######## sram_write_arbiter ########
**sram_write_arbiter: placement view**

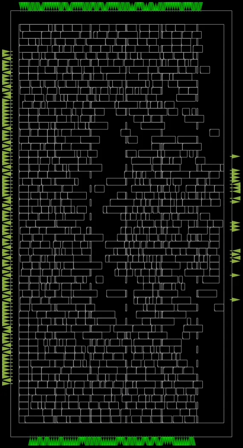
**sram_write_arbiter: nets reached from selected ports**

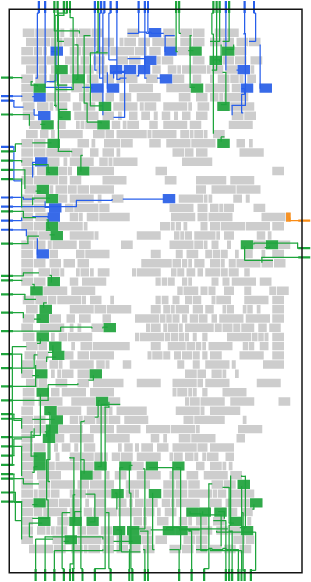
**sram_write_arbiter: signal wires by layer**

The bar under the picture is 20 um long.
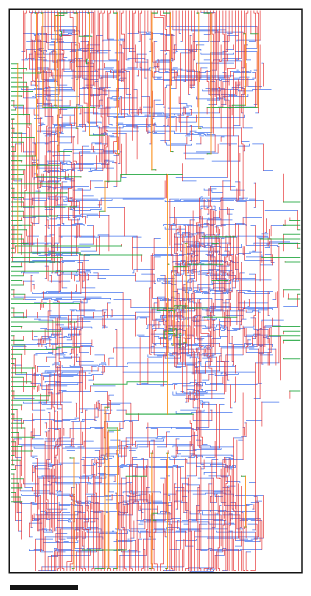
File: config.mk
export PLATFORM = sky130hd
export DESIGN_NAME = sram_write_arbiter
export DESIGN_NICKNAME = d
export VERILOG_FILES = /design/src/rtl/sram_write_arbiter.sv
export SDC_FILE = /design/constraint.sdc
export NUM_CORES = 1
export LEC_CHECK = 0
export ABC_CLOCK_PERIOD_IN_PS = 3300
export CAP_MARGIN = 20
export CORE_ASPECT_RATIO = 2
export CORE_MARGIN = 3
export CORE_UTILIZATION = 40
export DETAILED_ROUTE_END_ITERATION = 10
export PLACE_DENSITY = 0.87
export SLEW_MARGIN = 20
export SYNTH_ARGS = -nofsm -noshare
export SYNTH_HDL_FRONTEND = slang
export SYNTH_SLANG_ARGS = --single-unit
File: constraint.sdc
create_clock -name clk -period 3.3 [get_ports clk]
set_input_delay 0.825 -clock clk [delete_from_list [all_inputs] [get_ports clk]]
set_output_delay 0.825 -clock clk [all_outputs]
set_load 0.02 [all_outputs]
File: src/rtl/sram_write_arbiter.sv
// -----------------------------------------------------------------------------
// sram_write_arbiter
//
// Round-robin write arbiter and two-phase sequencer for the shared 64-bit SRAM
// write port of the canny filter. Two producers post word writes; the winner
// is granted with a one-cycle pulse. The SRAM then sees the address in one
// cycle (SETUP, we low) and the data in the next (WRITE, we high). Words
// written are counted per frame, and frameDone pulses when a frame completes.
//
// Optional feature macro: SRAM_ADDR_CHECK_EN
//   When this macro is defined, a winning request whose address is above
//   MAXADDR is granted but dropped, and the sticky addrError flag is set.
//   When it is not defined, every address is written unchecked and
//   addrError is tied to 0.
//
// Parameters
//   MAXADDR     highest legal word address
//   FRAMEWORDS  words per frame, summed over both ports (1 .. 2^20)
//
// Ports
//   clk            rising-edge clock
//   reset          synchronous reset, active low
//   req0/addr0/data0, gnt0   port 0 request, address, data and grant pulse
//   req1/addr1/data1, gnt1   port 1 request, address, data and grant pulse
//   wraddr         SRAM write address (held stable through SETUP and WRITE)
//   outData        SRAM write data (valid during WRITE)
//   we             SRAM write enable, active high
//   busy           high when the sequencer is not idle
//   frameDone      one-cycle pulse after the last word of a frame
//   addrError      sticky out-of-range flag (only with SRAM_ADDR_CHECK_EN)
// -----------------------------------------------------------------------------
module sram_write_arbiter #(
    parameter int unsigned MAXADDR    = 524287,
    parameter int unsigned FRAMEWORDS = 65536
) (
    input  logic        clk,
    input  logic        reset,
    input  logic        req0,
    input  logic [19:0] addr0,
    input  logic [63:0] data0,
    output logic        gnt0,
    input  logic        req1,
    input  logic [19:0] addr1,
    input  logic [63:0] data1,
    output logic        gnt1,
    output logic [19:0] wraddr,
    output logic [63:0] outData,
    output logic        we,
    output logic        busy,
    output logic        frameDone,
    output logic        addrError
);

    typedef enum logic [1:0] {
        IDLE  = 2'b00,
        SETUP = 2'b01,
        WRITE = 2'b10
    } state_t;

    state_t      state_q, state_d;
    logic        lastGrant_q;
    logic        gnt0_q, gnt1_q;
    logic        we_q;
    logic [19:0] wraddr_q;
    logic [63:0] hold_q;
    logic [19:0] frameCnt_q;
    logic        frameDone_q;

    logic        arb_en;
    logic        req0_eff, req1_eff;
    logic        win0, win1, win_any;
    logic [19:0] win_addr;
    logic [63:0] win_data;
    logic        bad_addr;
    logic [20:0] cnt_inc;
    logic        frame_wrap;

    // A port whose grant is showing this cycle is masked, so a requester that
    // only updates at the end of its grant cycle is never granted twice.
    assign req0_eff = req0 & ~gnt0_q;
    assign req1_eff = req1 & ~gnt1_q;

    // Requests are not looked at in SETUP.
    assign arb_en = (state_q == IDLE) || (state_q == WRITE);

    // On a tie, the port that did not win last time wins now.
    assign win0    = arb_en & req0_eff & (~req1_eff | lastGrant_q);
    assign win1    = arb_en & req1_eff & (~req0_eff | ~lastGrant_q);
    assign win_any = win0 | win1;

    assign win_addr = win1 ? addr1 : addr0;
    assign win_data = win1 ? data1 : data0;

`ifdef SRAM_ADDR_CHECK_EN
    logic addrError_q;

    assign bad_addr  = ({12'd0, win_addr} > 32'(MAXADDR));
    assign addrError = addrError_q;

    always_ff @(posedge clk) begin
        if (!reset) begin
            addrError_q <= 1'b0;
        end else if (win_any && bad_addr) begin
            addrError_q <= 1'b1;
        end
    end
`else
    assign bad_addr  = 1'b0;
    assign addrError = 1'b0;
`endif

    // The count is one bit wider so that FRAMEWORDS = 2^20 can be compared.
    assign cnt_inc    = {1'b0, frameCnt_q} + 21'd1;
    assign frame_wrap = (cnt_inc == 21'(FRAMEWORDS));

    always_comb begin
        state_d = IDLE;
        case (state_q)
            IDLE, WRITE: state_d = (win_any && !bad_addr) ? SETUP : IDLE;
            SETUP:       state_d = WRITE;
            default:     state_d = IDLE;
        endcase
    end

    always_ff @(posedge clk) begin
        if (!reset) begin
            state_q     <= IDLE;
            lastGrant_q <= 1'b1;
            gnt0_q      <= 1'b0;
            gnt1_q      <= 1'b0;
            we_q        <= 1'b0;
            wraddr_q    <= '0;
            hold_q      <= '0;
            frameCnt_q  <= '0;
            frameDone_q <= 1'b0;
        end else begin
            state_q     <= state_d;
            gnt0_q      <= win0;
            gnt1_q      <= win1;
            // we is high exactly during WRITE, which always follows SETUP.
            we_q        <= (state_q == SETUP);
            frameDone_q <= 1'b0;

            if (win_any) begin
                lastGrant_q <= win1;
            end

            if (win_any && !bad_addr) begin
                wraddr_q <= win_addr;
                hold_q   <= win_data;
            end

            if (state_q == WRITE) begin
                if (frame_wrap) begin
                    frameCnt_q  <= '0;
                    frameDone_q <= 1'b1;
                end else begin
                    frameCnt_q  <= cnt_inc[19:0];
                end
            end
        end
    end

    assign gnt0      = gnt0_q;
    assign gnt1      = gnt1_q;
    assign we        = we_q;
    assign wraddr    = wraddr_q;
    assign outData   = hold_q;
    assign busy      = (state_q != IDLE);
    assign frameDone = frameDone_q;

endmodule

==> reports/qor.csv <==
metric;value;unit
status;finished clean;
postPlaceCellArea;7810;um2
xor_area_share;3.257;%
finalSetupViolCount;0;
wl_met3;916;um
final_nets;956;
ys.flops;110;
mostFrequentLayoutCell;clkdlybuf4s50_1;
adder_share;0.4898;%
crit_start;frameCnt_q[0];
holdCritPathClass;reg -> reg;
layout_top_cells;260 x clkdlybuf4s50_1, 110 x dfxtp_1, 102 x nor2_1;
combPwrFrac;29.5;%
ff_count;110;
cp-end-kind;flop;
top_area_cell;dfxtp_1;
internal_power;0.002650;W
cts_tree;yes;
cp_slowest_stage_delay;0.56;ns
area_growth;58.95;%
crit_end;frameCnt_q[16];
logic_family;multiplexers;
top_usage_layer;met2;
finalInstanceArea;8120;um2
cts_resized;0;
hold_viol;0;
About 'placement view' of sram_write_arbiter:
Util after Layout: 65.81%
fillers: 953
well tap count: 147

About 'nets reached from selected ports' of sram_write_arbiter:
| colour | port | direction | edge | end cells | buffers | wire |
|---|---|---|---|---|---|---|
| green | data0 | input | 27 left, 23 bottom, 12 top, 2 right | 64 | 64 | 1690 um |
| blue | addr1 | input | 13 top, 7 left | 20 | 20 | 463 um |
| orange | addrError | output | right | 1 | 0 | 3.80 um |
Port Buffer Count: 260
boundary pin count: 262

About 'signal wires by layer' of sram_write_arbiter:
| colour | layer | wire length |
|---|---|---|
| orange | metal 4 | 894 um |
| blue | metal 1 | 6030 um |
| red | metal 2 | 8880 um |
| green | metal 3 | 916 um |
via count: 4993
Avg WL per Cell: 17.90 um
GRT Total Usage: 23.13%
drt total wl: 16720 um


######## clk_div_multi_flat ########
**clk_div_multi_flat: routed clock nets over the placement**

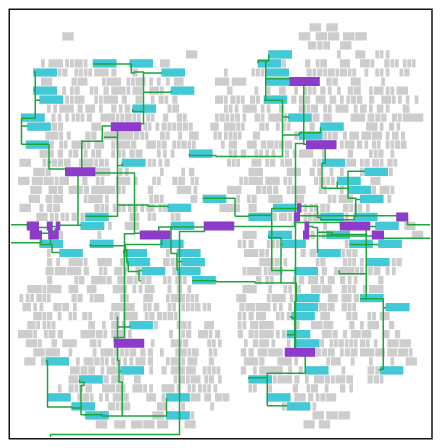
**clk_div_multi_flat: placement view**

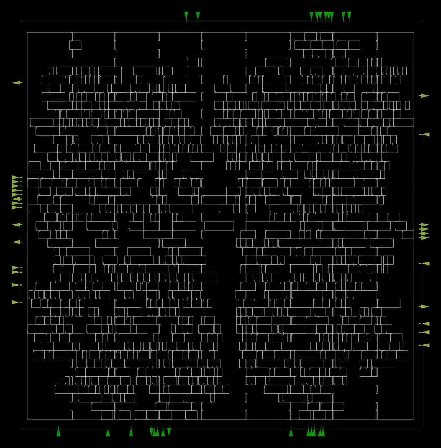
### config.mk
export PLATFORM = sky130hd
export DESIGN_NAME = clk_div_multi_flat
export DESIGN_NICKNAME = d
export VERILOG_FILES = /design/src/rtl/clk_div_pkg.sv /design/src/rtl/clk_div_multi_if.sv /design/src/rtl/clk_div_chan.sv /design/src/rtl/clk_div_multi.sv /design/src/flat_wrapper.sv
export SDC_FILE = /design/constraint.sdc
export NUM_CORES = 1
export LEC_CHECK = 0
export ABC_AREA = 1
export ABC_CLOCK_PERIOD_IN_PS = 6400
export CAP_MARGIN = 20
export CORE_AREA = 2 2 125 127
export DETAILED_ROUTE_END_ITERATION = 10
export DIE_AREA = 0 0 127 129
export PLACE_DENSITY_LB_ADDON = 0.25
export SLEW_MARGIN = 20
export SYNTH_ARGS = -nofsm -noshare
export SYNTH_HDL_FRONTEND = slang
export SYNTH_SLANG_ARGS = --single-unit
### constraint.sdc
create_clock -name i_ref_clk -period 6.4 [get_ports i_ref_clk]
set_input_delay 0.96 -clock i_ref_clk [delete_from_list [all_inputs] [get_ports i_ref_clk]]
set_output_delay 0.96 -clock i_ref_clk [all_outputs]
set_load 0.05 [all_outputs]
### src/rtl/clk_div_pkg.sv
// clk_div_pkg: shared channel state encoding and divider limits
package clk_div_pkg;
  typedef enum logic {ST_BYPASS = 1'b0, ST_RUN = 1'b1} state_e;
  localparam int MIN_DIV = 2;
endpackage

### src/rtl/clk_div_multi_if.sv
// clk_div_multi_if: per-channel enables/ratios in, divided clocks/ticks/lock out
interface clk_div_multi_if #(parameter int NUM_CH = 4, parameter int RATIO_W = 8);
  logic [NUM_CH-1:0]         i_clk_en;
  logic [NUM_CH*RATIO_W-1:0] i_div_ratio;
  logic [NUM_CH-1:0]         o_div_clk;
  logic [NUM_CH-1:0]         o_tick;
  logic [NUM_CH-1:0]         o_locked;
  modport master (output i_clk_en, i_div_ratio, input o_div_clk, o_tick, o_locked);
  modport slave (input i_clk_en, i_div_ratio, output o_div_clk, o_tick, o_locked);
endinterface

### src/rtl/clk_div_chan.sv
// clk_div_chan: one divider channel (i_ref_clk, i_rst, i_clk_en, i_div_ratio -> o_div_clk, o_tick, o_locked)
module clk_div_chan import clk_div_pkg::*; #(
  parameter int RATIO_W = 8
) (
  input  logic               i_ref_clk,
  input  logic               i_rst,
  input  logic               i_clk_en,
  input  logic [RATIO_W-1:0] i_div_ratio,
  output logic               o_div_clk,
  output logic               o_tick,
  output logic               o_locked
);
  state_e             state_q, state_d;
  logic [RATIO_W-1:0] act_ratio_q, act_ratio_d, cnt_q, cnt_d, half;
  logic               act_en_q, act_en_d, div_q, div_d, tick_q, tick_d, bnd, go_run;
  always_ff @(posedge i_ref_clk) begin
    if (i_rst) begin
      state_q     <= ST_BYPASS;
      act_ratio_q <= '0;
      act_en_q    <= 1'b0;
      cnt_q       <= '0;
      div_q       <= 1'b0;
      tick_q      <= 1'b0;
    end else begin
      state_q     <= state_d;
      act_ratio_q <= act_ratio_d;
      act_en_q    <= act_en_d;
      cnt_q       <= cnt_d;
      div_q       <= div_d;
      tick_q      <= tick_d;
    end
  end
  // Inputs are only sampled at a boundary, so a new mode/ratio always starts a fresh period
  always_comb begin
    bnd         = (state_q == ST_RUN) ? (cnt_q == act_ratio_q - RATIO_W'(1)) : 1'b1;
    go_run      = i_clk_en && (i_div_ratio >= RATIO_W'(MIN_DIV));
    state_d     = bnd ? (go_run ? ST_RUN : ST_BYPASS) : state_q;
    act_ratio_d = bnd ? i_div_ratio : act_ratio_q;
    act_en_d    = bnd ? i_clk_en : act_en_q;
    cnt_d       = bnd ? '0 : cnt_q + RATIO_W'(1);
    half        = act_ratio_d - (act_ratio_d >> 1);
    div_d       = (state_d == ST_RUN) && (cnt_d < half);
    tick_d      = (state_d == ST_RUN) && (cnt_d == '0);
  end
  always_comb begin
    o_div_clk = (state_q == ST_RUN) ? div_q : i_ref_clk;
    o_tick    = tick_q;
    o_locked  = (state_q == ST_RUN) && (act_ratio_q == i_div_ratio);
  end
endmodule

### src/rtl/clk_div_multi.sv
// clk_div_multi: NUM_CH independent integer dividers of i_ref_clk (i_rst sync; bus carries enables, ratios, clocks, ticks, lock)
module clk_div_multi #(
  parameter int NUM_CH  = 4,
  parameter int RATIO_W = 8
) (
  input  logic          i_ref_clk,
  input  logic          i_rst,
  clk_div_multi_if.slave bus
);
  for (genvar c = 0; c < NUM_CH; c++) begin : g_ch
    clk_div_chan #(.RATIO_W(RATIO_W)) u_chan (
      .i_ref_clk   (i_ref_clk),
      .i_rst       (i_rst),
      .i_clk_en    (bus.i_clk_en[c]),
      .i_div_ratio (bus.i_div_ratio[c*RATIO_W +: RATIO_W]),
      .o_div_clk   (bus.o_div_clk[c]),
      .o_tick      (bus.o_tick[c]),
      .o_locked    (bus.o_locked[c])
    );
  end
endmodule

### src/flat_wrapper.sv
// flat-port wrapper written by rule: the top's interface ports become plain ports
module clk_div_multi_flat 
#(
  parameter int NUM_CH  = 4,
  parameter int RATIO_W = 8
)
  (i_ref_clk, i_rst, bus_i_clk_en, bus_i_div_ratio, bus_o_div_clk, bus_o_tick, bus_o_locked);
  clk_div_multi_if #(.NUM_CH(NUM_CH), .RATIO_W(RATIO_W)) bus_i ();
  input  logic i_ref_clk;
  input  logic i_rst;
  input wire logic [$bits(bus_i.i_clk_en)-1:0] bus_i_clk_en;
  input wire logic [$bits(bus_i.i_div_ratio)-1:0] bus_i_div_ratio;
  output wire logic [$bits(bus_i.o_div_clk)-1:0] bus_o_div_clk;
  output wire logic [$bits(bus_i.o_tick)-1:0] bus_o_tick;
  output wire logic [$bits(bus_i.o_locked)-1:0] bus_o_locked;
  assign bus_i.i_clk_en = bus_i_clk_en;
  assign bus_i.i_div_ratio = bus_i_div_ratio;
  assign bus_o_div_clk = bus_i.o_div_clk;
  assign bus_o_tick = bus_i.o_tick;
  assign bus_o_locked = bus_i.o_locked;
  clk_div_multi #(.NUM_CH(NUM_CH), .RATIO_W(RATIO_W)) u_core (.i_ref_clk(i_ref_clk), .i_rst(i_rst), .bus(bus_i));
endmodule
==> reports/qor.csv <==
metric;value;unit
synth_area;6670;um2
top_usage_layer;met2;
ys_warn_count;0;
wl_met2;7147;um
totalWireLength;15790;um
setup_ws;1.008;ns
status;finished clean;
initCoreUtil;44.54;%
postSynthCellCount;1018;
comb_share;58.17;%
cts_tree;yes;
cp_common_cell;clkbuf_16;
area_leaders;dfxtp_1 23%, nand2_1 11%, ha_1 11%;
tns;0;ns
ys_types;44;
crit_chain;clkbuf_16 > clkbuf_16 > inv_1 > o21ai_0 > clkdlybuf4s50_1;
## Picture notes: 'routed clock nets over the placement' of clk_div_multi_flat
[purple] clock drivers | count: 21
[cyan] flip-flops | count: 76
[green] clock wires | length: 1320 um
flops lie: all over the die
routed clock nets: 22

## Picture notes: 'placement view' of clk_div_multi_flat
Non-Filler Instances: 1246
sequential cell area share: 20.29%
Util after Layout: 50.08%
seq_cells: 76
fillers: 1535


######## param_router ########
**param_router: pin placement**

Pins as bars across the die edge, other pins in grey.
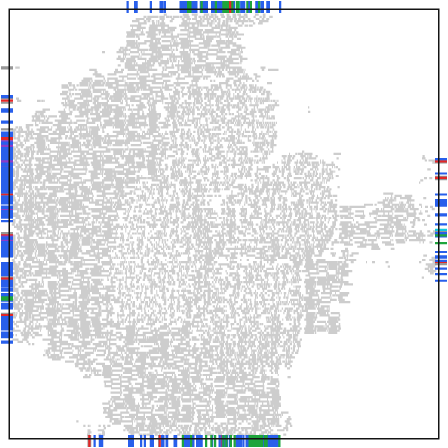
**src/rtl/param_router.sv**
```systemverilog
// N_IN x N_OUT word router: per-input FIFOs with drop filtering, per-output
// round-robin arbitration into a single registered output slot.
module param_router #(
  parameter int N_IN      = 17,
  parameter int N_OUT     = 3,
  parameter int DATA_W    = 16,
  parameter int DEPTH     = 4,
  parameter int PARITY_EN = 1
) (
  input  logic                    clk,
  input  logic                    reset,
  input  logic [N_IN*DATA_W-1:0]  in_data,
  input  logic [N_IN-1:0]         in_valid,
  output logic [N_IN-1:0]         in_ready,
  output logic [N_OUT*DATA_W-1:0] out_data,
  output logic [N_OUT-1:0]        out_valid,
  input  logic [N_OUT-1:0]        out_ready,
  output logic [N_IN-1:0]         fifo_full,
  output logic [15:0]             drop_count
);

  localparam int DEST_W = $clog2(N_OUT);
  localparam int DW1    = DEST_W + 1;
  localparam int IW     = $clog2(N_IN);
  localparam int PW     = $clog2(DEPTH);
  localparam int PW1    = PW + 1;
  localparam int CW     = $clog2(N_IN + 1);

  localparam logic [DEST_W:0] N_OUT_L = DW1'(N_OUT);
  localparam logic [PW:0]     DEPTH_L = PW1'(DEPTH);

  logic [DATA_W-1:0] mem    [N_IN][DEPTH];
  logic [PW-1:0]     rd_ptr [N_IN];
  logic [PW-1:0]     wr_ptr [N_IN];
  logic [PW:0]       count  [N_IN];

  logic [N_IN-1:0]   push;
  logic [N_IN-1:0]   pop;
  logic [N_IN-1:0]   drop;
  logic [N_IN-1:0]   empty;
  logic [DATA_W-1:0] head      [N_IN];
  logic [DEST_W-1:0] head_dest [N_IN];

  logic [N_IN-1:0]   req        [N_OUT];
  logic [N_OUT-1:0]  gnt_valid;
  logic [N_OUT-1:0]  load_en;
  logic [IW-1:0]     gnt_idx    [N_OUT];
  logic [IW-1:0]     last_grant [N_OUT];

  logic [CW-1:0]     n_drop;
  logic [16:0]       drop_sum;

  // Input side: occupancy flags, accept/drop classification, FIFO heads.
  always_comb begin
    logic [DATA_W-1:0] word;
    logic              bad;
    logic              acc;
    push  = '0;
    drop  = '0;
    empty = '0;
    fifo_full = '0;
    in_ready  = '0;
    for (int unsigned i = 0; i < N_IN; i++) begin
      word = in_data[i*DATA_W +: DATA_W];
      bad  = ({1'b0, word[DATA_W-1 -: DEST_W]} >= N_OUT_L) ||
             ((PARITY_EN != 0) && (^word));
      fifo_full[i] = (count[i] == DEPTH_L);
      in_ready[i]  = !fifo_full[i];
      empty[i]     = (count[i] == '0);
      acc          = in_valid[i] && in_ready[i];
      push[i]      = acc && !bad;
      drop[i]      = acc && bad;
      head[i]      = mem[i][rd_ptr[i]];
      head_dest[i] = head[i][DATA_W-1 -: DEST_W];
    end
  end

  always_comb begin
    n_drop = '0;
    for (int unsigned i = 0; i < N_IN; i++) begin
      n_drop = n_drop + CW'(drop[i]);
    end
    drop_sum = {1'b0, drop_count} + 17'(n_drop);
  end

  // Round-robin search begins one past the last granted input, wrapping at N_IN.
  always_comb begin
    int unsigned idx;
    idx       = 0;
    gnt_valid = '0;
    for (int unsigned o = 0; o < N_OUT; o++) begin
      gnt_idx[o] = '0;
      load_en[o] = !out_valid[o] || out_ready[o];
      for (int unsigned i = 0; i < N_IN; i++) begin
        req[o][i] = !empty[i] && (head_dest[i] == DEST_W'(o));
      end
      for (int unsigned k = 0; k < N_IN; k++) begin
        idx = 32'(last_grant[o]) + 32'd1 + k;
        if (idx >= N_IN) idx = idx - N_IN;
        if (!gnt_valid[o] && req[o][IW'(idx)]) begin
          gnt_valid[o] = 1'b1;
          gnt_idx[o]   = IW'(idx);
        end
      end
    end
  end

  always_comb begin
    pop = '0;
    for (int unsigned o = 0; o < N_OUT; o++) begin
      if (load_en[o] && gnt_valid[o]) pop[gnt_idx[o]] = 1'b1;
    end
  end

  always_ff @(posedge clk) begin
    for (int unsigned i = 0; i < N_IN; i++) begin
      if (push[i]) mem[i][wr_ptr[i]] <= in_data[i*DATA_W +: DATA_W];
    end
  end

  always_ff @(posedge clk or negedge reset) begin
    if (!reset) begin
      for (int unsigned i = 0; i < N_IN; i++) begin
        rd_ptr[i] <= '0;
        wr_ptr[i] <= '0;
        count[i]  <= '0;
      end
    end else begin
      for (int unsigned i = 0; i < N_IN; i++) begin
        if (push[i]) wr_ptr[i] <= wr_ptr[i] + 1'b1;
        if (pop[i])  rd_ptr[i] <= rd_ptr[i] + 1'b1;
        case ({push[i], pop[i]})
          2'b10:   count[i] <= count[i] + 1'b1;
          2'b01:   count[i] <= count[i] - 1'b1;
          default: count[i] <= count[i];
        endcase
      end
    end
  end

  always_ff @(posedge clk or negedge reset) begin
    if (!reset) begin
      out_valid  <= '0;
      out_data   <= '0;
      drop_count <= '0;
      for (int unsigned o = 0; o < N_OUT; o++) begin
        last_grant[o] <= IW'(N_IN - 1);
      end
    end else begin
      drop_count <= drop_sum[16] ? 16'hFFFF : drop_sum[15:0];
      for (int unsigned o = 0; o < N_OUT; o++) begin
        if (load_en[o]) begin
          out_valid[o] <= gnt_valid[o];
          if (gnt_valid[o]) begin
            out_data[o*DATA_W +: DATA_W] <= head[gnt_idx[o]];
            last_grant[o]                <= gnt_idx[o];
          end
        end
      end
    end
  end

endmodule

```
**config.mk**
```make
export PLATFORM = sky130hd
export DESIGN_NAME = param_router
export DESIGN_NICKNAME = d
export VERILOG_FILES = /design/src/rtl/param_router.sv
export SDC_FILE = /design/constraint.sdc
export NUM_CORES = 2
export LEC_CHECK = 0
export ABC_AREA = 1
export CAP_MARGIN = 20
export CORE_MARGIN = 2
export CORE_UTILIZATION = 30
export DETAILED_ROUTE_END_ITERATION = 10
export GPL_ROUTABILITY_DRIVEN = 0
export SLEW_MARGIN = 20
export SYNTH_ARGS = -nofsm -noshare
export SYNTH_HDL_FRONTEND = slang
export SYNTH_SLANG_ARGS = --single-unit
```
**constraint.sdc**
```tcl
create_clock -name clk -period 6.9 [get_ports clk]
set_clock_uncertainty 0.2 [all_clocks]
set_input_delay 1.38 -clock clk [delete_from_list [all_inputs] [get_ports clk]]
set_output_delay 1.38 -clock clk [all_outputs]
set_load 0.05 [all_outputs]
```
==> reports/qor.csv <==
metric;value;unit
largest_reg_flops;1088;
tns;0;ns
finalSetupViolCount;0;
fmax;148.0;MHz
status;finished clean;
drc;0;
comb_cells;7429;
yosysCellCount;10060;
r2r_start;last_grant[0];
grt_pass1_wl;498300;um
r2r_setup_slack;0.19;ns
wl_met2;145600;um
crit_slowest_cell;fa_1;
ys_types;83;
## Picture notes: 'pin placement' of param_router
| colour | port | pins | direction | edge |
|---|---|---|---|---|
| green | out_data | 48 | output | 28 bottom, 15 top, 3 left, 2 right |
| blue | in_data | 272 | input | 124 left, 71 bottom, 57 top, 20 right |
| red | in_ready | 17 | output | 7 left, 5 bottom, 3 right, 2 top |
| cyan | out_valid | 3 | output | 1 right, 1 top, 1 bottom |
| purple | drop_count | 16 | output | left |


######## mux_bus_responder_flat ########
File: src/rtl/mux_bus_responder_if.sv
// Pin-bus and memory-port signal bundle for mux_bus_responder.
// The slave view is the responder; the master view is the CPU pins plus the memory model.
interface mux_bus_responder_if;
   logic [7:0]  bus_addr_in;
   logic [7:0]  bus_data_in;
   logic [7:0]  bus_oe_in;
   logic [7:0]  bus_data_out;
   logic        bus_data_oe;
   logic        mem_req;
   logic        mem_we;
   logic [15:0] mem_addr;
   logic [7:0]  mem_wdata;
   logic [7:0]  mem_rdata;
   logic        mem_ack;

   modport slave (
      input  bus_addr_in, bus_data_in, bus_oe_in, mem_rdata, mem_ack,
      output bus_data_out, bus_data_oe, mem_req, mem_we, mem_addr, mem_wdata
   );

   modport master (
      output bus_addr_in, bus_data_in, bus_oe_in, mem_rdata, mem_ack,
      input  bus_data_out, bus_data_oe, mem_req, mem_we, mem_addr, mem_wdata
   );
endinterface

File: src/rtl/mux_bus_responder.sv
// Memory-side end of the tt_um_6502 multiplexed pin bus: rebuilds each 2-cycle bus cycle
// into one req/ack memory transaction and returns read data on the data pins.
module mux_bus_responder #(
   parameter int unsigned TIMEOUT  = 4,
   parameter logic [7:0]  OPEN_BUS = 8'hFF
) (
   input  logic                 clk,
   input  logic                 rst_n,
   mux_bus_responder_if.slave   bus,
   output logic                 err_overrun,
   output logic                 err_timeout,
   output logic [15:0]          txn_count
);
   localparam int unsigned TW = (TIMEOUT < 2) ? 1 : $clog2(TIMEOUT);

   typedef enum logic {PH_LO, PH_HI} phase_t;
   typedef enum logic {ST_IDLE, ST_WAIT_ACK} state_t;

   phase_t        phase_q, phase_d;
   state_t        state_q, state_d;
   logic [7:0]    addr_lo_q, addr_lo_d;
   logic          we_lo_q, we_lo_d;
   logic [TW-1:0] timer_q, timer_d;
   logic          req_q, req_d;
   logic          we_q, we_d;
   logic [15:0]   addr_q, addr_d;
   logic [7:0]    wdata_q, wdata_d;
   logic [7:0]    rdata_q, rdata_d;
   logic          ovr_q, ovr_d;
   logic          tmo_q, tmo_d;
   logic [15:0]   txn_q, txn_d;
   logic          cycle_done;
   logic          txn_end;

   always_ff @(posedge clk) begin
      if (!rst_n) begin
         phase_q   <= PH_LO;
         state_q   <= ST_IDLE;
         addr_lo_q <= '0;
         we_lo_q   <= 1'b0;
         timer_q   <= '0;
         req_q     <= 1'b0;
         we_q      <= 1'b0;
         addr_q    <= '0;
         wdata_q   <= '0;
         rdata_q   <= '0;
         ovr_q     <= 1'b0;
         tmo_q     <= 1'b0;
         txn_q     <= '0;
      end else begin
         phase_q   <= phase_d;
         state_q   <= state_d;
         addr_lo_q <= addr_lo_d;
         we_lo_q   <= we_lo_d;
         timer_q   <= timer_d;
         req_q     <= req_d;
         we_q      <= we_d;
         addr_q    <= addr_d;
         wdata_q   <= wdata_d;
         rdata_q   <= rdata_d;
         ovr_q     <= ovr_d;
         tmo_q     <= tmo_d;
         txn_q     <= txn_d;
      end
   end

   always_comb begin
      phase_d    = (phase_q == PH_LO) ? PH_HI : PH_LO;
      state_d    = state_q;
      addr_lo_d  = addr_lo_q;
      we_lo_d    = we_lo_q;
      timer_d    = timer_q;
      req_d      = req_q;
      we_d       = we_q;
      addr_d     = addr_q;
      wdata_d    = wdata_q;
      rdata_d    = rdata_q;
      ovr_d      = ovr_q;
      tmo_d      = tmo_q;
      txn_d      = txn_q;
      cycle_done = (phase_q == PH_HI);
      txn_end    = 1'b0;

      if (phase_q == PH_LO) begin
         addr_lo_d = bus.bus_addr_in;
         we_lo_d   = |bus.bus_oe_in;
      end

      case (state_q)
         ST_IDLE: ;
         ST_WAIT_ACK: begin
            timer_d = timer_q + TW'(1);
            // Ack wins over a timeout landing on the same edge.
            if (bus.mem_ack) begin
               txn_end = 1'b1;
               if (!we_q) rdata_d = bus.mem_rdata;
            end else if (timer_q == TW'(TIMEOUT - 1)) begin
               txn_end = 1'b1;
               tmo_d   = 1'b1;
               if (!we_q) rdata_d = OPEN_BUS;
            end
            if (txn_end) begin
               txn_d   = txn_q + 16'd1;
               req_d   = 1'b0;
               state_d = ST_IDLE;
            end else if (cycle_done) begin
               ovr_d = 1'b1;
            end
         end
         default: state_d = ST_IDLE;
      endcase

      // The high address byte and write data are taken straight off the pins on the HI edge,
      // so a finishing transaction can hand over to the next one without a bubble.
      if (cycle_done && (state_q == ST_IDLE || txn_end)) begin
         state_d = ST_WAIT_ACK;
         req_d   = 1'b1;
         addr_d  = {bus.bus_addr_in, addr_lo_q};
         we_d    = we_lo_q;
         wdata_d = bus.bus_data_in;
         timer_d = '0;
      end
   end

   assign bus.bus_data_out = rdata_q;
   assign bus.bus_data_oe  = ~|bus.bus_oe_in;
   assign bus.mem_req      = req_q;
   assign bus.mem_we       = we_q;
   assign bus.mem_addr     = addr_q;
   assign bus.mem_wdata    = wdata_q;
   assign err_overrun      = ovr_q;
   assign err_timeout      = tmo_q;
   assign txn_count        = txn_q;
endmodule

File: src/flat_wrapper.sv
// flat-port wrapper written by rule: the top's interface ports become plain ports
module mux_bus_responder_flat 
#(
   parameter int unsigned TIMEOUT  = 4,
   parameter logic [7:0]  OPEN_BUS = 8'hFF
)
  (clk, rst_n, err_overrun, err_timeout, txn_count, bus_bus_addr_in, bus_bus_data_in, bus_bus_oe_in, bus_mem_rdata, bus_mem_ack, bus_bus_data_out, bus_bus_data_oe, bus_mem_req, bus_mem_we, bus_mem_addr, bus_mem_wdata);
  mux_bus_responder_if bus_i ();
  input  logic clk;
  input  logic rst_n;
  output logic err_overrun;
  output logic err_timeout;
  output logic [15:0] txn_count;
  input wire logic [$bits(bus_i.bus_addr_in)-1:0] bus_bus_addr_in;
  input wire logic [$bits(bus_i.bus_data_in)-1:0] bus_bus_data_in;
  input wire logic [$bits(bus_i.bus_oe_in)-1:0] bus_bus_oe_in;
  input wire logic [$bits(bus_i.mem_rdata)-1:0] bus_mem_rdata;
  input wire logic [$bits(bus_i.mem_ack)-1:0] bus_mem_ack;
  output wire logic [$bits(bus_i.bus_data_out)-1:0] bus_bus_data_out;
  output wire logic [$bits(bus_i.bus_data_oe)-1:0] bus_bus_data_oe;
  output wire logic [$bits(bus_i.mem_req)-1:0] bus_mem_req;
  output wire logic [$bits(bus_i.mem_we)-1:0] bus_mem_we;
  output wire logic [$bits(bus_i.mem_addr)-1:0] bus_mem_addr;
  output wire logic [$bits(bus_i.mem_wdata)-1:0] bus_mem_wdata;
  assign bus_i.bus_addr_in = bus_bus_addr_in;
  assign bus_i.bus_data_in = bus_bus_data_in;
  assign bus_i.bus_oe_in = bus_bus_oe_in;
  assign bus_i.mem_rdata = bus_mem_rdata;
  assign bus_i.mem_ack = bus_mem_ack;
  assign bus_bus_data_out = bus_i.bus_data_out;
  assign bus_bus_data_oe = bus_i.bus_data_oe;
  assign bus_mem_req = bus_i.mem_req;
  assign bus_mem_we = bus_i.mem_we;
  assign bus_mem_addr = bus_i.mem_addr;
  assign bus_mem_wdata = bus_i.mem_wdata;
  mux_bus_responder #(.TIMEOUT(TIMEOUT), .OPEN_BUS(OPEN_BUS)) u_core (.clk(clk), .rst_n(rst_n), .bus(bus_i), .err_overrun(err_overrun), .err_timeout(err_timeout), .txn_count(txn_count));
endmodule
File: config.mk
export PLATFORM = sky130hd
export DESIGN_NAME = mux_bus_responder_flat
export DESIGN_NICKNAME = d
export VERILOG_FILES = /design/src/rtl/mux_bus_responder_if.sv /design/src/rtl/mux_bus_responder.sv /design/src/flat_wrapper.sv
export SDC_FILE = /design/constraint.sdc
export NUM_CORES = 1
export LEC_CHECK = 0
export CAP_MARGIN = 20
export CORE_MARGIN = 4
export CORE_UTILIZATION = 40
export CTS_CLUSTER_SIZE = 14
export DETAILED_ROUTE_END_ITERATION = 16
export GPL_ROUTABILITY_DRIVEN = 0
export HOLD_SLACK_MARGIN = 0.02
export PLACE_DENSITY = 0.82
export RECOVER_POWER = 100
export SETUP_SLACK_MARGIN = 0.05
export SYNTH_ARGS = -nofsm -noshare
export SYNTH_HDL_FRONTEND = slang
export SYNTH_SLANG_ARGS = --single-unit
File: constraint.sdc
create_clock -name clk -period 1.6 [get_ports clk]
set_input_delay 0.24 -clock clk [delete_from_list [all_inputs] [get_ports clk]]
set_output_delay 0.24 -clock clk [all_outputs]
set_load 0.02 [all_outputs]
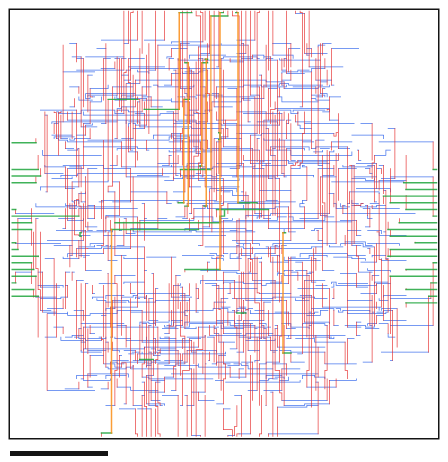
**Above:** mux_bus_responder_flat (signal wires by layer).
The bar under the picture is 20 um long.
| colour | layer | wire length |
|---|---|---|
| orange | metal 4 | 309 um |
| red | metal 2 | 4060 um |
| green | metal 3 | 304 um |
| blue | metal 1 | 3320 um |
Avg WL per Cell: 16.38 um
via count: 2511

==> reports/qor.csv <==
metric;value;unit
ys_chip_area;2511;um2
timing.rr.end;u_core.bus.mem_wdata[2];
cp_data_required_time;1.79;ns
edf_count;0;
mux_area_share;4.385;%
finalInstanceArea;4175;um2
crit_buf_inv;2;
violations;negative setup slack;
crit_path_start_kind;flop;
p_sw_share;25.42;%
power_leader;sequential cells;
synth_area;2511;um2
gr-usage-met3;2.933;%
dp_hpwl;4552;um
wl_met2;4059;um
setup_ws;-0.01169;ns
antenna_cells;0;
syn_nets;329;
postSynthSeqShare;51.82;%
tap_cells;75;
use_met2;33.82;%
drc;0;
r2r_start;u_core.timer_q[0];
final_nets;446;
simple_gate_area_share;20.28;%
status;finished, violations left;
finalSetupViolCount;1;
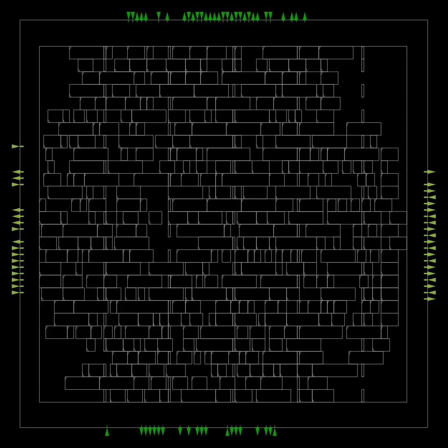
**Above:** mux_bus_responder_flat (placement view).
Non-Filler Instances: 488
sequential cell area share: 31.29%
num rows: 28


######## rsv_dispatch ########
**rsv_dispatch: nets reached from selected ports**

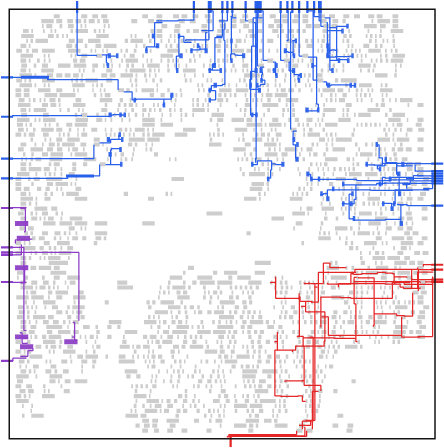
**rsv_dispatch: routed clock nets over the placement**

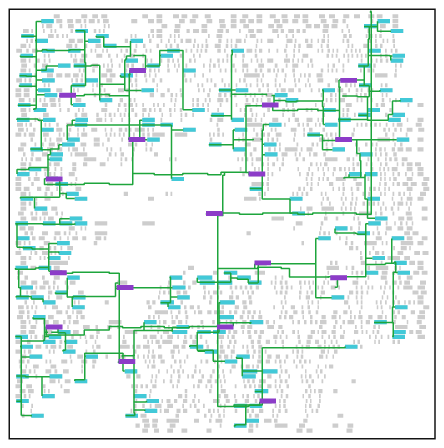
**rsv_dispatch: placement view**

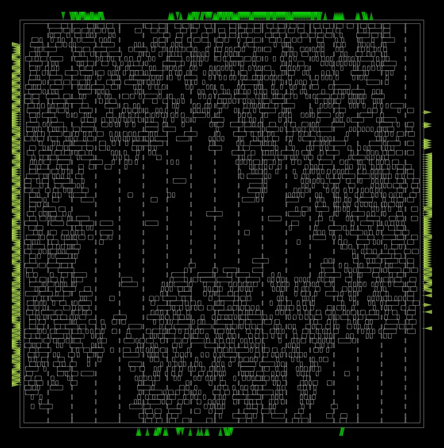
### src/rtl/rsv_pkg.sv
// Shared types and constants for dispatch and the reservation station.
// Holds widths, the idle micro-op, the dispatch-entry struct and a CDB match helper.
package rsv_pkg;

  localparam int W_PA_REG   = 5;
  localparam int N_REG      = 32;
  localparam int W_PD_DATA  = 32;
  localparam int W_AA_INSTR = 32;
  localparam int W_PD_UOPS  = 6;
  localparam int W_PD_req   = 2;

  localparam logic [W_PD_UOPS-1:0] unused_op = '1;

  typedef struct packed {
    logic [W_PD_req-1:0]   req;
    logic [W_PD_UOPS-1:0]  uops;
    logic [W_PA_REG-1:0]   rd;
    logic                  rs_v;
    logic [W_PA_REG-1:0]   rs_a;
    logic [W_PD_DATA-1:0]  rs_d;
    logic                  rt_v;
    logic [W_PA_REG-1:0]   rt_a;
    logic [W_PD_DATA-1:0]  rt_d;
    logic [W_PD_DATA-1:0]  imm;
    logic [W_AA_INSTR-1:0] pc;
  } rsv_entry_t;

  localparam rsv_entry_t ENTRY_RST = '{uops: unused_op, default: '0};

  // Register 0 never matches: it is hardwired and never broadcast.
  function automatic logic cdb_hit(
    input logic                v,
    input logic [W_PA_REG-1:0] ca,
    input logic [W_PA_REG-1:0] a
  );
    return v && (ca == a) && (a != '0);
  endfunction

endpackage

### src/rtl/reg_busy_table.sv
// Busy-bit scoreboard: one bit per architectural register, set on dispatch,
// cleared by CDB broadcast. Ports: set/clear, rs/rt/rd lookups with CDB hit flags.
module reg_busy_table
  import rsv_pkg::*;
(
  input  logic                clk,
  input  logic                rst_i,
  input  logic                clr_i,
  input  logic                set_i,
  input  logic [W_PA_REG-1:0] set_a_i,
  input  logic                upt_v_i,
  input  logic [W_PA_REG-1:0] upt_a_i,
  input  logic [W_PA_REG-1:0] rs_a_i,
  input  logic [W_PA_REG-1:0] rt_a_i,
  input  logic [W_PA_REG-1:0] rd_a_i,
  output logic                rs_busy_o,
  output logic                rt_busy_o,
  output logic                rd_busy_o,
  output logic                rs_hit_o,
  output logic                rt_hit_o,
  output logic                rd_hit_o
);

  logic [N_REG-1:0] busy_q;
  logic [N_REG-1:0] busy_d;

  assign rs_busy_o = busy_q[rs_a_i];
  assign rt_busy_o = busy_q[rt_a_i];
  assign rd_busy_o = busy_q[rd_a_i];
  assign rs_hit_o  = cdb_hit(upt_v_i, upt_a_i, rs_a_i);
  assign rt_hit_o  = cdb_hit(upt_v_i, upt_a_i, rt_a_i);
  assign rd_hit_o  = cdb_hit(upt_v_i, upt_a_i, rd_a_i);

  // Clear first so a same-cycle set of that register wins.
  always_comb begin
    busy_d = busy_q;
    if (upt_v_i && upt_a_i != '0)
      busy_d[upt_a_i] = 1'b0;
    if (set_i && set_a_i != '0)
      busy_d[set_a_i] = 1'b1;
    busy_d[0] = 1'b0;
  end

  always_ff @(posedge clk) begin
    if (rst_i || clr_i)
      busy_q <= '0;
    else
      busy_q <= busy_d;
  end

endmodule

### src/rtl/rsv_dispatch.sv
// Dispatch stage in front of the reservation station: reads operands, tags readiness,
// bypasses the CDB and holds one registered entry while the station is full.
module rsv_dispatch
  import rsv_pkg::*;
(
  input  logic                  clk,
  input  logic                  CFI_PC_rst,
  input  logic                  CFI_PC_clear,
  input  logic                  DFI_PV_inst,
  input  logic [W_PD_req-1:0]   DFI_PD_REQ,
  input  logic [W_PD_UOPS-1:0]  DFI_PD_uops,
  input  logic [W_PA_REG-1:0]   DFI_PA_rd,
  input  logic [W_PA_REG-1:0]   DFI_PA_rs,
  input  logic [W_PA_REG-1:0]   DFI_PA_rt,
  input  logic                  DFI_PV_wrd,
  input  logic                  DFI_PV_urs,
  input  logic                  DFI_PV_urt,
  input  logic [W_PD_DATA-1:0]  DFI_PD_imm,
  input  logic [W_AA_INSTR-1:0] DFI_AA_pc,
  output logic [W_PA_REG-1:0]   CDO_PA_rf1,
  output logic [W_PA_REG-1:0]   CDO_PA_rf2,
  input  logic [W_PD_DATA-1:0]  CDI_PD_rf1,
  input  logic [W_PD_DATA-1:0]  CDI_PD_rf2,
  input  logic                  CDI_PV_upt1,
  input  logic [W_PA_REG-1:0]   CDI_PA_upt1,
  input  logic [W_PD_DATA-1:0]  CDI_PD_upt1,
  input  logic                  CFI_PC_full,
  output logic                  CFO_PC_stall,
  output logic                  DFO_PV_ena,
  output logic [W_PD_req-1:0]   DFO_PD_REQ,
  output logic [W_PD_UOPS-1:0]  DFO_PD_uops,
  output logic [W_PA_REG-1:0]   DFO_PA_rd,
  output logic                  DFO_PV_rs,
  output logic [W_PA_REG-1:0]   DFO_PA_rs,
  output logic [W_PD_DATA-1:0]  DFO_PD_rs,
  output logic                  DFO_PV_rt,
  output logic [W_PA_REG-1:0]   DFO_PA_rt,
  output logic [W_PD_DATA-1:0]  DFO_PD_rt,
  output logic [W_PD_DATA-1:0]  DFO_PD_imm,
  output logic [W_AA_INSTR-1:0] DFO_AA_pc
);

  rsv_entry_t ent_q, ent_d, ent_in;
  logic       ena_q, ena_d;
  logic       fire, room, hazard, acc;
  logic       rs_busy, rt_busy, rd_busy;
  logic       rs_hit, rt_hit, rd_hit;

  assign CDO_PA_rf1 = DFI_PA_rs;
  assign CDO_PA_rf2 = DFI_PA_rt;

  reg_busy_table u_busy (
    .clk       (clk),
    .rst_i     (CFI_PC_rst),
    .clr_i     (CFI_PC_clear),
    .set_i     (acc && DFI_PV_wrd),
    .set_a_i   (DFI_PA_rd),
    .upt_v_i   (CDI_PV_upt1),
    .upt_a_i   (CDI_PA_upt1),
    .rs_a_i    (DFI_PA_rs),
    .rt_a_i    (DFI_PA_rt),
    .rd_a_i    (DFI_PA_rd),
    .rs_busy_o (rs_busy),
    .rt_busy_o (rt_busy),
    .rd_busy_o (rd_busy),
    .rs_hit_o  (rs_hit),
    .rt_hit_o  (rt_hit),
    .rd_hit_o  (rd_hit)
  );

  assign fire   = ena_q && !CFI_PC_full;
  assign room   = !ena_q || fire;
  assign hazard = DFI_PV_wrd && (DFI_PA_rd != '0)
                  && rd_busy && !rd_hit;
  assign acc    = DFI_PV_inst && room && !hazard
                  && !CFI_PC_clear;
  assign CFO_PC_stall = DFI_PV_inst && !acc;

  always_comb begin
    ent_in      = '0;
    ent_in.req  = DFI_PD_REQ;
    ent_in.uops = DFI_PD_uops;
    ent_in.rd   = DFI_PA_rd;
    ent_in.rs_a = DFI_PA_rs;
    ent_in.rt_a = DFI_PA_rt;
    ent_in.imm  = DFI_PD_imm;
    ent_in.pc   = DFI_AA_pc;
    ent_in.rs_v = 1'b1;
    ent_in.rt_v = 1'b1;
    if (DFI_PV_urs && DFI_PA_rs != '0) begin
      if (rs_hit)
        ent_in.rs_d = CDI_PD_upt1;
      else if (rs_busy)
        ent_in.rs_v = 1'b0;
      else
        ent_in.rs_d = CDI_PD_rf1;
    end
    if (DFI_PV_urt && DFI_PA_rt != '0) begin
      if (rt_hit)
        ent_in.rt_d = CDI_PD_upt1;
      else if (rt_busy)
        ent_in.rt_v = 1'b0;
      else
        ent_in.rt_d = CDI_PD_rf2;
    end
  end

  // A held entry keeps snooping the CDB so a wakeup is not lost while full.
  always_comb begin
    ena_d = ena_q;
    ent_d = ent_q;
    if (CFI_PC_clear) begin
      ena_d      = 1'b0;
      ent_d.uops = unused_op;
    end else if (acc) begin
      ena_d = 1'b1;
      ent_d = ent_in;
    end else if (fire) begin
      ena_d      = 1'b0;
      ent_d.uops = unused_op;
    end else begin
      if (!ent_q.rs_v && cdb_hit(CDI_PV_upt1, CDI_PA_upt1, ent_q.rs_a)) begin
        ent_d.rs_v = 1'b1;
        ent_d.rs_d = CDI_PD_upt1;
      end
      if (!ent_q.rt_v && cdb_hit(CDI_PV_upt1, CDI_PA_upt1, ent_q.rt_a)) begin
        ent_d.rt_v = 1'b1;
        ent_d.rt_d = CDI_PD_upt1;
      end
    end
  end

  always_ff @(posedge clk) begin
    if (CFI_PC_rst) begin
      ena_q <= 1'b0;
      ent_q <= ENTRY_RST;
    end else begin
      ena_q <= ena_d;
      ent_q <= ent_d;
    end
  end

  assign DFO_PV_ena  = ena_q;
  assign DFO_PD_REQ  = ent_q.req;
  assign DFO_PD_uops = ent_q.uops;
  assign DFO_PA_rd   = ent_q.rd;
  assign DFO_PV_rs   = ent_q.rs_v;
  assign DFO_PA_rs   = ent_q.rs_a;
  assign DFO_PD_rs   = ent_q.rs_d;
  assign DFO_PV_rt   = ent_q.rt_v;
  assign DFO_PA_rt   = ent_q.rt_a;
  assign DFO_PD_rt   = ent_q.rt_d;
  assign DFO_PD_imm  = ent_q.imm;
  assign DFO_AA_pc   = ent_q.pc;

endmodule
### config.mk
export PLATFORM = sky130hd
export DESIGN_NAME = rsv_dispatch
export DESIGN_NICKNAME = d
export VERILOG_FILES = /design/src/rtl/rsv_pkg.sv /design/src/rtl/reg_busy_table.sv /design/src/rtl/rsv_dispatch.sv
export SDC_FILE = /design/constraint.sdc
export NUM_CORES = 1
export LEC_CHECK = 0
export ABC_AREA = 1
export CAP_MARGIN = 10
export CELL_PAD_IN_SITES_DETAIL_PLACEMENT = 1
export CELL_PAD_IN_SITES_GLOBAL_PLACEMENT = 2
export CORE_AREA = 2 2 232 234
export DETAILED_ROUTE_END_ITERATION = 7
export DIE_AREA = 0 0 234 236
export PLACE_DENSITY = 0.76
export SKIP_LAST_GASP = 1
export SLEW_MARGIN = 40
export SYNTH_ARGS = -nofsm -noshare
export SYNTH_HDL_FRONTEND = slang
export SYNTH_HIERARCHICAL = 1
export SYNTH_SLANG_ARGS = --single-unit
### constraint.sdc
create_clock -name clk -period 2.5 [get_ports clk]
set_input_delay 0.5 -clock clk [delete_from_list [all_inputs] [get_ports clk]]
set_output_delay 0.5 -clock clk [all_outputs]
set_load 0.02 [all_outputs]
==> reports/qor.csv <==
metric;value;unit
logic_area;5982;um2
path_clk_slew;0.07;ns
syn_nets;2029;
crit_arrival;2.00;ns
dp.cells;2905;
wl_per_cell;17.98;um
status;finished clean;
tns;0;ns
dieWidth;234;um
grt_antenna_before_repair;5;
vias;13410;
power_leader;sequential cells;
postPlaceCellArea;16150;um2
maxCapViolations;0;
setup_ws;0.003936;ns
Notes on 'nets reached from selected ports' of rsv_dispatch above:
| colour | port | direction | edge | end cells | buffers | wire |
|---|---|---|---|---|---|---|
| purple | DFO_PD_uops | output | left | 6 | 6 | 249 um |
| blue | CDI_PD_upt1 | input | 20 top, 8 right, 4 left | 96 | 32 | 1970 um |
| red | CDO_PA_rf1 | output | 4 right, 1 bottom | 0 | 15 | 1230 um |

Notes on 'routed clock nets over the placement' of rsv_dispatch above:
[green] clock wires | length: 3320 um
[purple] clock drivers | count: 17
[cyan] flip-flops | count: 185
flops lie: all over the die
routed clock nets: 18

Notes on 'placement view' of rsv_dispatch above:
sequential cell area share: 21.99%
seq_cells: 185


######## lsq_mem_ctrl ########
### config.mk
export PLATFORM = sky130hd
export DESIGN_NAME = lsq_mem_ctrl
export DESIGN_NICKNAME = d
export VERILOG_FILES = /design/src/rtl/lsq_mem_ctrl.sv
export SDC_FILE = /design/constraint.sdc
export NUM_CORES = 1
export LEC_CHECK = 0
export ABC_CLOCK_PERIOD_IN_PS = 7780
export CAP_MARGIN = 15
export CORE_MARGIN = 1
export CORE_UTILIZATION = 42
export DETAILED_ROUTE_END_ITERATION = 8
export PLACE_DENSITY = 0.76
export REMOVE_ABC_BUFFERS = 1
export SLEW_MARGIN = 30
export SYNTH_ARGS = -nofsm -noshare
export SYNTH_HDL_FRONTEND = slang
export SYNTH_SLANG_ARGS = --single-unit
### constraint.sdc
create_clock -name clk -period 7.78 [get_ports clk]
set_input_delay 1.167 -clock clk [delete_from_list [all_inputs] [get_ports clk]]
set_output_delay 1.167 -clock clk [all_outputs]
set_load 0.02 [all_outputs]
### src/rtl/lsq_mem_ctrl.sv
// LSQ memory-side responder: serializes one 32-bit load/store into byte accesses
// on a byte-wide single-port memory. Optional macro: MEMCTRL_ALIGN_CHECK_EN.
module lsq_mem_ctrl #(
    parameter int ADDR_WIDTH = 20,
    parameter int TAG_WIDTH  = 6
) (
    input  logic                  clk,
    input  logic                  rst,
    input  logic                  req_valid,
    output logic                  req_ready,
    input  logic                  req_wr,
    input  logic [2:0]            req_funct3,
    input  logic [31:0]           req_addr,
    input  logic [31:0]           req_wdata,
    input  logic [TAG_WIDTH-1:0]  req_tag,
    output logic                  resp_valid,
    output logic                  resp_wr,
    output logic [TAG_WIDTH-1:0]  resp_tag,
    output logic [31:0]           resp_data,
    output logic                  resp_err,
    output logic                  mem_cs,
    output logic                  mem_re,
    output logic                  mem_wr,
    output logic [ADDR_WIDTH-1:0] mem_address,
    output logic [7:0]            mem_wdata,
    input  logic [7:0]            mem_rdata
);
    typedef enum logic [1:0] {IDLE = 2'd0, ACCESS = 2'd1, DRAIN = 2'd2, RESP = 2'd3} state_t;

    state_t                state_q, state_d;
    logic                  wr_q, wr_d;
    logic [2:0]            f3_q, f3_d;
    logic [ADDR_WIDTH-1:0] addr_q, addr_d;
    logic [31:0]           wdata_q, wdata_d;
    logic [TAG_WIDTH-1:0]  tag_q, tag_d;
    logic [1:0]            idx_q, idx_d, last_q, last_d;
    logic [31:0]           rdata_q, rdata_d;
    logic                  ready_q, ready_d;
    logic                  resp_valid_q, resp_valid_d, resp_wr_q, resp_wr_d, resp_err_q, resp_err_d;
    logic [TAG_WIDTH-1:0]  resp_tag_q, resp_tag_d;
    logic [31:0]           resp_data_q, resp_data_d;
    logic                  mem_cs_q, mem_cs_d, mem_re_q, mem_re_d, mem_wr_q, mem_wr_d;
    logic [ADDR_WIDTH-1:0] mem_address_q, mem_address_d;
    logic [7:0]            mem_wdata_q, mem_wdata_d;
    logic [1:0]            nidx_s;
    logic [31:0]           raw_s;
    logic                  align_err_s;
    logic                  unused_addr_s;

    function automatic logic [7:0] byte_sel(input logic [31:0] w, input logic [1:0] lane);
        case (lane)
            2'd0:    byte_sel = w[7:0];
            2'd1:    byte_sel = w[15:8];
            2'd2:    byte_sel = w[23:16];
            default: byte_sel = w[31:24];
        endcase
    endfunction

    function automatic logic [31:0] byte_ins(input logic [31:0] r, input logic [1:0] lane,
                                             input logic [7:0] b);
        case (lane)
            2'd0:    byte_ins = {r[31:8], b};
            2'd1:    byte_ins = {r[31:16], b, r[7:0]};
            2'd2:    byte_ins = {r[31:24], b, r[15:0]};
            default: byte_ins = {b, r[23:0]};
        endcase
    endfunction

    function automatic logic [31:0] load_ext(input logic [31:0] r, input logic [2:0] f3);
        case (f3[1:0])
            2'b00:   load_ext = f3[2] ? {24'd0, r[7:0]} : {{24{r[7]}}, r[7:0]};
            2'b01:   load_ext = f3[2] ? {16'd0, r[15:0]} : {{16{r[15]}}, r[15:0]};
            default: load_ext = r;
        endcase
    endfunction

    function automatic logic [1:0] last_idx(input logic [1:0] size);
        case (size)
            2'b00:   last_idx = 2'd0;
            2'b01:   last_idx = 2'd1;
            default: last_idx = 2'd3;
        endcase
    endfunction

`ifdef MEMCTRL_ALIGN_CHECK_EN
    assign align_err_s = ((req_funct3[1:0] == 2'b01) && req_addr[0]) ||
                         (req_funct3[1] && (req_addr[1:0] != 2'b00));
`else
    assign align_err_s = 1'b0;
`endif

    assign unused_addr_s = ^req_addr[31:ADDR_WIDTH];
    assign nidx_s        = idx_q + 2'd1;

    // Next-state, byte sequencing and response formation.
    always_comb begin
        state_d       = state_q;
        wr_d          = wr_q;
        f3_d          = f3_q;
        addr_d        = addr_q;
        wdata_d       = wdata_q;
        tag_d         = tag_q;
        idx_d         = idx_q;
        last_d        = last_q;
        rdata_d       = rdata_q;
        ready_d       = ready_q;
        resp_valid_d  = 1'b0;
        resp_wr_d     = resp_wr_q;
        resp_tag_d    = resp_tag_q;
        resp_data_d   = resp_data_q;
        resp_err_d    = resp_err_q;
        mem_cs_d      = 1'b0;
        mem_re_d      = 1'b0;
        mem_wr_d      = 1'b0;
        mem_address_d = mem_address_q;
        mem_wdata_d   = mem_wdata_q;
        raw_s         = rdata_q;
        case (state_q)
            IDLE: begin
                if (req_valid && ready_q) begin
                    wr_d    = req_wr;
                    f3_d    = req_funct3;
                    addr_d  = req_addr[ADDR_WIDTH-1:0];
                    wdata_d = req_wdata;
                    tag_d   = req_tag;
                    idx_d   = 2'd0;
                    last_d  = last_idx(req_funct3[1:0]);
                    rdata_d = 32'd0;
                    ready_d = 1'b0;
                    if (align_err_s) begin
                        state_d      = RESP;
                        resp_valid_d = 1'b1;
                        resp_wr_d    = req_wr;
                        resp_tag_d   = req_tag;
                        resp_data_d  = 32'd0;
                        resp_err_d   = 1'b1;
                    end else begin
                        state_d       = ACCESS;
                        mem_cs_d      = 1'b1;
                        mem_re_d      = ~req_wr;
                        mem_wr_d      = req_wr;
                        mem_address_d = req_addr[ADDR_WIDTH-1:0];
                        mem_wdata_d   = req_wdata[7:0];
                    end
                end else begin
                    ready_d = 1'b1;
                end
            end
            ACCESS: begin
                // Read data trails the strobe by a cycle, so this cycle holds byte idx-1.
                if (!wr_q && (idx_q != 2'd0)) begin
                    rdata_d = byte_ins(rdata_q, idx_q - 2'd1, mem_rdata);
                end else begin
                    rdata_d = rdata_q;
                end
                if (idx_q == last_q) begin
                    if (wr_q) begin
                        state_d      = RESP;
                        resp_valid_d = 1'b1;
                        resp_wr_d    = 1'b1;
                        resp_tag_d   = tag_q;
                        resp_data_d  = 32'd0;
                        resp_err_d   = 1'b0;
                    end else begin
                        state_d = DRAIN;
                    end
                end else begin
                    idx_d         = nidx_s;
                    mem_cs_d      = 1'b1;
                    mem_re_d      = ~wr_q;
                    mem_wr_d      = wr_q;
                    mem_address_d = addr_q + {{(ADDR_WIDTH-2){1'b0}}, nidx_s};
                    mem_wdata_d   = byte_sel(wdata_q, nidx_s);
                end
            end
            DRAIN: begin
                raw_s        = byte_ins(rdata_q, last_q, mem_rdata);
                rdata_d      = raw_s;
                state_d      = RESP;
                resp_valid_d = 1'b1;
                resp_wr_d    = 1'b0;
                resp_tag_d   = tag_q;
                resp_data_d  = load_ext(raw_s, f3_q);
                resp_err_d   = 1'b0;
            end
            RESP: begin
                state_d = IDLE;
                ready_d = 1'b1;
            end
            default: begin
                state_d = IDLE;
                ready_d = 1'b1;
            end
        endcase
    end

    // State and output registers; reset drops memory strobes immediately.
    always_ff @(posedge clk or posedge rst) begin
        if (rst) begin
            state_q       <= IDLE;
            wr_q          <= 1'b0;
            f3_q          <= 3'd0;
            addr_q        <= '0;
            wdata_q       <= 32'd0;
            tag_q         <= '0;
            idx_q         <= 2'd0;
            last_q        <= 2'd0;
            rdata_q       <= 32'd0;
            ready_q       <= 1'b1;
            resp_valid_q  <= 1'b0;
            resp_wr_q     <= 1'b0;
            resp_tag_q    <= '0;
            resp_data_q   <= 32'd0;
            resp_err_q    <= 1'b0;
            mem_cs_q      <= 1'b0;
            mem_re_q      <= 1'b0;
            mem_wr_q      <= 1'b0;
            mem_address_q <= '0;
            mem_wdata_q   <= 8'd0;
        end else begin
            state_q       <= state_d;
            wr_q          <= wr_d;
            f3_q          <= f3_d;
            addr_q        <= addr_d;
            wdata_q       <= wdata_d;
            tag_q         <= tag_d;
            idx_q         <= idx_d;
            last_q        <= last_d;
            rdata_q       <= rdata_d;
            ready_q       <= ready_d;
            resp_valid_q  <= resp_valid_d;
            resp_wr_q     <= resp_wr_d;
            resp_tag_q    <= resp_tag_d;
            resp_data_q   <= resp_data_d;
            resp_err_q    <= resp_err_d;
            mem_cs_q      <= mem_cs_d;
            mem_re_q      <= mem_re_d;
            mem_wr_q      <= mem_wr_d;
            mem_address_q <= mem_address_d;
            mem_wdata_q   <= mem_wdata_d;
        end
    end

    assign req_ready   = ready_q & ~rst;
    assign resp_valid  = resp_valid_q;
    assign resp_wr     = resp_wr_q;
    assign resp_tag    = resp_tag_q;
    assign resp_data   = resp_data_q;
    assign resp_err    = resp_err_q;
    assign mem_cs      = mem_cs_q;
    assign mem_re      = mem_re_q;
    assign mem_wr      = mem_wr_q;
    assign mem_address = mem_address_q;
    assign mem_wdata   = mem_wdata_q;
endmodule

==> reports/qor.csv <==
metric;value;unit
status;finished clean;
crit_start;rst;
cts-buffers-inserted;17;
cp_common_cell;clkdlybuf4s50_1;
flop_cell;dfrtp_1;
n_all_buffers;149;
path_clk_slew;0.06;ns
edf_count;0;
crit_type;in -> out;
root_buffer;clkbuf_16;
postSynth.asyncResetShare;100.0;%
warnings;48;
logic_family;simple AND/OR/NAND/NOR gates;
ys_chip_area;8122;um2
p_sw_share;41.09;%
clock.latency.late_pin;0.43;ns
top_area_share;52.69;%
tns;0;ns
grt_pass1_vias;6352;
seq_area_share;41.87;%
avgSynthCellArea;9.668;um2
grt_pass1_wl;31880;um
viasPerCell;5.253;
cp-end-kind;output pin;
holdWs;0.4678;ns
finalPower;0.004393;W
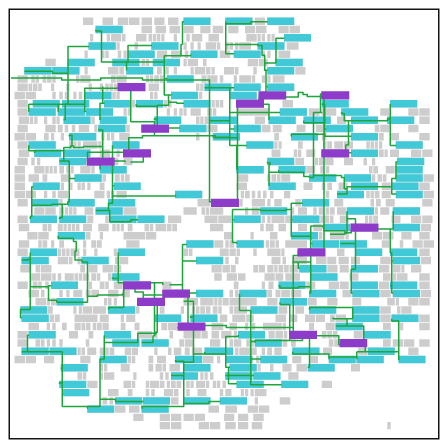
**Above:** lsq_mem_ctrl (routed clock nets over the placement).
[purple] clock drivers | count: 17
[green] clock wires | length: 2070 um
[cyan] flip-flops | count: 172
flops lie: all over the die

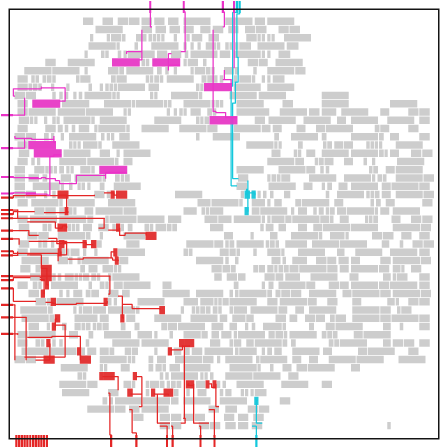
**Above:** lsq_mem_ctrl (nets reached from selected ports).
| colour | port | direction | edge | end cells | buffers | wire |
|---|---|---|---|---|---|---|
| red | req_addr | input | 18 bottom, 14 left | 41 | 20 | 624 um |
| cyan | req_funct3 | input | 2 top, 1 bottom | 4 | 3 | 153 um |
| magenta | mem_wdata | output | 4 top, 4 left | 8 | 8 | 260 um |

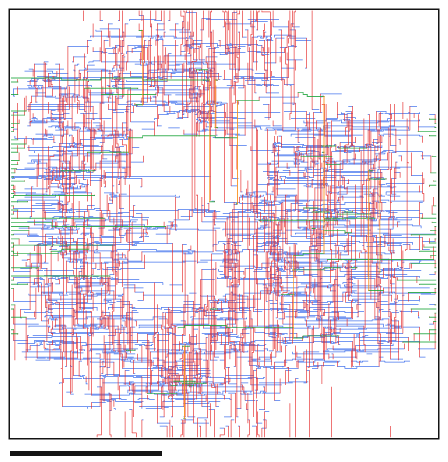
**Above:** lsq_mem_ctrl (signal wires by layer).
The bar under the picture is 50 um long.
| colour | layer | wire length |
|---|---|---|
| blue | metal 1 | 8930 um |
| red | metal 2 | 9510 um |
| orange | metal 4 | 292 um |
| green | metal 3 | 884 um |


######## rf_wb_arbiter ########
`config.mk`:
```
export PLATFORM = sky130hd
export DESIGN_NAME = rf_wb_arbiter
export DESIGN_NICKNAME = d
export VERILOG_FILES = /design/src/rtl/rf_pkg.sv /design/src/rtl/wb_fifo.sv /design/src/rtl/rf_wb_arbiter.sv
export SDC_FILE = /design/constraint.sdc
export NUM_CORES = 1
export LEC_CHECK = 0
export ABC_CLOCK_PERIOD_IN_PS = 6850
export CAP_MARGIN = 10
export CORE_MARGIN = 8
export CORE_UTILIZATION = 35
export CTS_CLUSTER_SIZE = 28
export DETAILED_ROUTE_END_ITERATION = 10
export SLEW_MARGIN = 20
export SYNTH_ARGS = -nofsm -noshare
export SYNTH_HDL_FRONTEND = slang
export SYNTH_HIERARCHICAL = 1
export SYNTH_SLANG_ARGS = --single-unit
```
`constraint.sdc`:
```
create_clock -name clk -period 6.85 [get_ports clk]
set_input_delay 0.685 -clock clk [delete_from_list [all_inputs] [get_ports clk]]
set_output_delay 0.685 -clock clk [all_outputs]
set_load 0.05 [all_outputs]
```
`src/rtl/rf_pkg.sv`:
```
// Shared types and sizes for the register-file writeback path.
package rf_pkg;

    localparam int unsigned XLEN     = 32;
    localparam int unsigned REG_AW   = 5;
    localparam int unsigned NUM_REGS = 32;

    // One buffered accelerator result awaiting the write port.
    typedef struct packed {
        logic [REG_AW-1:0] rd;
        logic [XLEN-1:0]   data;
    } wb_entry_t;

endpackage

```
`src/rtl/wb_fifo.sv`:
```
// Synchronous FIFO of writeback entries; no bypass, so a push is visible at head next cycle.
module wb_fifo
    import rf_pkg::*;
#(
    parameter int unsigned DEPTH = 4
) (
    input  logic      clk,
    input  logic      reset,
    input  logic      push,
    input  logic      pop,
    input  wb_entry_t din,
    output wb_entry_t head,
    output logic      full,
    output logic      empty
);

    localparam int unsigned PW = $clog2(DEPTH);

    wb_entry_t         mem_q [DEPTH];
    logic [PW-1:0]     wr_ptr_q;
    logic [PW-1:0]     rd_ptr_q;
    logic [PW:0]       count_q;
    logic              push_en;
    logic              pop_en;

    assign full    = (count_q == (PW+1)'(DEPTH));
    assign empty   = (count_q == '0);
    // A full FIFO refuses a push even if it pops in the same cycle.
    assign push_en = push & ~full;
    assign pop_en  = pop & ~empty;
    assign head    = mem_q[rd_ptr_q];

    // Pointer and occupancy update; pointers wrap naturally at DEPTH.
    always_ff @(posedge clk) begin
        if (reset) begin
            wr_ptr_q <= '0;
            rd_ptr_q <= '0;
            count_q  <= '0;
        end else begin
            if (push_en) wr_ptr_q <= wr_ptr_q + PW'(1);
            if (pop_en)  rd_ptr_q <= rd_ptr_q + PW'(1);
            if (push_en && !pop_en)      count_q <= count_q + (PW+1)'(1);
            else if (!push_en && pop_en) count_q <= count_q - (PW+1)'(1);
        end
    end

    // Entry storage; contents are don't-care while the slot is not occupied.
    always_ff @(posedge clk) begin
        if (push_en) mem_q[wr_ptr_q] <= din;
    end

endmodule

```
`src/rtl/rf_wb_arbiter.sv`:
```
// Register-file write-port arbiter: core writeback has priority, accelerator results are
// buffered and drained in idle cycles; a busy scoreboard drives decode stalls.
module rf_wb_arbiter
    import rf_pkg::*;
#(
    parameter int unsigned DEPTH = 4
) (
    input  logic              clk,
    input  logic              reset,
    input  logic              core_we,
    input  logic [REG_AW-1:0] core_rd,
    input  logic [XLEN-1:0]   core_wdata,
    input  logic              acc_valid,
    output logic              acc_ready,
    input  logic [REG_AW-1:0] acc_rd,
    input  logic [XLEN-1:0]   acc_wdata,
    input  logic              issue_acc,
    input  logic [REG_AW-1:0] issue_rd,
    input  logic [REG_AW-1:0] chk_rs1,
    input  logic [REG_AW-1:0] chk_rs2,
    input  logic [REG_AW-1:0] chk_rd,
    output logic              stall,
    output logic              write_reg,
    output logic [REG_AW-1:0] rd,
    output logic [XLEN-1:0]   data_in,
    output logic [NUM_REGS-1:0] busy
);

    wb_entry_t           fifo_head;
    logic                fifo_full;
    logic                fifo_empty;
    logic                pop_commit;
    logic [NUM_REGS-1:0] busy_q;
    logic [NUM_REGS-1:0] busy_d;

    // The FIFO only drains in cycles the core leaves the port free.
    assign pop_commit = ~core_we & ~fifo_empty;
    assign acc_ready  = ~fifo_full;

    wb_fifo #(
        .DEPTH (DEPTH)
    ) u_fifo (
        .clk   (clk),
        .reset (reset),
        .push  (acc_valid),
        .pop   (pop_commit),
        .din   ('{rd: acc_rd, data: acc_wdata}),
        .head  (fifo_head),
        .full  (fifo_full),
        .empty (fifo_empty)
    );

    // Write-port mux: core first, then FIFO head, else idle; x0 is never written.
    always_comb begin
        write_reg = 1'b0;
        rd        = '0;
        data_in   = '0;
        if (core_we) begin
            write_reg = (core_rd != '0);
            rd        = core_rd;
            data_in   = core_wdata;
        end else if (!fifo_empty) begin
            write_reg = (fifo_head.rd != '0);
            rd        = fifo_head.rd;
            data_in   = fifo_head.data;
        end
    end

    // Scoreboard next state: clear on commit, then set on issue so a new op supersedes.
    always_comb begin
        busy_d = busy_q;
        if (pop_commit) busy_d[fifo_head.rd] = 1'b0;
        if (issue_acc)  busy_d[issue_rd]     = 1'b1;
        busy_d[0] = 1'b0;
    end

    // Scoreboard register.
    always_ff @(posedge clk) begin
        if (reset) busy_q <= '0;
        else       busy_q <= busy_d;
    end

    assign stall = busy_q[chk_rs1] | busy_q[chk_rs2] | busy_q[chk_rd];
    assign busy  = busy_q;

endmodule

```
==> reports/qor.csv <==
metric;value;unit
min-delay-start;u_fifo/wr_ptr_q[1];
cp_data_required_time;6.16;ns
slew_headroom;29.83;%
clockNetworkAreaShare;5.315;%
dieArea;29290;um2
postSynthSeqShare;62.25;%
cts_resized;0;
wl_met2;10220;um
clockBufferDepth;2;
powerDensity;306.6;nW/um2
ff_count;188;
postSynth.asyncResetShare;0;%
use_met2;24.45;%
mux_area_share;16.34;%
fin_crit_sh;61.64;%
top_area_share;52.75;%
clock_skew;0.01016;ns
status;finished clean;
rsz0062_at_grt;false;
drtPass1Iterations;5;
pg_seq;0.00140;W
hold_viol;0;
initCoreUtil;35.79;%
xor_area_share;0.4158;%
fin_util;46.20;%
ys_warn_count;6;
finalInstanceArea;10880;um2
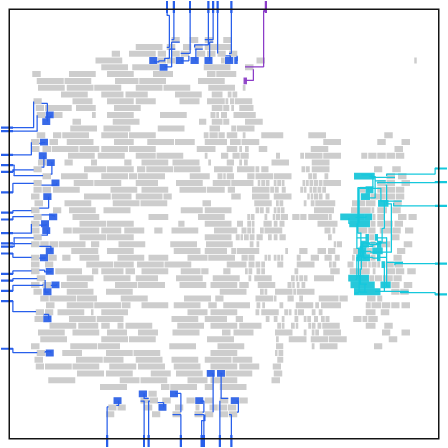
**Above:** rf_wb_arbiter (nets reached from selected ports).
| colour | port | direction | edge | end cells | buffers | wire |
|---|---|---|---|---|---|---|
| blue | core_wdata | input | 17 left, 8 bottom, 7 top | 32 | 32 | 637 um |
| cyan | chk_rs1 | input | right | 22 | 5 | 446 um |
| purple | acc_valid | input | top | 1 | 1 | 39.3 um |
Port Buffer Count: 169
boundary pin count: 171

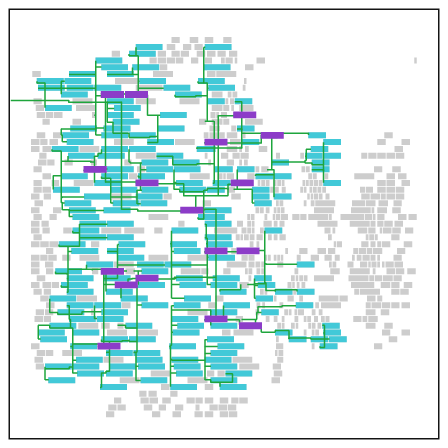
**Above:** rf_wb_arbiter (routed clock nets over the placement).
[cyan] flip-flops | count: 188
[green] clock wires | length: 1990 um
[purple] clock drivers | count: 17
routed clock nets: 18


######## uart_tx_param ########
**uart_tx_param: routed clock nets over the placement**

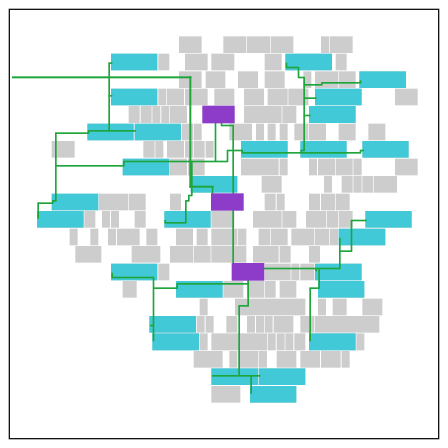
File: config.mk
export PLATFORM = sky130hd
export DESIGN_NAME = uart_tx_param
export DESIGN_NICKNAME = d
export VERILOG_FILES = /design/src/rtl/uart_tx_param.sv
export SDC_FILE = /design/constraint.sdc
export NUM_CORES = 1
export LEC_CHECK = 0
export CORE_MARGIN = 3
export CORE_UTILIZATION = 40
export CTS_CLUSTER_DIAMETER = 60
export DETAILED_ROUTE_END_ITERATION = 8
export PLACE_DENSITY = 0.67
export SLEW_MARGIN = 40
export SYNTH_ARGS = -nofsm -noshare
export SYNTH_HDL_FRONTEND = slang
export SYNTH_SLANG_ARGS = --single-unit
File: constraint.sdc
create_clock -name clk -period 5.6 [get_ports clk]
set_input_delay 0.56 -clock clk [delete_from_list [all_inputs] [get_ports clk]]
set_output_delay 0.56 -clock clk [all_outputs]
set_load 0.02 [all_outputs]
File: src/rtl/uart_tx_param.sv
// Parametrised UART transmitter: configurable data width, parity and stop bits,
// valid/ready input handshake, LSB-first serialisation at F/BAUD clocks per bit.
module uart_tx_param #(
    parameter int unsigned F         = 50000000,
    parameter int unsigned BAUD      = 115200,
    parameter int unsigned DATA_BITS = 8,
    parameter int unsigned PARITY    = 0,
    parameter int unsigned STOP_BITS = 1
) (
    input  logic                 clk,
    input  logic                 rst,
    input  logic [DATA_BITS-1:0] data,
    input  logic                 valid,
    output logic                 ready,
    output logic                 tx,
    output logic                 busy
);

    localparam int unsigned DIV   = F / BAUD;
    localparam int unsigned CNT_W = (DIV > 1) ? $clog2(DIV) : 1;
    localparam int unsigned IDX_W = $clog2(DATA_BITS + 1);

    // Reject configurations the datapath cannot represent
    if (DIV < 2) begin : g_div_check
        $error("uart_tx_param: F/BAUD must be at least 2");
    end
    if (DATA_BITS < 5 || DATA_BITS > 9) begin : g_bits_check
        $error("uart_tx_param: DATA_BITS must be 5..9");
    end
    if (PARITY > 2) begin : g_par_check
        $error("uart_tx_param: PARITY must be 0, 1 or 2");
    end
    if (STOP_BITS < 1 || STOP_BITS > 2) begin : g_stop_check
        $error("uart_tx_param: STOP_BITS must be 1 or 2");
    end

    typedef enum logic [2:0] {
        IDLE  = 3'd0,
        START = 3'd1,
        DATA  = 3'd2,
        PAR   = 3'd3,
        STOP  = 3'd4
    } state_t;

    state_t               state;
    state_t               state_nxt;
    logic [CNT_W-1:0]     cnt;
    logic [CNT_W-1:0]     cnt_nxt;
    logic [IDX_W-1:0]     idx;
    logic [IDX_W-1:0]     idx_nxt;
    logic [DATA_BITS-1:0] shreg;
    logic [DATA_BITS-1:0] shreg_nxt;
    logic                 par_bit;
    logic                 par_bit_nxt;
    logic                 tx_nxt;
    logic                 ready_nxt;
    logic                 busy_nxt;
    logic                 bit_end;

    // State, datapath and registered line/handshake outputs
    always_ff @(posedge clk) begin
        if (rst) begin
            state   <= IDLE;
            cnt     <= '0;
            idx     <= '0;
            shreg   <= '0;
            par_bit <= 1'b0;
            tx      <= 1'b1;
            ready   <= 1'b1;
            busy    <= 1'b0;
        end else begin
            state   <= state_nxt;
            cnt     <= cnt_nxt;
            idx     <= idx_nxt;
            shreg   <= shreg_nxt;
            par_bit <= par_bit_nxt;
            tx      <= tx_nxt;
            ready   <= ready_nxt;
            busy    <= busy_nxt;
        end
    end

    // Next-state, bit timing and output decode of the upcoming state
    always_comb begin
        state_nxt   = state;
        cnt_nxt     = cnt;
        idx_nxt     = idx;
        shreg_nxt   = shreg;
        par_bit_nxt = par_bit;
        tx_nxt      = 1'b1;
        ready_nxt   = 1'b0;
        busy_nxt    = 1'b1;

        bit_end = (cnt == CNT_W'(DIV - 1));

        if (state != IDLE) begin
            cnt_nxt = bit_end ? '0 : CNT_W'(cnt + 1'b1);
        end

        case (state)
            IDLE: begin
                cnt_nxt = '0;
                if (valid && ready) begin
                    shreg_nxt   = data;
                    par_bit_nxt = (PARITY == 1) ? ~(^data) : (^data);
                    idx_nxt     = '0;
                    state_nxt   = START;
                end
            end
            START: begin
                if (bit_end) begin
                    idx_nxt   = '0;
                    state_nxt = DATA;
                end
            end
            DATA: begin
                if (bit_end) begin
                    shreg_nxt = {1'b0, shreg[DATA_BITS-1:1]};
                    if (idx == IDX_W'(DATA_BITS - 1)) begin
                        idx_nxt   = '0;
                        state_nxt = (PARITY != 0) ? PAR : STOP;
                    end else begin
                        idx_nxt = IDX_W'(idx + 1'b1);
                    end
                end
            end
            PAR: begin
                if (bit_end) begin
                    idx_nxt   = '0;
                    state_nxt = STOP;
                end
            end
            STOP: begin
                if (bit_end) begin
                    if (idx == IDX_W'(STOP_BITS - 1)) begin
                        idx_nxt   = '0;
                        state_nxt = IDLE;
                    end else begin
                        idx_nxt = IDX_W'(idx + 1'b1);
                    end
                end
            end
            default: begin
                state_nxt = IDLE;
                cnt_nxt   = '0;
                idx_nxt   = '0;
            end
        endcase

        case (state_nxt)
            IDLE:    tx_nxt = 1'b1;
            START:   tx_nxt = 1'b0;
            DATA:    tx_nxt = shreg_nxt[0];
            PAR:     tx_nxt = par_bit_nxt;
            STOP:    tx_nxt = 1'b1;
            default: tx_nxt = 1'b1;
        endcase

        ready_nxt = (state_nxt == IDLE);
        busy_nxt  = (state_nxt != IDLE);
    end

endmodule

==> reports/qor.csv <==
metric;value;unit
hold_buffers;0;
ant_nets;0;
cts_tree;yes;
postSynthCellCount;164;
area_leaders;dfxtp_1 38%, xnor2_1 7.2%, nor2_1 5.4%;
fillers;326;
buf_share;7.636;%
p_clk;0.000158;W
crit_chain;or3_1 > nor2_1 > o22ai_1 > nor4_1 > a211oi_1;
core.rowCount;21;
seq_area_share;32.89;%
h-tree-depth;1;
crit_arrival;2.28;ns
status;finished clean;
dominant-cell-class;combinational gates;
post-place-ws;3.230;ns
postSynthSeqShare;38.19;%
power_leader;sequential cells;
reg2regPathDepth;5;
## Picture notes: 'routed clock nets over the placement' of uart_tx_param
[cyan] flip-flops | count: 28
[green] clock wires | length: 325 um
[purple] clock drivers | count: 3
routed clock nets: 4


######## io_switch_debounce ########
**io_switch_debounce: nets reached from selected ports**

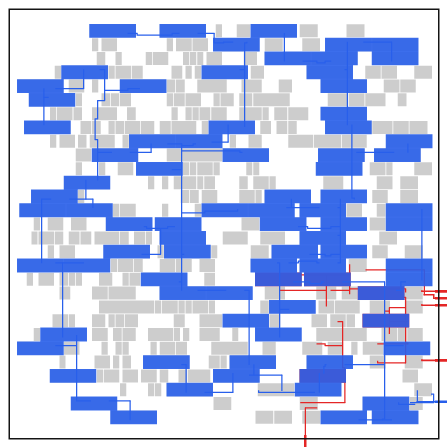
**io_switch_debounce: placement view**

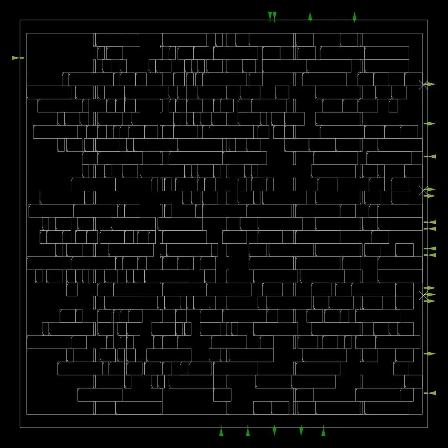
**io_switch_debounce: routed clock nets over the placement**

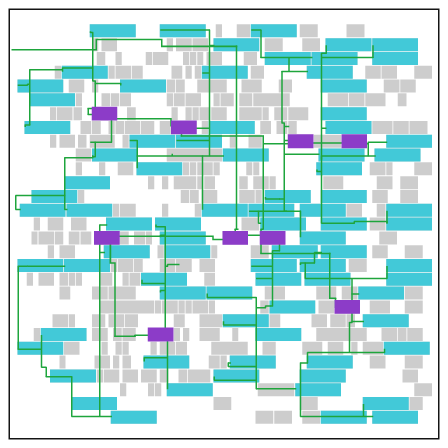
### src/rtl/io_switch_debounce.sv
// Two-bank slide-switch conditioner: synchronise each raw bank, debounce it as a whole word,
// and present settled values with a one-cycle change strobe to the I/O input port block.

module io_switch_debounce_bank #(
    parameter int WIDTH      = 5,
    parameter int CNT_W      = 20,
    parameter int STABLE_CNT = 500000
) (
    input  logic             clk,
    input  logic             resetn,
    input  logic [WIDTH-1:0] i_raw,
    output logic [WIDTH-1:0] o_val,
    output logic             o_chg
);

    localparam logic [CNT_W-1:0] LP_CNT_LAST = CNT_W'(STABLE_CNT - 1);

    logic [WIDTH-1:0] r_s1;
    logic [WIDTH-1:0] r_s2;
    logic [WIDTH-1:0] r_cand;
    logic [WIDTH-1:0] r_val;
    logic [CNT_W-1:0] r_cnt;
    logic             r_chg;

    // Synchroniser, candidate tracking and whole-word debounce counter
    always_ff @(posedge clk or negedge resetn) begin
        if (!resetn) begin
            r_s1   <= {WIDTH{1'b0}};
            r_s2   <= {WIDTH{1'b0}};
            r_cand <= {WIDTH{1'b0}};
            r_val  <= {WIDTH{1'b0}};
            r_cnt  <= {CNT_W{1'b0}};
            r_chg  <= 1'b0;
        end else begin
            r_s1   <= i_raw;
            r_s2   <= r_s1;
            r_cand <= r_s2;
            r_chg  <= 1'b0;
            // A value equal to the accepted one, or one still moving, never counts
            if (r_s2 == r_val) begin
                r_cnt <= {CNT_W{1'b0}};
            end else if (r_s2 != r_cand) begin
                r_cnt <= {CNT_W{1'b0}};
            end else if (r_cnt == LP_CNT_LAST) begin
                r_val <= r_s2;
                r_cnt <= {CNT_W{1'b0}};
                r_chg <= 1'b1;
            end else begin
                r_cnt <= r_cnt + CNT_W'(1);
            end
        end
    end

    assign o_val = r_val;
    assign o_chg = r_chg;

endmodule

module io_switch_debounce #(
    parameter int WIDTH      = 5,
    parameter int CNT_W      = 20,
    parameter int STABLE_CNT = 500000
) (
    input  logic             clk,
    input  logic             resetn,
    input  logic [WIDTH-1:0] sw_raw0,
    input  logic [WIDTH-1:0] sw_raw1,
    output logic [WIDTH-1:0] in_port0,
    output logic [WIDTH-1:0] in_port1,
    output logic             chg0,
    output logic             chg1
);

    io_switch_debounce_bank #(
        .WIDTH      (WIDTH),
        .CNT_W      (CNT_W),
        .STABLE_CNT (STABLE_CNT)
    ) u_bank0 (
        .clk    (clk),
        .resetn (resetn),
        .i_raw  (sw_raw0),
        .o_val  (in_port0),
        .o_chg  (chg0)
    );

    io_switch_debounce_bank #(
        .WIDTH      (WIDTH),
        .CNT_W      (CNT_W),
        .STABLE_CNT (STABLE_CNT)
    ) u_bank1 (
        .clk    (clk),
        .resetn (resetn),
        .i_raw  (sw_raw1),
        .o_val  (in_port1),
        .o_chg  (chg1)
    );

endmodule

### config.mk
export PLATFORM = sky130hd
export DESIGN_NAME = io_switch_debounce
export DESIGN_NICKNAME = d
export VERILOG_FILES = /design/src/rtl/io_switch_debounce.sv
export SDC_FILE = /design/constraint.sdc
export NUM_CORES = 1
export LEC_CHECK = 0
export CORE_UTILIZATION = 50
export DETAILED_ROUTE_END_ITERATION = 8
export PLACE_DENSITY_LB_ADDON = 0.05
export SYNTH_ARGS = -nofsm -noshare
export SYNTH_HDL_FRONTEND = slang
export SYNTH_SLANG_ARGS = --single-unit
### constraint.sdc
create_clock -name clk -period 1.92 [get_ports clk]
set_input_delay 0.192 -clock clk [delete_from_list [all_inputs] [get_ports clk]]
set_output_delay 0.192 -clock clk [all_outputs]
set_load 0.005 [all_outputs]
==> reports/qor.csv <==
metric;value;unit
reg2regPathDepth;5;
ys_types;29;
tap_cells;77;
setup_ws;-0.002320;ns
holdCritPathClass;in -> reg;
cp-end-kind;flop;
grt_overflow_total;0;
viasPerCell;5.043;
crit_type;reg -> reg;
comb_cells;196;
drc;3;
violations;design-rule violations, negative setup slack;
timing.rr.end;u_bank0.o_val[1];
clockBufferCount;10;
status;finished, violations left;
cp_slowest_stage_delay;0.55;ns
top_layer_used;met4;
finalSetupViolCount;1;
crit_arrival;2.15;ns
## Picture notes: 'nets reached from selected ports' of io_switch_debounce
| colour | port | direction | edge | end cells | buffers | wire |
|---|---|---|---|---|---|---|
| blue | resetn | input | right | 82 | 3 | 535 um |
| red | in_port1 | output | 4 right, 1 bottom | 5 | 5 | 152 um |

## Picture notes: 'placement view' of io_switch_debounce
Core Area: 6459 um2
num rows: 29
fillers: 532
Util after Layout: 63.23%
seq_cells: 82

## Picture notes: 'routed clock nets over the placement' of io_switch_debounce
[purple] clock drivers | count: 9
[green] clock wires | length: 940 um
[cyan] flip-flops | count: 82
routed clock nets: 10
Clock Skews: 0.009223 ns
Latency at later pin: 0.34 ns
Clock Power Share: 41.4%


######## arbiter_rr_onehot ########
**arbiter_rr_onehot: signal wires by layer**

The bar under the picture is 20 um long.
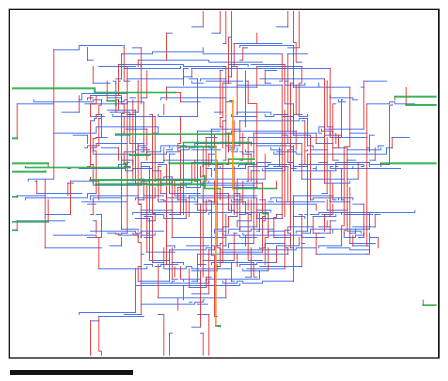
**arbiter_rr_onehot: pin placement**

Pins as bars across the die edge, other pins in grey.
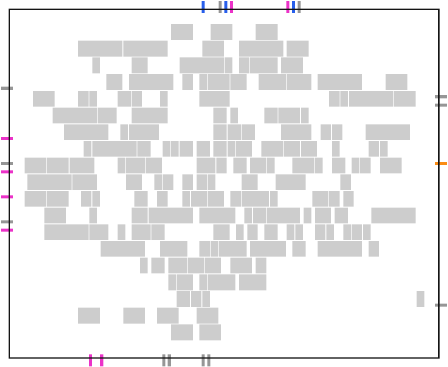
**arbiter_rr_onehot: placement view**

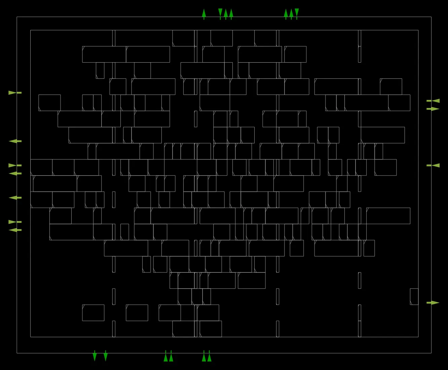
[src/rtl/arb_pkg.sv]
// rtl/arb_pkg.sv - shared types and width helpers for the round-robin arbiter
package arb_pkg;

    typedef enum logic {
        IDLE  = 1'b0,
        GRANT = 1'b1
    } arb_state_e;

    // Index width for N requesters, never narrower than one bit.
    function automatic int arb_iw(input int n);
        return (n <= 2) ? 1 : $clog2(n);
    endfunction

    // Hold-counter width; it only has to count up to MAX_HOLD-1.
    function automatic int arb_cw(input int max_hold);
        return (max_hold <= 2) ? 1 : $clog2(max_hold);
    endfunction

endpackage

[src/rtl/arb_rr_priority_pick.sv]
// rtl/arb_rr_priority_pick.sv - circular first-set-bit pick starting at ptr
module arb_rr_priority_pick
    import arb_pkg::*;
#(
    parameter int N  = 8,
    parameter int IW = arb_iw(N)
) (
    input  logic [N-1:0]  req,
    input  logic [IW-1:0] ptr,
    output logic [N-1:0]  pick,
    output logic [IW-1:0] pick_id,
    output logic          found
);

    logic [N-1:0] mask;
    logic [N-1:0] masked_req;
    logic [N-1:0] scan_src;

    // Requests at or above ptr win first; otherwise fall back to the unmasked set.
    assign mask       = {N{1'b1}} << ptr;
    assign masked_req = req & mask;
    assign scan_src   = (|masked_req) ? masked_req : req;

    // Isolate the lowest set bit through the carry chain of a two's complement.
    assign pick  = scan_src & (~scan_src + 1'b1);
    assign found = |req;

    always_comb begin
        pick_id = '0;
        for (int i = 0; i < N; i++) begin
            if (pick[i]) begin
                pick_id = pick_id | IW'(i);
            end
        end
    end

endmodule

[src/rtl/arbiter_rr_onehot.sv]
// rtl/arbiter_rr_onehot.sv - registered one-hot round-robin arbiter with hold-until-ack
// Optional forced release after MAX_HOLD cycles when ARB_RR_TIMEOUT_EN is defined.
module arbiter_rr_onehot
    import arb_pkg::*;
#(
    parameter int N        = 8,
    parameter int MAX_HOLD = 16
) (
    input  logic                 clk,
    input  logic                 rst,
    input  logic [N-1:0]         request,
    input  logic                 grant_ack,
    output logic                 grant_valid,
    output logic [N-1:0]         grant,
    output logic [arb_iw(N)-1:0] grant_id,
    output logic                 grant_timeout
);

    localparam int IW = arb_iw(N);

    arb_state_e    state_q;
    logic [N-1:0]  grant_q;
    logic [IW-1:0] grant_id_q;
    logic          grant_valid_q;
    logic          grant_timeout_q;
    logic [IW-1:0] ptr_q;

    logic [IW-1:0] ptr_d;
    logic [N-1:0]  pick_req;
    logic [IW-1:0] pick_ptr;
    logic [N-1:0]  pick;
    logic [IW-1:0] pick_id;
    logic          found;
    logic          forced_release;
    logic          release_grant;

    // On release the just-served client is masked out and the scan restarts above it.
    always_comb begin
        ptr_d    = (grant_id_q == IW'(N - 1)) ? '0 : grant_id_q + 1'b1;
        pick_req = request;
        pick_ptr = ptr_q;
        if (state_q == GRANT) begin
            pick_req = request & ~grant_q;
            pick_ptr = ptr_d;
        end
    end

    arb_rr_priority_pick #(
        .N  (N),
        .IW (IW)
    ) u_pick (
        .req     (pick_req),
        .ptr     (pick_ptr),
        .pick    (pick),
        .pick_id (pick_id),
        .found   (found)
    );

`ifdef ARB_RR_TIMEOUT_EN
    localparam int CW = arb_cw(MAX_HOLD);

    logic [CW-1:0] hold_q;

    assign forced_release = (state_q == GRANT) && !grant_ack
                            && (hold_q == CW'(MAX_HOLD - 1));

    always_ff @(posedge clk) begin
        if (rst) begin
            hold_q <= '0;
        end else if (state_q != GRANT || release_grant) begin
            hold_q <= '0;
        end else begin
            hold_q <= hold_q + 1'b1;
        end
    end
`else
    logic unused_max_hold;

    assign unused_max_hold = (MAX_HOLD > 0);
    assign forced_release  = 1'b0;
`endif

    assign release_grant = grant_ack | forced_release;

    always_ff @(posedge clk) begin
        if (rst) begin
            state_q         <= IDLE;
            grant_q         <= '0;
            grant_id_q      <= '0;
            grant_valid_q   <= 1'b0;
            grant_timeout_q <= 1'b0;
            ptr_q           <= '0;
        end else begin
            case (state_q)
                IDLE: begin
                    grant_timeout_q <= 1'b0;
                    if (found) begin
                        grant_q       <= pick;
                        grant_id_q    <= pick_id;
                        grant_valid_q <= 1'b1;
                        state_q       <= GRANT;
                    end
                end
                GRANT: begin
                    grant_timeout_q <= forced_release;
                    if (release_grant) begin
                        ptr_q <= ptr_d;
                        if (found) begin
                            grant_q    <= pick;
                            grant_id_q <= pick_id;
                        end else begin
                            grant_q       <= '0;
                            grant_id_q    <= '0;
                            grant_valid_q <= 1'b0;
                            state_q       <= IDLE;
                        end
                    end
                end
                default: begin
                    state_q <= IDLE;
                end
            endcase
        end
    end

    assign grant         = grant_q;
    assign grant_id      = grant_id_q;
    assign grant_valid   = grant_valid_q;
    assign grant_timeout = grant_timeout_q;

endmodule

[config.mk]
export PLATFORM = sky130hd
export DESIGN_NAME = arbiter_rr_onehot
export DESIGN_NICKNAME = d
export VERILOG_FILES = /design/src/rtl/arb_pkg.sv /design/src/rtl/arb_rr_priority_pick.sv /design/src/rtl/arbiter_rr_onehot.sv
export SDC_FILE = /design/constraint.sdc
export NUM_CORES = 1
export LEC_CHECK = 0
export CORE_ASPECT_RATIO = 0.8
export CORE_MARGIN = 2
export CORE_UTILIZATION = 35
export DETAILED_ROUTE_END_ITERATION = 10
export SLEW_MARGIN = 10
export SYNTH_ARGS = -nofsm -noshare
export SYNTH_HDL_FRONTEND = slang
export SYNTH_SLANG_ARGS = --single-unit
[constraint.sdc]
create_clock -name clk -period 4.2 [get_ports clk]
set_input_delay 1.26 -clock clk [delete_from_list [all_inputs] [get_ports clk]]
set_output_delay 1.26 -clock clk [all_outputs]
set_load 0.02 [all_outputs]
==> reports/qor.csv <==
metric;value;unit
drive_above_1_share;12.79;%
final_nets;186;
tns;0;ns
nonClockInverterCount;4;
fillers;342;
layout_top_cells;22 x nand2_1, 22 x clkdlybuf4s50_1, 16 x dfxtp_1;
cts_resized;0;
ys_chip_area;1212;um2
top_area_share;26.42;%
power.leakage;0.5029;nW
clockBufferDepth;2;
comb_cells;126;
crit_buf_inv;1;
slew_headroom;33.67;%
postSynthSeqShare;26.42;%
tightestPinTransition;0.9936;ns
p_comb;0.000164;W
avgSynthCellArea;7.924;um2
cp_slowest_stage_delay;0.71;ns
edf_count;0;
initCoreUtil;35.92;%
synth_area;1212;um2
clockNetworkAreaShare;3.685;%
grt_pass1_wl;5457;um
crit_chain;clkdlybuf4s50_1 > nor4_1 > a21oi_1 > nand4b_1 > o21ai_1 > nand2_1 > a41oi_2;
drtPass1Iterations;4;
status;finished clean;
About 'signal wires by layer' of arbiter_rr_onehot:
| colour | layer | wire length |
|---|---|---|
| red | metal 2 | 1430 um |
| blue | metal 1 | 1580 um |
| green | metal 3 | 195 um |
| orange | metal 4 | 43.5 um |
drt total wl: 3242 um
GRT Total Usage: 17.10%
Avg WL per Cell: 15.15 um
via count: 1220

About 'pin placement' of arbiter_rr_onehot:
| colour | port | pins | direction | edge |
|---|---|---|---|---|
| magenta | grant | 8 | output | 4 left, 2 top, 2 bottom |
| blue | grant_id | 3 | output | top |
| orange | grant_ack | 1 | input | right |
all pins by edge: 7 left, 7 top, 6 bottom, 4 right

About 'placement view' of arbiter_rr_onehot:
seq_cells: 16
Non-Filler Instances: 214


######## hash_round_sequencer ########
### config.mk
export PLATFORM = sky130hd
export DESIGN_NAME = hash_round_sequencer
export DESIGN_NICKNAME = d
export VERILOG_FILES = /design/src/rtl/hash_round_sequencer.sv
export SDC_FILE = /design/constraint.sdc
export NUM_CORES = 1
export LEC_CHECK = 0
export CORE_ASPECT_RATIO = 2
export CORE_MARGIN = 2
export CORE_UTILIZATION = 26
export DETAILED_ROUTE_END_ITERATION = 10
export MAX_ROUTING_LAYER = met4
export SLEW_MARGIN = 15
export SYNTH_ARGS = -nofsm -noshare
export SYNTH_HDL_FRONTEND = slang
export SYNTH_SLANG_ARGS = --single-unit
### constraint.sdc
create_clock -name Clk_i -period 1.7 [get_ports Clk_i]
set_clock_uncertainty 0.05 [all_clocks]
set_input_delay 0.255 -clock Clk_i [delete_from_list [all_inputs] [get_ports Clk_i]]
set_output_delay 0.255 -clock Clk_i [all_outputs]
set_load 0.05 [all_outputs]
### src/rtl/hash_round_sequencer.sv
// rtl/hash_round_sequencer.sv - sequencer feeding the hash datapath's 4:1 operand-select stage
//
// Collects four message words over a valid/ready input stream and holds them
// on Word0..Word3, which drive data inputs 0..3 of the downstream selector.
// Sel is stepped 0..3 for a latched number of passes, with the held words
// rotated by one position after each pass. Done pulses for one cycle when the
// sequence ends.
//
// Ports:
//   Clk_i          rising-edge clock
//   Reset_n_i      synchronous active-low reset
//   InValid_i      InData_i holds a valid word
//   InReady_o      block accepts a word this cycle (LOAD state)
//   InData_i       message word, N bits
//   NumRounds_i    pass count, sampled with the 4th accepted word
//   Word0_o..3_o   held words, to selector data inputs 0..3
//   Sel_o          2-bit selector control
//   OutValid_o     Sel_o/Word*_o form a valid beat (RUN state)
//   OutReady_i     downstream consumes the beat
//   Round_o        index of the current pass, from 0
//   Done_o         one-cycle pulse at the end of the sequence
module hash_round_sequencer #(
    parameter int N = 32,
    parameter int R = 4
) (
    input  logic         Clk_i,
    input  logic         Reset_n_i,
    input  logic         InValid_i,
    output logic         InReady_o,
    input  logic [N-1:0] InData_i,
    input  logic [R-1:0] NumRounds_i,
    output logic [N-1:0] Word0_o,
    output logic [N-1:0] Word1_o,
    output logic [N-1:0] Word2_o,
    output logic [N-1:0] Word3_o,
    output logic [1:0]   Sel_o,
    output logic         OutValid_o,
    input  logic         OutReady_i,
    output logic [R-1:0] Round_o,
    output logic         Done_o
);

    typedef enum logic [1:0] {
        S_LOAD = 2'd0,
        S_RUN  = 2'd1,
        S_DONE = 2'd2
    } state_t;

    state_t       state_q, state_d;
    logic [1:0]   cnt_q, cnt_d;
    logic [N-1:0] word_q [4];
    logic [N-1:0] word_d [4];
    logic [1:0]   sel_q, sel_d;
    logic [R-1:0] round_q, round_d;
    logic [R-1:0] rounds_q, rounds_d;

    always_ff @(posedge Clk_i) begin
        if (!Reset_n_i) begin
            state_q  <= S_LOAD;
            cnt_q    <= 2'd0;
            sel_q    <= 2'd0;
            round_q  <= '0;
            rounds_q <= '0;
            for (int i = 0; i < 4; i++) begin
                word_q[i] <= '0;
            end
        end else begin
            state_q  <= state_d;
            cnt_q    <= cnt_d;
            sel_q    <= sel_d;
            round_q  <= round_d;
            rounds_q <= rounds_d;
            for (int i = 0; i < 4; i++) begin
                word_q[i] <= word_d[i];
            end
        end
    end

    always_comb begin
        state_d  = state_q;
        cnt_d    = cnt_q;
        sel_d    = sel_q;
        round_d  = round_q;
        rounds_d = rounds_q;
        for (int i = 0; i < 4; i++) begin
            word_d[i] = word_q[i];
        end

        // Handshake signals are pure state decodes so they never glitch
        // with the data inputs.
        InReady_o  = (state_q == S_LOAD);
        OutValid_o = (state_q == S_RUN);
        Done_o     = (state_q == S_DONE);

        case (state_q)
            S_LOAD: begin
                if (InValid_i) begin
                    word_d[cnt_q] = InData_i;
                    cnt_d         = cnt_q + 2'd1;
                    if (cnt_q == 2'd3) begin
                        rounds_d = NumRounds_i;
                        cnt_d    = 2'd0;
                        sel_d    = 2'd0;
                        round_d  = '0;
                        state_d  = (NumRounds_i == '0) ? S_DONE : S_RUN;
                    end
                end
            end

            S_RUN: begin
                if (OutReady_i) begin
                    if (sel_q != 2'd3) begin
                        sel_d = sel_q + 2'd1;
                    end else begin
                        // End of pass: shift every word one selector input down.
                        sel_d     = 2'd0;
                        word_d[0] = word_q[1];
                        word_d[1] = word_q[2];
                        word_d[2] = word_q[3];
                        word_d[3] = word_q[0];
                        // Round stays on the last pass index while Done is shown.
                        if ((round_q + R'(1)) == rounds_q) begin
                            state_d = S_DONE;
                        end else begin
                            round_d = round_q + R'(1);
                        end
                    end
                end
            end

            S_DONE: begin
                state_d = S_LOAD;
            end

            default: begin
                state_d = S_LOAD;
            end
        endcase
    end

    assign Word0_o = word_q[0];
    assign Word1_o = word_q[1];
    assign Word2_o = word_q[2];
    assign Word3_o = word_q[3];
    assign Sel_o   = sel_q;
    assign Round_o = round_q;

endmodule

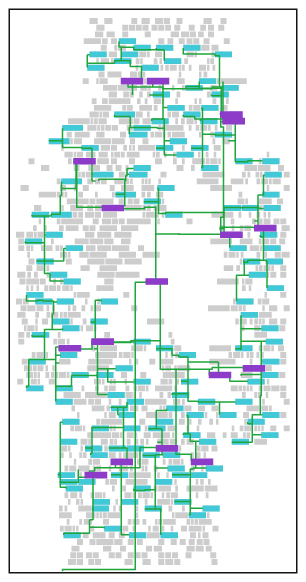
**Above:** hash_round_sequencer (routed clock nets over the placement).
[purple] clock drivers | count: 17
[green] clock wires | length: 2090 um
[cyan] flip-flops | count: 142
routed clock nets: 18
flops lie: all over the die
Latency at later pin: 0.44 ns
Clock Power Share: 40.1%

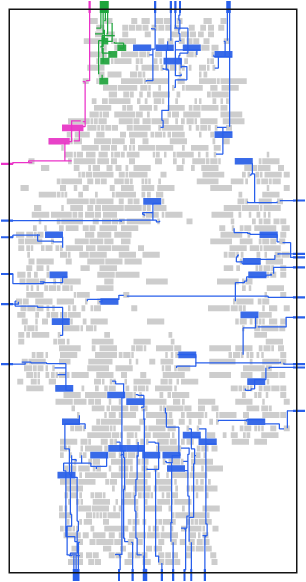
**Above:** hash_round_sequencer (nets reached from selected ports).
| colour | port | direction | edge | end cells | buffers | wire |
|---|---|---|---|---|---|---|
| green | NumRounds_i | input | top | 5 | 7 | 103 um |
| blue | Word0_o | output | 12 bottom, 9 right, 6 top, 5 left | 32 | 32 | 1750 um |
| magenta | Sel_o | output | 1 left, 1 top | 2 | 2 | 105 um |

==> reports/qor.csv <==
metric;value;unit
status;finished clean;
ant_nets;0;
mostFrequentLayoutCell;buf_4;
area_growth;60.04;%
hold-path-endpoint;rounds_q[2];
cts_resized;13;
die_h;228.9;um
synth_area;6575;um2
r2r_start;cnt_q[0];
grt_pass1_vias;6633;
wl_per_cell;21.44;um
edf_count;0;
pg_seq;0.00366;W
comb_cells;590;
grt_pass1_wl;37650;um
rsz0062_at_grt;true;
peakVddDrop;0.0005571;V
cp_data_required_time;2.00;ns
xor_area_share;0.8754;%
warnings;32;
ys.flops;142;
synthTopCellsByCount;142 x dfxtp_1, 138 x nand2_1, 138 x nor2_1;
cts_tree;yes;
timing.rr.end;word_q[2][24];
wl_met3;1400;um
power_leader;the clock network;
internal_power;0.006539;W
hold_buffers;0;
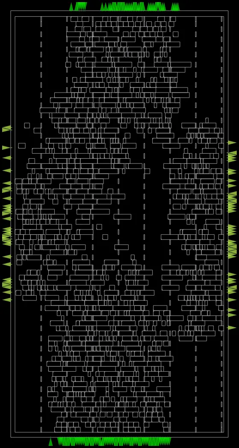
**Above:** hash_round_sequencer (placement view).
Non-Filler Instances: 1381
Core Area: 24930 um2
fillers: 2485
seq_cells: 142


######## mem_stage_ctrl ########
### src/rtl/mem_stage_ctrl_pkg.sv
// Shared definitions for the MEM-stage access controller.
//   DATA_W_DEF : default data/address width
//   state_t    : controller FSM state encoding
package mem_stage_ctrl_pkg;

  localparam int DATA_W_DEF = 16;

  typedef enum logic [1:0] {
    ST_IDLE = 2'd0,
    ST_BUSY = 2'd1,
    ST_HELD = 2'd2
  } state_t;

endpackage

### src/rtl/mem_stage_ctrl_timer.sv
// Outstanding-request timer for the MEM-stage controller.
// Counts cycles while en is high and flags the cycle in which the
// TIMEOUT-th enabled cycle is reached. TIMEOUT = 0 disables the check.
//   clk     : clock
//   rst     : synchronous active-high reset
//   clr     : synchronous clear of the count
//   en      : count this cycle (request outstanding)
//   expired : high during the TIMEOUT-th consecutive enabled cycle
module mem_req_timer #(
  parameter int TIMEOUT = 64
) (
  input  logic clk,
  input  logic rst,
  input  logic clr,
  input  logic en,
  output logic expired
);

  generate
    if (TIMEOUT == 0) begin : g_off
      assign expired = 1'b0;
    end else begin : g_on
      localparam int CW = (TIMEOUT > 1) ? $clog2(TIMEOUT) : 1;
      logic [CW-1:0] r_cnt;

      always_ff @(posedge clk) begin
        if (rst || clr) begin
          r_cnt <= '0;
        end else if (en) begin
          r_cnt <= r_cnt + CW'(1);
        end
      end

      // r_cnt holds the number of enabled cycles already elapsed
      assign expired = en && (r_cnt == CW'(TIMEOUT - 1));
    end
  endgenerate

endmodule

### src/rtl/mem_stage_ctrl.sv
// MEM-stage access controller feeding the MEM/WB register.
// Runs a req/done handshake with a multi-cycle data memory, stalls the
// upstream stages while an access is outstanding, buffers read data while
// MEM/WB is frozen, and flags misaligned accesses and memory timeouts.
//
// state | meaning
// IDLE  | no access outstanding; request driven straight from EX/MEM
// BUSY  | request outstanding, fields held in registers
// HELD  | access done while MEM/WB frozen; result replayed from buffer
//
// Ports:
//   clk, rst                         : clock, synchronous active-high reset
//   valid, memRead, memWrite         : EX/MEM instruction qualifiers
//   addr, wrData                     : effective address, store data
//   hold_in                          : downstream freeze of MEM/WB
//   mem_req, mem_wr, mem_addr,
//   mem_wdata                        : memory request
//   mem_done, mem_rdata              : memory completion pulse and read data
//   memData                          : load result to MEM/WB
//   stall_out                        : upstream freeze
//   err_align, err_timeout           : sticky error flags
module mem_stage_ctrl
  import mem_stage_ctrl_pkg::*;
#(
  parameter int DATA_W  = DATA_W_DEF,
  parameter int TIMEOUT = 64
) (
  input  logic              clk,
  input  logic              rst,
  input  logic              valid,
  input  logic              memRead,
  input  logic              memWrite,
  input  logic [DATA_W-1:0] addr,
  input  logic [DATA_W-1:0] wrData,
  input  logic              hold_in,
  output logic              mem_req,
  output logic              mem_wr,
  output logic [DATA_W-1:0] mem_addr,
  output logic [DATA_W-1:0] mem_wdata,
  input  logic              mem_done,
  input  logic [DATA_W-1:0] mem_rdata,
  output logic [DATA_W-1:0] memData,
  output logic              stall_out,
  output logic              err_align,
  output logic              err_timeout
);

  state_t            r_state, w_state_nxt;
  logic [DATA_W-1:0] r_addr, r_wdata, r_buf;
  logic              r_wr, r_err_align, r_err_timeout;
  logic              w_mem_op, w_acc, w_misalign;
  logic              w_expired, w_cap, w_set_to;

  assign w_mem_op   = valid && (memRead || memWrite);
  assign w_acc      = w_mem_op && !addr[0];
  assign w_misalign = w_mem_op && addr[0];

  mem_req_timer #(.TIMEOUT(TIMEOUT)) u_timer (
    .clk     (clk),
    .rst     (rst),
    .clr     (r_state != ST_BUSY),
    .en      (r_state == ST_BUSY),
    .expired (w_expired)
  );

  always_comb begin
    w_state_nxt = r_state;
    mem_req     = 1'b0;
    mem_wr      = r_wr;
    mem_addr    = r_addr;
    mem_wdata   = r_wdata;
    memData     = '0;
    stall_out   = 1'b0;
    w_cap       = 1'b0;
    w_set_to    = 1'b0;
    case (r_state)
      ST_IDLE: begin
        mem_req   = w_acc;
        mem_wr    = memWrite;
        mem_addr  = addr;
        mem_wdata = wrData;
        if (w_acc) begin
          if (mem_done) begin
            memData = memWrite ? '0 : mem_rdata;
            if (hold_in) begin
              w_cap       = 1'b1;
              w_state_nxt = ST_HELD;
            end
          end else begin
            stall_out   = 1'b1;
            w_state_nxt = ST_BUSY;
          end
        end
      end
      ST_BUSY: begin
        mem_req = 1'b1;
        if (mem_done) begin
          memData = r_wr ? '0 : mem_rdata;
          if (hold_in) begin
            w_cap       = 1'b1;
            w_state_nxt = ST_HELD;
          end else begin
            w_state_nxt = ST_IDLE;
          end
        end else if (w_expired) begin
          // give up: the instruction retires with memData = 0
          w_set_to    = 1'b1;
          w_state_nxt = ST_IDLE;
        end else begin
          stall_out = 1'b1;
        end
      end
      ST_HELD: begin
        memData   = r_buf;
        stall_out = 1'b1;
        if (!hold_in) w_state_nxt = ST_IDLE;
      end
      default: w_state_nxt = ST_IDLE;
    endcase
  end

  always_ff @(posedge clk) begin
    if (rst) begin
      r_state       <= ST_IDLE;
      r_addr        <= '0;
      r_wdata       <= '0;
      r_wr          <= 1'b0;
      r_buf         <= '0;
      r_err_align   <= 1'b0;
      r_err_timeout <= 1'b0;
    end else begin
      r_state <= w_state_nxt;
      if (r_state == ST_IDLE && w_acc) begin
        r_addr  <= addr;
        r_wdata <= wrData;
        r_wr    <= memWrite;
      end
      // buffer takes the already-masked result, so a held store replays 0
      if (w_cap) r_buf <= memData;
      if (r_state == ST_IDLE && w_misalign) r_err_align <= 1'b1;
      if (w_set_to) r_err_timeout <= 1'b1;
    end
  end

  assign err_align   = r_err_align;
  assign err_timeout = r_err_timeout;

endmodule

### config.mk
export PLATFORM = sky130hd
export DESIGN_NAME = mem_stage_ctrl
export DESIGN_NICKNAME = d
export VERILOG_FILES = /design/src/rtl/mem_stage_ctrl_pkg.sv /design/src/rtl/mem_stage_ctrl_timer.sv /design/src/rtl/mem_stage_ctrl.sv
export SDC_FILE = /design/constraint.sdc
export NUM_CORES = 1
export LEC_CHECK = 0
export CAP_MARGIN = 5
export CORE_UTILIZATION = 39
export DETAILED_ROUTE_END_ITERATION = 10
export GPL_ROUTABILITY_DRIVEN = 0
export PLACE_DENSITY = 0.76
export SETUP_SLACK_MARGIN = 0.4
export SYNTH_ARGS = -nofsm -noshare
export SYNTH_HDL_FRONTEND = slang
export SYNTH_SLANG_ARGS = --single-unit
### constraint.sdc
create_clock -name clk -period 1.7 [get_ports clk]
set_clock_uncertainty 0.2 [all_clocks]
set_input_delay 0.255 -clock clk [delete_from_list [all_inputs] [get_ports clk]]
set_output_delay 0.255 -clock clk [all_outputs]
set_load 0.02 [all_outputs]
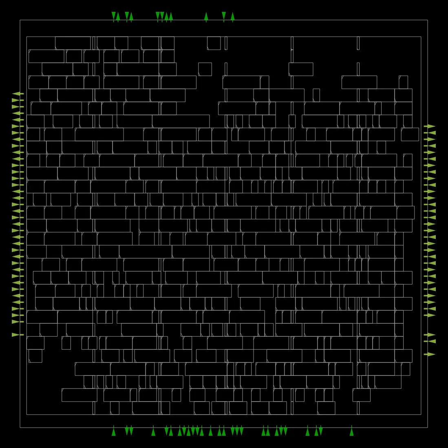
**Above:** mem_stage_ctrl (placement view).
Non-Filler Instances: 525
Util after Layout: 71.97%
fillers: 457
well tap count: 77

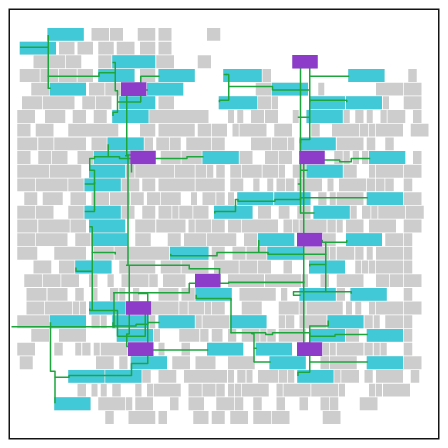
**Above:** mem_stage_ctrl (routed clock nets over the placement).
[green] clock wires | length: 702 um
[cyan] flip-flops | count: 59
[purple] clock drivers | count: 9
flops lie: all over the die
routed clock nets: 10
Clock Power Share: 36.1%
Latency at later pin: 0.33 ns
Clk power: 0.00125 W

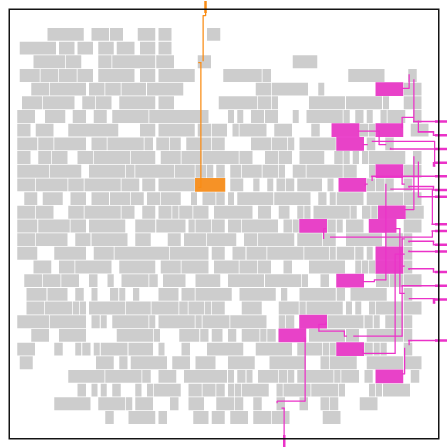
**Above:** mem_stage_ctrl (nets reached from selected ports).
| colour | port | direction | edge | end cells | buffers | wire |
|---|---|---|---|---|---|---|
| magenta | mem_wdata | output | 15 right, 1 bottom | 16 | 16 | 320 um |
| orange | stall_out | output | top | 1 | 1 | 35.9 um |

==> reports/qor.csv <==
metric;value;unit
simple_gate_area_share;15.94;%
xor_area_share;0.9758;%
setup_ws;-0.6014;ns
core.rowCount;29;
maxCapViolations;0;
nonClockInverterCount;2;
crit_path_start_kind;flop;
violations;negative setup slack;
finalSetupViolCount;99;
synthAoiAreaFrac;19.93;%
syn_nets;350;
wl_met2;4081;um
crit_buf_inv;3;
crit_type;reg -> out;
seq_area_share;25.46;%
cp_slowest_stage_delay;0.35;ns
postSynthCellCount;294;
area_leaders;dfxtp_1 44%, mux2_2 14%, a22o_1 10%;
area_growth;73.61;%
status;finished, violations left;
path_clk_slew;0.07;ns
reg2regPathDepth;10;

######## sample_points_stream ########
**sample_points_stream: routed clock nets over the placement**

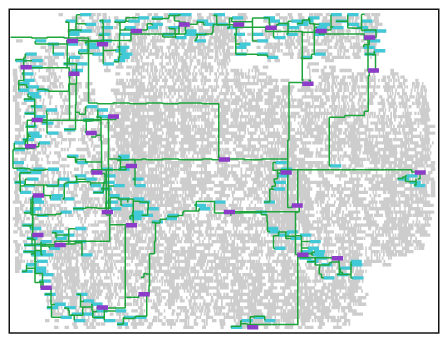
**sample_points_stream: placement view**

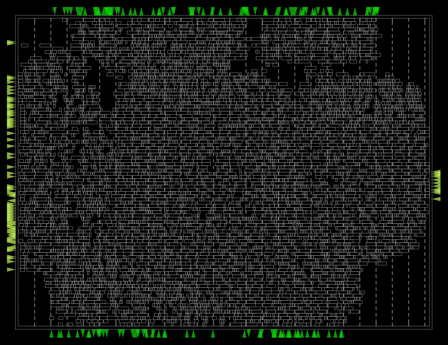
--- src/rtl/sample_points_stream.sv ---
// sample_points_stream: streaming ray sampler. Latches one ray descriptor per
// transaction and emits N_SAMPLES points o + d*z[k] in index order, one point
// per beat, in signed fixed point with saturating arithmetic.
module sample_points_stream #(
    parameter int INT_BITS   = 12,
    parameter int FRAC_BITS  = 4,
    parameter int TOTAL_BITS = 16,
    parameter int N_SAMPLES  = 16,
    parameter int LOG2_N     = 4,
    parameter int SPAN_SHIFT = 4
) (
    input  logic                    clk,
    input  logic                    rst_n,
    input  logic                    in_valid,
    output logic                    in_ready,
    input  logic                    in_mode,
    input  logic [TOTAL_BITS-1:0]   in_depth,
    input  logic [TOTAL_BITS-1:0]   in_near,
    input  logic [TOTAL_BITS-1:0]   in_far,
    input  logic [3*TOTAL_BITS-1:0] in_rays_o,
    input  logic [3*TOTAL_BITS-1:0] in_rays_d,
    output logic                    out_valid,
    input  logic                    out_ready,
    output logic [3*TOTAL_BITS-1:0] out_pt,
    output logic [TOTAL_BITS-1:0]   out_z,
    output logic [LOG2_N-1:0]       out_idx,
    output logic                    out_last,
    output logic                    out_sat,
    output logic                    out_hole
);

    localparam int W          = INT_BITS + FRAC_BITS;
    localparam int STEP_SHIFT = SPAN_SHIFT + LOG2_N - 1;

    localparam logic [LOG2_N-1:0]          LAST_IDX    = LOG2_N'(N_SAMPLES - 1);
    localparam logic [LOG2_N-1:0]          ZERO_IDX    = {LOG2_N{1'b0}};
    localparam logic [W-1:0]               SAT_MAX     = {1'b0, {(W-1){1'b1}}};
    localparam logic [W-1:0]               SAT_MIN     = {1'b1, {(W-1){1'b0}}};
    localparam logic signed [2*W-1:0]      SAT_MAX_EXT = {{(W+1){1'b0}}, {(W-1){1'b1}}};
    localparam logic signed [2*W-1:0]      SAT_MIN_EXT = {{(W+1){1'b1}}, {(W-1){1'b0}}};
    localparam logic signed [W-1:0]        ZERO_W      = {W{1'b0}};
    localparam logic signed [W:0]          ZERO_W1     = {(W+1){1'b0}};
    localparam logic signed [W+1:0]        ZERO_W2     = {(W+2){1'b0}};
    localparam logic [3*W-1:0]             ZERO_PT     = {(3*W){1'b0}};

    typedef enum logic [1:0] {
        ST_IDLE  = 2'd0,
        ST_SETUP = 2'd1,
        ST_EMIT  = 2'd2
    } state_t;

    // Clamp a wide signed value into W bits; result is {saturated, value}.
    function automatic logic [W:0] sat_w(input logic signed [2*W-1:0] v);
        logic [W:0] r;
        if (v > SAT_MAX_EXT) begin
            r = {1'b1, SAT_MAX};
        end else if (v < SAT_MIN_EXT) begin
            r = {1'b1, SAT_MIN};
        end else begin
            r = {1'b0, v[W-1:0]};
        end
        return r;
    endfunction

    // Fixed-point multiply: full product rescaled by FRAC_BITS, then clamped.
    function automatic logic [W:0] fx_mul(input logic signed [W-1:0] a,
                                          input logic signed [W-1:0] b);
        logic signed [2*W-1:0] ae;
        logic signed [2*W-1:0] be;
        logic signed [2*W-1:0] p;
        ae = a;
        be = b;
        p  = (ae * be) >>> FRAC_BITS;
        return sat_w(p);
    endfunction

    // Fixed-point add with clamp.
    function automatic logic [W:0] fx_add(input logic signed [W-1:0] a,
                                          input logic signed [W-1:0] b);
        logic signed [2*W-1:0] ae;
        logic signed [2*W-1:0] be;
        ae = a;
        be = b;
        return sat_w(ae + be);
    endfunction

    state_t state_r;
    state_t state_s;
    logic   accept_s;
    logic   load_s;
    logic   done_s;
    logic   in_ready_r;

    // Latched ray descriptor
    logic                mode_r;
    logic signed [W-1:0] depth_r;
    logic signed [W-1:0] near_r;
    logic signed [W-1:0] far_r;
    logic [3*W-1:0]      o_r;
    logic [3*W-1:0]      d_r;

    // Sampling schedule derived from the ray
    logic signed [W-1:0] span_s;
    logic signed [W:0]   diff_s;
    logic signed [W-1:0] z0_s;
    logic signed [W-1:0] step_s;
    logic                hole_s;

    logic signed [W+1:0] z_acc_r;
    logic signed [W-1:0] step_r;
    logic [LOG2_N-1:0]   k_r;
    logic                hole_r;

    // Point datapath
    logic signed [2*W-1:0] z_ext_s;
    logic [W:0]            z_pack_s;
    logic [W:0]            mul_s [3];
    logic [W:0]            add_s [3];
    logic [3*W-1:0]        pt_s;
    logic                  sat_s;

    // Output registers
    logic              out_valid_r;
    logic [3*W-1:0]    out_pt_r;
    logic [W-1:0]      out_z_r;
    logic [LOG2_N-1:0] out_idx_r;
    logic              out_last_r;
    logic              out_sat_r;
    logic              out_hole_r;

    assign accept_s = (state_r == ST_IDLE) && in_valid && in_ready_r;
    assign load_s   = (state_r == ST_EMIT) && (!out_valid_r || (out_ready && !out_last_r));
    assign done_s   = (state_r == ST_EMIT) && out_valid_r && out_ready && out_last_r;

    // State register.
    always_ff @(posedge clk or negedge rst_n) begin
        if (!rst_n) begin
            state_r <= ST_IDLE;
        end else begin
            state_r <= state_s;
        end
    end

    // Next-state logic: one ray at a time, back to IDLE after the last beat fires.
    always_comb begin
        state_s = state_r;
        case (state_r)
            ST_IDLE: begin
                if (accept_s) begin
                    state_s = ST_SETUP;
                end else begin
                    state_s = ST_IDLE;
                end
            end
            ST_SETUP: begin
                state_s = ST_EMIT;
            end
            ST_EMIT: begin
                if (done_s) begin
                    state_s = ST_IDLE;
                end else begin
                    state_s = ST_EMIT;
                end
            end
            default: begin
                state_s = ST_IDLE;
            end
        endcase
    end

    // Registered in_ready: low through reset, high whenever the next state is IDLE.
    always_ff @(posedge clk or negedge rst_n) begin
        if (!rst_n) begin
            in_ready_r <= 1'b0;
        end else begin
            in_ready_r <= (state_s == ST_IDLE);
        end
    end

    // Capture the ray descriptor on the input handshake only.
    always_ff @(posedge clk or negedge rst_n) begin
        if (!rst_n) begin
            mode_r  <= 1'b0;
            depth_r <= ZERO_W;
            near_r  <= ZERO_W;
            far_r   <= ZERO_W;
            o_r     <= ZERO_PT;
            d_r     <= ZERO_PT;
        end else if (accept_s) begin
            mode_r  <= in_mode;
            depth_r <= in_depth;
            near_r  <= in_near;
            far_r   <= in_far;
            o_r     <= in_rays_o;
            d_r     <= in_rays_d;
        end
    end

    // Start depth, step and hole flag for surface (bracket) or uniform (near..far) sampling.
    always_comb begin
        span_s = depth_r >>> SPAN_SHIFT;
        diff_s = {far_r[W-1], far_r} - {near_r[W-1], near_r};
        z0_s   = ZERO_W;
        step_s = ZERO_W;
        hole_s = 1'b0;
        if (mode_r) begin
            if (depth_r > ZERO_W) begin
                z0_s   = depth_r - span_s;
                step_s = depth_r >>> STEP_SHIFT;
                hole_s = 1'b0;
            end else begin
                z0_s   = ZERO_W;
                step_s = ZERO_W;
                hole_s = 1'b1;
            end
        end else begin
            z0_s = near_r;
            if (diff_s > ZERO_W1) begin
                step_s = W'(diff_s >>> LOG2_N);
                hole_s = 1'b0;
            end else begin
                step_s = ZERO_W;
                hole_s = 1'b1;
            end
        end
    end

    // Sample schedule: load in SETUP, advance depth and index with each loaded point.
    always_ff @(posedge clk or negedge rst_n) begin
        if (!rst_n) begin
            z_acc_r <= ZERO_W2;
            step_r  <= ZERO_W;
            k_r     <= ZERO_IDX;
            hole_r  <= 1'b0;
        end else if (state_r == ST_SETUP) begin
            z_acc_r <= {{2{z0_s[W-1]}}, z0_s};
            step_r  <= step_s;
            k_r     <= ZERO_IDX;
            hole_r  <= hole_s;
        end else if (load_s) begin
            z_acc_r <= z_acc_r + {{2{step_r[W-1]}}, step_r};
            k_r     <= k_r + {{(LOG2_N-1){1'b0}}, 1'b1};
        end
    end

    // Point for the current sample: z clamped to W, then o + d*z per axis.
    always_comb begin
        z_ext_s  = z_acc_r;
        z_pack_s = sat_w(z_ext_s);
        pt_s     = ZERO_PT;
        sat_s    = z_pack_s[W];
        for (int i = 0; i < 3; i++) begin
            mul_s[i] = fx_mul(d_r[i*W +: W], z_pack_s[W-1:0]);
            add_s[i] = fx_add(o_r[i*W +: W], mul_s[i][W-1:0]);
            pt_s[i*W +: W] = add_s[i][W-1:0];
            sat_s = sat_s | mul_s[i][W] | add_s[i][W];
        end
    end

    // Output beat registers: hold under backpressure, drop valid after the last beat fires.
    always_ff @(posedge clk or negedge rst_n) begin
        if (!rst_n) begin
            out_valid_r <= 1'b0;
            out_pt_r    <= ZERO_PT;
            out_z_r     <= ZERO_W;
            out_idx_r   <= ZERO_IDX;
            out_last_r  <= 1'b0;
            out_sat_r   <= 1'b0;
            out_hole_r  <= 1'b0;
        end else if (load_s) begin
            out_valid_r <= 1'b1;
            out_pt_r    <= pt_s;
            out_z_r     <= z_pack_s[W-1:0];
            out_idx_r   <= k_r;
            out_last_r  <= (k_r == LAST_IDX);
            out_sat_r   <= sat_s;
            out_hole_r  <= hole_r;
        end else if (done_s) begin
            out_valid_r <= 1'b0;
        end
    end

    assign in_ready  = in_ready_r;
    assign out_valid = out_valid_r;
    assign out_pt    = out_pt_r;
    assign out_z     = out_z_r;
    assign out_idx   = out_idx_r;
    assign out_last  = out_last_r;
    assign out_sat   = out_sat_r;
    assign out_hole  = out_hole_r;

endmodule
--- config.mk ---
export PLATFORM = sky130hd
export DESIGN_NAME = sample_points_stream
export DESIGN_NICKNAME = d
export VERILOG_FILES = /design/src/rtl/sample_points_stream.sv
export SDC_FILE = /design/constraint.sdc
export NUM_CORES = 2
export LEC_CHECK = 0
export ABC_AREA = 1
export CAP_MARGIN = 40
export CORE_ASPECT_RATIO = 0.75
export CORE_MARGIN = 2
export CORE_UTILIZATION = 50
export DETAILED_ROUTE_END_ITERATION = 8
export GPL_TIMING_DRIVEN = 0
export HOLD_SLACK_MARGIN = 0.12
export PLACE_DENSITY = 0.71
export SETUP_SLACK_MARGIN = 0.4
export SLEW_MARGIN = 0
export SYNTH_ARGS = -nofsm -noshare
export SYNTH_HDL_FRONTEND = slang
export SYNTH_SLANG_ARGS = --single-unit
--- constraint.sdc ---
create_clock -name clk -period 9.8 [get_ports clk]
set_clock_uncertainty 0.15 [all_clocks]
set_input_delay 0.98 -clock clk [delete_from_list [all_inputs] [get_ports clk]]
set_output_delay 0.98 -clock clk [all_outputs]
set_load 0.01 [all_outputs]
==> reports/qor.csv <==
metric;value;unit
status;finished clean;
viasPerCell;5.418;
use_met2;50.56;%
logic_area;36070;um2
grt_pass1_wl;241900;um
die_h;266.2;um
area_leaders;fa_1 35%, dfrtp_1 14%, nand2_1 12%;
gr-usage-all-layers;33.75;%
crit_path_start_kind;flop;
fin_util;60.97;%
fillers;8044;
area_growth;21.23;%
cp_max_fo;10;
clockNetworkAreaShare;2.046;%
synthAoiAreaFrac;6.713;%
comb_cells;4201;
hold_viol;0;
drc;0;
flop_cell;dfrtp_1;
clockBufferCount;49;
path_clk_slew;0.06;ns
Notes on 'routed clock nets over the placement' of sample_points_stream above:
[purple] clock drivers | count: 34
[green] clock wires | length: 4840 um
[cyan] flip-flops | count: 256
flops lie: all over the die
routed clock nets: 35

Notes on 'placement view' of sample_points_stream above:
Core Area: 91170 um2
well tap count: 1225
sequential cell area share: 11.53%
seq_cells: 256


######## msk_demux_buf ########
**msk_demux_buf: routed clock nets over the placement**

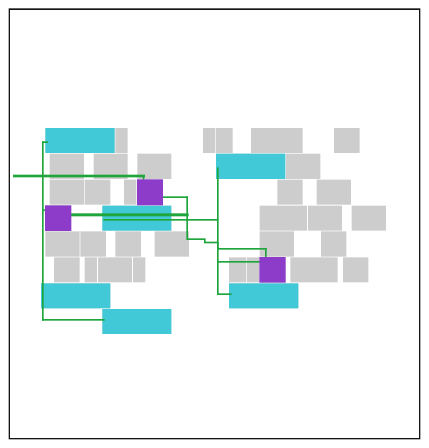
**msk_demux_buf: pin placement**

Pins as bars across the die edge, other pins in grey.
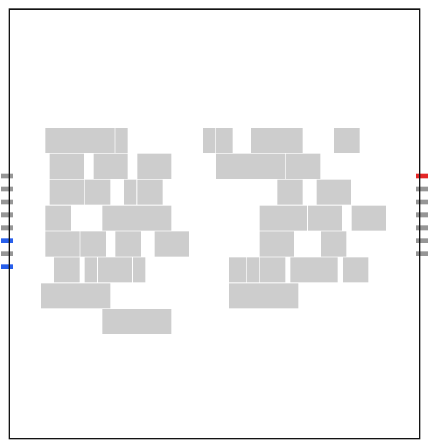
**msk_demux_buf: nets reached from selected ports**

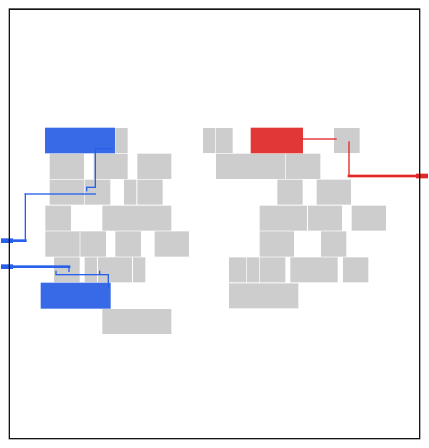
<file path="src/rtl/msk_demux_buf_pkg.sv">
// Shared constants for the masked routing gadgets.
package msk_demux_buf_pkg;
  localparam int DEFAULTSHARES = 2;
endpackage

</file>
<file path="src/rtl/msk_buf_stage.sv">
// One-entry valid/ready share register; data only moves on load, so each
// share bit stays in its own flop and no shares are ever combined.
module msk_buf_stage
  import msk_demux_buf_pkg::*;
#(
  parameter int d     = DEFAULTSHARES,
  parameter int count = 1
) (
  input  logic               clk,
  input  logic               syn_rst,
  input  logic               ld,
  input  logic [count*d-1:0] ld_data,
  output logic               ld_ok,
  output logic               valid,
  input  logic               ready,
  output logic [count*d-1:0] data
);
  logic               valid_q, valid_d;
  logic [count*d-1:0] data_q;

  // A load wins over a drain, so back-to-back transfers never bubble.
  always_comb valid_d = ld ? 1'b1 : (valid_q & ~ready);

  always_ff @(posedge clk) begin
    if (syn_rst) begin
      valid_q <= 1'b0;
      data_q  <= '0;
    end else begin
      valid_q <= valid_d;
      if (ld) data_q <= ld_data;
    end
  end

  assign ld_ok = ~valid_q | ready;
  assign valid = valid_q;
  assign data  = data_q;
endmodule

</file>
<file path="src/rtl/msk_demux_buf.sv">
// Masked 1-to-2 demux: a control select steers a sharing into one of two
// registered one-entry buffers. The top holds only steering logic.
module msk_demux_buf
  import msk_demux_buf_pkg::*;
#(
  parameter int d     = DEFAULTSHARES,
  parameter int count = 1
) (
  input  logic               clk,
  input  logic               syn_rst,
  input  logic               in_valid,
  output logic               in_ready,
  (* fv_type = "control" *)
  input  logic               sel,
  (* fv_type = "sharing", fv_latency = 1, fv_count = count *)
  input  logic [count*d-1:0] in_data,
  output logic               out_true_valid,
  input  logic               out_true_ready,
  (* fv_type = "sharing", fv_latency = 1, fv_count = count *)
  output logic [count*d-1:0] out_true_data,
  output logic               out_false_valid,
  input  logic               out_false_ready,
  (* fv_type = "sharing", fv_latency = 1, fv_count = count *)
  output logic [count*d-1:0] out_false_data
);
  logic ld_ok_t, ld_ok_f, acc, ld_t, ld_f;

  // Ready depends on the control select only, never on share values.
  assign in_ready = sel ? ld_ok_t : ld_ok_f;
  assign acc      = in_valid & in_ready;
  assign ld_t     = acc & sel;
  assign ld_f     = acc & ~sel;

  msk_buf_stage #(.d(d), .count(count)) u_true (
    .clk     (clk),
    .syn_rst (syn_rst),
    .ld      (ld_t),
    .ld_data (in_data),
    .ld_ok   (ld_ok_t),
    .valid   (out_true_valid),
    .ready   (out_true_ready),
    .data    (out_true_data)
  );

  msk_buf_stage #(.d(d), .count(count)) u_false (
    .clk     (clk),
    .syn_rst (syn_rst),
    .ld      (ld_f),
    .ld_data (in_data),
    .ld_ok   (ld_ok_f),
    .valid   (out_false_valid),
    .ready   (out_false_ready),
    .data    (out_false_data)
  );
endmodule
</file>
<file path="config.mk">
export PLATFORM = sky130hd
export DESIGN_NAME = msk_demux_buf
export DESIGN_NICKNAME = d
export VERILOG_FILES = /design/src/rtl/msk_demux_buf_pkg.sv /design/src/rtl/msk_buf_stage.sv /design/src/rtl/msk_demux_buf.sv
export SDC_FILE = /design/constraint.sdc
export NUM_CORES = 1
export LEC_CHECK = 0
export CORE_AREA = 3 3 40 42
export DETAILED_ROUTE_END_ITERATION = 10
export DIE_AREA = 0 0 43 45
export PLACE_DENSITY = 0.57
export SLEW_MARGIN = 10
export SYNTH_ARGS = -nofsm -noshare
export SYNTH_HDL_FRONTEND = slang
export SYNTH_HIERARCHICAL = 1
export SYNTH_SLANG_ARGS = --single-unit
</file>
<file path="constraint.sdc">
create_clock -name clk -period 2.8 [get_ports clk]
set_input_delay 0.28 -clock clk [delete_from_list [all_inputs] [get_ports clk]]
set_output_delay 0.28 -clock clk [all_outputs]
set_load 0.1 [all_outputs]
</file>
==> reports/qor.csv <==
metric;value;unit
r2r_start;u_false/valid;
slew_headroom;81.32;%
finalSetupViolCount;0;
synthAoiAreaFrac;3.960;%
cts_tree;yes;
wl_met3;90;um
internal_power;0.0001617;W
worst-path-stages;3;
dp.cells;52;
die_h;45;um
grt_overflow_total;0;
powerDensity;585.3;nW/um2
postSynthCellCount;23;
status;finished clean;
fin_crit_sh;57.46;%
logic_area;125.1;um2
h-tree-depth;1;
crit_arrival;1.33;ns
tightestPinTransition;0.2826;ns
min_period;1.609;ns
grt_antenna_before_repair;0;
top_area_cell;dfxtp_1;
antenna_cells;0;
crit_chain;clkdlybuf4s50_1 > mux2_4 > buf_4;
post-place-ws;1.189;ns
nonClockInverterCount;2;
core.rowCount;13;
crit_slowest_cell;clkdlybuf4s50_1;
About 'routed clock nets over the placement' of msk_demux_buf:
[purple] clock drivers | count: 3
[green] clock wires | length: 108 um
[cyan] flip-flops | count: 6
routed clock nets: 4

About 'pin placement' of msk_demux_buf:
| colour | port | pins | direction | edge |
|---|---|---|---|---|
| blue | out_false_data | 2 | output | left |
| red | in_ready | 1 | output | right |

About 'nets reached from selected ports' of msk_demux_buf:
| colour | port | direction | edge | end cells | buffers | wire |
|---|---|---|---|---|---|---|
| blue | out_false_data | output | left | 2 | 2 | 34.4 um |
| red | in_ready | output | right | 1 | 1 | 14.4 um |


######## three_down_bitcounter ########
**three_down_bitcounter: pin placement**

Pins as bars across the die edge, other pins in grey.
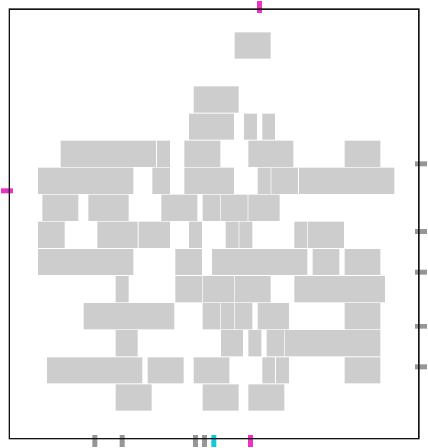
**three_down_bitcounter: nets reached from selected ports**

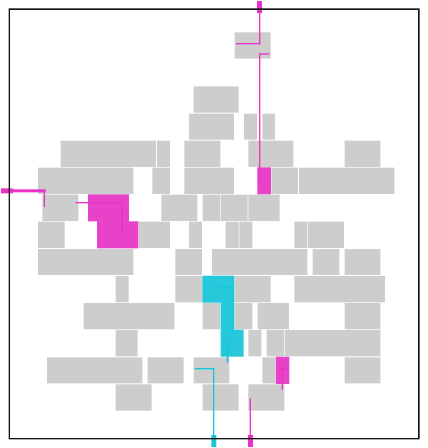
<file path="src/rtl/three_down_bitcounter.sv">
// Loadable down-counter with terminal-count pulse, one-shot or auto-reload.
// Optional DOWN_CNT_GRAY_EN adds a registered Gray-code copy of the count (a_gray).
module three_down_bitcounter #(
  parameter int               WIDTH   = 3,
  parameter logic [WIDTH-1:0] RST_VAL = {WIDTH{1'b1}}
) (
  input  logic             clk,
  input  logic             rst,
  input  logic             en,
  input  logic             load,
  input  logic [WIDTH-1:0] load_val,
  input  logic             auto_reload,
`ifdef DOWN_CNT_GRAY_EN
  output logic [WIDTH-1:0] a_gray,
`endif
  output logic [WIDTH-1:0] a,
  output logic             tc,
  output logic             busy
);

  typedef enum logic {
    ST_RUN  = 1'b0,
    ST_DONE = 1'b1
  } state_t;

  state_t           state_q, state_d;
  logic [WIDTH-1:0] a_q, a_d;
  logic [WIDTH-1:0] reload_q, reload_d;
  logic             tc_q, tc_d;
  logic             busy_q, busy_d;

  always_comb begin
    state_d  = state_q;
    a_d      = a_q;
    reload_d = reload_q;
    tc_d     = 1'b0;
    if (load) begin
      a_d      = load_val;
      reload_d = load_val;
      state_d  = ST_RUN;
    end else begin
      unique case (state_q)
        ST_RUN: begin
          if (en) begin
            if (a_q != '0) begin
              a_d  = a_q - 1'b1;
              // tc fires only when a decrement lands on zero, never on a load of zero
              tc_d = (a_q == WIDTH'(1));
            end else if (auto_reload) begin
              a_d = reload_q;
            end else begin
              state_d = ST_DONE;
            end
          end
        end
        ST_DONE: begin
          a_d = '0;
        end
      endcase
    end
    busy_d = (state_d == ST_RUN);
  end

  always_ff @(posedge clk or negedge rst) begin
    if (!rst) begin
      state_q  <= ST_RUN;
      a_q      <= RST_VAL;
      reload_q <= RST_VAL;
      tc_q     <= 1'b0;
      busy_q   <= 1'b1;
    end else begin
      state_q  <= state_d;
      a_q      <= a_d;
      reload_q <= reload_d;
      tc_q     <= tc_d;
      busy_q   <= busy_d;
    end
  end

  assign a    = a_q;
  assign tc   = tc_q;
  assign busy = busy_q;

`ifdef DOWN_CNT_GRAY_EN
  logic [WIDTH-1:0] a_gray_q;

  // Encoded from a_d so the Gray copy updates on the same edge as a
  always_ff @(posedge clk or negedge rst) begin
    if (!rst) a_gray_q <= RST_VAL ^ (RST_VAL >> 1);
    else      a_gray_q <= a_d ^ (a_d >> 1);
  end

  assign a_gray = a_gray_q;
`endif

endmodule

</file>
<file path="config.mk">
export PLATFORM = sky130hd
export DESIGN_NAME = three_down_bitcounter
export DESIGN_NICKNAME = d
export VERILOG_FILES = /design/src/rtl/three_down_bitcounter.sv
export SDC_FILE = /design/constraint.sdc
export NUM_CORES = 1
export LEC_CHECK = 0
export CORE_AREA = 2 2 39 41
export DETAILED_ROUTE_END_ITERATION = 10
export DIE_AREA = 0 0 41 43
export PLACE_DENSITY = 0.64
export RECOVER_POWER = 25
export SYNTH_ARGS = -nofsm -noshare
export SYNTH_HDL_FRONTEND = slang
export SYNTH_SLANG_ARGS = --single-unit
</file>
<file path="constraint.sdc">
create_clock -name clk -period 1.9 [get_ports clk]
set_input_delay 0.285 -clock clk [delete_from_list [all_inputs] [get_ports clk]]
set_output_delay 0.285 -clock clk [all_outputs]
set_load 0.01 [all_outputs]
</file>
==> reports/qor.csv <==
metric;value;unit
ant_nets;0;
path_clk_slew;0.06;ns
totalWireLength;845;um
internal_power;0.0003992;W
finalInstanceArea;644.4;um2
grt_max_degree;11;
crit_start;a[0];
wl_per_cell;11.12;um
finalPower;0.0005540;W
antenna_cells;0;
tightestPinTransition;0.4027;ns
p_clk_share;26.1;%
cp-end-kind;output pin;
r2r_start;a[0];
crit_buf_inv;1;
syn_nets;56;
area_leaders;dfstp_2 38%, dfrtp_1 10%, ha_1 7.7%;
gr-usage-met3;7.853;%
status;finished clean;
grt_pass1_vias;364;
combPwrFrac;28.8;%
yosysCellCount;45;
crit_type;reg -> out;
fillers;155;
clock_skew;0.005184;ns
About 'pin placement' of three_down_bitcounter:
| colour | port | pins | direction | edge |
|---|---|---|---|---|
| magenta | load_val | 3 | input | 1 bottom, 1 top, 1 left |
| cyan | auto_reload | 1 | input | bottom |
all pins by edge: 6 bottom, 5 right, 1 top, 1 left
Die Y: 43 um
Die X-Extent: 41 um

About 'nets reached from selected ports' of three_down_bitcounter:
| colour | port | direction | edge | end cells | buffers | wire |
|---|---|---|---|---|---|---|
| magenta | load_val | input | 1 bottom, 1 top, 1 left | 4 | 3 | 37.5 um |
| cyan | auto_reload | input | bottom | 3 | 1 | 18.2 um |


######## prog_loader ########
**prog_loader: routed clock nets over the placement**

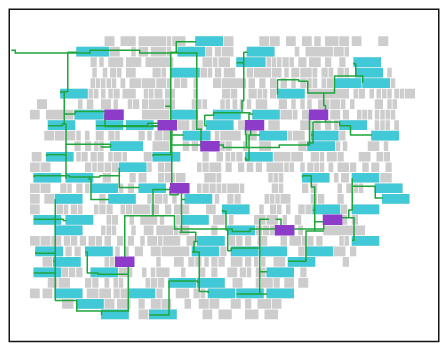
<file path="src/rtl/prog_loader.sv">
// prog_loader: receives a byte stream (count, little-endian words, XOR checksum),
// writes the words into instruction memory and holds the CPU until the image
// has been loaded and verified.
module prog_loader #(
  parameter int MAX_WORDS = 1024,
  parameter int AW        = 10
) (
  input  logic          clk,
  input  logic          rst,
  input  logic          byte_valid,
  input  logic [7:0]    byte_data,
  output logic          byte_ready,
  output logic          imem_we,
  output logic [AW-1:0] imem_addr,
  output logic [31:0]   imem_wdata,
  output logic          cpu_hold,
  output logic          done,
  output logic          error
);

  typedef enum logic [2:0] {
    S_CNT_LO,
    S_CNT_HI,
    S_DATA,
    S_WRITE,
    S_CHECK,
    S_DONE,
    S_ERR
  } state_t;

  state_t        state;
  state_t        state_nx;
  logic [7:0]    cnt_lo;
  logic [7:0]    chk;
  logic [AW-1:0] word_idx;
  logic [AW-1:0] last_idx;
  logic [1:0]    byte_idx;
  logic [31:0]   asm_word;
  logic [15:0]   n_words;
  logic          n_ok;
  logic          accept;

  assign accept     = byte_valid & byte_ready;
  assign n_words    = {byte_data, cnt_lo};
  assign n_ok       = (n_words != 16'd0) && ({16'd0, n_words} <= 32'(MAX_WORDS));
  assign imem_addr  = word_idx;
  assign imem_wdata = asm_word;

  // State register; reset wins over any byte presented in the same cycle.
  always_ff @(posedge clk) begin
    if (rst) state <= S_CNT_LO;
    else     state <= state_nx;
  end

  // Next-state and Moore outputs. byte_valid is used directly (byte_ready is
  // 1 in every state that consumes bytes) so no loop through byte_ready forms.
  always_comb begin
    state_nx   = state;
    byte_ready = 1'b0;
    imem_we    = 1'b0;
    cpu_hold   = 1'b1;
    done       = 1'b0;
    error      = 1'b0;
    case (state)
      S_CNT_LO: begin
        byte_ready = 1'b1;
        if (byte_valid) state_nx = S_CNT_HI;
      end
      S_CNT_HI: begin
        byte_ready = 1'b1;
        if (byte_valid) state_nx = n_ok ? S_DATA : S_ERR;
      end
      S_DATA: begin
        byte_ready = 1'b1;
        if (byte_valid && byte_idx == 2'd3) state_nx = S_WRITE;
      end
      S_WRITE: begin
        imem_we  = 1'b1;
        state_nx = (word_idx == last_idx) ? S_CHECK : S_DATA;
      end
      S_CHECK: begin
        byte_ready = 1'b1;
        if (byte_valid) state_nx = (byte_data == chk) ? S_DONE : S_ERR;
      end
      S_DONE: begin
        cpu_hold = 1'b0;
        done     = 1'b1;
      end
      S_ERR: begin
        error = 1'b1;
      end
      default: state_nx = S_CNT_LO;
    endcase
  end

  // Datapath: count capture, word assembly, running checksum, word index.
  // The index stops at the last word so it never addresses beyond N-1.
  always_ff @(posedge clk) begin
    if (rst) begin
      cnt_lo   <= '0;
      last_idx <= '0;
      word_idx <= '0;
      byte_idx <= '0;
      chk      <= '0;
      asm_word <= '0;
    end else begin
      case (state)
        S_CNT_LO: if (accept) cnt_lo <= byte_data;
        S_CNT_HI: if (accept) last_idx <= AW'(n_words - 16'd1);
        S_DATA: begin
          if (accept) begin
            asm_word[{byte_idx, 3'b000} +: 8] <= byte_data;
            byte_idx <= byte_idx + 2'd1;
            chk      <= chk ^ byte_data;
          end
        end
        S_WRITE: if (word_idx != last_idx) word_idx <= word_idx + 1'b1;
        default: ;
      endcase
    end
  end

endmodule

</file>
<file path="config.mk">
export PLATFORM = sky130hd
export DESIGN_NAME = prog_loader
export DESIGN_NICKNAME = d
export VERILOG_FILES = /design/src/rtl/prog_loader.sv
export SDC_FILE = /design/constraint.sdc
export NUM_CORES = 1
export LEC_CHECK = 0
export ABC_AREA = 1
export CORE_ASPECT_RATIO = 0.75
export CORE_MARGIN = 5
export CORE_UTILIZATION = 48
export CTS_BUF_LIST = sky130_fd_sc_hd__clkbuf_8
export DETAILED_ROUTE_END_ITERATION = 12
export GPL_ROUTABILITY_DRIVEN = 0
export PLACE_DENSITY = 0.73
export SETUP_SLACK_MARGIN = 0.3
export SLEW_MARGIN = 20
export SYNTH_ARGS = -nofsm -noshare
export SYNTH_HDL_FRONTEND = slang
export SYNTH_SLANG_ARGS = --single-unit
</file>
<file path="constraint.sdc">
create_clock -name clk -period 2.4 [get_ports clk]
set_input_delay 0.6 -clock clk [delete_from_list [all_inputs] [get_ports clk]]
set_output_delay 0.6 -clock clk [all_outputs]
set_load 0.1 [all_outputs]
</file>
==> reports/qor.csv <==
metric;value;unit
status;finished clean;
gr-usage-met3;5.924;%
wl_per_cell;13.83;um
drt-initial-drc-count;186;
dominant-cell-class;combinational gates;
root_buffer;clkbuf_8;
ys.flops;73;
fillers;704;
synthAoiAreaFrac;19.41;%
cts.sinks;73;
top_area_cell;dfxtp_1;
core.rowCount;27;
wl_met2;4148;um
drive_above_1_share;23.62;%
buf_share;14.55;%
postPlaceCellArea;4270;um2
h-tree-depth;3;
crit_slowest_cell;dfxtp_2;
crit_chain;inv_2 > or2_4 > nor2_4 > inv_2 > nand2_2 > inv_2 > nand2_2 > buf_12;
power.leakage;1.957;nW
combPwrFrac;26.0;%
ant_nets;0;
met1_usage;27.42;%
About 'routed clock nets over the placement' of prog_loader:
[purple] clock drivers | count: 9
[green] clock wires | length: 867 um
[cyan] flip-flops | count: 73
flops lie: all over the die


######## imem_loader ########
## src/rtl/loader_pkg.sv

```systemverilog
// Shared definitions for the instruction-memory boot loader: FSM encoding,
// frame geometry and the image-capacity helper.
package loader_pkg;

  typedef enum logic [2:0] {
    IDLE,
    HDR_LO,
    HDR_HI,
    DATA,
    CHECK,
    DONE,
    ERR
  } state_t;

  localparam int HDR_BYTES      = 2;
  localparam int BYTES_PER_WORD = 4;

  // Largest legal word count for a memory with addrW word-address bits.
  function automatic logic [16:0] maxWords(input int addrW);
    return 17'(1) << addrW;
  endfunction

endpackage

```

## src/rtl/byte_packer.sv

```systemverilog
// Assembles little-endian bytes into 32-bit words; wordValid flags the byte
// that completes a word, with the finished word presented alongside it.
import loader_pkg::*;

module byte_packer (
  input  logic        clk,
  input  logic        rst,
  input  logic        clr,
  input  logic        byteValid,
  input  logic [7:0]  byteIn,
  output logic [31:0] word,
  output logic        wordValid
);

  logic [1:0]  idx;
  logic [23:0] partial;

  assign wordValid = byteValid && (idx == 2'(BYTES_PER_WORD - 1));
  assign word      = {byteIn, partial};

  always_ff @(posedge clk) begin
    if (rst || clr) begin
      idx <= '0;
    end else if (byteValid) begin
      idx <= idx + 2'd1;
    end
  end

  // Earlier bytes slide toward the LSB so the first byte ends up in [7:0].
  always_ff @(posedge clk) begin
    if (byteValid) begin
      partial <= {byteIn, partial[23:8]};
    end
  end

endmodule

```

## src/rtl/imem_loader.sv

```systemverilog
// Boot loader: parses a length/payload/XOR-checksum byte frame, writes words
// into instruction RAM and holds the core in reset until the image verifies.
import loader_pkg::*;

module imem_loader #(
  parameter int ADDR_W = 8
) (
  input  logic              clk,
  input  logic              rst,
  input  logic              start,
  input  logic              in_valid,
  output logic              in_ready,
  input  logic [7:0]        in_data,
  output logic              mem_we,
  output logic [ADDR_W-1:0] mem_addr,
  output logic [31:0]       mem_wdata,
  output logic              cpu_rst,
  output logic              busy,
  output logic              done,
  output logic              err
);

  localparam logic [16:0] MAX_WORDS = maxWords(ADDR_W);

  state_t              state;
  logic [7:0]          lenLo;
  logic [15:0]         len;
  logic [15:0]         hdrLen;
  logic [16:0]         wordCnt;
  logic [ADDR_W-1:0]   addrCnt;
  logic [7:0]          chk;
  logic                xfer;
  logic                sessionStart;
  logic                packValid;
  logic                wordValid;
  logic [31:0]         word;

  assign in_ready     = state inside {HDR_LO, HDR_HI, DATA, CHECK};
  assign busy         = in_ready;
  assign xfer         = in_valid && in_ready;
  assign sessionStart = start && (state inside {IDLE, DONE, ERR});
  assign packValid    = xfer && (state == DATA);
  assign hdrLen       = {in_data, lenLo};

  byte_packer u_packer (
    .clk       (clk),
    .rst       (rst),
    .clr       (sessionStart),
    .byteValid (packValid),
    .byteIn    (in_data),
    .word      (word),
    .wordValid (wordValid)
  );

  always_ff @(posedge clk) begin
    if (rst) begin
      state     <= IDLE;
      mem_we    <= 1'b0;
      mem_addr  <= '0;
      mem_wdata <= '0;
      cpu_rst   <= 1'b1;
      done      <= 1'b0;
      err       <= 1'b0;
      wordCnt   <= '0;
      addrCnt   <= '0;
      chk       <= '0;
    end else begin
      mem_we <= 1'b0;
      if (sessionStart) begin
        state   <= HDR_LO;
        cpu_rst <= 1'b1;
        done    <= 1'b0;
        err     <= 1'b0;
        wordCnt <= '0;
        addrCnt <= '0;
        chk     <= '0;
      end else if (xfer) begin
        case (state)
          HDR_LO: begin
            lenLo <= in_data;
            state <= HDR_HI;
          end
          HDR_HI: begin
            len <= hdrLen;
            if (hdrLen == 16'd0 || {1'b0, hdrLen} > MAX_WORDS) begin
              state <= ERR;
              err   <= 1'b1;
            end else begin
              state <= DATA;
            end
          end
          DATA: begin
            chk <= chk ^ in_data;
            if (wordValid) begin
              mem_we    <= 1'b1;
              mem_addr  <= addrCnt;
              mem_wdata <= word;
              addrCnt   <= addrCnt + 1'b1;
              wordCnt   <= wordCnt + 17'd1;
              if (wordCnt + 17'd1 == {1'b0, len}) begin
                state <= CHECK;
              end
            end
          end
          CHECK: begin
            if (in_data == chk) begin
              state   <= DONE;
              done    <= 1'b1;
              cpu_rst <= 1'b0;
            end else begin
              state <= ERR;
              err   <= 1'b1;
            end
          end
          default: ;
        endcase
      end
    end
  end

endmodule

```

## config.mk

```make
export PLATFORM = sky130hd
export DESIGN_NAME = imem_loader
export DESIGN_NICKNAME = d
export VERILOG_FILES = /design/src/rtl/loader_pkg.sv /design/src/rtl/byte_packer.sv /design/src/rtl/imem_loader.sv
export SDC_FILE = /design/constraint.sdc
export NUM_CORES = 1
export LEC_CHECK = 0
export CAP_MARGIN = 25
export CORE_ASPECT_RATIO = 0.9
export CORE_MARGIN = 2
export CORE_UTILIZATION = 56
export CTS_CLUSTER_SIZE = 24
export DETAILED_ROUTE_END_ITERATION = 12
export GPL_TIMING_DRIVEN = 0
export HOLD_SLACK_MARGIN = 0.06
export PLACE_DENSITY = 0.87
export SYNTH_ARGS = -nofsm -noshare
export SYNTH_HDL_FRONTEND = slang
export SYNTH_SLANG_ARGS = --single-unit
```

## constraint.sdc

```tcl
create_clock -name clk -period 3.5 [get_ports clk]
set_clock_uncertainty 0.05 [all_clocks]
set_input_delay 0.35 -clock clk [delete_from_list [all_inputs] [get_ports clk]]
set_output_delay 0.35 -clock clk [all_outputs]
set_load 0.01 [all_outputs]
```

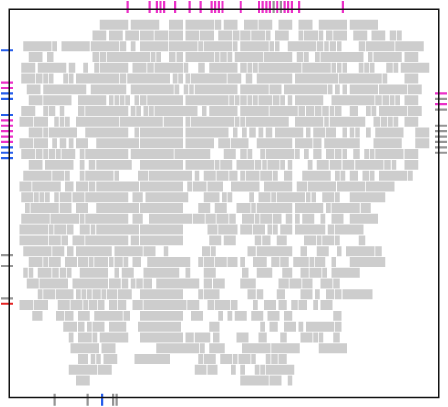
**Above:** imem_loader (pin placement).
Pins as bars across the die edge, other pins in grey.
| colour | port | pins | direction | edge |
|---|---|---|---|---|
| blue | in_data | 8 | input | 7 left, 1 bottom |
| red | in_ready | 1 | output | left |
| magenta | mem_wdata | 32 | output | 23 top, 7 left, 2 right |
all pins by edge: 25 top, 18 left, 10 right, 5 bottom

==> reports/qor.csv <==
metric;value;unit
status;finished clean;
ys_warn_count;0;
cts.sinks;130;
wl_met2;6077;um
dieArea;10530;um2
peakVddDrop;0.0003563;V
share_seq_of_total_power;47.7;%
ys.flops;130;
min_period;2.925;ns
p_sw_share;22.77;%
fillers;656;
tightestPinTransition;0.7343;ns
grt_pass1_wl;20840;um
critPathTopFamily;simple AND/OR/NAND/NOR gates;
top_layer_used;met4;
drc;0;
pg_seq;0.00157;W
fmax;341.9;MHz
clock.latency.late_pin;0.53;ns
layoutNonFillerInstCount;761;
top_area_share;30.15;%

######## mrv1_tw_issue_ctrl ########
$ cat src/rtl/mrv1_tw_issue_ctrl.sv
// mrv1_tw_issue_ctrl: per-thread issue state tracking with round-robin thread
// selection. The selection is presented through a registered valid/ready
// handshake. Threads that issue a long-latency op are parked until woken.
// Idle issue cycles are counted while any thread is active.
module mrv1_tw_issue_ctrl #(
  parameter  int NUM_TW_P      = 8,
  localparam int twid_width_lp = $clog2(NUM_TW_P)
) (
  input  logic                     clk_i,
  input  logic                     rst_ni,
  input  logic [NUM_TW_P-1:0]      tw_active_i,
  input  logic [NUM_TW_P-1:0]      tw_rdy_i,
  output logic                     issue_vld_o,
  output logic [twid_width_lp-1:0] issue_twid_o,
  input  logic                     issue_rdy_i,
  input  logic                     issue_long_i,
  input  logic                     wake_vld_i,
  input  logic [twid_width_lp-1:0] wake_twid_i,
  input  logic                     flush_vld_i,
  input  logic [twid_width_lp-1:0] flush_twid_i,
  output logic [31:0]              bubble_cnt_o
);

  typedef enum logic [1:0] {
    TW_IDLE  = 2'd0,
    TW_READY = 2'd1,
    TW_WAIT  = 2'd2
  } tw_state_e;

  tw_state_e                state_q [NUM_TW_P];
  tw_state_e                state_d [NUM_TW_P];
  logic                     vld_q, vld_d;
  logic [twid_width_lp-1:0] twid_q, twid_d;
  logic [twid_width_lp-1:0] rr_q, rr_d;
  logic [31:0]              bubble_q, bubble_d;

  logic                     accept;
  logic                     kill;
  logic                     acc_ok;
  logic [NUM_TW_P-1:0]      elig;
  logic [twid_width_lp-1:0] search_base;
  logic [twid_width_lp-1:0] idx;
  logic [twid_width_lp-1:0] cand_twid;
  logic                     cand_found;

  // A kill (flush or deactivation of the held thread) cancels any acceptance in the same cycle
  assign accept = vld_q & issue_rdy_i;
  assign kill   = vld_q & ((flush_vld_i & (flush_twid_i == twid_q)) | ~tw_active_i[twid_q]);
  assign acc_ok = accept & ~kill;

  // Per-thread next state, earlier branches take priority over later ones
  always_comb begin
    for (int i = 0; i < NUM_TW_P; i++) begin
      state_d[i] = state_q[i];
      if (!tw_active_i[i]) begin
        state_d[i] = TW_IDLE;
      end else if (flush_vld_i && (flush_twid_i == twid_width_lp'(i))) begin
        state_d[i] = TW_READY;
      end else if (acc_ok && issue_long_i && (twid_q == twid_width_lp'(i))) begin
        state_d[i] = TW_WAIT;
      end else if (wake_vld_i && (wake_twid_i == twid_width_lp'(i)) && (state_q[i] == TW_WAIT)) begin
        state_d[i] = TW_READY;
      end else if (state_q[i] == TW_IDLE) begin
        state_d[i] = TW_READY;
      end
    end
  end

  // A thread is eligible when ready, has an instruction, and is not the one currently held
  always_comb begin
    for (int i = 0; i < NUM_TW_P; i++) begin
      elig[i] = (state_q[i] == TW_READY) & tw_rdy_i[i] & ~(vld_q & (twid_q == twid_width_lp'(i)));
    end
  end

  // Round-robin search; after an acceptance it starts just past the accepted thread
  always_comb begin
    search_base = acc_ok ? (twid_q + twid_width_lp'(1)) : rr_q;
    cand_found  = 1'b0;
    cand_twid   = '0;
    idx         = '0;
    for (int k = 0; k < NUM_TW_P; k++) begin
      idx = search_base + twid_width_lp'(k);
      if (!cand_found && elig[idx]) begin
        cand_found = 1'b1;
        cand_twid  = idx;
      end
    end
  end

  // Output register, round-robin pointer and bubble counter next values
  always_comb begin
    vld_d    = vld_q;
    twid_d   = twid_q;
    rr_d     = rr_q;
    bubble_d = bubble_q;
    if (!vld_q || kill) begin
      vld_d = cand_found;
      if (cand_found) twid_d = cand_twid;
    end else if (accept) begin
      rr_d  = twid_q + twid_width_lp'(1);
      vld_d = cand_found;
      if (cand_found) twid_d = cand_twid;
    end
    if (!vld_q && (|tw_active_i)) begin
      bubble_d = bubble_q + 32'd1;
    end
  end

  // Per-thread state registers
  always_ff @(posedge clk_i or negedge rst_ni) begin
    if (!rst_ni) begin
      for (int i = 0; i < NUM_TW_P; i++) state_q[i] <= TW_IDLE;
    end else begin
      for (int i = 0; i < NUM_TW_P; i++) state_q[i] <= state_d[i];
    end
  end

  // Grant output register, round-robin pointer and bubble counter
  always_ff @(posedge clk_i or negedge rst_ni) begin
    if (!rst_ni) begin
      vld_q    <= 1'b0;
      twid_q   <= '0;
      rr_q     <= '0;
      bubble_q <= '0;
    end else begin
      vld_q    <= vld_d;
      twid_q   <= twid_d;
      rr_q     <= rr_d;
      bubble_q <= bubble_d;
    end
  end

  assign issue_vld_o  = vld_q;
  assign issue_twid_o = twid_q;
  assign bubble_cnt_o = bubble_q;

endmodule

$ cat config.mk
export PLATFORM = sky130hd
export DESIGN_NAME = mrv1_tw_issue_ctrl
export DESIGN_NICKNAME = d
export VERILOG_FILES = /design/src/rtl/mrv1_tw_issue_ctrl.sv
export SDC_FILE = /design/constraint.sdc
export NUM_CORES = 1
export LEC_CHECK = 0
export CELL_PAD_IN_SITES_DETAIL_PLACEMENT = 0
export CELL_PAD_IN_SITES_GLOBAL_PLACEMENT = 1
export CORE_ASPECT_RATIO = 0.6
export CORE_MARGIN = 10
export CORE_UTILIZATION = 44
export CTS_BUF_LIST = sky130_fd_sc_hd__clkbuf_16
export CTS_CLUSTER_DIAMETER = 120
export DETAILED_ROUTE_END_ITERATION = 16
export PLACE_DENSITY_LB_ADDON = 0.05
export SYNTH_ARGS = -nofsm -noshare
export SYNTH_HDL_FRONTEND = slang
export SYNTH_SLANG_ARGS = --single-unit
$ cat constraint.sdc
create_clock -name clk_i -period 14.9 [get_ports clk_i]
set_input_delay 2.98 -clock clk_i [delete_from_list [all_inputs] [get_ports clk_i]]
set_output_delay 2.98 -clock clk_i [all_outputs]
set_load 0.1 [all_outputs]
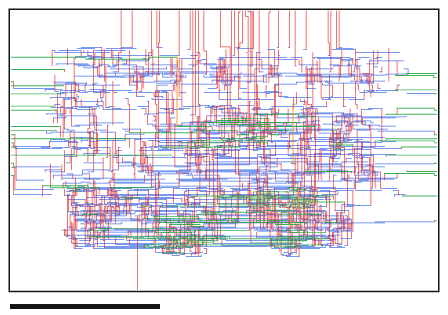
**Above:** mrv1_tw_issue_ctrl (signal wires by layer).
The bar under the picture is 50 um long.
| colour | layer | wire length |
|---|---|---|
| blue | metal 1 | 6400 um |
| orange | metal 4 | 58.4 um |
| green | metal 3 | 1610 um |
| red | metal 2 | 4690 um |
Avg WL per Cell: 20.39 um
via count: 3868

==> reports/qor.csv <==
metric;value;unit
hold-path-endpoint;bubble_cnt_o[31];
syn_nets;491;
avgSynthCellArea;8.747;um2
clock_skew;0.005183;ns
crit_chain;clkdlybuf4s50_1 > xor2_1 > o41a_1 > nand3_1 > nand2_1 > inv_2 > ha_1 > inv_1 > a2111oi_2 > a211oi_1 > or4_4 > mux2_2 > a21oi_1 > nor2_1 > o21ai_0 > o2111ai_1 > o221ai_1;
rsz0062_at_grt;false;
p_switching;0.0006294;W
dominant-cell-class;combinational gates;
mux_area_share;5.892;%
logic_area;2460;um2
final_nets;549;
ys.flops;55;
logic_family;AND-OR/OR-AND gates;
status;finished clean;
crit_type;in -> reg;
r2r_setup_slack;9.11;ns
area_growth;21.30;%
cts_resized;0;
cp_slowest_stage_delay;0.67;ns
mostFrequentLayoutCell;clkdlybuf4s50_1;
critPathTopFamily;AND-OR/OR-AND gates;
flop_cell;dfrtp_1;
share_seq_of_total_power;17.4;%
fin_util;55.67;%
maxCapViolations;0;
slew_headroom;26.74;%
top_layer_used;met4;
grt_overflow_total;0;
dp_hpwl;10060;um
xor_area_share;7.940;%

######## regfile_2r1w ########
[config.mk]
export PLATFORM = sky130hd
export DESIGN_NAME = regfile_2r1w
export DESIGN_NICKNAME = d
export VERILOG_FILES = /design/src/rtl/regfile_2r1w.sv
export SDC_FILE = /design/constraint.sdc
export NUM_CORES = 1
export LEC_CHECK = 0
export CAP_MARGIN = 25
export CORE_MARGIN = 8
export CORE_UTILIZATION = 45
export CTS_BUF_LIST = sky130_fd_sc_hd__clkbuf_8 sky130_fd_sc_hd__clkbuf_16
export CTS_CLUSTER_SIZE = 28
export DETAILED_ROUTE_END_ITERATION = 8
export SYNTH_ARGS = -nofsm -noshare
export SYNTH_HDL_FRONTEND = slang
export SYNTH_SLANG_ARGS = --single-unit
[constraint.sdc]
create_clock -name clk -period 3.8 [get_ports clk]
set_input_delay 0.76 -clock clk [delete_from_list [all_inputs] [get_ports clk]]
set_output_delay 0.76 -clock clk [all_outputs]
set_load 0.03 [all_outputs]
[src/rtl/regfile_2r1w.sv]
// Register file with one write port and two independently enabled, registered read ports.
// Same-cycle write/read of one address returns the new data; entry 0 can be hardwired to zero.
module regfile_2r1w #(
  parameter int WIDTH    = 8,
  parameter int DEPTH    = 8,
  parameter int AW       = $clog2(DEPTH),
  parameter int ZERO_REG = 0
) (
  input  logic             clk,
  input  logic             rst,
  input  logic             wen,
  input  logic [AW-1:0]    waddr,
  input  logic [WIDTH-1:0] Din,
  input  logic             ren_a,
  input  logic [AW-1:0]    raddr_a,
  output logic [WIDTH-1:0] Dout_a,
  input  logic             ren_b,
  input  logic [AW-1:0]    raddr_b,
  output logic [WIDTH-1:0] Dout_b
);

  logic [WIDTH-1:0] mem_q [DEPTH];
  logic [WIDTH-1:0] dout_a_q, dout_b_q;
  logic [WIDTH-1:0] dout_a_d, dout_b_d;
  logic             wr_en;

  // Writes to the hardwired-zero entry are dropped before they reach the array.
  assign wr_en = wen && !((ZERO_REG != 0) && (waddr == '0));

  always_ff @(posedge clk) begin
    if (rst) begin
      for (int i = 0; i < DEPTH; i++) begin
        mem_q[i] <= '0;
      end
    end else if (wr_en) begin
      mem_q[waddr] <= Din;
    end
  end

  // Zero entry wins over the write-first bypass, which wins over the stored word.
  function automatic logic [WIDTH-1:0] read_word(input logic [AW-1:0] addr);
    if ((ZERO_REG != 0) && (addr == '0)) begin
      return '0;
    end
    if (wen && (addr == waddr)) begin
      return Din;
    end
    return mem_q[addr];
  endfunction

  always_comb begin
    dout_a_d = dout_a_q;
    dout_b_d = dout_b_q;
    if (ren_a) begin
      dout_a_d = read_word(raddr_a);
    end
    if (ren_b) begin
      dout_b_d = read_word(raddr_b);
    end
  end

  always_ff @(posedge clk) begin
    if (rst) begin
      dout_a_q <= '0;
      dout_b_q <= '0;
    end else begin
      dout_a_q <= dout_a_d;
      dout_b_q <= dout_b_d;
    end
  end

  assign Dout_a = dout_a_q;
  assign Dout_b = dout_b_q;

endmodule

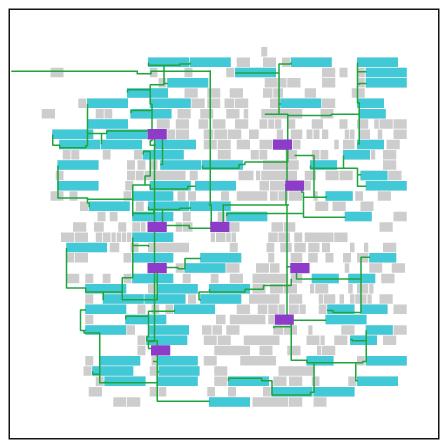
**Above:** regfile_2r1w (routed clock nets over the placement).
[purple] clock drivers | count: 9
[green] clock wires | length: 1030 um
[cyan] flip-flops | count: 80
flops lie: all over the die
Clk power: 0.000771 W
Clock Power Share: 36.4%

==> reports/qor.csv <==
metric;value;unit
status;finished clean;
synth_area;4239;um2
yosysCellCount;333;
finalSetupViolCount;0;
cts-buffers-inserted;9;
largest_reg_flops;64;
dp.cells;469;
warnings;26;
cp_max_fo;9;
share_seq_of_total_power;49.3;%
nonClockInverterCount;0;
globalplace.congestion;0.8774;
postSynth.asyncResetShare;0;%
grt_pass1_vias;2858;
power_leader;sequential cells;
cts_resized;0;
hold_depth;2;
wl_per_cell;22.46;um
flop_cell;edfxtp_1;
tns;0;ns
fin_crit_sh;66.78;%
drt-initial-drc-count;160;
use_met2;26.63;%
path_clk_slew;0.08;ns
ys_warn_count;0;
ant_nets;0;
grt_antenna_before_repair;0;

######## cla_pipe_adder_flat ########
### config.mk
export PLATFORM = sky130hd
export DESIGN_NAME = cla_pipe_adder_flat
export DESIGN_NICKNAME = d
export VERILOG_FILES = /design/src/rtl/cla_pipe_adder_pkg.sv /design/src/rtl/cla_pipe_adder_if.sv /design/src/rtl/cla4_group.sv /design/src/rtl/cla_pipe_adder.sv /design/src/flat_wrapper.sv
export SDC_FILE = /design/constraint.sdc
export NUM_CORES = 1
export LEC_CHECK = 0
export CAP_MARGIN = 20
export CORE_ASPECT_RATIO = 0.8
export CORE_MARGIN = 10
export CORE_UTILIZATION = 45
export DETAILED_ROUTE_END_ITERATION = 8
export GPL_ROUTABILITY_DRIVEN = 0
export PLACE_DENSITY_LB_ADDON = 0.05
export SYNTH_ARGS = -nofsm -noshare
export SYNTH_HDL_FRONTEND = slang
export SYNTH_SLANG_ARGS = --single-unit
### constraint.sdc
create_clock -name clk -period 5.2 [get_ports clk]
set_clock_uncertainty 0.15 [all_clocks]
set_input_delay 0.52 -clock clk [delete_from_list [all_inputs] [get_ports clk]]
set_output_delay 0.52 -clock clk [all_outputs]
set_load 0.02 [all_outputs]
### src/rtl/cla_pipe_adder_pkg.sv
// Shared definitions for the pipelined CLA adder: group width, lookahead
// function and the width legality check used at elaboration.
package cla_pkg;

    localparam int CLA_GRP = 4;

    typedef struct packed {
        logic [3:0] p;
        logic [4:0] c;   // c[0] is the group carry-in, c[4] the group carry-out
    } cla_grp_t;

    function automatic cla_grp_t cla4_lookahead(input logic [3:0] a,
                                                input logic [3:0] b,
                                                input logic       ci);
        logic [3:0] p;
        logic [3:0] g;
        cla_grp_t   r;
        p      = a ^ b;
        g      = a & b;
        r.p    = p;
        r.c[0] = ci;
        r.c[1] = g[0] | (p[0] & ci);
        r.c[2] = g[1] | (p[1] & g[0]) | (p[1] & p[0] & ci);
        r.c[3] = g[2] | (p[2] & g[1]) | (p[2] & p[1] & g[0]) | (p[2] & p[1] & p[0] & ci);
        r.c[4] = g[3] | (p[3] & g[2]) | (p[3] & p[2] & g[1]) | (p[3] & p[2] & p[1] & g[0])
               | (p[3] & p[2] & p[1] & p[0] & ci);
        return r;
    endfunction

    function automatic bit cla_width_ok(input int w);
        return (w >= CLA_GRP) && ((w % CLA_GRP) == 0);
    endfunction

endpackage

### src/rtl/cla_pipe_adder_if.sv
// Operand/result handshake bundle for cla_pipe_adder.
interface cla_pipe_adder_if #(
    parameter int WIDTH = 16
);
    logic             in_valid;
    logic             in_ready;
    logic [WIDTH-1:0] a;
    logic [WIDTH-1:0] b;
    logic             cin;
    logic             sub;
    logic             out_valid;
    logic             out_ready;
    logic [WIDTH-1:0] sum;
    logic             cout;
    logic             ovf;

    modport master (
        output in_valid, a, b, cin, sub, out_ready,
        input  in_ready, out_valid, sum, cout, ovf
    );

    modport slave (
        input  in_valid, a, b, cin, sub, out_ready,
        output in_ready, out_valid, sum, cout, ovf
    );
endinterface

### src/rtl/cla4_group.sv
// Combinational 4-bit carry-lookahead group: sum bits plus all internal carries.
module cla4_group
    import cla_pkg::*;
(
    input  logic [3:0] a,
    input  logic [3:0] b,
    input  logic       ci,
    output logic [3:0] s,
    output logic [4:1] c
);
    cla_grp_t r;

    assign r = cla4_lookahead(a, b, ci);
    assign s = r.p ^ r.c[3:0];
    assign c = r.c[4:1];
endmodule

### src/rtl/cla_pipe_adder.sv
// Pipelined add/sub: one 4-bit CLA group per stage, registered carry between
// stages, operands skewed so each stage only holds the slices still to be summed.
module cla_pipe_adder
    import cla_pkg::*;
#(
    parameter int WIDTH = 16
) (
    input  logic              clk,
    input  logic              rst,
    cla_pipe_adder_if.slave   bus
);
    localparam int NBLK = WIDTH / CLA_GRP;

    if (!cla_width_ok(WIDTH)) begin : g_width_chk
        $error("cla_pipe_adder: WIDTH must be a positive multiple of %0d", CLA_GRP);
    end

    logic             en;
    logic             acc;
    logic             c0;
    logic [WIDTH-1:0] b_eff;
    logic [NBLK-1:0]  vld_q;
    logic [NBLK:0]    vld_pipe;

    // Whole pipe moves as one: a stalled result freezes every stage, bubbles included.
    assign en           = !vld_q[NBLK-1] || bus.out_ready;
    assign bus.in_ready = en && !rst;
    assign acc          = bus.in_valid && bus.in_ready;
    assign b_eff        = bus.sub ? ~bus.b : bus.b;
    assign c0           = bus.sub ^ bus.cin;
    assign vld_pipe     = {vld_q, acc};

    always_ff @(posedge clk) begin
        if (rst)     vld_q <= '0;
        else if (en) vld_q <= vld_pipe[NBLK-1:0];
    end

    for (genvar k = 0; k < NBLK; k++) begin : g_stg
        localparam int LO  = k * CLA_GRP;
        localparam int REM = WIDTH - LO - CLA_GRP;

        logic [3:0]    ga;
        logic [3:0]    gb;
        logic [3:0]    gs;
        logic          gci;
        logic [4:1]    gc;
        logic [LO+3:0] sum_d;
        logic [LO+3:0] sum_q;
        logic          cy_q;
        logic          unused_c;

        if (k == 0) begin : g_src
            assign ga    = bus.a[3:0];
            assign gb    = b_eff[3:0];
            assign gci   = c0;
            assign sum_d = gs;
        end else begin : g_src
            assign ga    = g_stg[k-1].g_ops.opa_q[3:0];
            assign gb    = g_stg[k-1].g_ops.opb_q[3:0];
            assign gci   = g_stg[k-1].cy_q;
            assign sum_d = {gs, g_stg[k-1].sum_q};
        end

        cla4_group u_grp (
            .a  (ga),
            .b  (gb),
            .ci (gci),
            .s  (gs),
            .c  (gc)
        );

        // Internal group carries only matter for overflow in the top group.
        assign unused_c = ^gc[3:1];

        always_ff @(posedge clk) begin
            if (rst) begin
                sum_q <= '0;
                cy_q  <= 1'b0;
            end else if (en) begin
                sum_q <= sum_d;
                cy_q  <= gc[4];
            end
        end

        // Operand slices still owed to later groups; index 0 is bit LO+4.
        if (REM > 0) begin : g_ops
            logic [REM-1:0] opa_d;
            logic [REM-1:0] opb_d;
            logic [REM-1:0] opa_q;
            logic [REM-1:0] opb_q;

            if (k == 0) begin : g_fwd
                assign opa_d = bus.a[WIDTH-1:CLA_GRP];
                assign opb_d = b_eff[WIDTH-1:CLA_GRP];
            end else begin : g_fwd
                assign opa_d = g_stg[k-1].g_ops.opa_q[REM+3:4];
                assign opb_d = g_stg[k-1].g_ops.opb_q[REM+3:4];
            end

            always_ff @(posedge clk) begin
                if (rst) begin
                    opa_q <= '0;
                    opb_q <= '0;
                end else if (en) begin
                    opa_q <= opa_d;
                    opb_q <= opb_d;
                end
            end
        end

        if (k == NBLK - 1) begin : g_tail
            logic ovf_d;
            logic ovf_q;

            assign ovf_d = gc[4] ^ gc[3];

            always_ff @(posedge clk) begin
                if (rst)     ovf_q <= 1'b0;
                else if (en) ovf_q <= ovf_d;
            end
        end
    end

    assign bus.out_valid = vld_pipe[NBLK];
    assign bus.sum       = g_stg[NBLK-1].sum_q;
    assign bus.cout      = g_stg[NBLK-1].cy_q;
    assign bus.ovf       = g_stg[NBLK-1].g_tail.ovf_q;

endmodule

### src/flat_wrapper.sv
// flat-port wrapper written by rule: the top's interface ports become plain ports
module cla_pipe_adder_flat import cla_pkg::*;
#(
    parameter int WIDTH = 16
)
  (clk, rst, bus_in_valid, bus_a, bus_b, bus_cin, bus_sub, bus_out_ready, bus_in_ready, bus_out_valid, bus_sum, bus_cout, bus_ovf);
  cla_pipe_adder_if #(.WIDTH(WIDTH)) bus_i ();
  input  logic clk;
  input  logic rst;
  input wire logic [$bits(bus_i.in_valid)-1:0] bus_in_valid;
  input wire logic [$bits(bus_i.a)-1:0] bus_a;
  input wire logic [$bits(bus_i.b)-1:0] bus_b;
  input wire logic [$bits(bus_i.cin)-1:0] bus_cin;
  input wire logic [$bits(bus_i.sub)-1:0] bus_sub;
  input wire logic [$bits(bus_i.out_ready)-1:0] bus_out_ready;
  output wire logic [$bits(bus_i.in_ready)-1:0] bus_in_ready;
  output wire logic [$bits(bus_i.out_valid)-1:0] bus_out_valid;
  output wire logic [$bits(bus_i.sum)-1:0] bus_sum;
  output wire logic [$bits(bus_i.cout)-1:0] bus_cout;
  output wire logic [$bits(bus_i.ovf)-1:0] bus_ovf;
  assign bus_i.in_valid = bus_in_valid;
  assign bus_i.a = bus_a;
  assign bus_i.b = bus_b;
  assign bus_i.cin = bus_cin;
  assign bus_i.sub = bus_sub;
  assign bus_i.out_ready = bus_out_ready;
  assign bus_in_ready = bus_i.in_ready;
  assign bus_out_valid = bus_i.out_valid;
  assign bus_sum = bus_i.sum;
  assign bus_cout = bus_i.cout;
  assign bus_ovf = bus_i.ovf;
  cla_pipe_adder #(.WIDTH(WIDTH)) u_core (.clk(clk), .rst(rst), .bus(bus_i));
endmodule
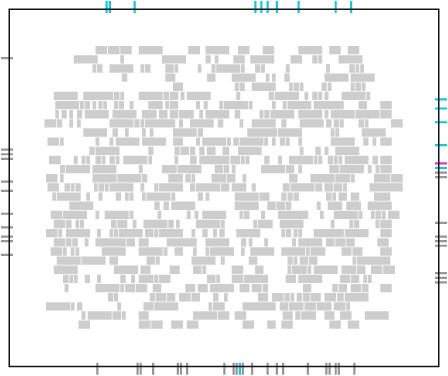
**Above:** cla_pipe_adder_flat (pin placement).
Pins as bars across the die edge, other pins in grey.
| colour | port | pins | direction | edge |
|---|---|---|---|---|
| cyan | bus_sum | 16 | output | 10 top, 5 right, 1 bottom |
| magenta | bus_out_ready | 1 | input | right |
all pins by edge: 22 bottom, 15 right, 11 left, 10 top

==> reports/qor.csv <==
metric;value;unit
share_seq_of_total_power;51.7;%
critPathTopFamily;buffers and inverters;
internal_power;0.001207;W
cp_slowest_stage_delay;0.69;ns
holdCritPathClass;reg -> reg;
cp_max_fo;13;
path_clk_slew;0.06;ns
grt_antenna_before_repair;0;
totalWireLength;8934;um
post-place-ws;1.683;ns
postPlaceCellArea;4721;um2
crit_type;in -> reg;
crit_chain;clkdlybuf4s50_1 > buf_16 > xor2_1 > ha_1 > a21o_1 > a21o_1 > or3_1 > a31o_1;
fin_util;55.74;%
clockBufferDepth;2;
die_h;105.8;um
wl_per_cell;13.77;um
grt_pass1_vias;3169;
comb_share;40.08;%
area_growth;21.19;%
finalInstanceArea;5016;um2
hold_buffers;0;
ys.flops;97;
slew_headroom;30.50;%
ys_types;34;
status;finished clean;
min-delay-start;u_core.g_stg[1].g_ops.opa_q[7];

######## upsampler_interp ########
**upsampler_interp: pin placement**

Pins as bars across the die edge, other pins in grey.
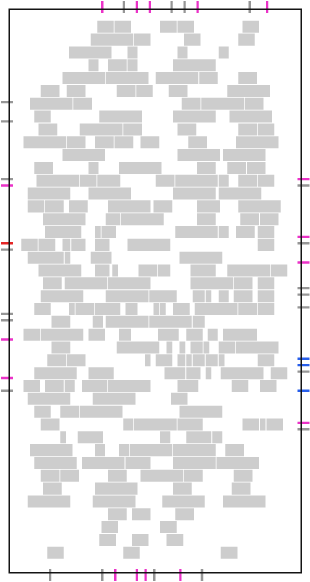
**upsampler_interp: routed clock nets over the placement**

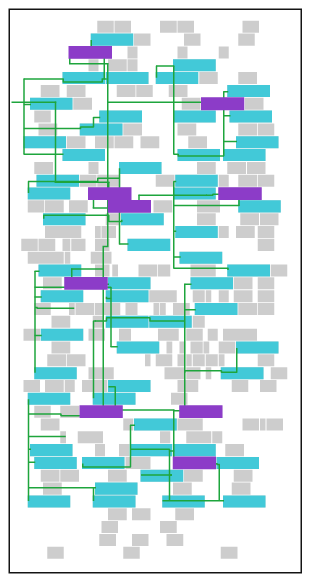
File: src/rtl/upsampler_pkg.sv
// Shared defaults and types for the zero-stuffing / hold upsampler.
package upsampler_pkg;

    localparam int DATA_W_DEF = 16;
    localparam int FACTOR_DEF = 6;
    localparam int PHASE_W    = 3;

    typedef enum logic {
        IDLE = 1'b0,
        EMIT = 1'b1
    } state_t;

endpackage

File: src/rtl/upsampler_fifo2.sv
// Two-entry FIFO buffering low-rate samples ahead of the interpolator.
// Push is ignored when full and pop when empty; push+pop together keeps count.
module upsampler_fifo2
    import upsampler_pkg::*;
#(
    parameter int DATA_W = DATA_W_DEF
) (
    input  logic              CLOCK_50,
    input  logic              reset,
    input  logic              push,
    input  logic              pop,
    input  logic [DATA_W-1:0] data_in,
    output logic [DATA_W-1:0] data_out,
    output logic [1:0]        count,
    output logic              full,
    output logic              empty
);

    logic [DATA_W-1:0] mem [2];
    logic              rd_ptr;
    logic              wr_ptr;
    logic              do_push;
    logic              do_pop;

    assign full     = (count == 2'd2);
    assign empty    = (count == 2'd0);
    assign do_push  = push & ~full;
    assign do_pop   = pop & ~empty;
    assign data_out = mem[rd_ptr];

    // Storage, pointers and occupancy; reset flushes everything.
    always_ff @(posedge CLOCK_50 or posedge reset) begin
        if (reset) begin
            mem[0] <= '0;
            mem[1] <= '0;
            rd_ptr <= 1'b0;
            wr_ptr <= 1'b0;
            count  <= 2'd0;
        end else begin
            if (do_push) begin
                mem[wr_ptr] <= data_in;
                wr_ptr      <= ~wr_ptr;
            end
            if (do_pop)
                rd_ptr <= ~rd_ptr;
            case ({do_push, do_pop})
                2'b10:   count <= count + 2'd1;
                2'b01:   count <= count - 2'd1;
                default: count <= count;
            endcase
        end
    end

endmodule

File: src/rtl/upsampler_interp.sv
// Integer-ratio upsampler: each input sample yields FACTOR output samples.
// Phase 0 carries the sample; later phases are zero, or repeat the sample
// when UPSAMPLER_HOLD_EN is defined (zero-order hold). Timing is the same
// in both builds. underrun latches whenever the output stream has to stop
// because no next sample was waiting at the end of a period.
module upsampler_interp
    import upsampler_pkg::*;
#(
    parameter int DATA_W = DATA_W_DEF,
    parameter int FACTOR = FACTOR_DEF
) (
    input  logic               CLOCK_50,
    input  logic               reset,
    input  logic [DATA_W-1:0]  data_in,
    input  logic               in_valid,
    output logic               in_ready,
    output logic [DATA_W-1:0]  up_data_out,
    output logic               out_valid,
    input  logic               out_ready,
    output logic [PHASE_W-1:0] phase,
    output logic               underrun
);

    localparam logic [PHASE_W-1:0] LAST_PHASE = PHASE_W'(FACTOR - 1);

    state_t            state;
    state_t            state_nxt;
    logic [DATA_W-1:0] cur;
    logic [DATA_W-1:0] fifo_head;
    logic [1:0]        fifo_count;
    logic              fifo_full;
    logic              fifo_empty;
    logic              pop;
    logic              out_fire;
    logic              last_fire;

    assign in_ready  = (fifo_count < 2'd2);
    assign out_fire  = out_valid & out_ready;
    assign last_fire = out_fire & (phase == LAST_PHASE);

    upsampler_fifo2 #(.DATA_W(DATA_W)) u_fifo (
        .CLOCK_50 (CLOCK_50),
        .reset    (reset),
        .push     (in_valid & ~fifo_full),
        .pop      (pop),
        .data_in  (data_in),
        .data_out (fifo_head),
        .count    (fifo_count),
        .full     (fifo_full),
        .empty    (fifo_empty)
    );

    // FSM state register.
    always_ff @(posedge CLOCK_50 or posedge reset) begin
        if (reset) state <= IDLE;
        else       state <= state_nxt;
    end

    // Next state, FIFO pop and out_valid; a waiting sample is taken at the
    // end of a period so consecutive periods run without a bubble.
    always_comb begin
        state_nxt = state;
        pop       = 1'b0;
        out_valid = 1'b0;
        case (state)
            IDLE: begin
                if (!fifo_empty) begin
                    pop       = 1'b1;
                    state_nxt = EMIT;
                end
            end
            EMIT: begin
                out_valid = 1'b1;
                if (last_fire) begin
                    if (!fifo_empty) pop       = 1'b1;
                    else             state_nxt = IDLE;
                end
            end
            default: state_nxt = IDLE;
        endcase
    end

    // Current sample, output phase counter and sticky underrun flag.
    always_ff @(posedge CLOCK_50 or posedge reset) begin
        if (reset) begin
            cur      <= '0;
            phase    <= '0;
            underrun <= 1'b0;
        end else begin
            if (pop) begin
                cur   <= fifo_head;
                phase <= '0;
            end else if (last_fire) begin
                phase <= '0;
            end else if (out_fire) begin
                phase <= phase + 1'b1;
            end
            if (state == EMIT && last_fire && fifo_empty)
                underrun <= 1'b1;
        end
    end

    // Output sample: held registers keep it stable while out_ready is low.
    always_comb begin
`ifdef UPSAMPLER_HOLD_EN
        up_data_out = out_valid ? cur : '0;
`else
        up_data_out = (out_valid && phase == '0) ? cur : '0;
`endif
    end

endmodule
File: config.mk
export PLATFORM = sky130hd
export DESIGN_NAME = upsampler_interp
export DESIGN_NICKNAME = d
export VERILOG_FILES = /design/src/rtl/upsampler_pkg.sv /design/src/rtl/upsampler_fifo2.sv /design/src/rtl/upsampler_interp.sv
export SDC_FILE = /design/constraint.sdc
export NUM_CORES = 1
export LEC_CHECK = 0
export CAP_MARGIN = 25
export CORE_ASPECT_RATIO = 2
export CORE_MARGIN = 2
export CORE_UTILIZATION = 40
export CTS_CLUSTER_SIZE = 12
export DETAILED_ROUTE_END_ITERATION = 10
export SKIP_LAST_GASP = 1
export SLEW_MARGIN = 20
export SYNTH_ARGS = -nofsm -noshare
export SYNTH_HDL_FRONTEND = slang
export SYNTH_SLANG_ARGS = --single-unit
File: constraint.sdc
create_clock -name CLOCK_50 -period 2.51 [get_ports CLOCK_50]
set_input_delay 0.251 -clock CLOCK_50 [delete_from_list [all_inputs] [get_ports CLOCK_50]]
set_output_delay 0.251 -clock CLOCK_50 [all_outputs]
set_load 0.005 [all_outputs]
==> reports/qor.csv <==
metric;value;unit
area_growth;29.29;%
antenna_cells;0;
vias;1552;
postSynthCellCount;184;
worst-path-stages;6;
clockNetworkAreaShare;7.698;%
cp-end-kind;output pin;
cp_data_required_time;2.26;ns
yosysCellCount;184;
power_leader;sequential cells;
ys_warn_count;0;
syn_nets;208;
initCoreUtil;40.71;%
status;finished clean;
fillers;625;
comb_share;33.53;%
logic_family;multiplexers;
slew_violations;0;
About 'pin placement' of upsampler_interp:
| colour | port | pins | direction | edge |
|---|---|---|---|---|
| red | in_ready | 1 | output | left |
| magenta | up_data_out | 16 | output | 5 top, 4 right, 4 bottom, 3 left |
| blue | phase | 3 | output | right |
Die Y: 119.2 um
Die X-Extent: 61.58 um
Port Buffer Count: 41

About 'routed clock nets over the placement' of upsampler_interp:
[cyan] flip-flops | count: 57
[purple] clock drivers | count: 9
[green] clock wires | length: 757 um
routed clock nets: 10
flops lie: all over the die
Clk power: 0.00107 W
Clock Skews: 0.006432 ns


######## write_buffer ########
**config.mk**
```make
export PLATFORM = sky130hd
export DESIGN_NAME = write_buffer
export DESIGN_NICKNAME = d
export VERILOG_FILES = /design/src/rtl/cache_pkg.sv /design/src/rtl/sync_fifo.sv /design/src/rtl/write_buffer.sv
export SDC_FILE = /design/constraint.sdc
export NUM_CORES = 1
export LEC_CHECK = 0
export CAP_MARGIN = 30
export CORE_ASPECT_RATIO = 1.1
export CORE_MARGIN = 2
export CORE_UTILIZATION = 40
export CTS_CLUSTER_DIAMETER = 200
export DETAILED_ROUTE_END_ITERATION = 10
export GPL_TIMING_DRIVEN = 1
export SLEW_MARGIN = 20
export SYNTH_ARGS = -nofsm -noshare
export SYNTH_HDL_FRONTEND = slang
export SYNTH_SLANG_ARGS = --single-unit
```
**constraint.sdc**
```tcl
create_clock -name clk -period 3.85 [get_ports clk]
set_clock_uncertainty 0.15 [all_clocks]
set_input_delay 0.5775 -clock clk [delete_from_list [all_inputs] [get_ports clk]]
set_output_delay 0.5775 -clock clk [all_outputs]
set_load 0.01 [all_outputs]
```
**src/rtl/cache_pkg.sv**
```systemverilog
// Shared cache-side widths and the write-buffer entry layout.
package cache_pkg;

    localparam int NUM_WAYS   = 4;
    localparam int DATA_WIDTH = 32;

    typedef struct packed {
        logic [NUM_WAYS-1:0]   way;
        logic [DATA_WIDTH-1:0] data;
    } wb_entry_t;

endpackage

```
**src/rtl/sync_fifo.sv**
```systemverilog
// Single-clock circular FIFO; caller guarantees no push when full, no pop when empty.
module sync_fifo #(
    parameter type T     = logic [7:0],
    parameter int  DEPTH = 4,
    localparam int PW    = $clog2(DEPTH),
    localparam int CW    = $clog2(DEPTH + 1)
) (
    input  logic          clk,
    input  logic          rst,
    input  logic          push,
    input  T              wr_entry,
    input  logic          pop,
    output T              rd_entry,
    output logic [CW-1:0] count
);

    T              mem [DEPTH];
    logic [PW-1:0] head;
    logic [PW-1:0] tail;

    // Storage carries no reset: occupancy is tracked by count alone.
    always_ff @(posedge clk) begin
        if (push) mem[tail] <= wr_entry;
    end

    // DEPTH is a power of two, so natural pointer overflow is the modulo wrap.
    always_ff @(posedge clk) begin
        if (rst) begin
            head  <= '0;
            tail  <= '0;
            count <= '0;
        end else begin
            if (push) tail <= tail + 1'b1;
            if (pop)  head <= head + 1'b1;
            case ({push, pop})
                2'b10:   count <= count + 1'b1;
                2'b01:   count <= count - 1'b1;
                default: count <= count;
            endcase
        end
    end

    assign rd_entry = mem[head];

endmodule

```
**src/rtl/write_buffer.sv**
```systemverilog
// Store write buffer: queues one-hot way stores and drains them to the cache
// write stage one per cycle through a single-cycle output register.
module write_buffer #(
    parameter int NUM_WAYS   = cache_pkg::NUM_WAYS,
    parameter int DATA_WIDTH = cache_pkg::DATA_WIDTH,
    parameter int DEPTH      = 4
) (
    input  logic                         clk,
    input  logic                         rst,
    input  logic                         req_valid,
    output logic                         req_ready,
    input  logic [NUM_WAYS-1:0]          req_way,
    input  logic [DATA_WIDTH-1:0]        req_data,
    input  logic                         cache_busy,
    output logic [NUM_WAYS-1:0]          targetWay,
    output logic [DATA_WIDTH-1:0]        data,
    output logic [$clog2(DEPTH+1)-1:0]   count,
    output logic                         way_err
);
    import cache_pkg::*;

    wb_entry_t in_entry;
    wb_entry_t head_entry;
    logic      way_ok;
    logic      accept;
    logic      push;
    logic      pop;

    assign req_ready = (count < DEPTH);
    assign accept    = req_valid && req_ready;
    // Exactly one bit set: nonzero and clearing the lowest set bit leaves zero.
    assign way_ok    = (req_way != '0) && ((req_way & (req_way - 1'b1)) == '0);
    assign push      = accept && way_ok;
    // Pop depends only on pre-edge occupancy, so a just-written entry is never popped.
    assign pop       = (count != '0) && !cache_busy;

    assign in_entry.way  = req_way;
    assign in_entry.data = req_data;

    sync_fifo #(
        .T     (wb_entry_t),
        .DEPTH (DEPTH)
    ) u_fifo (
        .clk      (clk),
        .rst      (rst),
        .push     (push),
        .wr_entry (in_entry),
        .pop      (pop),
        .rd_entry (head_entry),
        .count    (count)
    );

    always_ff @(posedge clk) begin
        if (rst) begin
            targetWay <= '0;
            data      <= '0;
            way_err   <= 1'b0;
        end else begin
            if (pop) begin
                targetWay <= head_entry.way;
                data      <= head_entry.data;
            end else begin
                targetWay <= '0;
                data      <= '0;
            end
            if (accept && !way_ok) way_err <= 1'b1;
        end
    end

endmodule

```
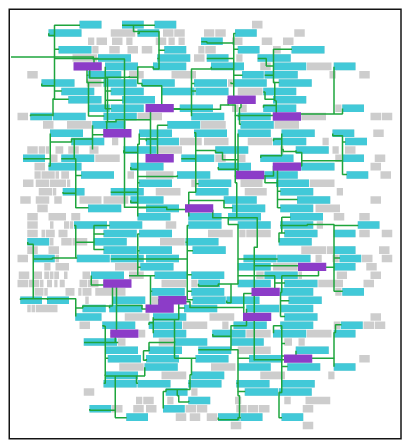
**Above:** write_buffer (routed clock nets over the placement).
[purple] clock drivers | count: 17
[green] clock wires | length: 1940 um
[cyan] flip-flops | count: 188
routed clock nets: 18

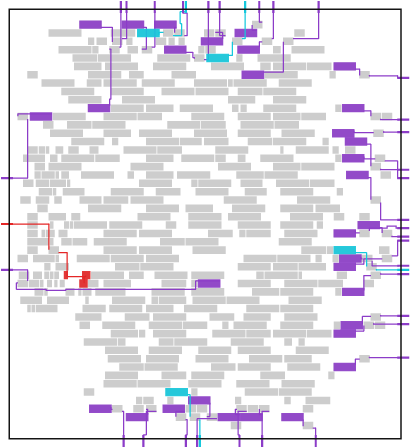
**Above:** write_buffer (nets reached from selected ports).
| colour | port | direction | edge | end cells | buffers | wire |
|---|---|---|---|---|---|---|
| red | cache_busy | input | left | 3 | 1 | 39.5 um |
| purple | data | output | 14 right, 9 top, 7 bottom, 2 left | 32 | 32 | 560 um |
| cyan | targetWay | output | 2 top, 1 bottom, 1 right | 4 | 4 | 59.9 um |

==> reports/qor.csv <==
metric;value;unit
synth_area;6668;um2
gr-usage-met3;4.883;%
gr-usage-all-layers;14.15;%
xor_area_share;0.6568;%
tightestPinTransition;0.7946;ns
clockBufferCount;24;
yosysCellCount;322;
grt_antenna_before_repair;1;
drc;0;
nonClockInverterCount;7;
core.rowCount;49;
use_met2;23.15;%
crit_arrival;3.10;ns
status;finished clean;
reg2regPathDepth;10;
r2r_setup_slack;1.65;ns
dp.cells;598;
slew_violations;0;
core;16310;um2
h-tree-depth;4;

######## phoneme_sequencer ########
**phoneme_sequencer: pin placement**

Pins as bars across the die edge, other pins in grey.
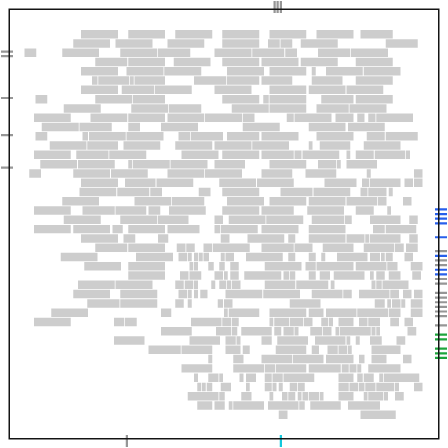
File: src/rtl/phoneme_seq_pkg.sv
// phoneme_seq_pkg: shared state type and phoneme constants for the phoneme sequencer
package phoneme_seq_pkg;
    localparam int PHONEME_W = 8;
    localparam logic [PHONEME_W-1:0] PH_PAUSE_SHORT = 8'h00;
    localparam logic [PHONEME_W-1:0] PH_PAUSE_LONG  = 8'h03;
    typedef enum logic [2:0] {IDLE, LAUNCH, WAIT_BUSY, WAIT_DONE, GAP} seq_state_t;
endpackage

File: src/rtl/phoneme_fifo.sv
// phoneme_fifo: DEPTH x PHONEME_W circular FIFO with push, pop, flush and registered count
module phoneme_fifo
    import phoneme_seq_pkg::*;
#(
    parameter int DEPTH = 16
) (
    input  logic                  Clock,
    input  logic                  Reset_H,
    input  logic                  push,
    input  logic [PHONEME_W-1:0]  push_data,
    input  logic                  pop,
    input  logic                  flush,
    output logic [PHONEME_W-1:0]  head,
    output logic [$clog2(DEPTH):0] count,
    output logic                  full,
    output logic                  empty
);
    localparam int AW = $clog2(DEPTH);
    logic [PHONEME_W-1:0] mem [DEPTH];
    logic [AW-1:0] rd_ptr, wr_ptr;
    logic do_push, do_pop;
    assign full    = count == (AW+1)'(DEPTH);
    assign empty   = count == '0;
    assign do_push = push && !full && !flush;
    assign do_pop  = pop && !empty && !flush;
    assign head    = mem[rd_ptr];
    always_ff @(posedge Clock or posedge Reset_H)
        if (Reset_H) begin
            rd_ptr <= '0;
            wr_ptr <= '0;
            count  <= '0;
        end else if (flush) begin
            rd_ptr <= '0;
            wr_ptr <= '0;
            count  <= '0;
        end else begin
            rd_ptr <= rd_ptr + AW'(do_pop);
            wr_ptr <= wr_ptr + AW'(do_push);
            count  <= count + (AW+1)'(do_push) - (AW+1)'(do_pop);
        end
    always_ff @(posedge Clock)
        if (do_push) mem[wr_ptr] <= push_data;
endmodule

File: src/rtl/phoneme_sequencer.sv
// phoneme_sequencer: queues phoneme codes and plays them back-to-back on the speech engine.
// Define PHONEME_GAP_EN to insert GAP_CYCLES of silence after every phoneme.
module phoneme_sequencer
    import phoneme_seq_pkg::*;
#(
    parameter int DEPTH       = 16,
    parameter int ACK_TIMEOUT = 1024,
    parameter int GAP_CYCLES  = 50000
) (
    input  logic                   Clock,
    input  logic                   Reset_H,
    input  logic                   push_valid,
    input  logic [PHONEME_W-1:0]   push_data,
    input  logic                   flush,
    input  logic                   pause,
    input  logic                   clear_flags,
    input  logic                   phoneme_speech_busy,
    input  logic                   phoneme_speech_finish,
    output logic                   start_phoneme_output,
    output logic [PHONEME_W-1:0]   phoneme_sel,
    output logic [$clog2(DEPTH):0] fifo_count,
    output logic                   fifo_full,
    output logic                   fifo_empty,
    output logic                   seq_active,
    output logic                   overflow,
    output logic                   ack_timeout_err
);
    localparam int TW = $clog2(ACK_TIMEOUT + 1);
    seq_state_t state, state_nx;
    logic [TW-1:0] timer;
    logic [PHONEME_W-1:0] head;
    logic pop, timed_out, ovf_set;
`ifdef PHONEME_GAP_EN
    localparam int GW = $clog2(GAP_CYCLES + 1);
    localparam seq_state_t POST = GAP;
    logic [GW-1:0] gap_cnt;
    always_ff @(posedge Clock or posedge Reset_H)
        if (Reset_H) gap_cnt <= '0;
        else gap_cnt <= state != GAP ? GW'(GAP_CYCLES - 1) : gap_cnt - GW'(1);
`else
    localparam seq_state_t POST = IDLE;
    logic unused_gap;
    assign unused_gap = ^GAP_CYCLES;
`endif
    phoneme_fifo #(.DEPTH(DEPTH)) u_fifo (
        .Clock     (Clock),
        .Reset_H   (Reset_H),
        .push      (push_valid),
        .push_data (push_data),
        .pop       (pop),
        .flush     (flush),
        .head      (head),
        .count     (fifo_count),
        .full      (fifo_full),
        .empty     (fifo_empty)
    );
    // fullness is judged before any same-cycle pop, so a push into a full FIFO is always lost
    assign ovf_set    = push_valid && fifo_full && !flush;
    assign timed_out  = state == WAIT_BUSY && !phoneme_speech_busy && timer == TW'(ACK_TIMEOUT - 1);
    assign seq_active = state != IDLE;
    always_comb begin
        state_nx = state;
        pop      = 1'b0;
        case (state)
            IDLE: begin
                pop      = !fifo_empty && !pause && !flush;
                state_nx = pop ? LAUNCH : IDLE;
            end
            LAUNCH:    state_nx = WAIT_BUSY;
            WAIT_BUSY: state_nx = phoneme_speech_busy ? WAIT_DONE : timed_out ? POST : WAIT_BUSY;
            WAIT_DONE: state_nx = (phoneme_speech_finish || !phoneme_speech_busy) ? POST : WAIT_DONE;
`ifdef PHONEME_GAP_EN
            GAP:       state_nx = gap_cnt == '0 ? IDLE : GAP;
`endif
            default:   state_nx = IDLE;
        endcase
    end
    always_ff @(posedge Clock or posedge Reset_H)
        if (Reset_H) begin
            state                <= IDLE;
            timer                <= '0;
            start_phoneme_output <= 1'b0;
            phoneme_sel          <= '0;
            overflow             <= 1'b0;
            ack_timeout_err      <= 1'b0;
        end else begin
            state                <= state_nx;
            timer                <= state == WAIT_BUSY ? timer + TW'(1) : '0;
            start_phoneme_output <= state == LAUNCH;
            phoneme_sel          <= pop ? head : phoneme_sel;
            overflow             <= ovf_set || (overflow && !clear_flags);
            ack_timeout_err      <= timed_out || (ack_timeout_err && !clear_flags);
        end
endmodule

File: config.mk
export PLATFORM = sky130hd
export DESIGN_NAME = phoneme_sequencer
export DESIGN_NICKNAME = d
export VERILOG_FILES = /design/src/rtl/phoneme_seq_pkg.sv /design/src/rtl/phoneme_fifo.sv /design/src/rtl/phoneme_sequencer.sv
export SDC_FILE = /design/constraint.sdc
export NUM_CORES = 1
export LEC_CHECK = 0
export CORE_MARGIN = 4
export CORE_UTILIZATION = 50
export CTS_CLUSTER_DIAMETER = 40
export DETAILED_ROUTE_END_ITERATION = 10
export PLACE_DENSITY = 0.68
export SLEW_MARGIN = 10
export SYNTH_ARGS = -nofsm -noshare
export SYNTH_HDL_FRONTEND = slang
export SYNTH_SLANG_ARGS = --single-unit
File: constraint.sdc
create_clock -name Clock -period 3.1 [get_ports Clock]
set_input_delay 0.62 -clock Clock [delete_from_list [all_inputs] [get_ports Clock]]
set_output_delay 0.62 -clock Clock [all_outputs]
set_load 0.1 [all_outputs]
==> reports/qor.csv <==
metric;value;unit
wl_met3;743;um
cp_max_fo;3;
status;finished clean;
clockBufferDepth;2;
drt-initial-drc-count;176;
yosysCellCount;374;
antenna_cells;0;
cts_resized;0;
peakVddDrop;0.0004412;V
layout_top_cells;128 x edfxtp_1, 41 x buf_4, 38 x nor2_1;
wl_per_cell;21.03;um
hold_viol;0;
clockNetworkAreaShare;7.022;%
tns;0;ns
slew_violations;0;
core;13350;um2
pg_seq;0.00264;W
hold_buffers;0;
## Picture notes: 'pin placement' of phoneme_sequencer
| colour | port | pins | direction | edge |
|---|---|---|---|---|
| blue | phoneme_sel | 8 | output | right |
| cyan | fifo_full | 1 | output | bottom |
| green | fifo_count | 5 | output | right |
all pins by edge: 25 right, 5 left, 3 top, 2 bottom


######## bin_to_bcd ########
### src/rtl/bin_to_bcd.sv
// Sequential double-dabble converter: captures a W-bit product on a valid/ready
// handshake and produces packed BCD after W shift-and-correct iterations.
//
// state | meaning
// ------+---------------------------------------------------------------
// IDLE  | waiting for a product; in_ready follows en
// SHIFT | one correct-then-shift iteration per enabled edge, W in total
// DONE  | bcd holds the new result; valid strobes for one enabled cycle
module bin_to_bcd #(
    parameter int inSize = 4,
    parameter int DIGITS = 3
) (
    input  logic                  clk,
    input  logic                  rst,
    input  logic                  en,
    input  logic                  in_valid,
    input  logic [2*inSize-1:0]   bin,
    output logic                  in_ready,
    output logic                  busy,
    output logic [4*DIGITS-1:0]   bcd,
    output logic                  valid
);

    localparam int W  = 2 * inSize;
    localparam int CW = $clog2(W) + 1;
    localparam int SW = 4 * DIGITS;

    typedef enum logic [1:0] {
        IDLE  = 2'd0,
        SHIFT = 2'd1,
        DONE  = 2'd2
    } state_t;

    state_t          state;
    logic [W-1:0]    bin_sr;
    logic [SW-1:0]   scr;
    logic [CW-1:0]   cnt;

    logic [SW-1:0]   scr_cor;
    logic [SW-1:0]   scr_next;
    logic            last_iter;

    // Each digit is <= 9 before correction, so +3 never carries out of its nibble.
    always_comb begin
        scr_cor = '0;
        for (int d = 0; d < DIGITS; d++) begin
            if (scr[4*d +: 4] >= 4'd5)
                scr_cor[4*d +: 4] = scr[4*d +: 4] + 4'd3;
            else
                scr_cor[4*d +: 4] = scr[4*d +: 4];
        end
    end

    assign scr_next  = {scr_cor[SW-2:0], bin_sr[W-1]};
    assign last_iter = (cnt == CW'(W - 1));

    assign in_ready = (state == IDLE) && en;
    assign busy     = (state != IDLE);
    assign valid    = (state == DONE) && en;

    always_ff @(posedge clk or negedge rst) begin
        if (!rst) begin
            state  <= IDLE;
            bin_sr <= '0;
            scr    <= '0;
            cnt    <= '0;
            bcd    <= '0;
        end else if (en) begin
            case (state)
                IDLE: begin
                    if (in_valid) begin
                        bin_sr <= bin;
                        scr    <= '0;
                        cnt    <= '0;
                        state  <= SHIFT;
                    end
                end
                SHIFT: begin
                    scr    <= scr_next;
                    bin_sr <= {bin_sr[W-2:0], 1'b0};
                    cnt    <= cnt + CW'(1);
                    if (last_iter) begin
                        bcd   <= scr_next;
                        state <= DONE;
                    end
                end
                DONE: begin
                    state <= IDLE;
                end
                default: begin
                    state <= IDLE;
                end
            endcase
        end
    end

endmodule
### config.mk
export PLATFORM = sky130hd
export DESIGN_NAME = bin_to_bcd
export DESIGN_NICKNAME = d
export VERILOG_FILES = /design/src/rtl/bin_to_bcd.sv
export SDC_FILE = /design/constraint.sdc
export NUM_CORES = 1
export LEC_CHECK = 0
export ABC_AREA = 1
export CORE_ASPECT_RATIO = 0.75
export CORE_MARGIN = 8
export CORE_UTILIZATION = 45
export CTS_BUF_LIST = sky130_fd_sc_hd__clkbuf_8 sky130_fd_sc_hd__clkbuf_16
export CTS_CLUSTER_DIAMETER = 150
export DETAILED_ROUTE_END_ITERATION = 8
export GPL_ROUTABILITY_DRIVEN = 0
export HOLD_SLACK_MARGIN = 0.05
export PLACE_DENSITY = 0.76
export SYNTH_ARGS = -nofsm -noshare
export SYNTH_HDL_FRONTEND = slang
export SYNTH_SLANG_ARGS = --single-unit
### constraint.sdc
create_clock -name clk -period 2.8 [get_ports clk]
set_input_delay 0.28 -clock clk [delete_from_list [all_inputs] [get_ports clk]]
set_output_delay 0.28 -clock clk [all_outputs]
set_load 0.1 [all_outputs]
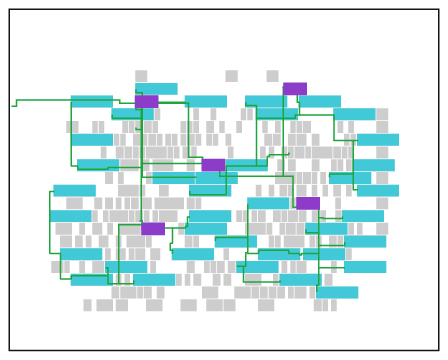
**Above:** bin_to_bcd (routed clock nets over the placement).
[green] clock wires | length: 496 um
[purple] clock drivers | count: 5
[cyan] flip-flops | count: 38
routed clock nets: 6

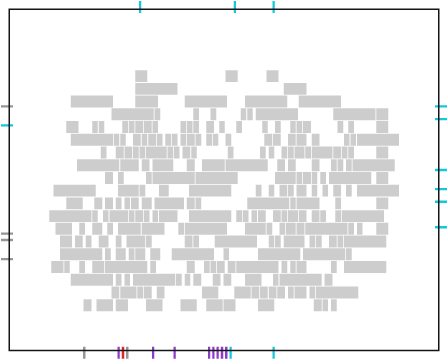
**Above:** bin_to_bcd (pin placement).
Pins as bars across the die edge, other pins in grey.
| colour | port | pins | direction | edge |
|---|---|---|---|---|
| purple | bin | 8 | input | bottom |
| cyan | bcd | 12 | output | 6 right, 3 top, 2 bottom, 1 left |
| red | in_ready | 1 | output | bottom |
all pins by edge: 13 bottom, 6 right, 5 left, 3 top

==> reports/qor.csv <==
metric;value;unit
status;finished clean;
dieWidth;91.49;um
mostFrequentLayoutCell;nand2_1;
flop_cell;dfrtp_1;
dp.cells;313;
simple_gate_area_share;30.58;%
wl_met3;228;um
fmax;560.8;MHz
ys_warn_count;0;
cts-buffers-inserted;5;
final-seq-area;950.9;um2
grt_overflow_total;0;
dieArea;6643;um2

######## rot16_seq_arb_flat ########
**src/rtl/rot16_seq_arb_if.sv**
```systemverilog
// Bus bundle for rot16_seq_arb: two rotate requesters, one response channel and the
// connection to the shared 16-bit combinational rotator.
//   req0_* / req1_* : valid/ready request with 16-bit operand and 4-bit right-rotate amount
//   rsp_*           : valid/ready result with 16-bit data and issuing requester id
//   rot_din/rot_ctl : operand and 6-bit select driven to the rotator
//   rot_dout        : rotator result, combinational from rot_din/rot_ctl
// Modports: slave = the arbiter/controller, master = requesters, consumer and rotator.
interface rot16_seq_arb_if;
  logic        req0_valid;
  logic        req0_ready;
  logic [15:0] req0_data;
  logic [3:0]  req0_amt;
  logic        req1_valid;
  logic        req1_ready;
  logic [15:0] req1_data;
  logic [3:0]  req1_amt;
  logic        rsp_valid;
  logic        rsp_ready;
  logic [15:0] rsp_data;
  logic        rsp_id;
  logic [15:0] rot_din;
  logic [5:0]  rot_ctl;
  logic [15:0] rot_dout;

  modport slave (
    input  req0_valid, req0_data, req0_amt,
    input  req1_valid, req1_data, req1_amt,
    input  rsp_ready, rot_dout,
    output req0_ready, req1_ready,
    output rsp_valid, rsp_data, rsp_id,
    output rot_din, rot_ctl
  );

  modport master (
    output req0_valid, req0_data, req0_amt,
    output req1_valid, req1_data, req1_amt,
    output rsp_ready, rot_dout,
    input  req0_ready, req1_ready,
    input  rsp_valid, rsp_data, rsp_id,
    input  rot_din, rot_ctl
  );
endinterface

```
**src/rtl/rot16_seq_arb.sv**
```systemverilog
// rot16_seq_arb: arbitrates two rotate requesters onto a shared 16-bit rotator that only
// supports right-rotates by {0, 9..15}, and decomposes any amount 0..15 into a sequence
// of native one-cycle passes. The registered rotator output is fed back as the next input.
// Ports:
//   clk, rst_n : clock, asynchronous active-low reset
//   bus        : rot16_seq_arb_if.slave (requests, response, rotator connection)
//   op_count   : (ROT16_SEQ_STATS_EN only) completed response handshakes, wrapping
//   pass_count : (ROT16_SEQ_STATS_EN only) rotator pass cycles, wrapping
// Parameter FIXED_PRIO: 0 = round-robin, 1 = requester 0 always wins contention.
// Optional statistics counters are enabled by defining the macro ROT16_SEQ_STATS_EN.
module rot16_seq_arb #(
  parameter int unsigned FIXED_PRIO = 0
) (
  input  logic         clk,
  input  logic         rst_n,
  rot16_seq_arb_if.slave bus
`ifdef ROT16_SEQ_STATS_EN
  ,
  output logic [15:0]  op_count,
  output logic [15:0]  pass_count
`endif
);

  localparam bit FixedPrio = (FIXED_PRIO != 0);

  typedef enum logic [1:0] {StIdle, StRun, StResp} state_e;

  state_e      state_q, state_d;
  logic [15:0] acc_q, acc_d;
  logic [3:0]  rem_q, rem_d;
  logic        id_q, id_d;
  logic        last_q, last_d;

  logic any_valid;
  logic win1;
  logic native;

  // Rotator select for a native amount, written as {s21,s20,s19,s18,s17,s16}.
  function automatic logic [5:0] ctl_code(input logic [3:0] r);
    case (r)
      4'd0:    ctl_code = 6'b111000;
      4'd9:    ctl_code = 6'b000111;
      4'd10:   ctl_code = 6'b100011;
      4'd11:   ctl_code = 6'b010101;
      4'd12:   ctl_code = 6'b110001;
      4'd13:   ctl_code = 6'b001110;
      4'd14:   ctl_code = 6'b101010;
      4'd15:   ctl_code = 6'b011100;
      default: ctl_code = 6'b000000;
    endcase
  endfunction

  // Gated by rst_n so no ready can leak out while reset is held.
  assign any_valid = rst_n & (bus.req0_valid | bus.req1_valid);

  always_comb begin
    if (bus.req0_valid && bus.req1_valid) begin
      win1 = FixedPrio ? 1'b0 : ~last_q;
    end else begin
      win1 = bus.req1_valid;
    end
  end

  assign native = (rem_q == 4'd0) || (rem_q >= 4'd9);

  always_comb begin
    state_d        = state_q;
    acc_d          = acc_q;
    rem_d          = rem_q;
    id_d           = id_q;
    last_d         = last_q;
    bus.req0_ready = 1'b0;
    bus.req1_ready = 1'b0;
    bus.rsp_valid  = 1'b0;
    bus.rot_ctl    = 6'b000000;
    unique case (state_q)
      StIdle: begin
        if (any_valid) begin
          bus.req0_ready = ~win1;
          bus.req1_ready = win1;
          acc_d          = win1 ? bus.req1_data : bus.req0_data;
          rem_d          = win1 ? bus.req1_amt : bus.req0_amt;
          id_d           = win1;
          last_d         = win1;
          state_d        = StRun;
        end
      end
      StRun: begin
        acc_d = bus.rot_dout;
        if (native) begin
          bus.rot_ctl = ctl_code(rem_q);
          state_d     = StResp;
        end else begin
          // Non-native amounts peel off a rotate-by-9 and loop on the remainder.
          bus.rot_ctl = ctl_code(4'd9);
          rem_d       = rem_q - 4'd9;
        end
      end
      StResp: begin
        bus.rsp_valid = 1'b1;
        if (bus.rsp_ready) begin
          state_d = StIdle;
        end
      end
      default: state_d = StIdle;
    endcase
  end

  assign bus.rot_din  = acc_q;
  assign bus.rsp_data = acc_q;
  assign bus.rsp_id   = id_q;

  always_ff @(posedge clk or negedge rst_n) begin
    if (!rst_n) begin
      state_q <= StIdle;
      acc_q   <= 16'h0000;
      rem_q   <= 4'd0;
      id_q    <= 1'b0;
      last_q  <= 1'b1;  // requester 0 wins the first contention
    end else begin
      state_q <= state_d;
      acc_q   <= acc_d;
      rem_q   <= rem_d;
      id_q    <= id_d;
      last_q  <= last_d;
    end
  end

`ifdef ROT16_SEQ_STATS_EN
  always_ff @(posedge clk or negedge rst_n) begin
    if (!rst_n) begin
      op_count   <= 16'h0000;
      pass_count <= 16'h0000;
    end else begin
      if (state_q == StResp && bus.rsp_ready) begin
        op_count <= op_count + 16'd1;
      end
      if (state_q == StRun) begin
        pass_count <= pass_count + 16'd1;
      end
    end
  end
`endif

endmodule

```
**src/flat_wrapper.sv**
```systemverilog
// flat-port wrapper written by rule: the top's interface ports become plain ports
module rot16_seq_arb_flat 
#(
  parameter int unsigned FIXED_PRIO = 0
)
  (clk, rst_n, bus_req0_valid, bus_req0_data, bus_req0_amt, bus_req1_valid, bus_req1_data, bus_req1_amt, bus_rsp_ready, bus_rot_dout, bus_req0_ready, bus_req1_ready, bus_rsp_valid, bus_rsp_data, bus_rsp_id, bus_rot_din, bus_rot_ctl);
  rot16_seq_arb_if bus_i ();
  input  logic clk;
  input  logic rst_n;
  input wire logic [$bits(bus_i.req0_valid)-1:0] bus_req0_valid;
  input wire logic [$bits(bus_i.req0_data)-1:0] bus_req0_data;
  input wire logic [$bits(bus_i.req0_amt)-1:0] bus_req0_amt;
  input wire logic [$bits(bus_i.req1_valid)-1:0] bus_req1_valid;
  input wire logic [$bits(bus_i.req1_data)-1:0] bus_req1_data;
  input wire logic [$bits(bus_i.req1_amt)-1:0] bus_req1_amt;
  input wire logic [$bits(bus_i.rsp_ready)-1:0] bus_rsp_ready;
  input wire logic [$bits(bus_i.rot_dout)-1:0] bus_rot_dout;
  output wire logic [$bits(bus_i.req0_ready)-1:0] bus_req0_ready;
  output wire logic [$bits(bus_i.req1_ready)-1:0] bus_req1_ready;
  output wire logic [$bits(bus_i.rsp_valid)-1:0] bus_rsp_valid;
  output wire logic [$bits(bus_i.rsp_data)-1:0] bus_rsp_data;
  output wire logic [$bits(bus_i.rsp_id)-1:0] bus_rsp_id;
  output wire logic [$bits(bus_i.rot_din)-1:0] bus_rot_din;
  output wire logic [$bits(bus_i.rot_ctl)-1:0] bus_rot_ctl;
  assign bus_i.req0_valid = bus_req0_valid;
  assign bus_i.req0_data = bus_req0_data;
  assign bus_i.req0_amt = bus_req0_amt;
  assign bus_i.req1_valid = bus_req1_valid;
  assign bus_i.req1_data = bus_req1_data;
  assign bus_i.req1_amt = bus_req1_amt;
  assign bus_i.rsp_ready = bus_rsp_ready;
  assign bus_i.rot_dout = bus_rot_dout;
  assign bus_req0_ready = bus_i.req0_ready;
  assign bus_req1_ready = bus_i.req1_ready;
  assign bus_rsp_valid = bus_i.rsp_valid;
  assign bus_rsp_data = bus_i.rsp_data;
  assign bus_rsp_id = bus_i.rsp_id;
  assign bus_rot_din = bus_i.rot_din;
  assign bus_rot_ctl = bus_i.rot_ctl;
  rot16_seq_arb #(.FIXED_PRIO(FIXED_PRIO)) u_core (.clk(clk), .rst_n(rst_n), .bus(bus_i));
endmodule
```
**config.mk**
```make
export PLATFORM = sky130hd
export DESIGN_NAME = rot16_seq_arb_flat
export DESIGN_NICKNAME = d
export VERILOG_FILES = /design/src/rtl/rot16_seq_arb_if.sv /design/src/rtl/rot16_seq_arb.sv /design/src/flat_wrapper.sv
export SDC_FILE = /design/constraint.sdc
export NUM_CORES = 1
export LEC_CHECK = 0
export ABC_AREA = 1
export CAP_MARGIN = 20
export CORE_MARGIN = 2
export CORE_UTILIZATION = 39
export CTS_CLUSTER_SIZE = 40
export DETAILED_ROUTE_END_ITERATION = 7
export PLACE_DENSITY = 0.85
export SYNTH_ARGS = -nofsm -noshare
export SYNTH_HDL_FRONTEND = slang
export SYNTH_SLANG_ARGS = --single-unit
```
**constraint.sdc**
```tcl
create_clock -name clk -period 2.1 [get_ports clk]
set_input_delay 0.315 -clock clk [delete_from_list [all_inputs] [get_ports clk]]
set_output_delay 0.315 -clock clk [all_outputs]
set_load 0.05 [all_outputs]
```
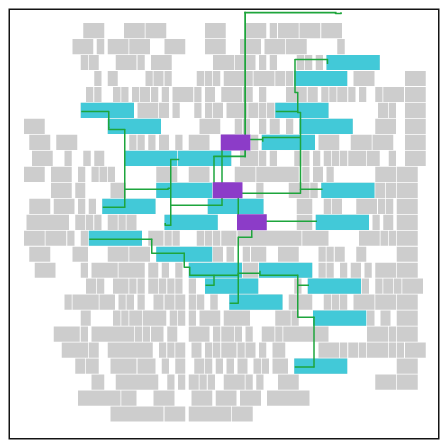
**Above:** rot16_seq_arb_flat (routed clock nets over the placement).
[purple] clock drivers | count: 3
[green] clock wires | length: 286 um
[cyan] flip-flops | count: 24
routed clock nets: 4
Clk power: 0.000397 W
Clock Skews: 0.004977 ns

==> reports/qor.csv <==
metric;value;unit
crit_buf_inv;2;
h-tree-depth;1;
fin_util;64.91;%
tns;0;ns
globalplace.congestion;0.7922;
final-seq-area;604.3;um2
clockBufferDepth;2;
finalSetupViolCount;0;
dp.cells;415;
use_met2;37.58;%
status;finished clean;
slew_headroom;65.26;%
avgSynthCellArea;6.628;um2
finalInstanceArea;3025;um2
path_clk_slew;0.09;ns
logic_family;simple AND/OR/NAND/NOR gates;
grt_overflow_total;0;

######## mem_stage_lsu_flat ########
**mem_stage_lsu_flat: nets reached from selected ports**

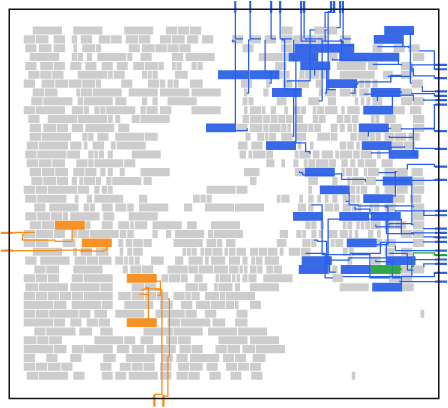
**mem_stage_lsu_flat: placement view**

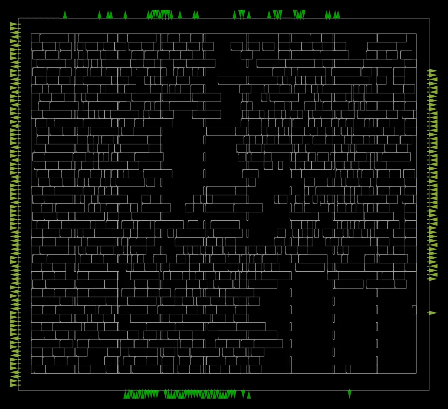
**mem_stage_lsu_flat: signal wires by layer**

The bar under the picture is 50 um long.
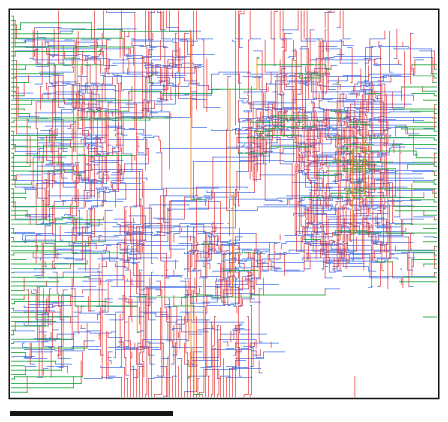
--- config.mk ---
export PLATFORM = sky130hd
export DESIGN_NAME = mem_stage_lsu_flat
export DESIGN_NICKNAME = d
export VERILOG_FILES = /design/src/rtl/mem_stage_lsu_if.sv /design/src/rtl/mem_stage_lsu.sv /design/src/flat_wrapper.sv
export SDC_FILE = /design/constraint.sdc
export NUM_CORES = 1
export LEC_CHECK = 0
export CAP_MARGIN = 10
export CORE_ASPECT_RATIO = 0.9
export CORE_MARGIN = 4
export CORE_UTILIZATION = 41
export DETAILED_ROUTE_END_ITERATION = 8
export PLACE_DENSITY = 0.78
export SYNTH_ARGS = -nofsm -noshare
export SYNTH_HDL_FRONTEND = slang
export SYNTH_SLANG_ARGS = --single-unit
--- constraint.sdc ---
create_clock -name CLK -period 3 [get_ports CLK]
set_input_delay 0.3 -clock CLK [delete_from_list [all_inputs] [get_ports CLK]]
set_output_delay 0.3 -clock CLK [all_outputs]
set_load 0.005 [all_outputs]
--- src/rtl/mem_stage_lsu_if.sv ---
// Data-memory bus between the MEM-stage LSU (master) and the data memory (slave).
// req/gnt/rvalid handshake; address, byte enables and write data come from the master.
interface mem_stage_lsu_if;
  logic        DMEM_REQ;
  logic        DMEM_WE;
  logic [31:0] DMEM_ADDR;
  logic [3:0]  DMEM_BE;
  logic [31:0] DMEM_WDATA;
  logic        DMEM_GNT;
  logic        DMEM_RVALID;
  logic [31:0] DMEM_RDATA;

  modport master (
    output DMEM_REQ, DMEM_WE, DMEM_ADDR, DMEM_BE, DMEM_WDATA,
    input  DMEM_GNT, DMEM_RVALID, DMEM_RDATA
  );

  modport slave (
    input  DMEM_REQ, DMEM_WE, DMEM_ADDR, DMEM_BE, DMEM_WDATA,
    output DMEM_GNT, DMEM_RVALID, DMEM_RDATA
  );
endinterface

--- src/rtl/mem_stage_lsu.sv ---
// MEM-stage load/store unit: turns EX/MEM load/store controls into one data-memory
// transaction, stalls the pipeline while it runs and returns extended load data.
module mem_stage_lsu #(
  parameter int MAX_WAIT = 15
) (
  input  logic         CLK,
  input  logic         RESET,
  input  logic         IN_MEM_READ,
  input  logic         IN_MEM_WRITE,
  input  logic [2:0]   IN_FUNCT3,
  input  logic [31:0]  IN_ADDR,
  input  logic [31:0]  IN_STORE_DATA,
  mem_stage_lsu_if.master dmem,
  output logic [31:0]  OUT_DMEM_OUT,
  output logic         OUT_STALL,
  output logic         OUT_ACCESS_ERR,
  output logic         OUT_TIMEOUT
);

  localparam int CW = $clog2(MAX_WAIT + 1);

  typedef enum logic [1:0] {IDLE, REQ, WAIT, DONE} state_t;

  state_t        state, state_d;
  logic [CW-1:0] cnt;
  logic [29:0]   addr_q;
  logic          we_q;
  logic [3:0]    be_q;
  logic [31:0]   wdata_q;
  logic [2:0]    funct3_q;
  logic [1:0]    off_q;
  logic [31:0]   dmem_out_q;
  logic          timeout_q;

  logic          access, is_load, funct3_ok, misaligned, access_err, start;
  logic [1:0]    off;
  logic [3:0]    be_d;
  logic [31:0]   wdata_d;
  logic          stall, capture, tmo, load_done, cnt_hit;
  logic [7:0]    byte_sel;
  logic [15:0]   half_sel;
  logic [31:0]   load_ext;

  assign off = IN_ADDR[1:0];

  // Decode of the access sitting in EX/MEM: legality and store lane placement.
  always_comb begin
    // NOTE: every signal driven here gets a default first, so no path can infer a latch.
    access    = IN_MEM_READ | IN_MEM_WRITE;
    is_load   = IN_MEM_READ;
    funct3_ok = 1'b0;
    case (IN_FUNCT3)
      3'b000, 3'b001, 3'b010: funct3_ok = 1'b1;
      3'b100, 3'b101:         funct3_ok = is_load;
      default:                funct3_ok = 1'b0;
    endcase
    misaligned = ((IN_FUNCT3[1:0] == 2'b01) && off[0]) ||
                 ((IN_FUNCT3[1:0] == 2'b10) && (off != 2'b00));
    access_err = access & (~funct3_ok | misaligned);
    start      = access & ~access_err;

    be_d    = 4'b1111;
    wdata_d = IN_STORE_DATA;
    if (!is_load) begin
      case (IN_FUNCT3[1:0])
        2'b00: begin
          be_d    = 4'b0001 << off;
          wdata_d = {4{IN_STORE_DATA[7:0]}};
        end
        2'b01: begin
          be_d    = 4'b0011 << off;
          wdata_d = {2{IN_STORE_DATA[15:0]}};
        end
        default: ;
      endcase
    end
  end

  assign cnt_hit = (cnt == CW'(MAX_WAIT - 1));

  always_comb begin
    state_d   = state;
    stall     = 1'b0;
    capture   = 1'b0;
    tmo       = 1'b0;
    load_done = 1'b0;
    case (state)
      IDLE: begin
        if (start) begin
          stall   = 1'b1;
          capture = 1'b1;
          state_d = REQ;
        end
      end
      REQ: begin
        stall = 1'b1;
        if (dmem.DMEM_GNT) begin
          state_d = we_q ? DONE : WAIT;
        end else if (cnt_hit) begin
          tmo     = 1'b1;
          state_d = DONE;
        end
      end
      WAIT: begin
        stall = 1'b1;
        if (dmem.DMEM_RVALID) begin
          load_done = 1'b1;
          state_d   = DONE;
        end else if (cnt_hit) begin
          tmo     = 1'b1;
          state_d = DONE;
        end
      end
      DONE:    state_d = IDLE;
      default: state_d = IDLE;
    endcase
  end

  always_comb begin
    byte_sel = 8'h00;
    case (off_q)
      2'd0: byte_sel = dmem.DMEM_RDATA[7:0];
      2'd1: byte_sel = dmem.DMEM_RDATA[15:8];
      2'd2: byte_sel = dmem.DMEM_RDATA[23:16];
      2'd3: byte_sel = dmem.DMEM_RDATA[31:24];
      default: ;
    endcase
    half_sel = off_q[1] ? dmem.DMEM_RDATA[31:16] : dmem.DMEM_RDATA[15:0];
    case (funct3_q)
      3'b000:  load_ext = {{24{byte_sel[7]}}, byte_sel};
      3'b100:  load_ext = {24'h000000, byte_sel};
      3'b001:  load_ext = {{16{half_sel[15]}}, half_sel};
      3'b101:  load_ext = {16'h0000, half_sel};
      default: load_ext = dmem.DMEM_RDATA;
    endcase
  end

  always_ff @(posedge CLK or posedge RESET) begin
    if (RESET) begin
      state      <= IDLE;
      cnt        <= '0;
      addr_q     <= '0;
      we_q       <= 1'b0;
      be_q       <= '0;
      wdata_q    <= '0;
      funct3_q   <= '0;
      off_q      <= '0;
      dmem_out_q <= '0;
      timeout_q  <= 1'b0;
    end else begin
      // NOTE: non-blocking assignments so every register sees pre-edge values.
      state     <= state_d;
      timeout_q <= tmo;
      // The wait counter restarts on every state change and only runs in REQ/WAIT.
      if (state_d != state)
        cnt <= '0;
      else if (state == REQ || state == WAIT)
        cnt <= cnt + 1'b1;
      if (capture) begin
        addr_q   <= IN_ADDR[31:2];
        we_q     <= ~IN_MEM_READ;
        be_q     <= be_d;
        wdata_q  <= wdata_d;
        funct3_q <= IN_FUNCT3;
        off_q    <= off;
      end
      if (tmo)
        dmem_out_q <= '0;
      else if (load_done)
        dmem_out_q <= load_ext;
    end
  end

  assign dmem.DMEM_REQ   = (state == REQ);
  assign dmem.DMEM_WE    = we_q;
  assign dmem.DMEM_ADDR  = {addr_q, 2'b00};
  assign dmem.DMEM_BE    = be_q;
  assign dmem.DMEM_WDATA = wdata_q;

  // Stall is partly combinational from EX/MEM, so reset must mask it while held.
  assign OUT_STALL      = stall & ~RESET;
  assign OUT_ACCESS_ERR = access_err;
  assign OUT_TIMEOUT    = timeout_q;
  assign OUT_DMEM_OUT   = dmem_out_q;

endmodule

--- src/flat_wrapper.sv ---
// flat-port wrapper written by rule: the top's interface ports become plain ports
module mem_stage_lsu_flat 
#(
  parameter int MAX_WAIT = 15
)
  (CLK, RESET, IN_MEM_READ, IN_MEM_WRITE, IN_FUNCT3, IN_ADDR, IN_STORE_DATA, OUT_DMEM_OUT, OUT_STALL, OUT_ACCESS_ERR, OUT_TIMEOUT, dmem_DMEM_REQ, dmem_DMEM_WE, dmem_DMEM_ADDR, dmem_DMEM_BE, dmem_DMEM_WDATA, dmem_DMEM_GNT, dmem_DMEM_RVALID, dmem_DMEM_RDATA);
  mem_stage_lsu_if dmem_i ();
  input  logic CLK;
  input  logic RESET;
  input  logic IN_MEM_READ;
  input  logic IN_MEM_WRITE;
  input  logic [2:0] IN_FUNCT3;
  input  logic [31:0] IN_ADDR;
  input  logic [31:0] IN_STORE_DATA;
  output logic [31:0] OUT_DMEM_OUT;
  output logic OUT_STALL;
  output logic OUT_ACCESS_ERR;
  output logic OUT_TIMEOUT;
  output wire logic [$bits(dmem_i.DMEM_REQ)-1:0] dmem_DMEM_REQ;
  output wire logic [$bits(dmem_i.DMEM_WE)-1:0] dmem_DMEM_WE;
  output wire logic [$bits(dmem_i.DMEM_ADDR)-1:0] dmem_DMEM_ADDR;
  output wire logic [$bits(dmem_i.DMEM_BE)-1:0] dmem_DMEM_BE;
  output wire logic [$bits(dmem_i.DMEM_WDATA)-1:0] dmem_DMEM_WDATA;
  input wire logic [$bits(dmem_i.DMEM_GNT)-1:0] dmem_DMEM_GNT;
  input wire logic [$bits(dmem_i.DMEM_RVALID)-1:0] dmem_DMEM_RVALID;
  input wire logic [$bits(dmem_i.DMEM_RDATA)-1:0] dmem_DMEM_RDATA;
  assign dmem_DMEM_REQ = dmem_i.DMEM_REQ;
  assign dmem_DMEM_WE = dmem_i.DMEM_WE;
  assign dmem_DMEM_ADDR = dmem_i.DMEM_ADDR;
  assign dmem_DMEM_BE = dmem_i.DMEM_BE;
  assign dmem_DMEM_WDATA = dmem_i.DMEM_WDATA;
  assign dmem_i.DMEM_GNT = dmem_DMEM_GNT;
  assign dmem_i.DMEM_RVALID = dmem_DMEM_RVALID;
  assign dmem_i.DMEM_RDATA = dmem_DMEM_RDATA;
  mem_stage_lsu #(.MAX_WAIT(MAX_WAIT)) u_core (.CLK(CLK), .RESET(RESET), .IN_MEM_READ(IN_MEM_READ), .IN_MEM_WRITE(IN_MEM_WRITE), .IN_FUNCT3(IN_FUNCT3), .IN_ADDR(IN_ADDR), .IN_STORE_DATA(IN_STORE_DATA), .dmem(dmem_i), .OUT_DMEM_OUT(OUT_DMEM_OUT), .OUT_STALL(OUT_STALL), .OUT_ACCESS_ERR(OUT_ACCESS_ERR), .OUT_TIMEOUT(OUT_TIMEOUT));
endmodule
==> reports/qor.csv <==
metric;value;unit
status;finished clean;
crit_start;u_core.state[0];
synthTopCellsByCount;111 x dfrtp_1, 84 x o21ai_0, 50 x mux2_1, 50 x nand2_1;
clock.latency.late_pin;0.36;ns
maxCapViolations;0;
post-place-ws;0.3922;ns
r2r_start;u_core.state[0];
timing.rr.end;u_core.OUT_DMEM_OUT[22];
ys.flops;111;
clockBufferCount;10;
setup_ws;0.4432;ns
crit_buf_inv;1;
holdWs;0.4920;ns
worst-path-stages;5;
comb_cells;365;
area_growth;43.61;%
postPlaceCellArea;7795;um2
hold_buffers;0;
## Picture notes: 'nets reached from selected ports' of mem_stage_lsu_flat
| colour | port | direction | edge | end cells | buffers | wire |
|---|---|---|---|---|---|---|
| green | OUT_TIMEOUT | output | right | 1 | 1 | 13.3 um |
| blue | OUT_DMEM_OUT | output | 22 right, 10 top | 32 | 32 | 1050 um |
| orange | dmem_DMEM_BE | output | 2 bottom, 2 left | 4 | 4 | 167 um |
Port Buffer Count: 207
boundary pin count: 210

## Picture notes: 'placement view' of mem_stage_lsu_flat
Non-Filler Instances: 893
num rows: 40

## Picture notes: 'signal wires by layer' of mem_stage_lsu_flat
| colour | layer | wire length |
|---|---|---|
| green | metal 3 | 2020 um |
| blue | metal 1 | 6870 um |
| orange | metal 4 | 314 um |
| red | metal 2 | 8100 um |
via count: 5079
drt total wl: 17300 um
Avg WL per Cell: 19.38 um
GRT Total Usage: 21.68%


######## msg_scroller ########
## src/rtl/msg_scroller.sv

```systemverilog
// ============================================================================
// Module   : msg_scroller
// Purpose  : Message store with a scrolling four-character window for the
//            four-digit LED driver. MSG_SCROLLER_REVERSE_EN adds a dir input.
// Revision : 1.0  initial release
// ============================================================================
`default_nettype none

module msg_scroller #(
  parameter int MSG_LEN       = 16,
  parameter int SCROLL_PERIOD = 25000000
) (
  input  logic                       clk,
  input  logic                       reset,
  input  logic                       run,
  input  logic                       step,
`ifdef MSG_SCROLLER_REVERSE_EN
  input  logic                       dir,
`endif
  input  logic                       wr_en,
  input  logic [$clog2(MSG_LEN)-1:0] wr_addr,
  input  logic [3:0]                 wr_data,
  output logic [3:0]                 char3,
  output logic [3:0]                 char2,
  output logic [3:0]                 char1,
  output logic [3:0]                 char0,
  output logic                       advance
);

  localparam int AW = $clog2(MSG_LEN);
  localparam int CW = $clog2(SCROLL_PERIOD);

  logic [3:0]    msg_q [MSG_LEN];
  logic [3:0]    msg_d [MSG_LEN];
  logic [AW-1:0] ptr_q, ptr_d;
  logic [CW-1:0] cnt_q, cnt_d;
  logic [3:0]    char3_q, char2_q, char1_q, char0_q;
  logic [3:0]    char3_d, char2_d, char1_d, char0_d;
  logic          advance_q, advance_d;
  logic          tick;
  logic          adv_req;

  always_comb begin
    tick      = run && (cnt_q == CW'(SCROLL_PERIOD - 1));
    // tick and step merge into a single request, so never a double advance
    adv_req   = tick || step;
    cnt_d     = '0;
    if (run && !tick) begin
      cnt_d = cnt_q + CW'(1);
    end
    ptr_d = ptr_q;
    if (adv_req) begin
`ifdef MSG_SCROLLER_REVERSE_EN
      ptr_d = dir ? (ptr_q - AW'(1)) : (ptr_q + AW'(1));
`else
      ptr_d = ptr_q + AW'(1);
`endif
    end
    msg_d = msg_q;
    if (wr_en) begin
      msg_d[wr_addr] = wr_data;
    end
    // window reads the pre-edge pointer/store, giving one cycle of lag
    char3_d   = msg_q[ptr_q];
    char2_d   = msg_q[ptr_q + AW'(1)];
    char1_d   = msg_q[ptr_q + AW'(2)];
    char0_d   = msg_q[ptr_q + AW'(3)];
    advance_d = adv_req;
  end

  always_ff @(posedge clk or posedge reset) begin
    if (reset) begin
      for (int i = 0; i < MSG_LEN; i++) begin
        msg_q[i] <= 4'(i);
      end
      ptr_q     <= '0;
      cnt_q     <= '0;
      char3_q   <= 4'd0;
      char2_q   <= 4'd1;
      char1_q   <= 4'd2;
      char0_q   <= 4'd3;
      advance_q <= 1'b0;
    end else begin
      msg_q     <= msg_d;
      ptr_q     <= ptr_d;
      cnt_q     <= cnt_d;
      char3_q   <= char3_d;
      char2_q   <= char2_d;
      char1_q   <= char1_d;
      char0_q   <= char0_d;
      advance_q <= advance_d;
    end
  end

  assign char3   = char3_q;
  assign char2   = char2_q;
  assign char1   = char1_q;
  assign char0   = char0_q;
  assign advance = advance_q;

endmodule

`default_nettype wire

```

## config.mk

```make
export PLATFORM = sky130hd
export DESIGN_NAME = msg_scroller
export DESIGN_NICKNAME = d
export VERILOG_FILES = /design/src/rtl/msg_scroller.sv
export SDC_FILE = /design/constraint.sdc
export NUM_CORES = 1
export LEC_CHECK = 0
export CORE_UTILIZATION = 35
export DETAILED_ROUTE_END_ITERATION = 8
export DONT_BUFFER_PORTS = 1
export PLACE_DENSITY_LB_ADDON = 0.25
export SETUP_SLACK_MARGIN = 0.05
export SYNTH_ARGS = -nofsm -noshare
export SYNTH_HDL_FRONTEND = slang
export SYNTH_SLANG_ARGS = --single-unit
```

## constraint.sdc

```tcl
create_clock -name clk -period 4.06 [get_ports clk]
set_input_delay 0.812 -clock clk [delete_from_list [all_inputs] [get_ports clk]]
set_output_delay 0.812 -clock clk [all_outputs]
set_load 0.005 [all_outputs]
```

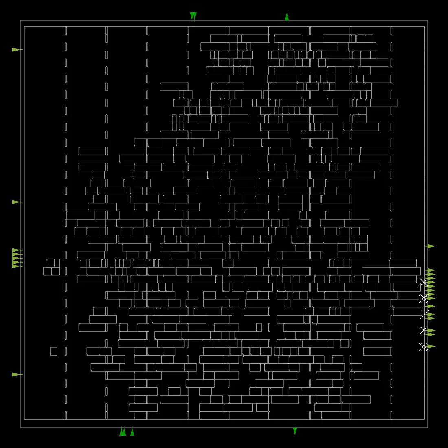
**Above:** msg_scroller (placement view).
Non-Filler Instances: 705
sequential cell area share: 40.06%
fillers: 1638

==> reports/qor.csv <==
metric;value;unit
ff_count;110;
met1_usage;27.42;%
top_regs;msg_q: 64 flops, cnt_q: 25 flops;
synth_top_cell_by_count;dfrtp_1;
layout_top_cells;73 x dfrtp_1, 64 x mux2_2, 56 x mux4_2;
fmax;364.2;MHz
synth_area;6485;um2
postSynthSeqShare;43.14;%
hold_buffers;0;
ys_chip_area;6485;um2
cts.sinks;110;
p_switching;0.002021;W
drtPass1Iterations;8;
flop_cell;dfrtp_1;
postSynth.asyncResetShare;100.0;%
synthAoiAreaFrac;4.766;%
status;finished, violations left;
crit_chain;inv_2 > ha_1 > mux4_2 > and2_1 > a211oi_1 > a21oi_1;
p_sw_share;38.08;%
worst-path-stages;6;
violations;design-rule violations;
crit_arrival;2.91;ns
drc;9;

######## exe_stage ########
[src/rtl/exe_stage.sv]
// exe_stage: execute stage of a 5-stage pipeline.
//   Forwards operands A/B and store data from the ID/EX register, the EX/MEM
//   ALU result or the write-back value, evaluates a single-cycle ALU op and
//   registers the result with the pass-through fields. MUL runs as a 32-cycle
//   shift-add on a small FSM and holds the pipeline with stall meanwhile.
// Ports:
//   clk, rst                          clock, synchronous active-high reset
//   EXE_CMD[3:0]                      ALU operation
//   val1, val2, ST_value [31:0]       ID/EX operands and store data
//   dest[4:0], MEM_R_EN, MEM_W_EN, WB_EN   pass-through destination/controls
//   sel_src1, sel_src2, sel_st [1:0]  forward selects (00 ID/EX, 01 MEM, 10 WB)
//   mem_fwd_val, wb_fwd_val [31:0]    forwarded values
//   flush                             squash the current instruction
//   ALU_result, ST_val_out, dest_out, MEM_R_EN_out, MEM_W_EN_out, WB_EN_out
//                                     registered EX/MEM outputs
//   stall                             combinational, high while a MUL occupies the stage
//
// state | meaning
// IDLE  | normal issue; a MUL here latches operands and starts the multiply
// BUSY  | one shift-add step per cycle, 32 cycles
// DONE  | product ready; written to the outputs at the next edge
module exe_stage (
  input  logic        clk,
  input  logic        rst,
  input  logic [3:0]  EXE_CMD,
  input  logic [31:0] val1,
  input  logic [31:0] val2,
  input  logic [31:0] ST_value,
  input  logic [4:0]  dest,
  input  logic        MEM_R_EN,
  input  logic        MEM_W_EN,
  input  logic        WB_EN,
  input  logic [1:0]  sel_src1,
  input  logic [1:0]  sel_src2,
  input  logic [1:0]  sel_st,
  input  logic [31:0] mem_fwd_val,
  input  logic [31:0] wb_fwd_val,
  input  logic        flush,
  output logic [31:0] ALU_result,
  output logic [31:0] ST_val_out,
  output logic [4:0]  dest_out,
  output logic        MEM_R_EN_out,
  output logic        MEM_W_EN_out,
  output logic        WB_EN_out,
  output logic        stall
);

  localparam logic [3:0] CMD_MOV = 4'b0000;
  localparam logic [3:0] CMD_ADD = 4'b0001;
  localparam logic [3:0] CMD_SUB = 4'b0010;
  localparam logic [3:0] CMD_AND = 4'b0011;
  localparam logic [3:0] CMD_OR  = 4'b0100;
  localparam logic [3:0] CMD_NOR = 4'b0101;
  localparam logic [3:0] CMD_XOR = 4'b0110;
  localparam logic [3:0] CMD_SLL = 4'b0111;
  localparam logic [3:0] CMD_SRL = 4'b1000;
  localparam logic [3:0] CMD_SRA = 4'b1001;
  localparam logic [3:0] CMD_SLT = 4'b1010;
  localparam logic [3:0] CMD_MUL = 4'b1011;

  typedef enum logic [1:0] {IDLE, BUSY, DONE} state_t;

  state_t      state, state_nx;
  logic        mul_start;

  logic [31:0] op_a, op_b, st_fwd;
  logic [31:0] alu_res;

  logic [31:0] mul_acc;
  logic [31:0] mul_mcand;
  logic [31:0] mul_mplier;
  logic [31:0] mul_st;
  logic [4:0]  mul_dest;
  logic [2:0]  mul_ctrl;   // {MEM_R_EN, MEM_W_EN, WB_EN}
  logic [4:0]  cnt;

  // Forward muxes; 11 falls back to the ID/EX value.
  always_comb begin
    op_a = val1;
    case (sel_src1)
      2'b01:   op_a = mem_fwd_val;
      2'b10:   op_a = wb_fwd_val;
      default: op_a = val1;
    endcase
    op_b = val2;
    case (sel_src2)
      2'b01:   op_b = mem_fwd_val;
      2'b10:   op_b = wb_fwd_val;
      default: op_b = val2;
    endcase
    st_fwd = ST_value;
    case (sel_st)
      2'b01:   st_fwd = mem_fwd_val;
      2'b10:   st_fwd = wb_fwd_val;
      default: st_fwd = ST_value;
    endcase
  end

  // Single-cycle ALU; MUL and the unused codes produce 0 here.
  always_comb begin
    alu_res = '0;
    case (EXE_CMD)
      CMD_MOV: alu_res = op_b;
      CMD_ADD: alu_res = op_a + op_b;
      CMD_SUB: alu_res = op_a - op_b;
      CMD_AND: alu_res = op_a & op_b;
      CMD_OR:  alu_res = op_a | op_b;
      CMD_NOR: alu_res = ~(op_a | op_b);
      CMD_XOR: alu_res = op_a ^ op_b;
      CMD_SLL: alu_res = op_a << op_b[4:0];
      CMD_SRL: alu_res = op_a >> op_b[4:0];
      CMD_SRA: alu_res = $unsigned($signed(op_a) >>> op_b[4:0]);
      CMD_SLT: alu_res = {31'd0, ($signed(op_a) < $signed(op_b))};
      default: alu_res = '0;
    endcase
  end

  // Next state and stall. DONE always returns to IDLE so the MUL still
  // sitting in ID/EX during DONE is consumed rather than restarted.
  always_comb begin
    state_nx  = state;
    stall     = 1'b0;
    mul_start = 1'b0;
    if (flush) begin
      state_nx = IDLE;
    end else begin
      case (state)
        IDLE: begin
          if (EXE_CMD == CMD_MUL) begin
            stall     = 1'b1;
            mul_start = 1'b1;
            state_nx  = BUSY;
          end
        end
        BUSY: begin
          stall = 1'b1;
          if (cnt == 5'd31) state_nx = DONE;
        end
        DONE:    state_nx = IDLE;
        default: state_nx = IDLE;
      endcase
    end
  end

  always_ff @(posedge clk) begin
    if (rst) state <= IDLE;
    else     state <= state_nx;
  end

  always_ff @(posedge clk) begin
    if (rst) begin
      ALU_result   <= '0;
      ST_val_out   <= '0;
      dest_out     <= '0;
      MEM_R_EN_out <= 1'b0;
      MEM_W_EN_out <= 1'b0;
      WB_EN_out    <= 1'b0;
      mul_acc      <= '0;
      mul_mcand    <= '0;
      mul_mplier   <= '0;
      mul_st       <= '0;
      mul_dest     <= '0;
      mul_ctrl     <= '0;
      cnt          <= '0;
    end else if (flush) begin
      ALU_result   <= '0;
      ST_val_out   <= '0;
      dest_out     <= '0;
      MEM_R_EN_out <= 1'b0;
      MEM_W_EN_out <= 1'b0;
      WB_EN_out    <= 1'b0;
    end else if (stall) begin
      ALU_result   <= '0;
      ST_val_out   <= '0;
      dest_out     <= '0;
      MEM_R_EN_out <= 1'b0;
      MEM_W_EN_out <= 1'b0;
      WB_EN_out    <= 1'b0;
      if (mul_start) begin
        mul_acc    <= '0;
        mul_mcand  <= op_a;
        mul_mplier <= op_b;
        mul_st     <= st_fwd;
        mul_dest   <= dest;
        mul_ctrl   <= {MEM_R_EN, MEM_W_EN, WB_EN};
        cnt        <= '0;
      end else begin
        // LSB-first shift-add; only the low 32 bits of the product are kept.
        mul_acc    <= mul_acc + (mul_mplier[0] ? mul_mcand : 32'd0);
        mul_mcand  <= mul_mcand << 1;
        mul_mplier <= mul_mplier >> 1;
        cnt        <= cnt + 5'd1;
      end
    end else if (state == DONE) begin
      ALU_result   <= mul_acc;
      ST_val_out   <= mul_st;
      dest_out     <= mul_dest;
      MEM_R_EN_out <= mul_ctrl[2];
      MEM_W_EN_out <= mul_ctrl[1];
      WB_EN_out    <= mul_ctrl[0];
    end else begin
      ALU_result   <= alu_res;
      ST_val_out   <= st_fwd;
      dest_out     <= dest;
      MEM_R_EN_out <= MEM_R_EN;
      MEM_W_EN_out <= MEM_W_EN;
      WB_EN_out    <= WB_EN;
    end
  end

endmodule

[config.mk]
export PLATFORM = sky130hd
export DESIGN_NAME = exe_stage
export DESIGN_NICKNAME = d
export VERILOG_FILES = /design/src/rtl/exe_stage.sv
export SDC_FILE = /design/constraint.sdc
export NUM_CORES = 1
export LEC_CHECK = 0
export CELL_PAD_IN_SITES_DETAIL_PLACEMENT = 1
export CELL_PAD_IN_SITES_GLOBAL_PLACEMENT = 2
export CORE_ASPECT_RATIO = 0.9
export CORE_MARGIN = 4
export CORE_UTILIZATION = 35
export CTS_CLUSTER_DIAMETER = 40
export CTS_CLUSTER_SIZE = 24
export DETAILED_ROUTE_END_ITERATION = 12
export PLACE_DENSITY_LB_ADDON = 0.1
export SLEW_MARGIN = 0
export SYNTH_ARGS = -nofsm -noshare
export SYNTH_HDL_FRONTEND = slang
export SYNTH_SLANG_ARGS = --single-unit
[constraint.sdc]
create_clock -name clk -period 16.4 [get_ports clk]
set_input_delay 4.1 -clock clk [delete_from_list [all_inputs] [get_ports clk]]
set_output_delay 4.1 -clock clk [all_outputs]
set_load 0.1 [all_outputs]
==> reports/qor.csv <==
metric;value;unit
status;finished clean;
wl_met1;51430;um
setup_ws;3.892;ns
cp-end-kind;output pin;
top_area_share;20.21;%
slew_headroom;13.39;%
p_comb;0.00117;W
h-tree-depth;2;
yosysCellCount;3050;
top_area_cell;dfxtp_1;
finalSetupViolCount;0;
pg_seq;0.000550;W
finalInstanceArea;26450;um2
edf_count;0;
warnings;101;
synthTopCellsByCount;556 x nor2_1, 372 x a21oi_1, 225 x nand2_1;
fin_crit_sh;76.27;%
ys_types;103;
comb_share;58.92;%
peakVddDrop;0.00008337;V
finalPower;0.002831;W
initCoreUtil;35.51;%
ys_chip_area;21300;um2
drive_above_1_share;8.290;%
crit_path_start_kind;input pin;
critPathTopFamily;buffers and inverters;
grt_overflow_total;0;
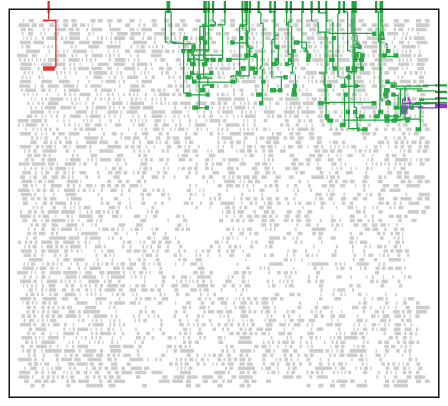
**Above:** exe_stage (nets reached from selected ports).
| colour | port | direction | edge | end cells | buffers | wire |
|---|---|---|---|---|---|---|
| red | MEM_R_EN_out | output | top | 1 | 1 | 43.9 um |
| purple | sel_src2 | input | right | 4 | 2 | 64.7 um |
| green | wb_fwd_val | input | 28 top, 4 right | 98 | 32 | 2090 um |

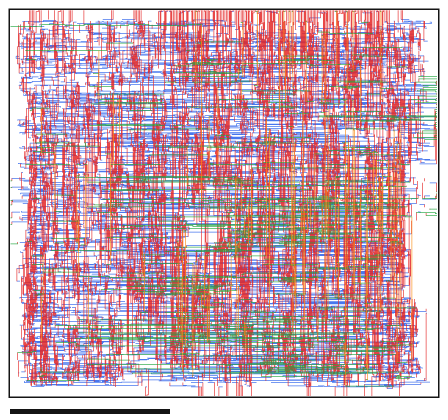
**Above:** exe_stage (signal wires by layer).
The bar under the picture is 100 um long.
| colour | layer | wire length |
|---|---|---|
| orange | metal 4 | 5080 um |
| blue | metal 1 | 51.4 mm |
| green | metal 3 | 11200 um |
| red | metal 2 | 51.3 mm |
drt total wl: 119000 um
via count: 25600
Avg WL per Cell: 29.40 um
GRT Total Usage: 34.85%

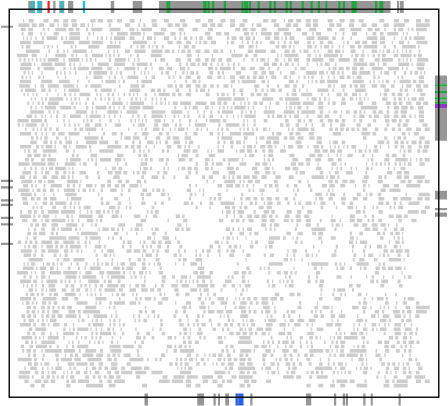
**Above:** exe_stage (pin placement).
Pins as bars across the die edge, other pins in grey.
| colour | port | pins | direction | edge |
|---|---|---|---|---|
| cyan | dest_out | 5 | output | top |
| red | MEM_R_EN_out | 1 | output | top |
| purple | sel_src2 | 2 | input | right |
| blue | EXE_CMD | 4 | input | bottom |
| green | wb_fwd_val | 32 | input | 28 top, 4 right |
all pins by edge: 184 top, 37 right, 25 bottom, 8 left
Die Y: 242.0 um
Die X-Extent: 268.0 um


######## mc_scheduler ########
--- src/rtl/mc_pkg.sv ---
// mc_pkg: shared types, constants and latency lookup for the multi-cycle FP scheduler
package mc_pkg;

    typedef enum logic [1:0] {OP_NONE, OP_MUL, OP_DIV, OP_SQRT} mc_op_t;
    typedef enum logic [1:0] {IDLE, RUN, WAIT_WB} mc_state_t;

    localparam logic [5:0] REG_ZERO = 6'd0;

    function automatic logic [4:0] lat_of(mc_op_t op, int lat_div, int lat_sqrt, int lat_mul);
        return op == OP_DIV ? 5'(lat_div) : op == OP_SQRT ? 5'(lat_sqrt) : 5'(lat_mul);
    endfunction

endpackage

--- src/rtl/mc_scheduler.sv ---
// mc_scheduler: sequences the shared multi-cycle FP unit, arbitrates the RF write port, raises stalls
module mc_scheduler
    import mc_pkg::*;
#(
    parameter int LAT_DIV  = 10,
    parameter int LAT_SQRT = 12,
    parameter int LAT_MUL  = 3
) (
    input  logic       clk,
    input  logic       rst,
    input  logic       issue_valid,
    input  mc_op_t     issue_op,
    input  logic [5:0] issue_rd,
    input  logic [5:0] rs1D,
    input  logic [5:0] rs2D,
    input  logic [5:0] rdD,
    input  logic       reg_writeD,
    input  logic       reg_writeW,
    output logic       unit_start,
    output logic       issue_stall,
    output logic       raw_stall,
    output logic       busy,
    output logic       wb_en,
    output logic [5:0] wb_rd
);

    if (LAT_DIV < 2 || LAT_DIV > 31 || LAT_SQRT < 2 || LAT_SQRT > 31 || LAT_MUL < 2 || LAT_MUL > 31) begin : g_bad_lat
        $error("mc_scheduler: every LAT_* must lie in 2..31");
    end

    mc_state_t  state, next_state;
    logic [4:0] cnt;
    logic [5:0] pend_rd;
    logic [5:0] hz_rd;
    logic       accept;
    logic       done;
    logic       wb_fire;

    // cnt holds the cycles left before wb_en; done marks the last RUN cycle so wb_en lands exactly LAT after start
    assign done    = state == RUN && cnt == 5'd1;
    assign wb_fire = (done || state == WAIT_WB) && !reg_writeW;

    // state register
    always_ff @(posedge clk) begin
        if (rst) state <= IDLE;
        else     state <= next_state;
    end

    // next-state: the main pipeline always wins the write port, parking a finished result in WAIT_WB
    always_comb begin
        next_state = state == IDLE    ? (accept ? RUN : IDLE) :
                     state == RUN     ? (done ? (reg_writeW ? WAIT_WB : IDLE) : RUN) :
                     state == WAIT_WB ? (reg_writeW ? WAIT_WB : IDLE) : IDLE;
    end

    // outputs: start strobe, structural stall and RAW/WAW stall against the pending (or accepting) destination
    always_comb begin
        accept      = state == IDLE && issue_valid && issue_op != OP_NONE;
        unit_start  = accept;
        busy        = state != IDLE;
        issue_stall = issue_valid && state != IDLE;
        hz_rd       = state != IDLE ? pend_rd : accept ? issue_rd : REG_ZERO;
        raw_stall   = hz_rd != REG_ZERO && (rs1D == hz_rd || rs2D == hz_rd || (reg_writeD && rdD == hz_rd));
    end

    // datapath: latency counter, pending destination and the registered write-port grant
    always_ff @(posedge clk) begin
        if (rst) begin
            cnt     <= '0;
            pend_rd <= REG_ZERO;
            wb_en   <= 1'b0;
            wb_rd   <= REG_ZERO;
        end else begin
            wb_en <= wb_fire;
            if (wb_fire) wb_rd <= pend_rd;
            if (accept) begin
                pend_rd <= issue_rd;
                cnt     <= lat_of(issue_op, LAT_DIV, LAT_SQRT, LAT_MUL) - 5'd1;
            end else if (state == RUN) begin
                cnt <= cnt - 5'd1;
            end
        end
    end

endmodule
--- config.mk ---
export PLATFORM = sky130hd
export DESIGN_NAME = mc_scheduler
export DESIGN_NICKNAME = d
export VERILOG_FILES = /design/src/rtl/mc_pkg.sv /design/src/rtl/mc_scheduler.sv
export SDC_FILE = /design/constraint.sdc
export NUM_CORES = 1
export LEC_CHECK = 0
export ABC_AREA = 0
export ABC_CLOCK_PERIOD_IN_PS = 6530
export CORE_MARGIN = 4
export CORE_UTILIZATION = 49
export DETAILED_ROUTE_END_ITERATION = 6
export GPL_TIMING_DRIVEN = 0
export MAX_ROUTING_LAYER = met4
export PLACE_DENSITY = 0.95
export SYNTH_ARGS = -nofsm -noshare
export SYNTH_HDL_FRONTEND = slang
export SYNTH_SLANG_ARGS = --single-unit
--- constraint.sdc ---
create_clock -name clk -period 6.53 [get_ports clk]
set_input_delay 1.306 -clock clk [delete_from_list [all_inputs] [get_ports clk]]
set_output_delay 1.306 -clock clk [all_outputs]
set_load 0.1 [all_outputs]
==> reports/qor.csv <==
metric;value;unit
layout_top_cells;38 x clkdlybuf4s50_1, 22 x nand2_1, 20 x dfxtp_1;
area_growth;34.94;%
hold_buffers;0;
rsz0062_at_grt;false;
status;finished clean;
finalSetupViolCount;0;
crit_chain;clkdlybuf4s50_1 > nor3b_2 > buf_2 > a31o_2 > xor2_1 > nor4_1 > nand3_1 > a21oi_1 > clkdlybuf4s50_1;
core;2500;um2
hold-path-endpoint;pend_rd[1];
gr-usage-met3;2.397;%
adder_share;1.925;%
wl_met3;234;um
synth_top_cell_by_count;nand2_1;
flop_cell;dfxtp_1;
drc;0;
pg_seq;0.000137;W
slew_violations;0;
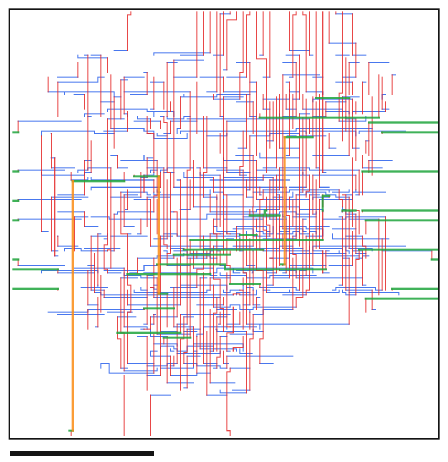
**Above:** mc_scheduler (signal wires by layer).
The bar under the picture is 20 um long.
| colour | layer | wire length |
|---|---|---|
| green | metal 3 | 234 um |
| orange | metal 4 | 68.7 um |
| blue | metal 1 | 1490 um |
| red | metal 2 | 1840 um |
Avg WL per Cell: 15.93 um
drt total wl: 3632 um
via count: 1341
GRT Total Usage: 22.02%


######## oisc8_fetch ########
**src/rtl/oisc8_fetch.sv**
```systemverilog
// oisc8_fetch: instruction fetch / sequencing stage of the oisc8 core.
// Owns the program counter, the BRPT0/BRPT1 branch pointer and BRZ
// resolution, and drives the IBus instruction word plus its bus reset.
// Optional feature macro: OISC8_HALT_EN (executing 13'h1FFF halts the core).
module oisc8_fetch #(
  parameter int PC_WIDTH   = 16,
  parameter int RST_CYCLES = 2,
  parameter int RESET_PC   = 0
) (
  input  logic                clk,
  input  logic                rst,
  output logic [PC_WIDTH-1:0] rom_addr,
  output logic                rom_rd,
  input  logic [12:0]         rom_data,
  input  logic                stall,
  input  logic [7:0]          bus_data,
  output logic [12:0]         instr,
  output logic                instr_valid,
  output logic                bus_rst,
  output logic [PC_WIDTH-1:0] pc,
  output logic [15:0]         brpt,
  output logic                halted
);

  localparam logic [12:0]         NOP       = 13'h0F00;
  localparam logic [3:0]          DST_BRPT0 = 4'h2;
  localparam logic [3:0]          DST_BRPT1 = 4'h3;
  localparam logic [3:0]          DST_BRZ   = 4'h4;
  localparam int                  CNT_W     = (RST_CYCLES > 1) ? $clog2(RST_CYCLES) : 1;
  localparam logic [CNT_W-1:0]    CNT_LAST  = CNT_W'(RST_CYCLES - 1);
  localparam logic [PC_WIDTH-1:0] START_PC  = PC_WIDTH'(RESET_PC);

  typedef enum logic [1:0] {
    ST_RST_HOLD,
    ST_PRIME,
    ST_RUN,
    ST_HALT
  } state_e;

  state_e              state_q, state_d;
  logic [CNT_W-1:0]    rstCnt_q, rstCnt_d;
  logic [PC_WIDTH-1:0] fetchPtr_q, fetchPtr_d;
  logic                pending_q, pending_d;
  logic [PC_WIDTH-1:0] pendPc_q, pendPc_d;
  logic [12:0]         curInstr_q, curInstr_d;
  logic [PC_WIDTH-1:0] curPc_q, curPc_d;
  logic                curValid_q, curValid_d;
  logic [15:0]         brpt_q, brpt_d;

  logic                exec;
  logic [7:0]          opValue;
  logic                brzTaken;
  logic [PC_WIDTH-1:0] brTarget;
  logic [PC_WIDTH-1:0] fetchAddr;
  logic                haltReq;

  // The current word executes only when it is real and the core is not held;
  // BRZ always sees the branch pointer as it was before this cycle's update.
  assign exec     = (state_q == ST_RUN) && curValid_q && !stall;
  assign opValue  = curInstr_q[12] ? curInstr_q[7:0] : bus_data;
  assign brzTaken = exec && (curInstr_q[11:8] == DST_BRZ) && (opValue == 8'h00);
  assign brTarget = PC_WIDTH'(brpt_q);
  assign pc       = curPc_q;
  assign brpt     = brpt_q;

`ifdef OISC8_HALT_EN
  assign haltReq = exec && (curInstr_q == 13'h1FFF);
  assign halted  = (state_q == ST_HALT);
`else
  assign haltReq = 1'b0;
  assign halted  = 1'b0;
`endif

  // State and datapath registers; reset discards any in-flight fetch, branch or stall.
  always_ff @(posedge clk or negedge rst) begin
    if (!rst) begin
      state_q    <= ST_RST_HOLD;
      rstCnt_q   <= '0;
      fetchPtr_q <= START_PC;
      pending_q  <= 1'b0;
      pendPc_q   <= START_PC;
      curInstr_q <= NOP;
      curPc_q    <= START_PC;
      curValid_q <= 1'b0;
      brpt_q     <= 16'h0000;
    end else begin
      state_q    <= state_d;
      rstCnt_q   <= rstCnt_d;
      fetchPtr_q <= fetchPtr_d;
      pending_q  <= pending_d;
      pendPc_q   <= pendPc_d;
      curInstr_q <= curInstr_d;
      curPc_q    <= curPc_d;
      curValid_q <= curValid_d;
      brpt_q     <= brpt_d;
    end
  end

  // Next-state and output logic: bus reset hold, ROM prime, steady fetch, halt.
  always_comb begin
    state_d     = state_q;
    rstCnt_d    = rstCnt_q;
    fetchPtr_d  = fetchPtr_q;
    pending_d   = pending_q;
    pendPc_d    = pendPc_q;
    curInstr_d  = curInstr_q;
    curPc_d     = curPc_q;
    curValid_d  = curValid_q;
    brpt_d      = brpt_q;
    fetchAddr   = fetchPtr_q;
    rom_rd      = 1'b0;
    rom_addr    = fetchPtr_q;
    bus_rst     = 1'b0;
    instr       = NOP;
    instr_valid = 1'b0;

    case (state_q)
      ST_RST_HOLD: begin
        bus_rst = 1'b1;
        if (rstCnt_q == CNT_LAST) begin
          state_d = ST_PRIME;
        end else begin
          rstCnt_d = rstCnt_q + 1'b1;
        end
      end

      ST_PRIME: begin
        rom_rd     = 1'b1;
        fetchPtr_d = fetchPtr_q + 1'b1;
        pending_d  = 1'b1;
        pendPc_d   = fetchPtr_q;
        state_d    = ST_RUN;
      end

      ST_RUN: begin
        if (!stall) begin
          instr       = curValid_q ? curInstr_q : NOP;
          instr_valid = curValid_q;
          if (exec && (curInstr_q[11:8] == DST_BRPT0)) begin
            brpt_d[7:0] = opValue;
          end
          if (exec && (curInstr_q[11:8] == DST_BRPT1)) begin
            brpt_d[15:8] = opValue;
          end
          if (haltReq) begin
            state_d    = ST_HALT;
            pending_d  = 1'b0;
            curValid_d = 1'b0;
          end else begin
            fetchAddr  = brzTaken ? brTarget : fetchPtr_q;
            rom_rd     = 1'b1;
            rom_addr   = fetchAddr;
            fetchPtr_d = fetchAddr + 1'b1;
            pending_d  = 1'b1;
            pendPc_d   = fetchAddr;
            curValid_d = pending_q && !brzTaken;
            if (pending_q) begin
              curInstr_d = rom_data;
              curPc_d    = pendPc_q;
            end
          end
        end
      end

      ST_HALT: begin
        state_d = ST_HALT;
      end

      default: begin
        state_d = ST_RST_HOLD;
      end
    endcase
  end

endmodule

```
**config.mk**
```make
export PLATFORM = sky130hd
export DESIGN_NAME = oisc8_fetch
export DESIGN_NICKNAME = d
export VERILOG_FILES = /design/src/rtl/oisc8_fetch.sv
export SDC_FILE = /design/constraint.sdc
export NUM_CORES = 1
export LEC_CHECK = 0
export ABC_CLOCK_PERIOD_IN_PS = 7400
export CAP_MARGIN = 20
export CORE_ASPECT_RATIO = 2
export CORE_UTILIZATION = 30
export DETAILED_ROUTE_END_ITERATION = 8
export PLACE_DENSITY = 0.63
export SYNTH_ARGS = -nofsm -noshare
export SYNTH_HDL_FRONTEND = slang
export SYNTH_SLANG_ARGS = --single-unit
```
**constraint.sdc**
```tcl
create_clock -name clk -period 7.4 [get_ports clk]
set_input_delay 0.74 -clock clk [delete_from_list [all_inputs] [get_ports clk]]
set_output_delay 0.74 -clock clk [all_outputs]
set_load 0.02 [all_outputs]
```
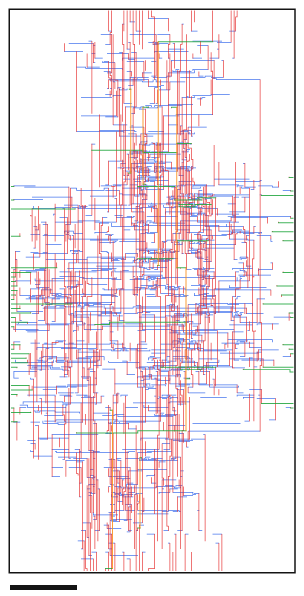
**Above:** oisc8_fetch (signal wires by layer).
The bar under the picture is 20 um long.
| colour | layer | wire length |
|---|---|---|
| green | metal 3 | 414 um |
| orange | metal 4 | 282 um |
| blue | metal 1 | 4160 um |
| red | metal 2 | 6020 um |
via count: 3424
Avg WL per Cell: 16.40 um

==> reports/qor.csv <==
metric;value;unit
flop_cell;dfrtp_1;
comb_cells;308;
cts_resized;0;
top_layer_used;met4;
edf_count;0;
finalSetupViolCount;0;
ys_chip_area;4184;um2
top_area_share;46.65;%
pg_seq;0.000665;W
clock.latency.late_pin;0.34;ns
slew_headroom;35.74;%
clockNetworkAreaShare;4.666;%
grt_max_degree;76;
layout_top_cells;86 x clkdlybuf4s50_1, 78 x nand2_1, 78 x dfrtp_1;
crit_buf_inv;3;
comb_share;36.45;%
status;finished clean;
p_sw_share;34.55;%
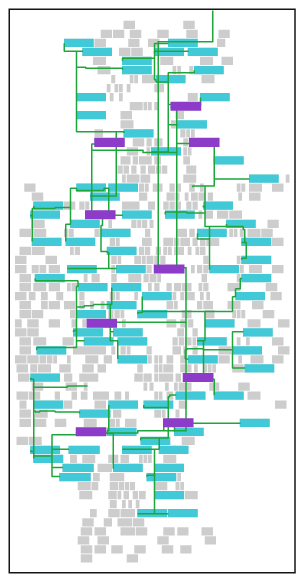
**Above:** oisc8_fetch (routed clock nets over the placement).
[purple] clock drivers | count: 9
[green] clock wires | length: 1120 um
[cyan] flip-flops | count: 82
routed clock nets: 10
flops lie: all over the die



## Gallery

Routed clock nets over the placement.
Plate I
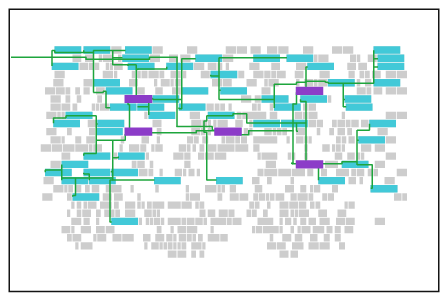
Plate II
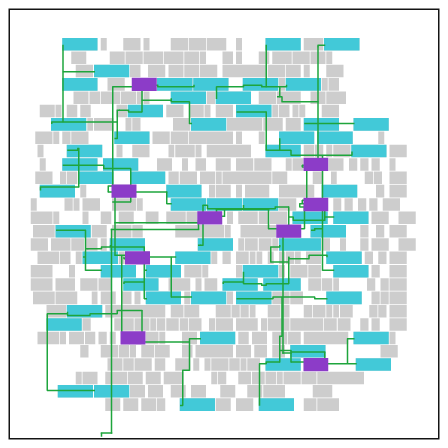
Plate III
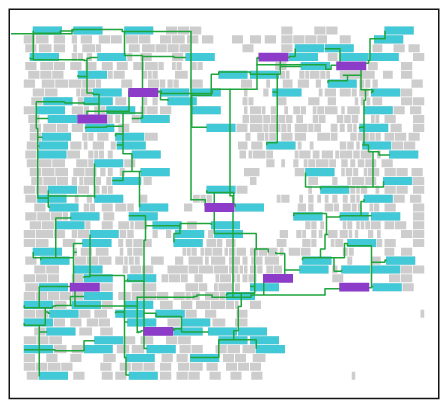
Plate IV
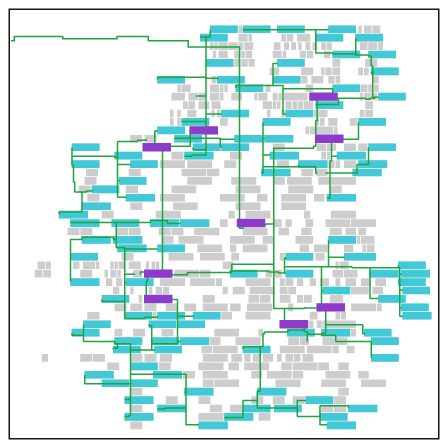
Plate V
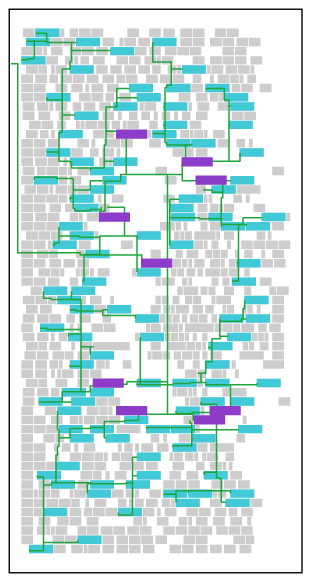
Plate VI
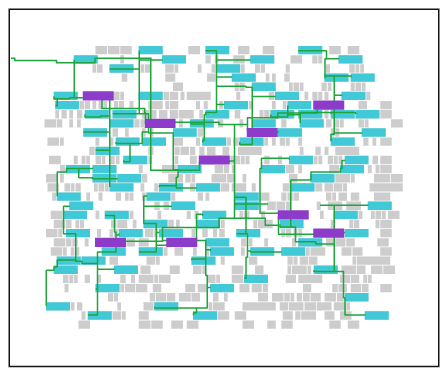
cla_pipe_adder_flat -> Plate VI
sram_write_arbiter -> Plate V
mrv1_tw_issue_ctrl -> Plate I
mem_stage_lsu_flat -> Plate III
mux_bus_responder_flat -> Plate II
msg_scroller -> Plate IV

Key to Plate IV:
[purple] clock drivers | count: 9
[cyan] flip-flops | count: 110
[green] clock wires | length: 1440 um
flops lie: all over the die


==> notes/layouts.md <==
Pictures saved along the way, in no particular order.

Pin placement.
Pins as bars across the die edge, other pins in grey.
panel A
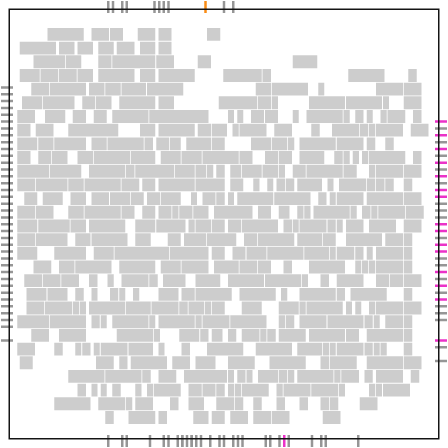
panel B
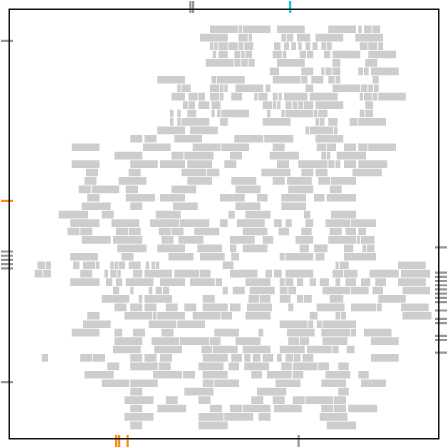
panel C
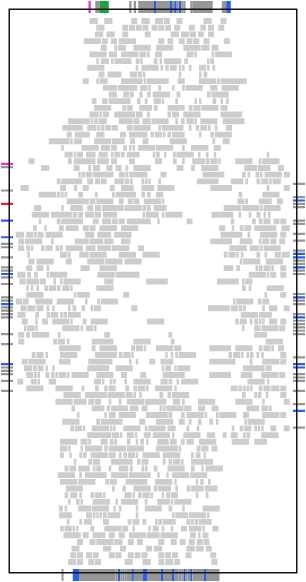
panel D
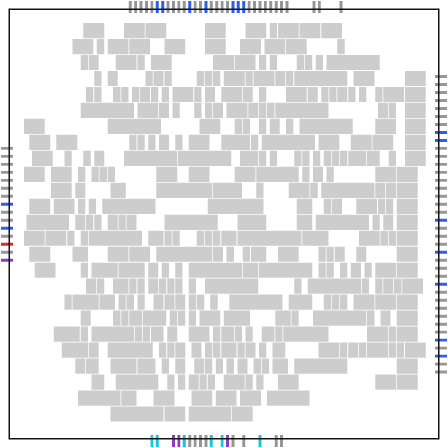
panel E
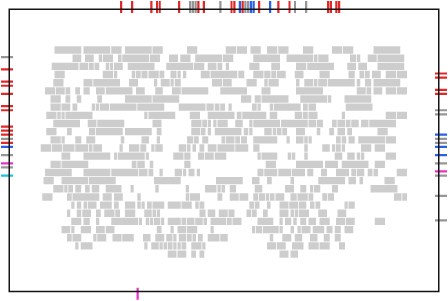
panel F
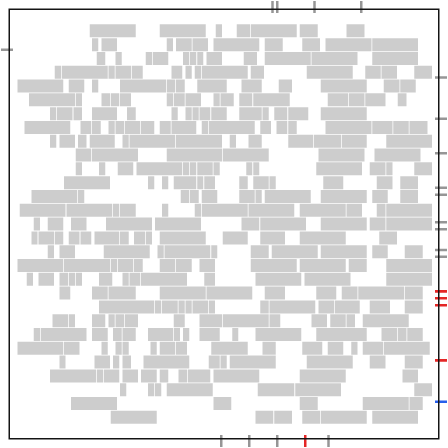
mrv1_tw_issue_ctrl is panel E.
msg_scroller is panel B.
hash_round_sequencer is panel C.
rot16_seq_arb_flat is panel D.
mem_stage_ctrl is panel A.
io_switch_debounce is panel F.

Key to panel D:
| colour | port | pins | direction | edge |
|---|---|---|---|---|
| blue | bus_req1_data | 16 | input | 7 right, 7 top, 2 left |
| purple | bus_req1_amt | 4 | input | 3 bottom, 1 left |
| red | bus_req1_ready | 1 | output | left |
| cyan | bus_rot_ctl | 6 | output | bottom |
all pins by edge: 38 right, 33 top, 17 bottom, 15 left

No activity file was given, so power comes from the tool's default toggle rates.
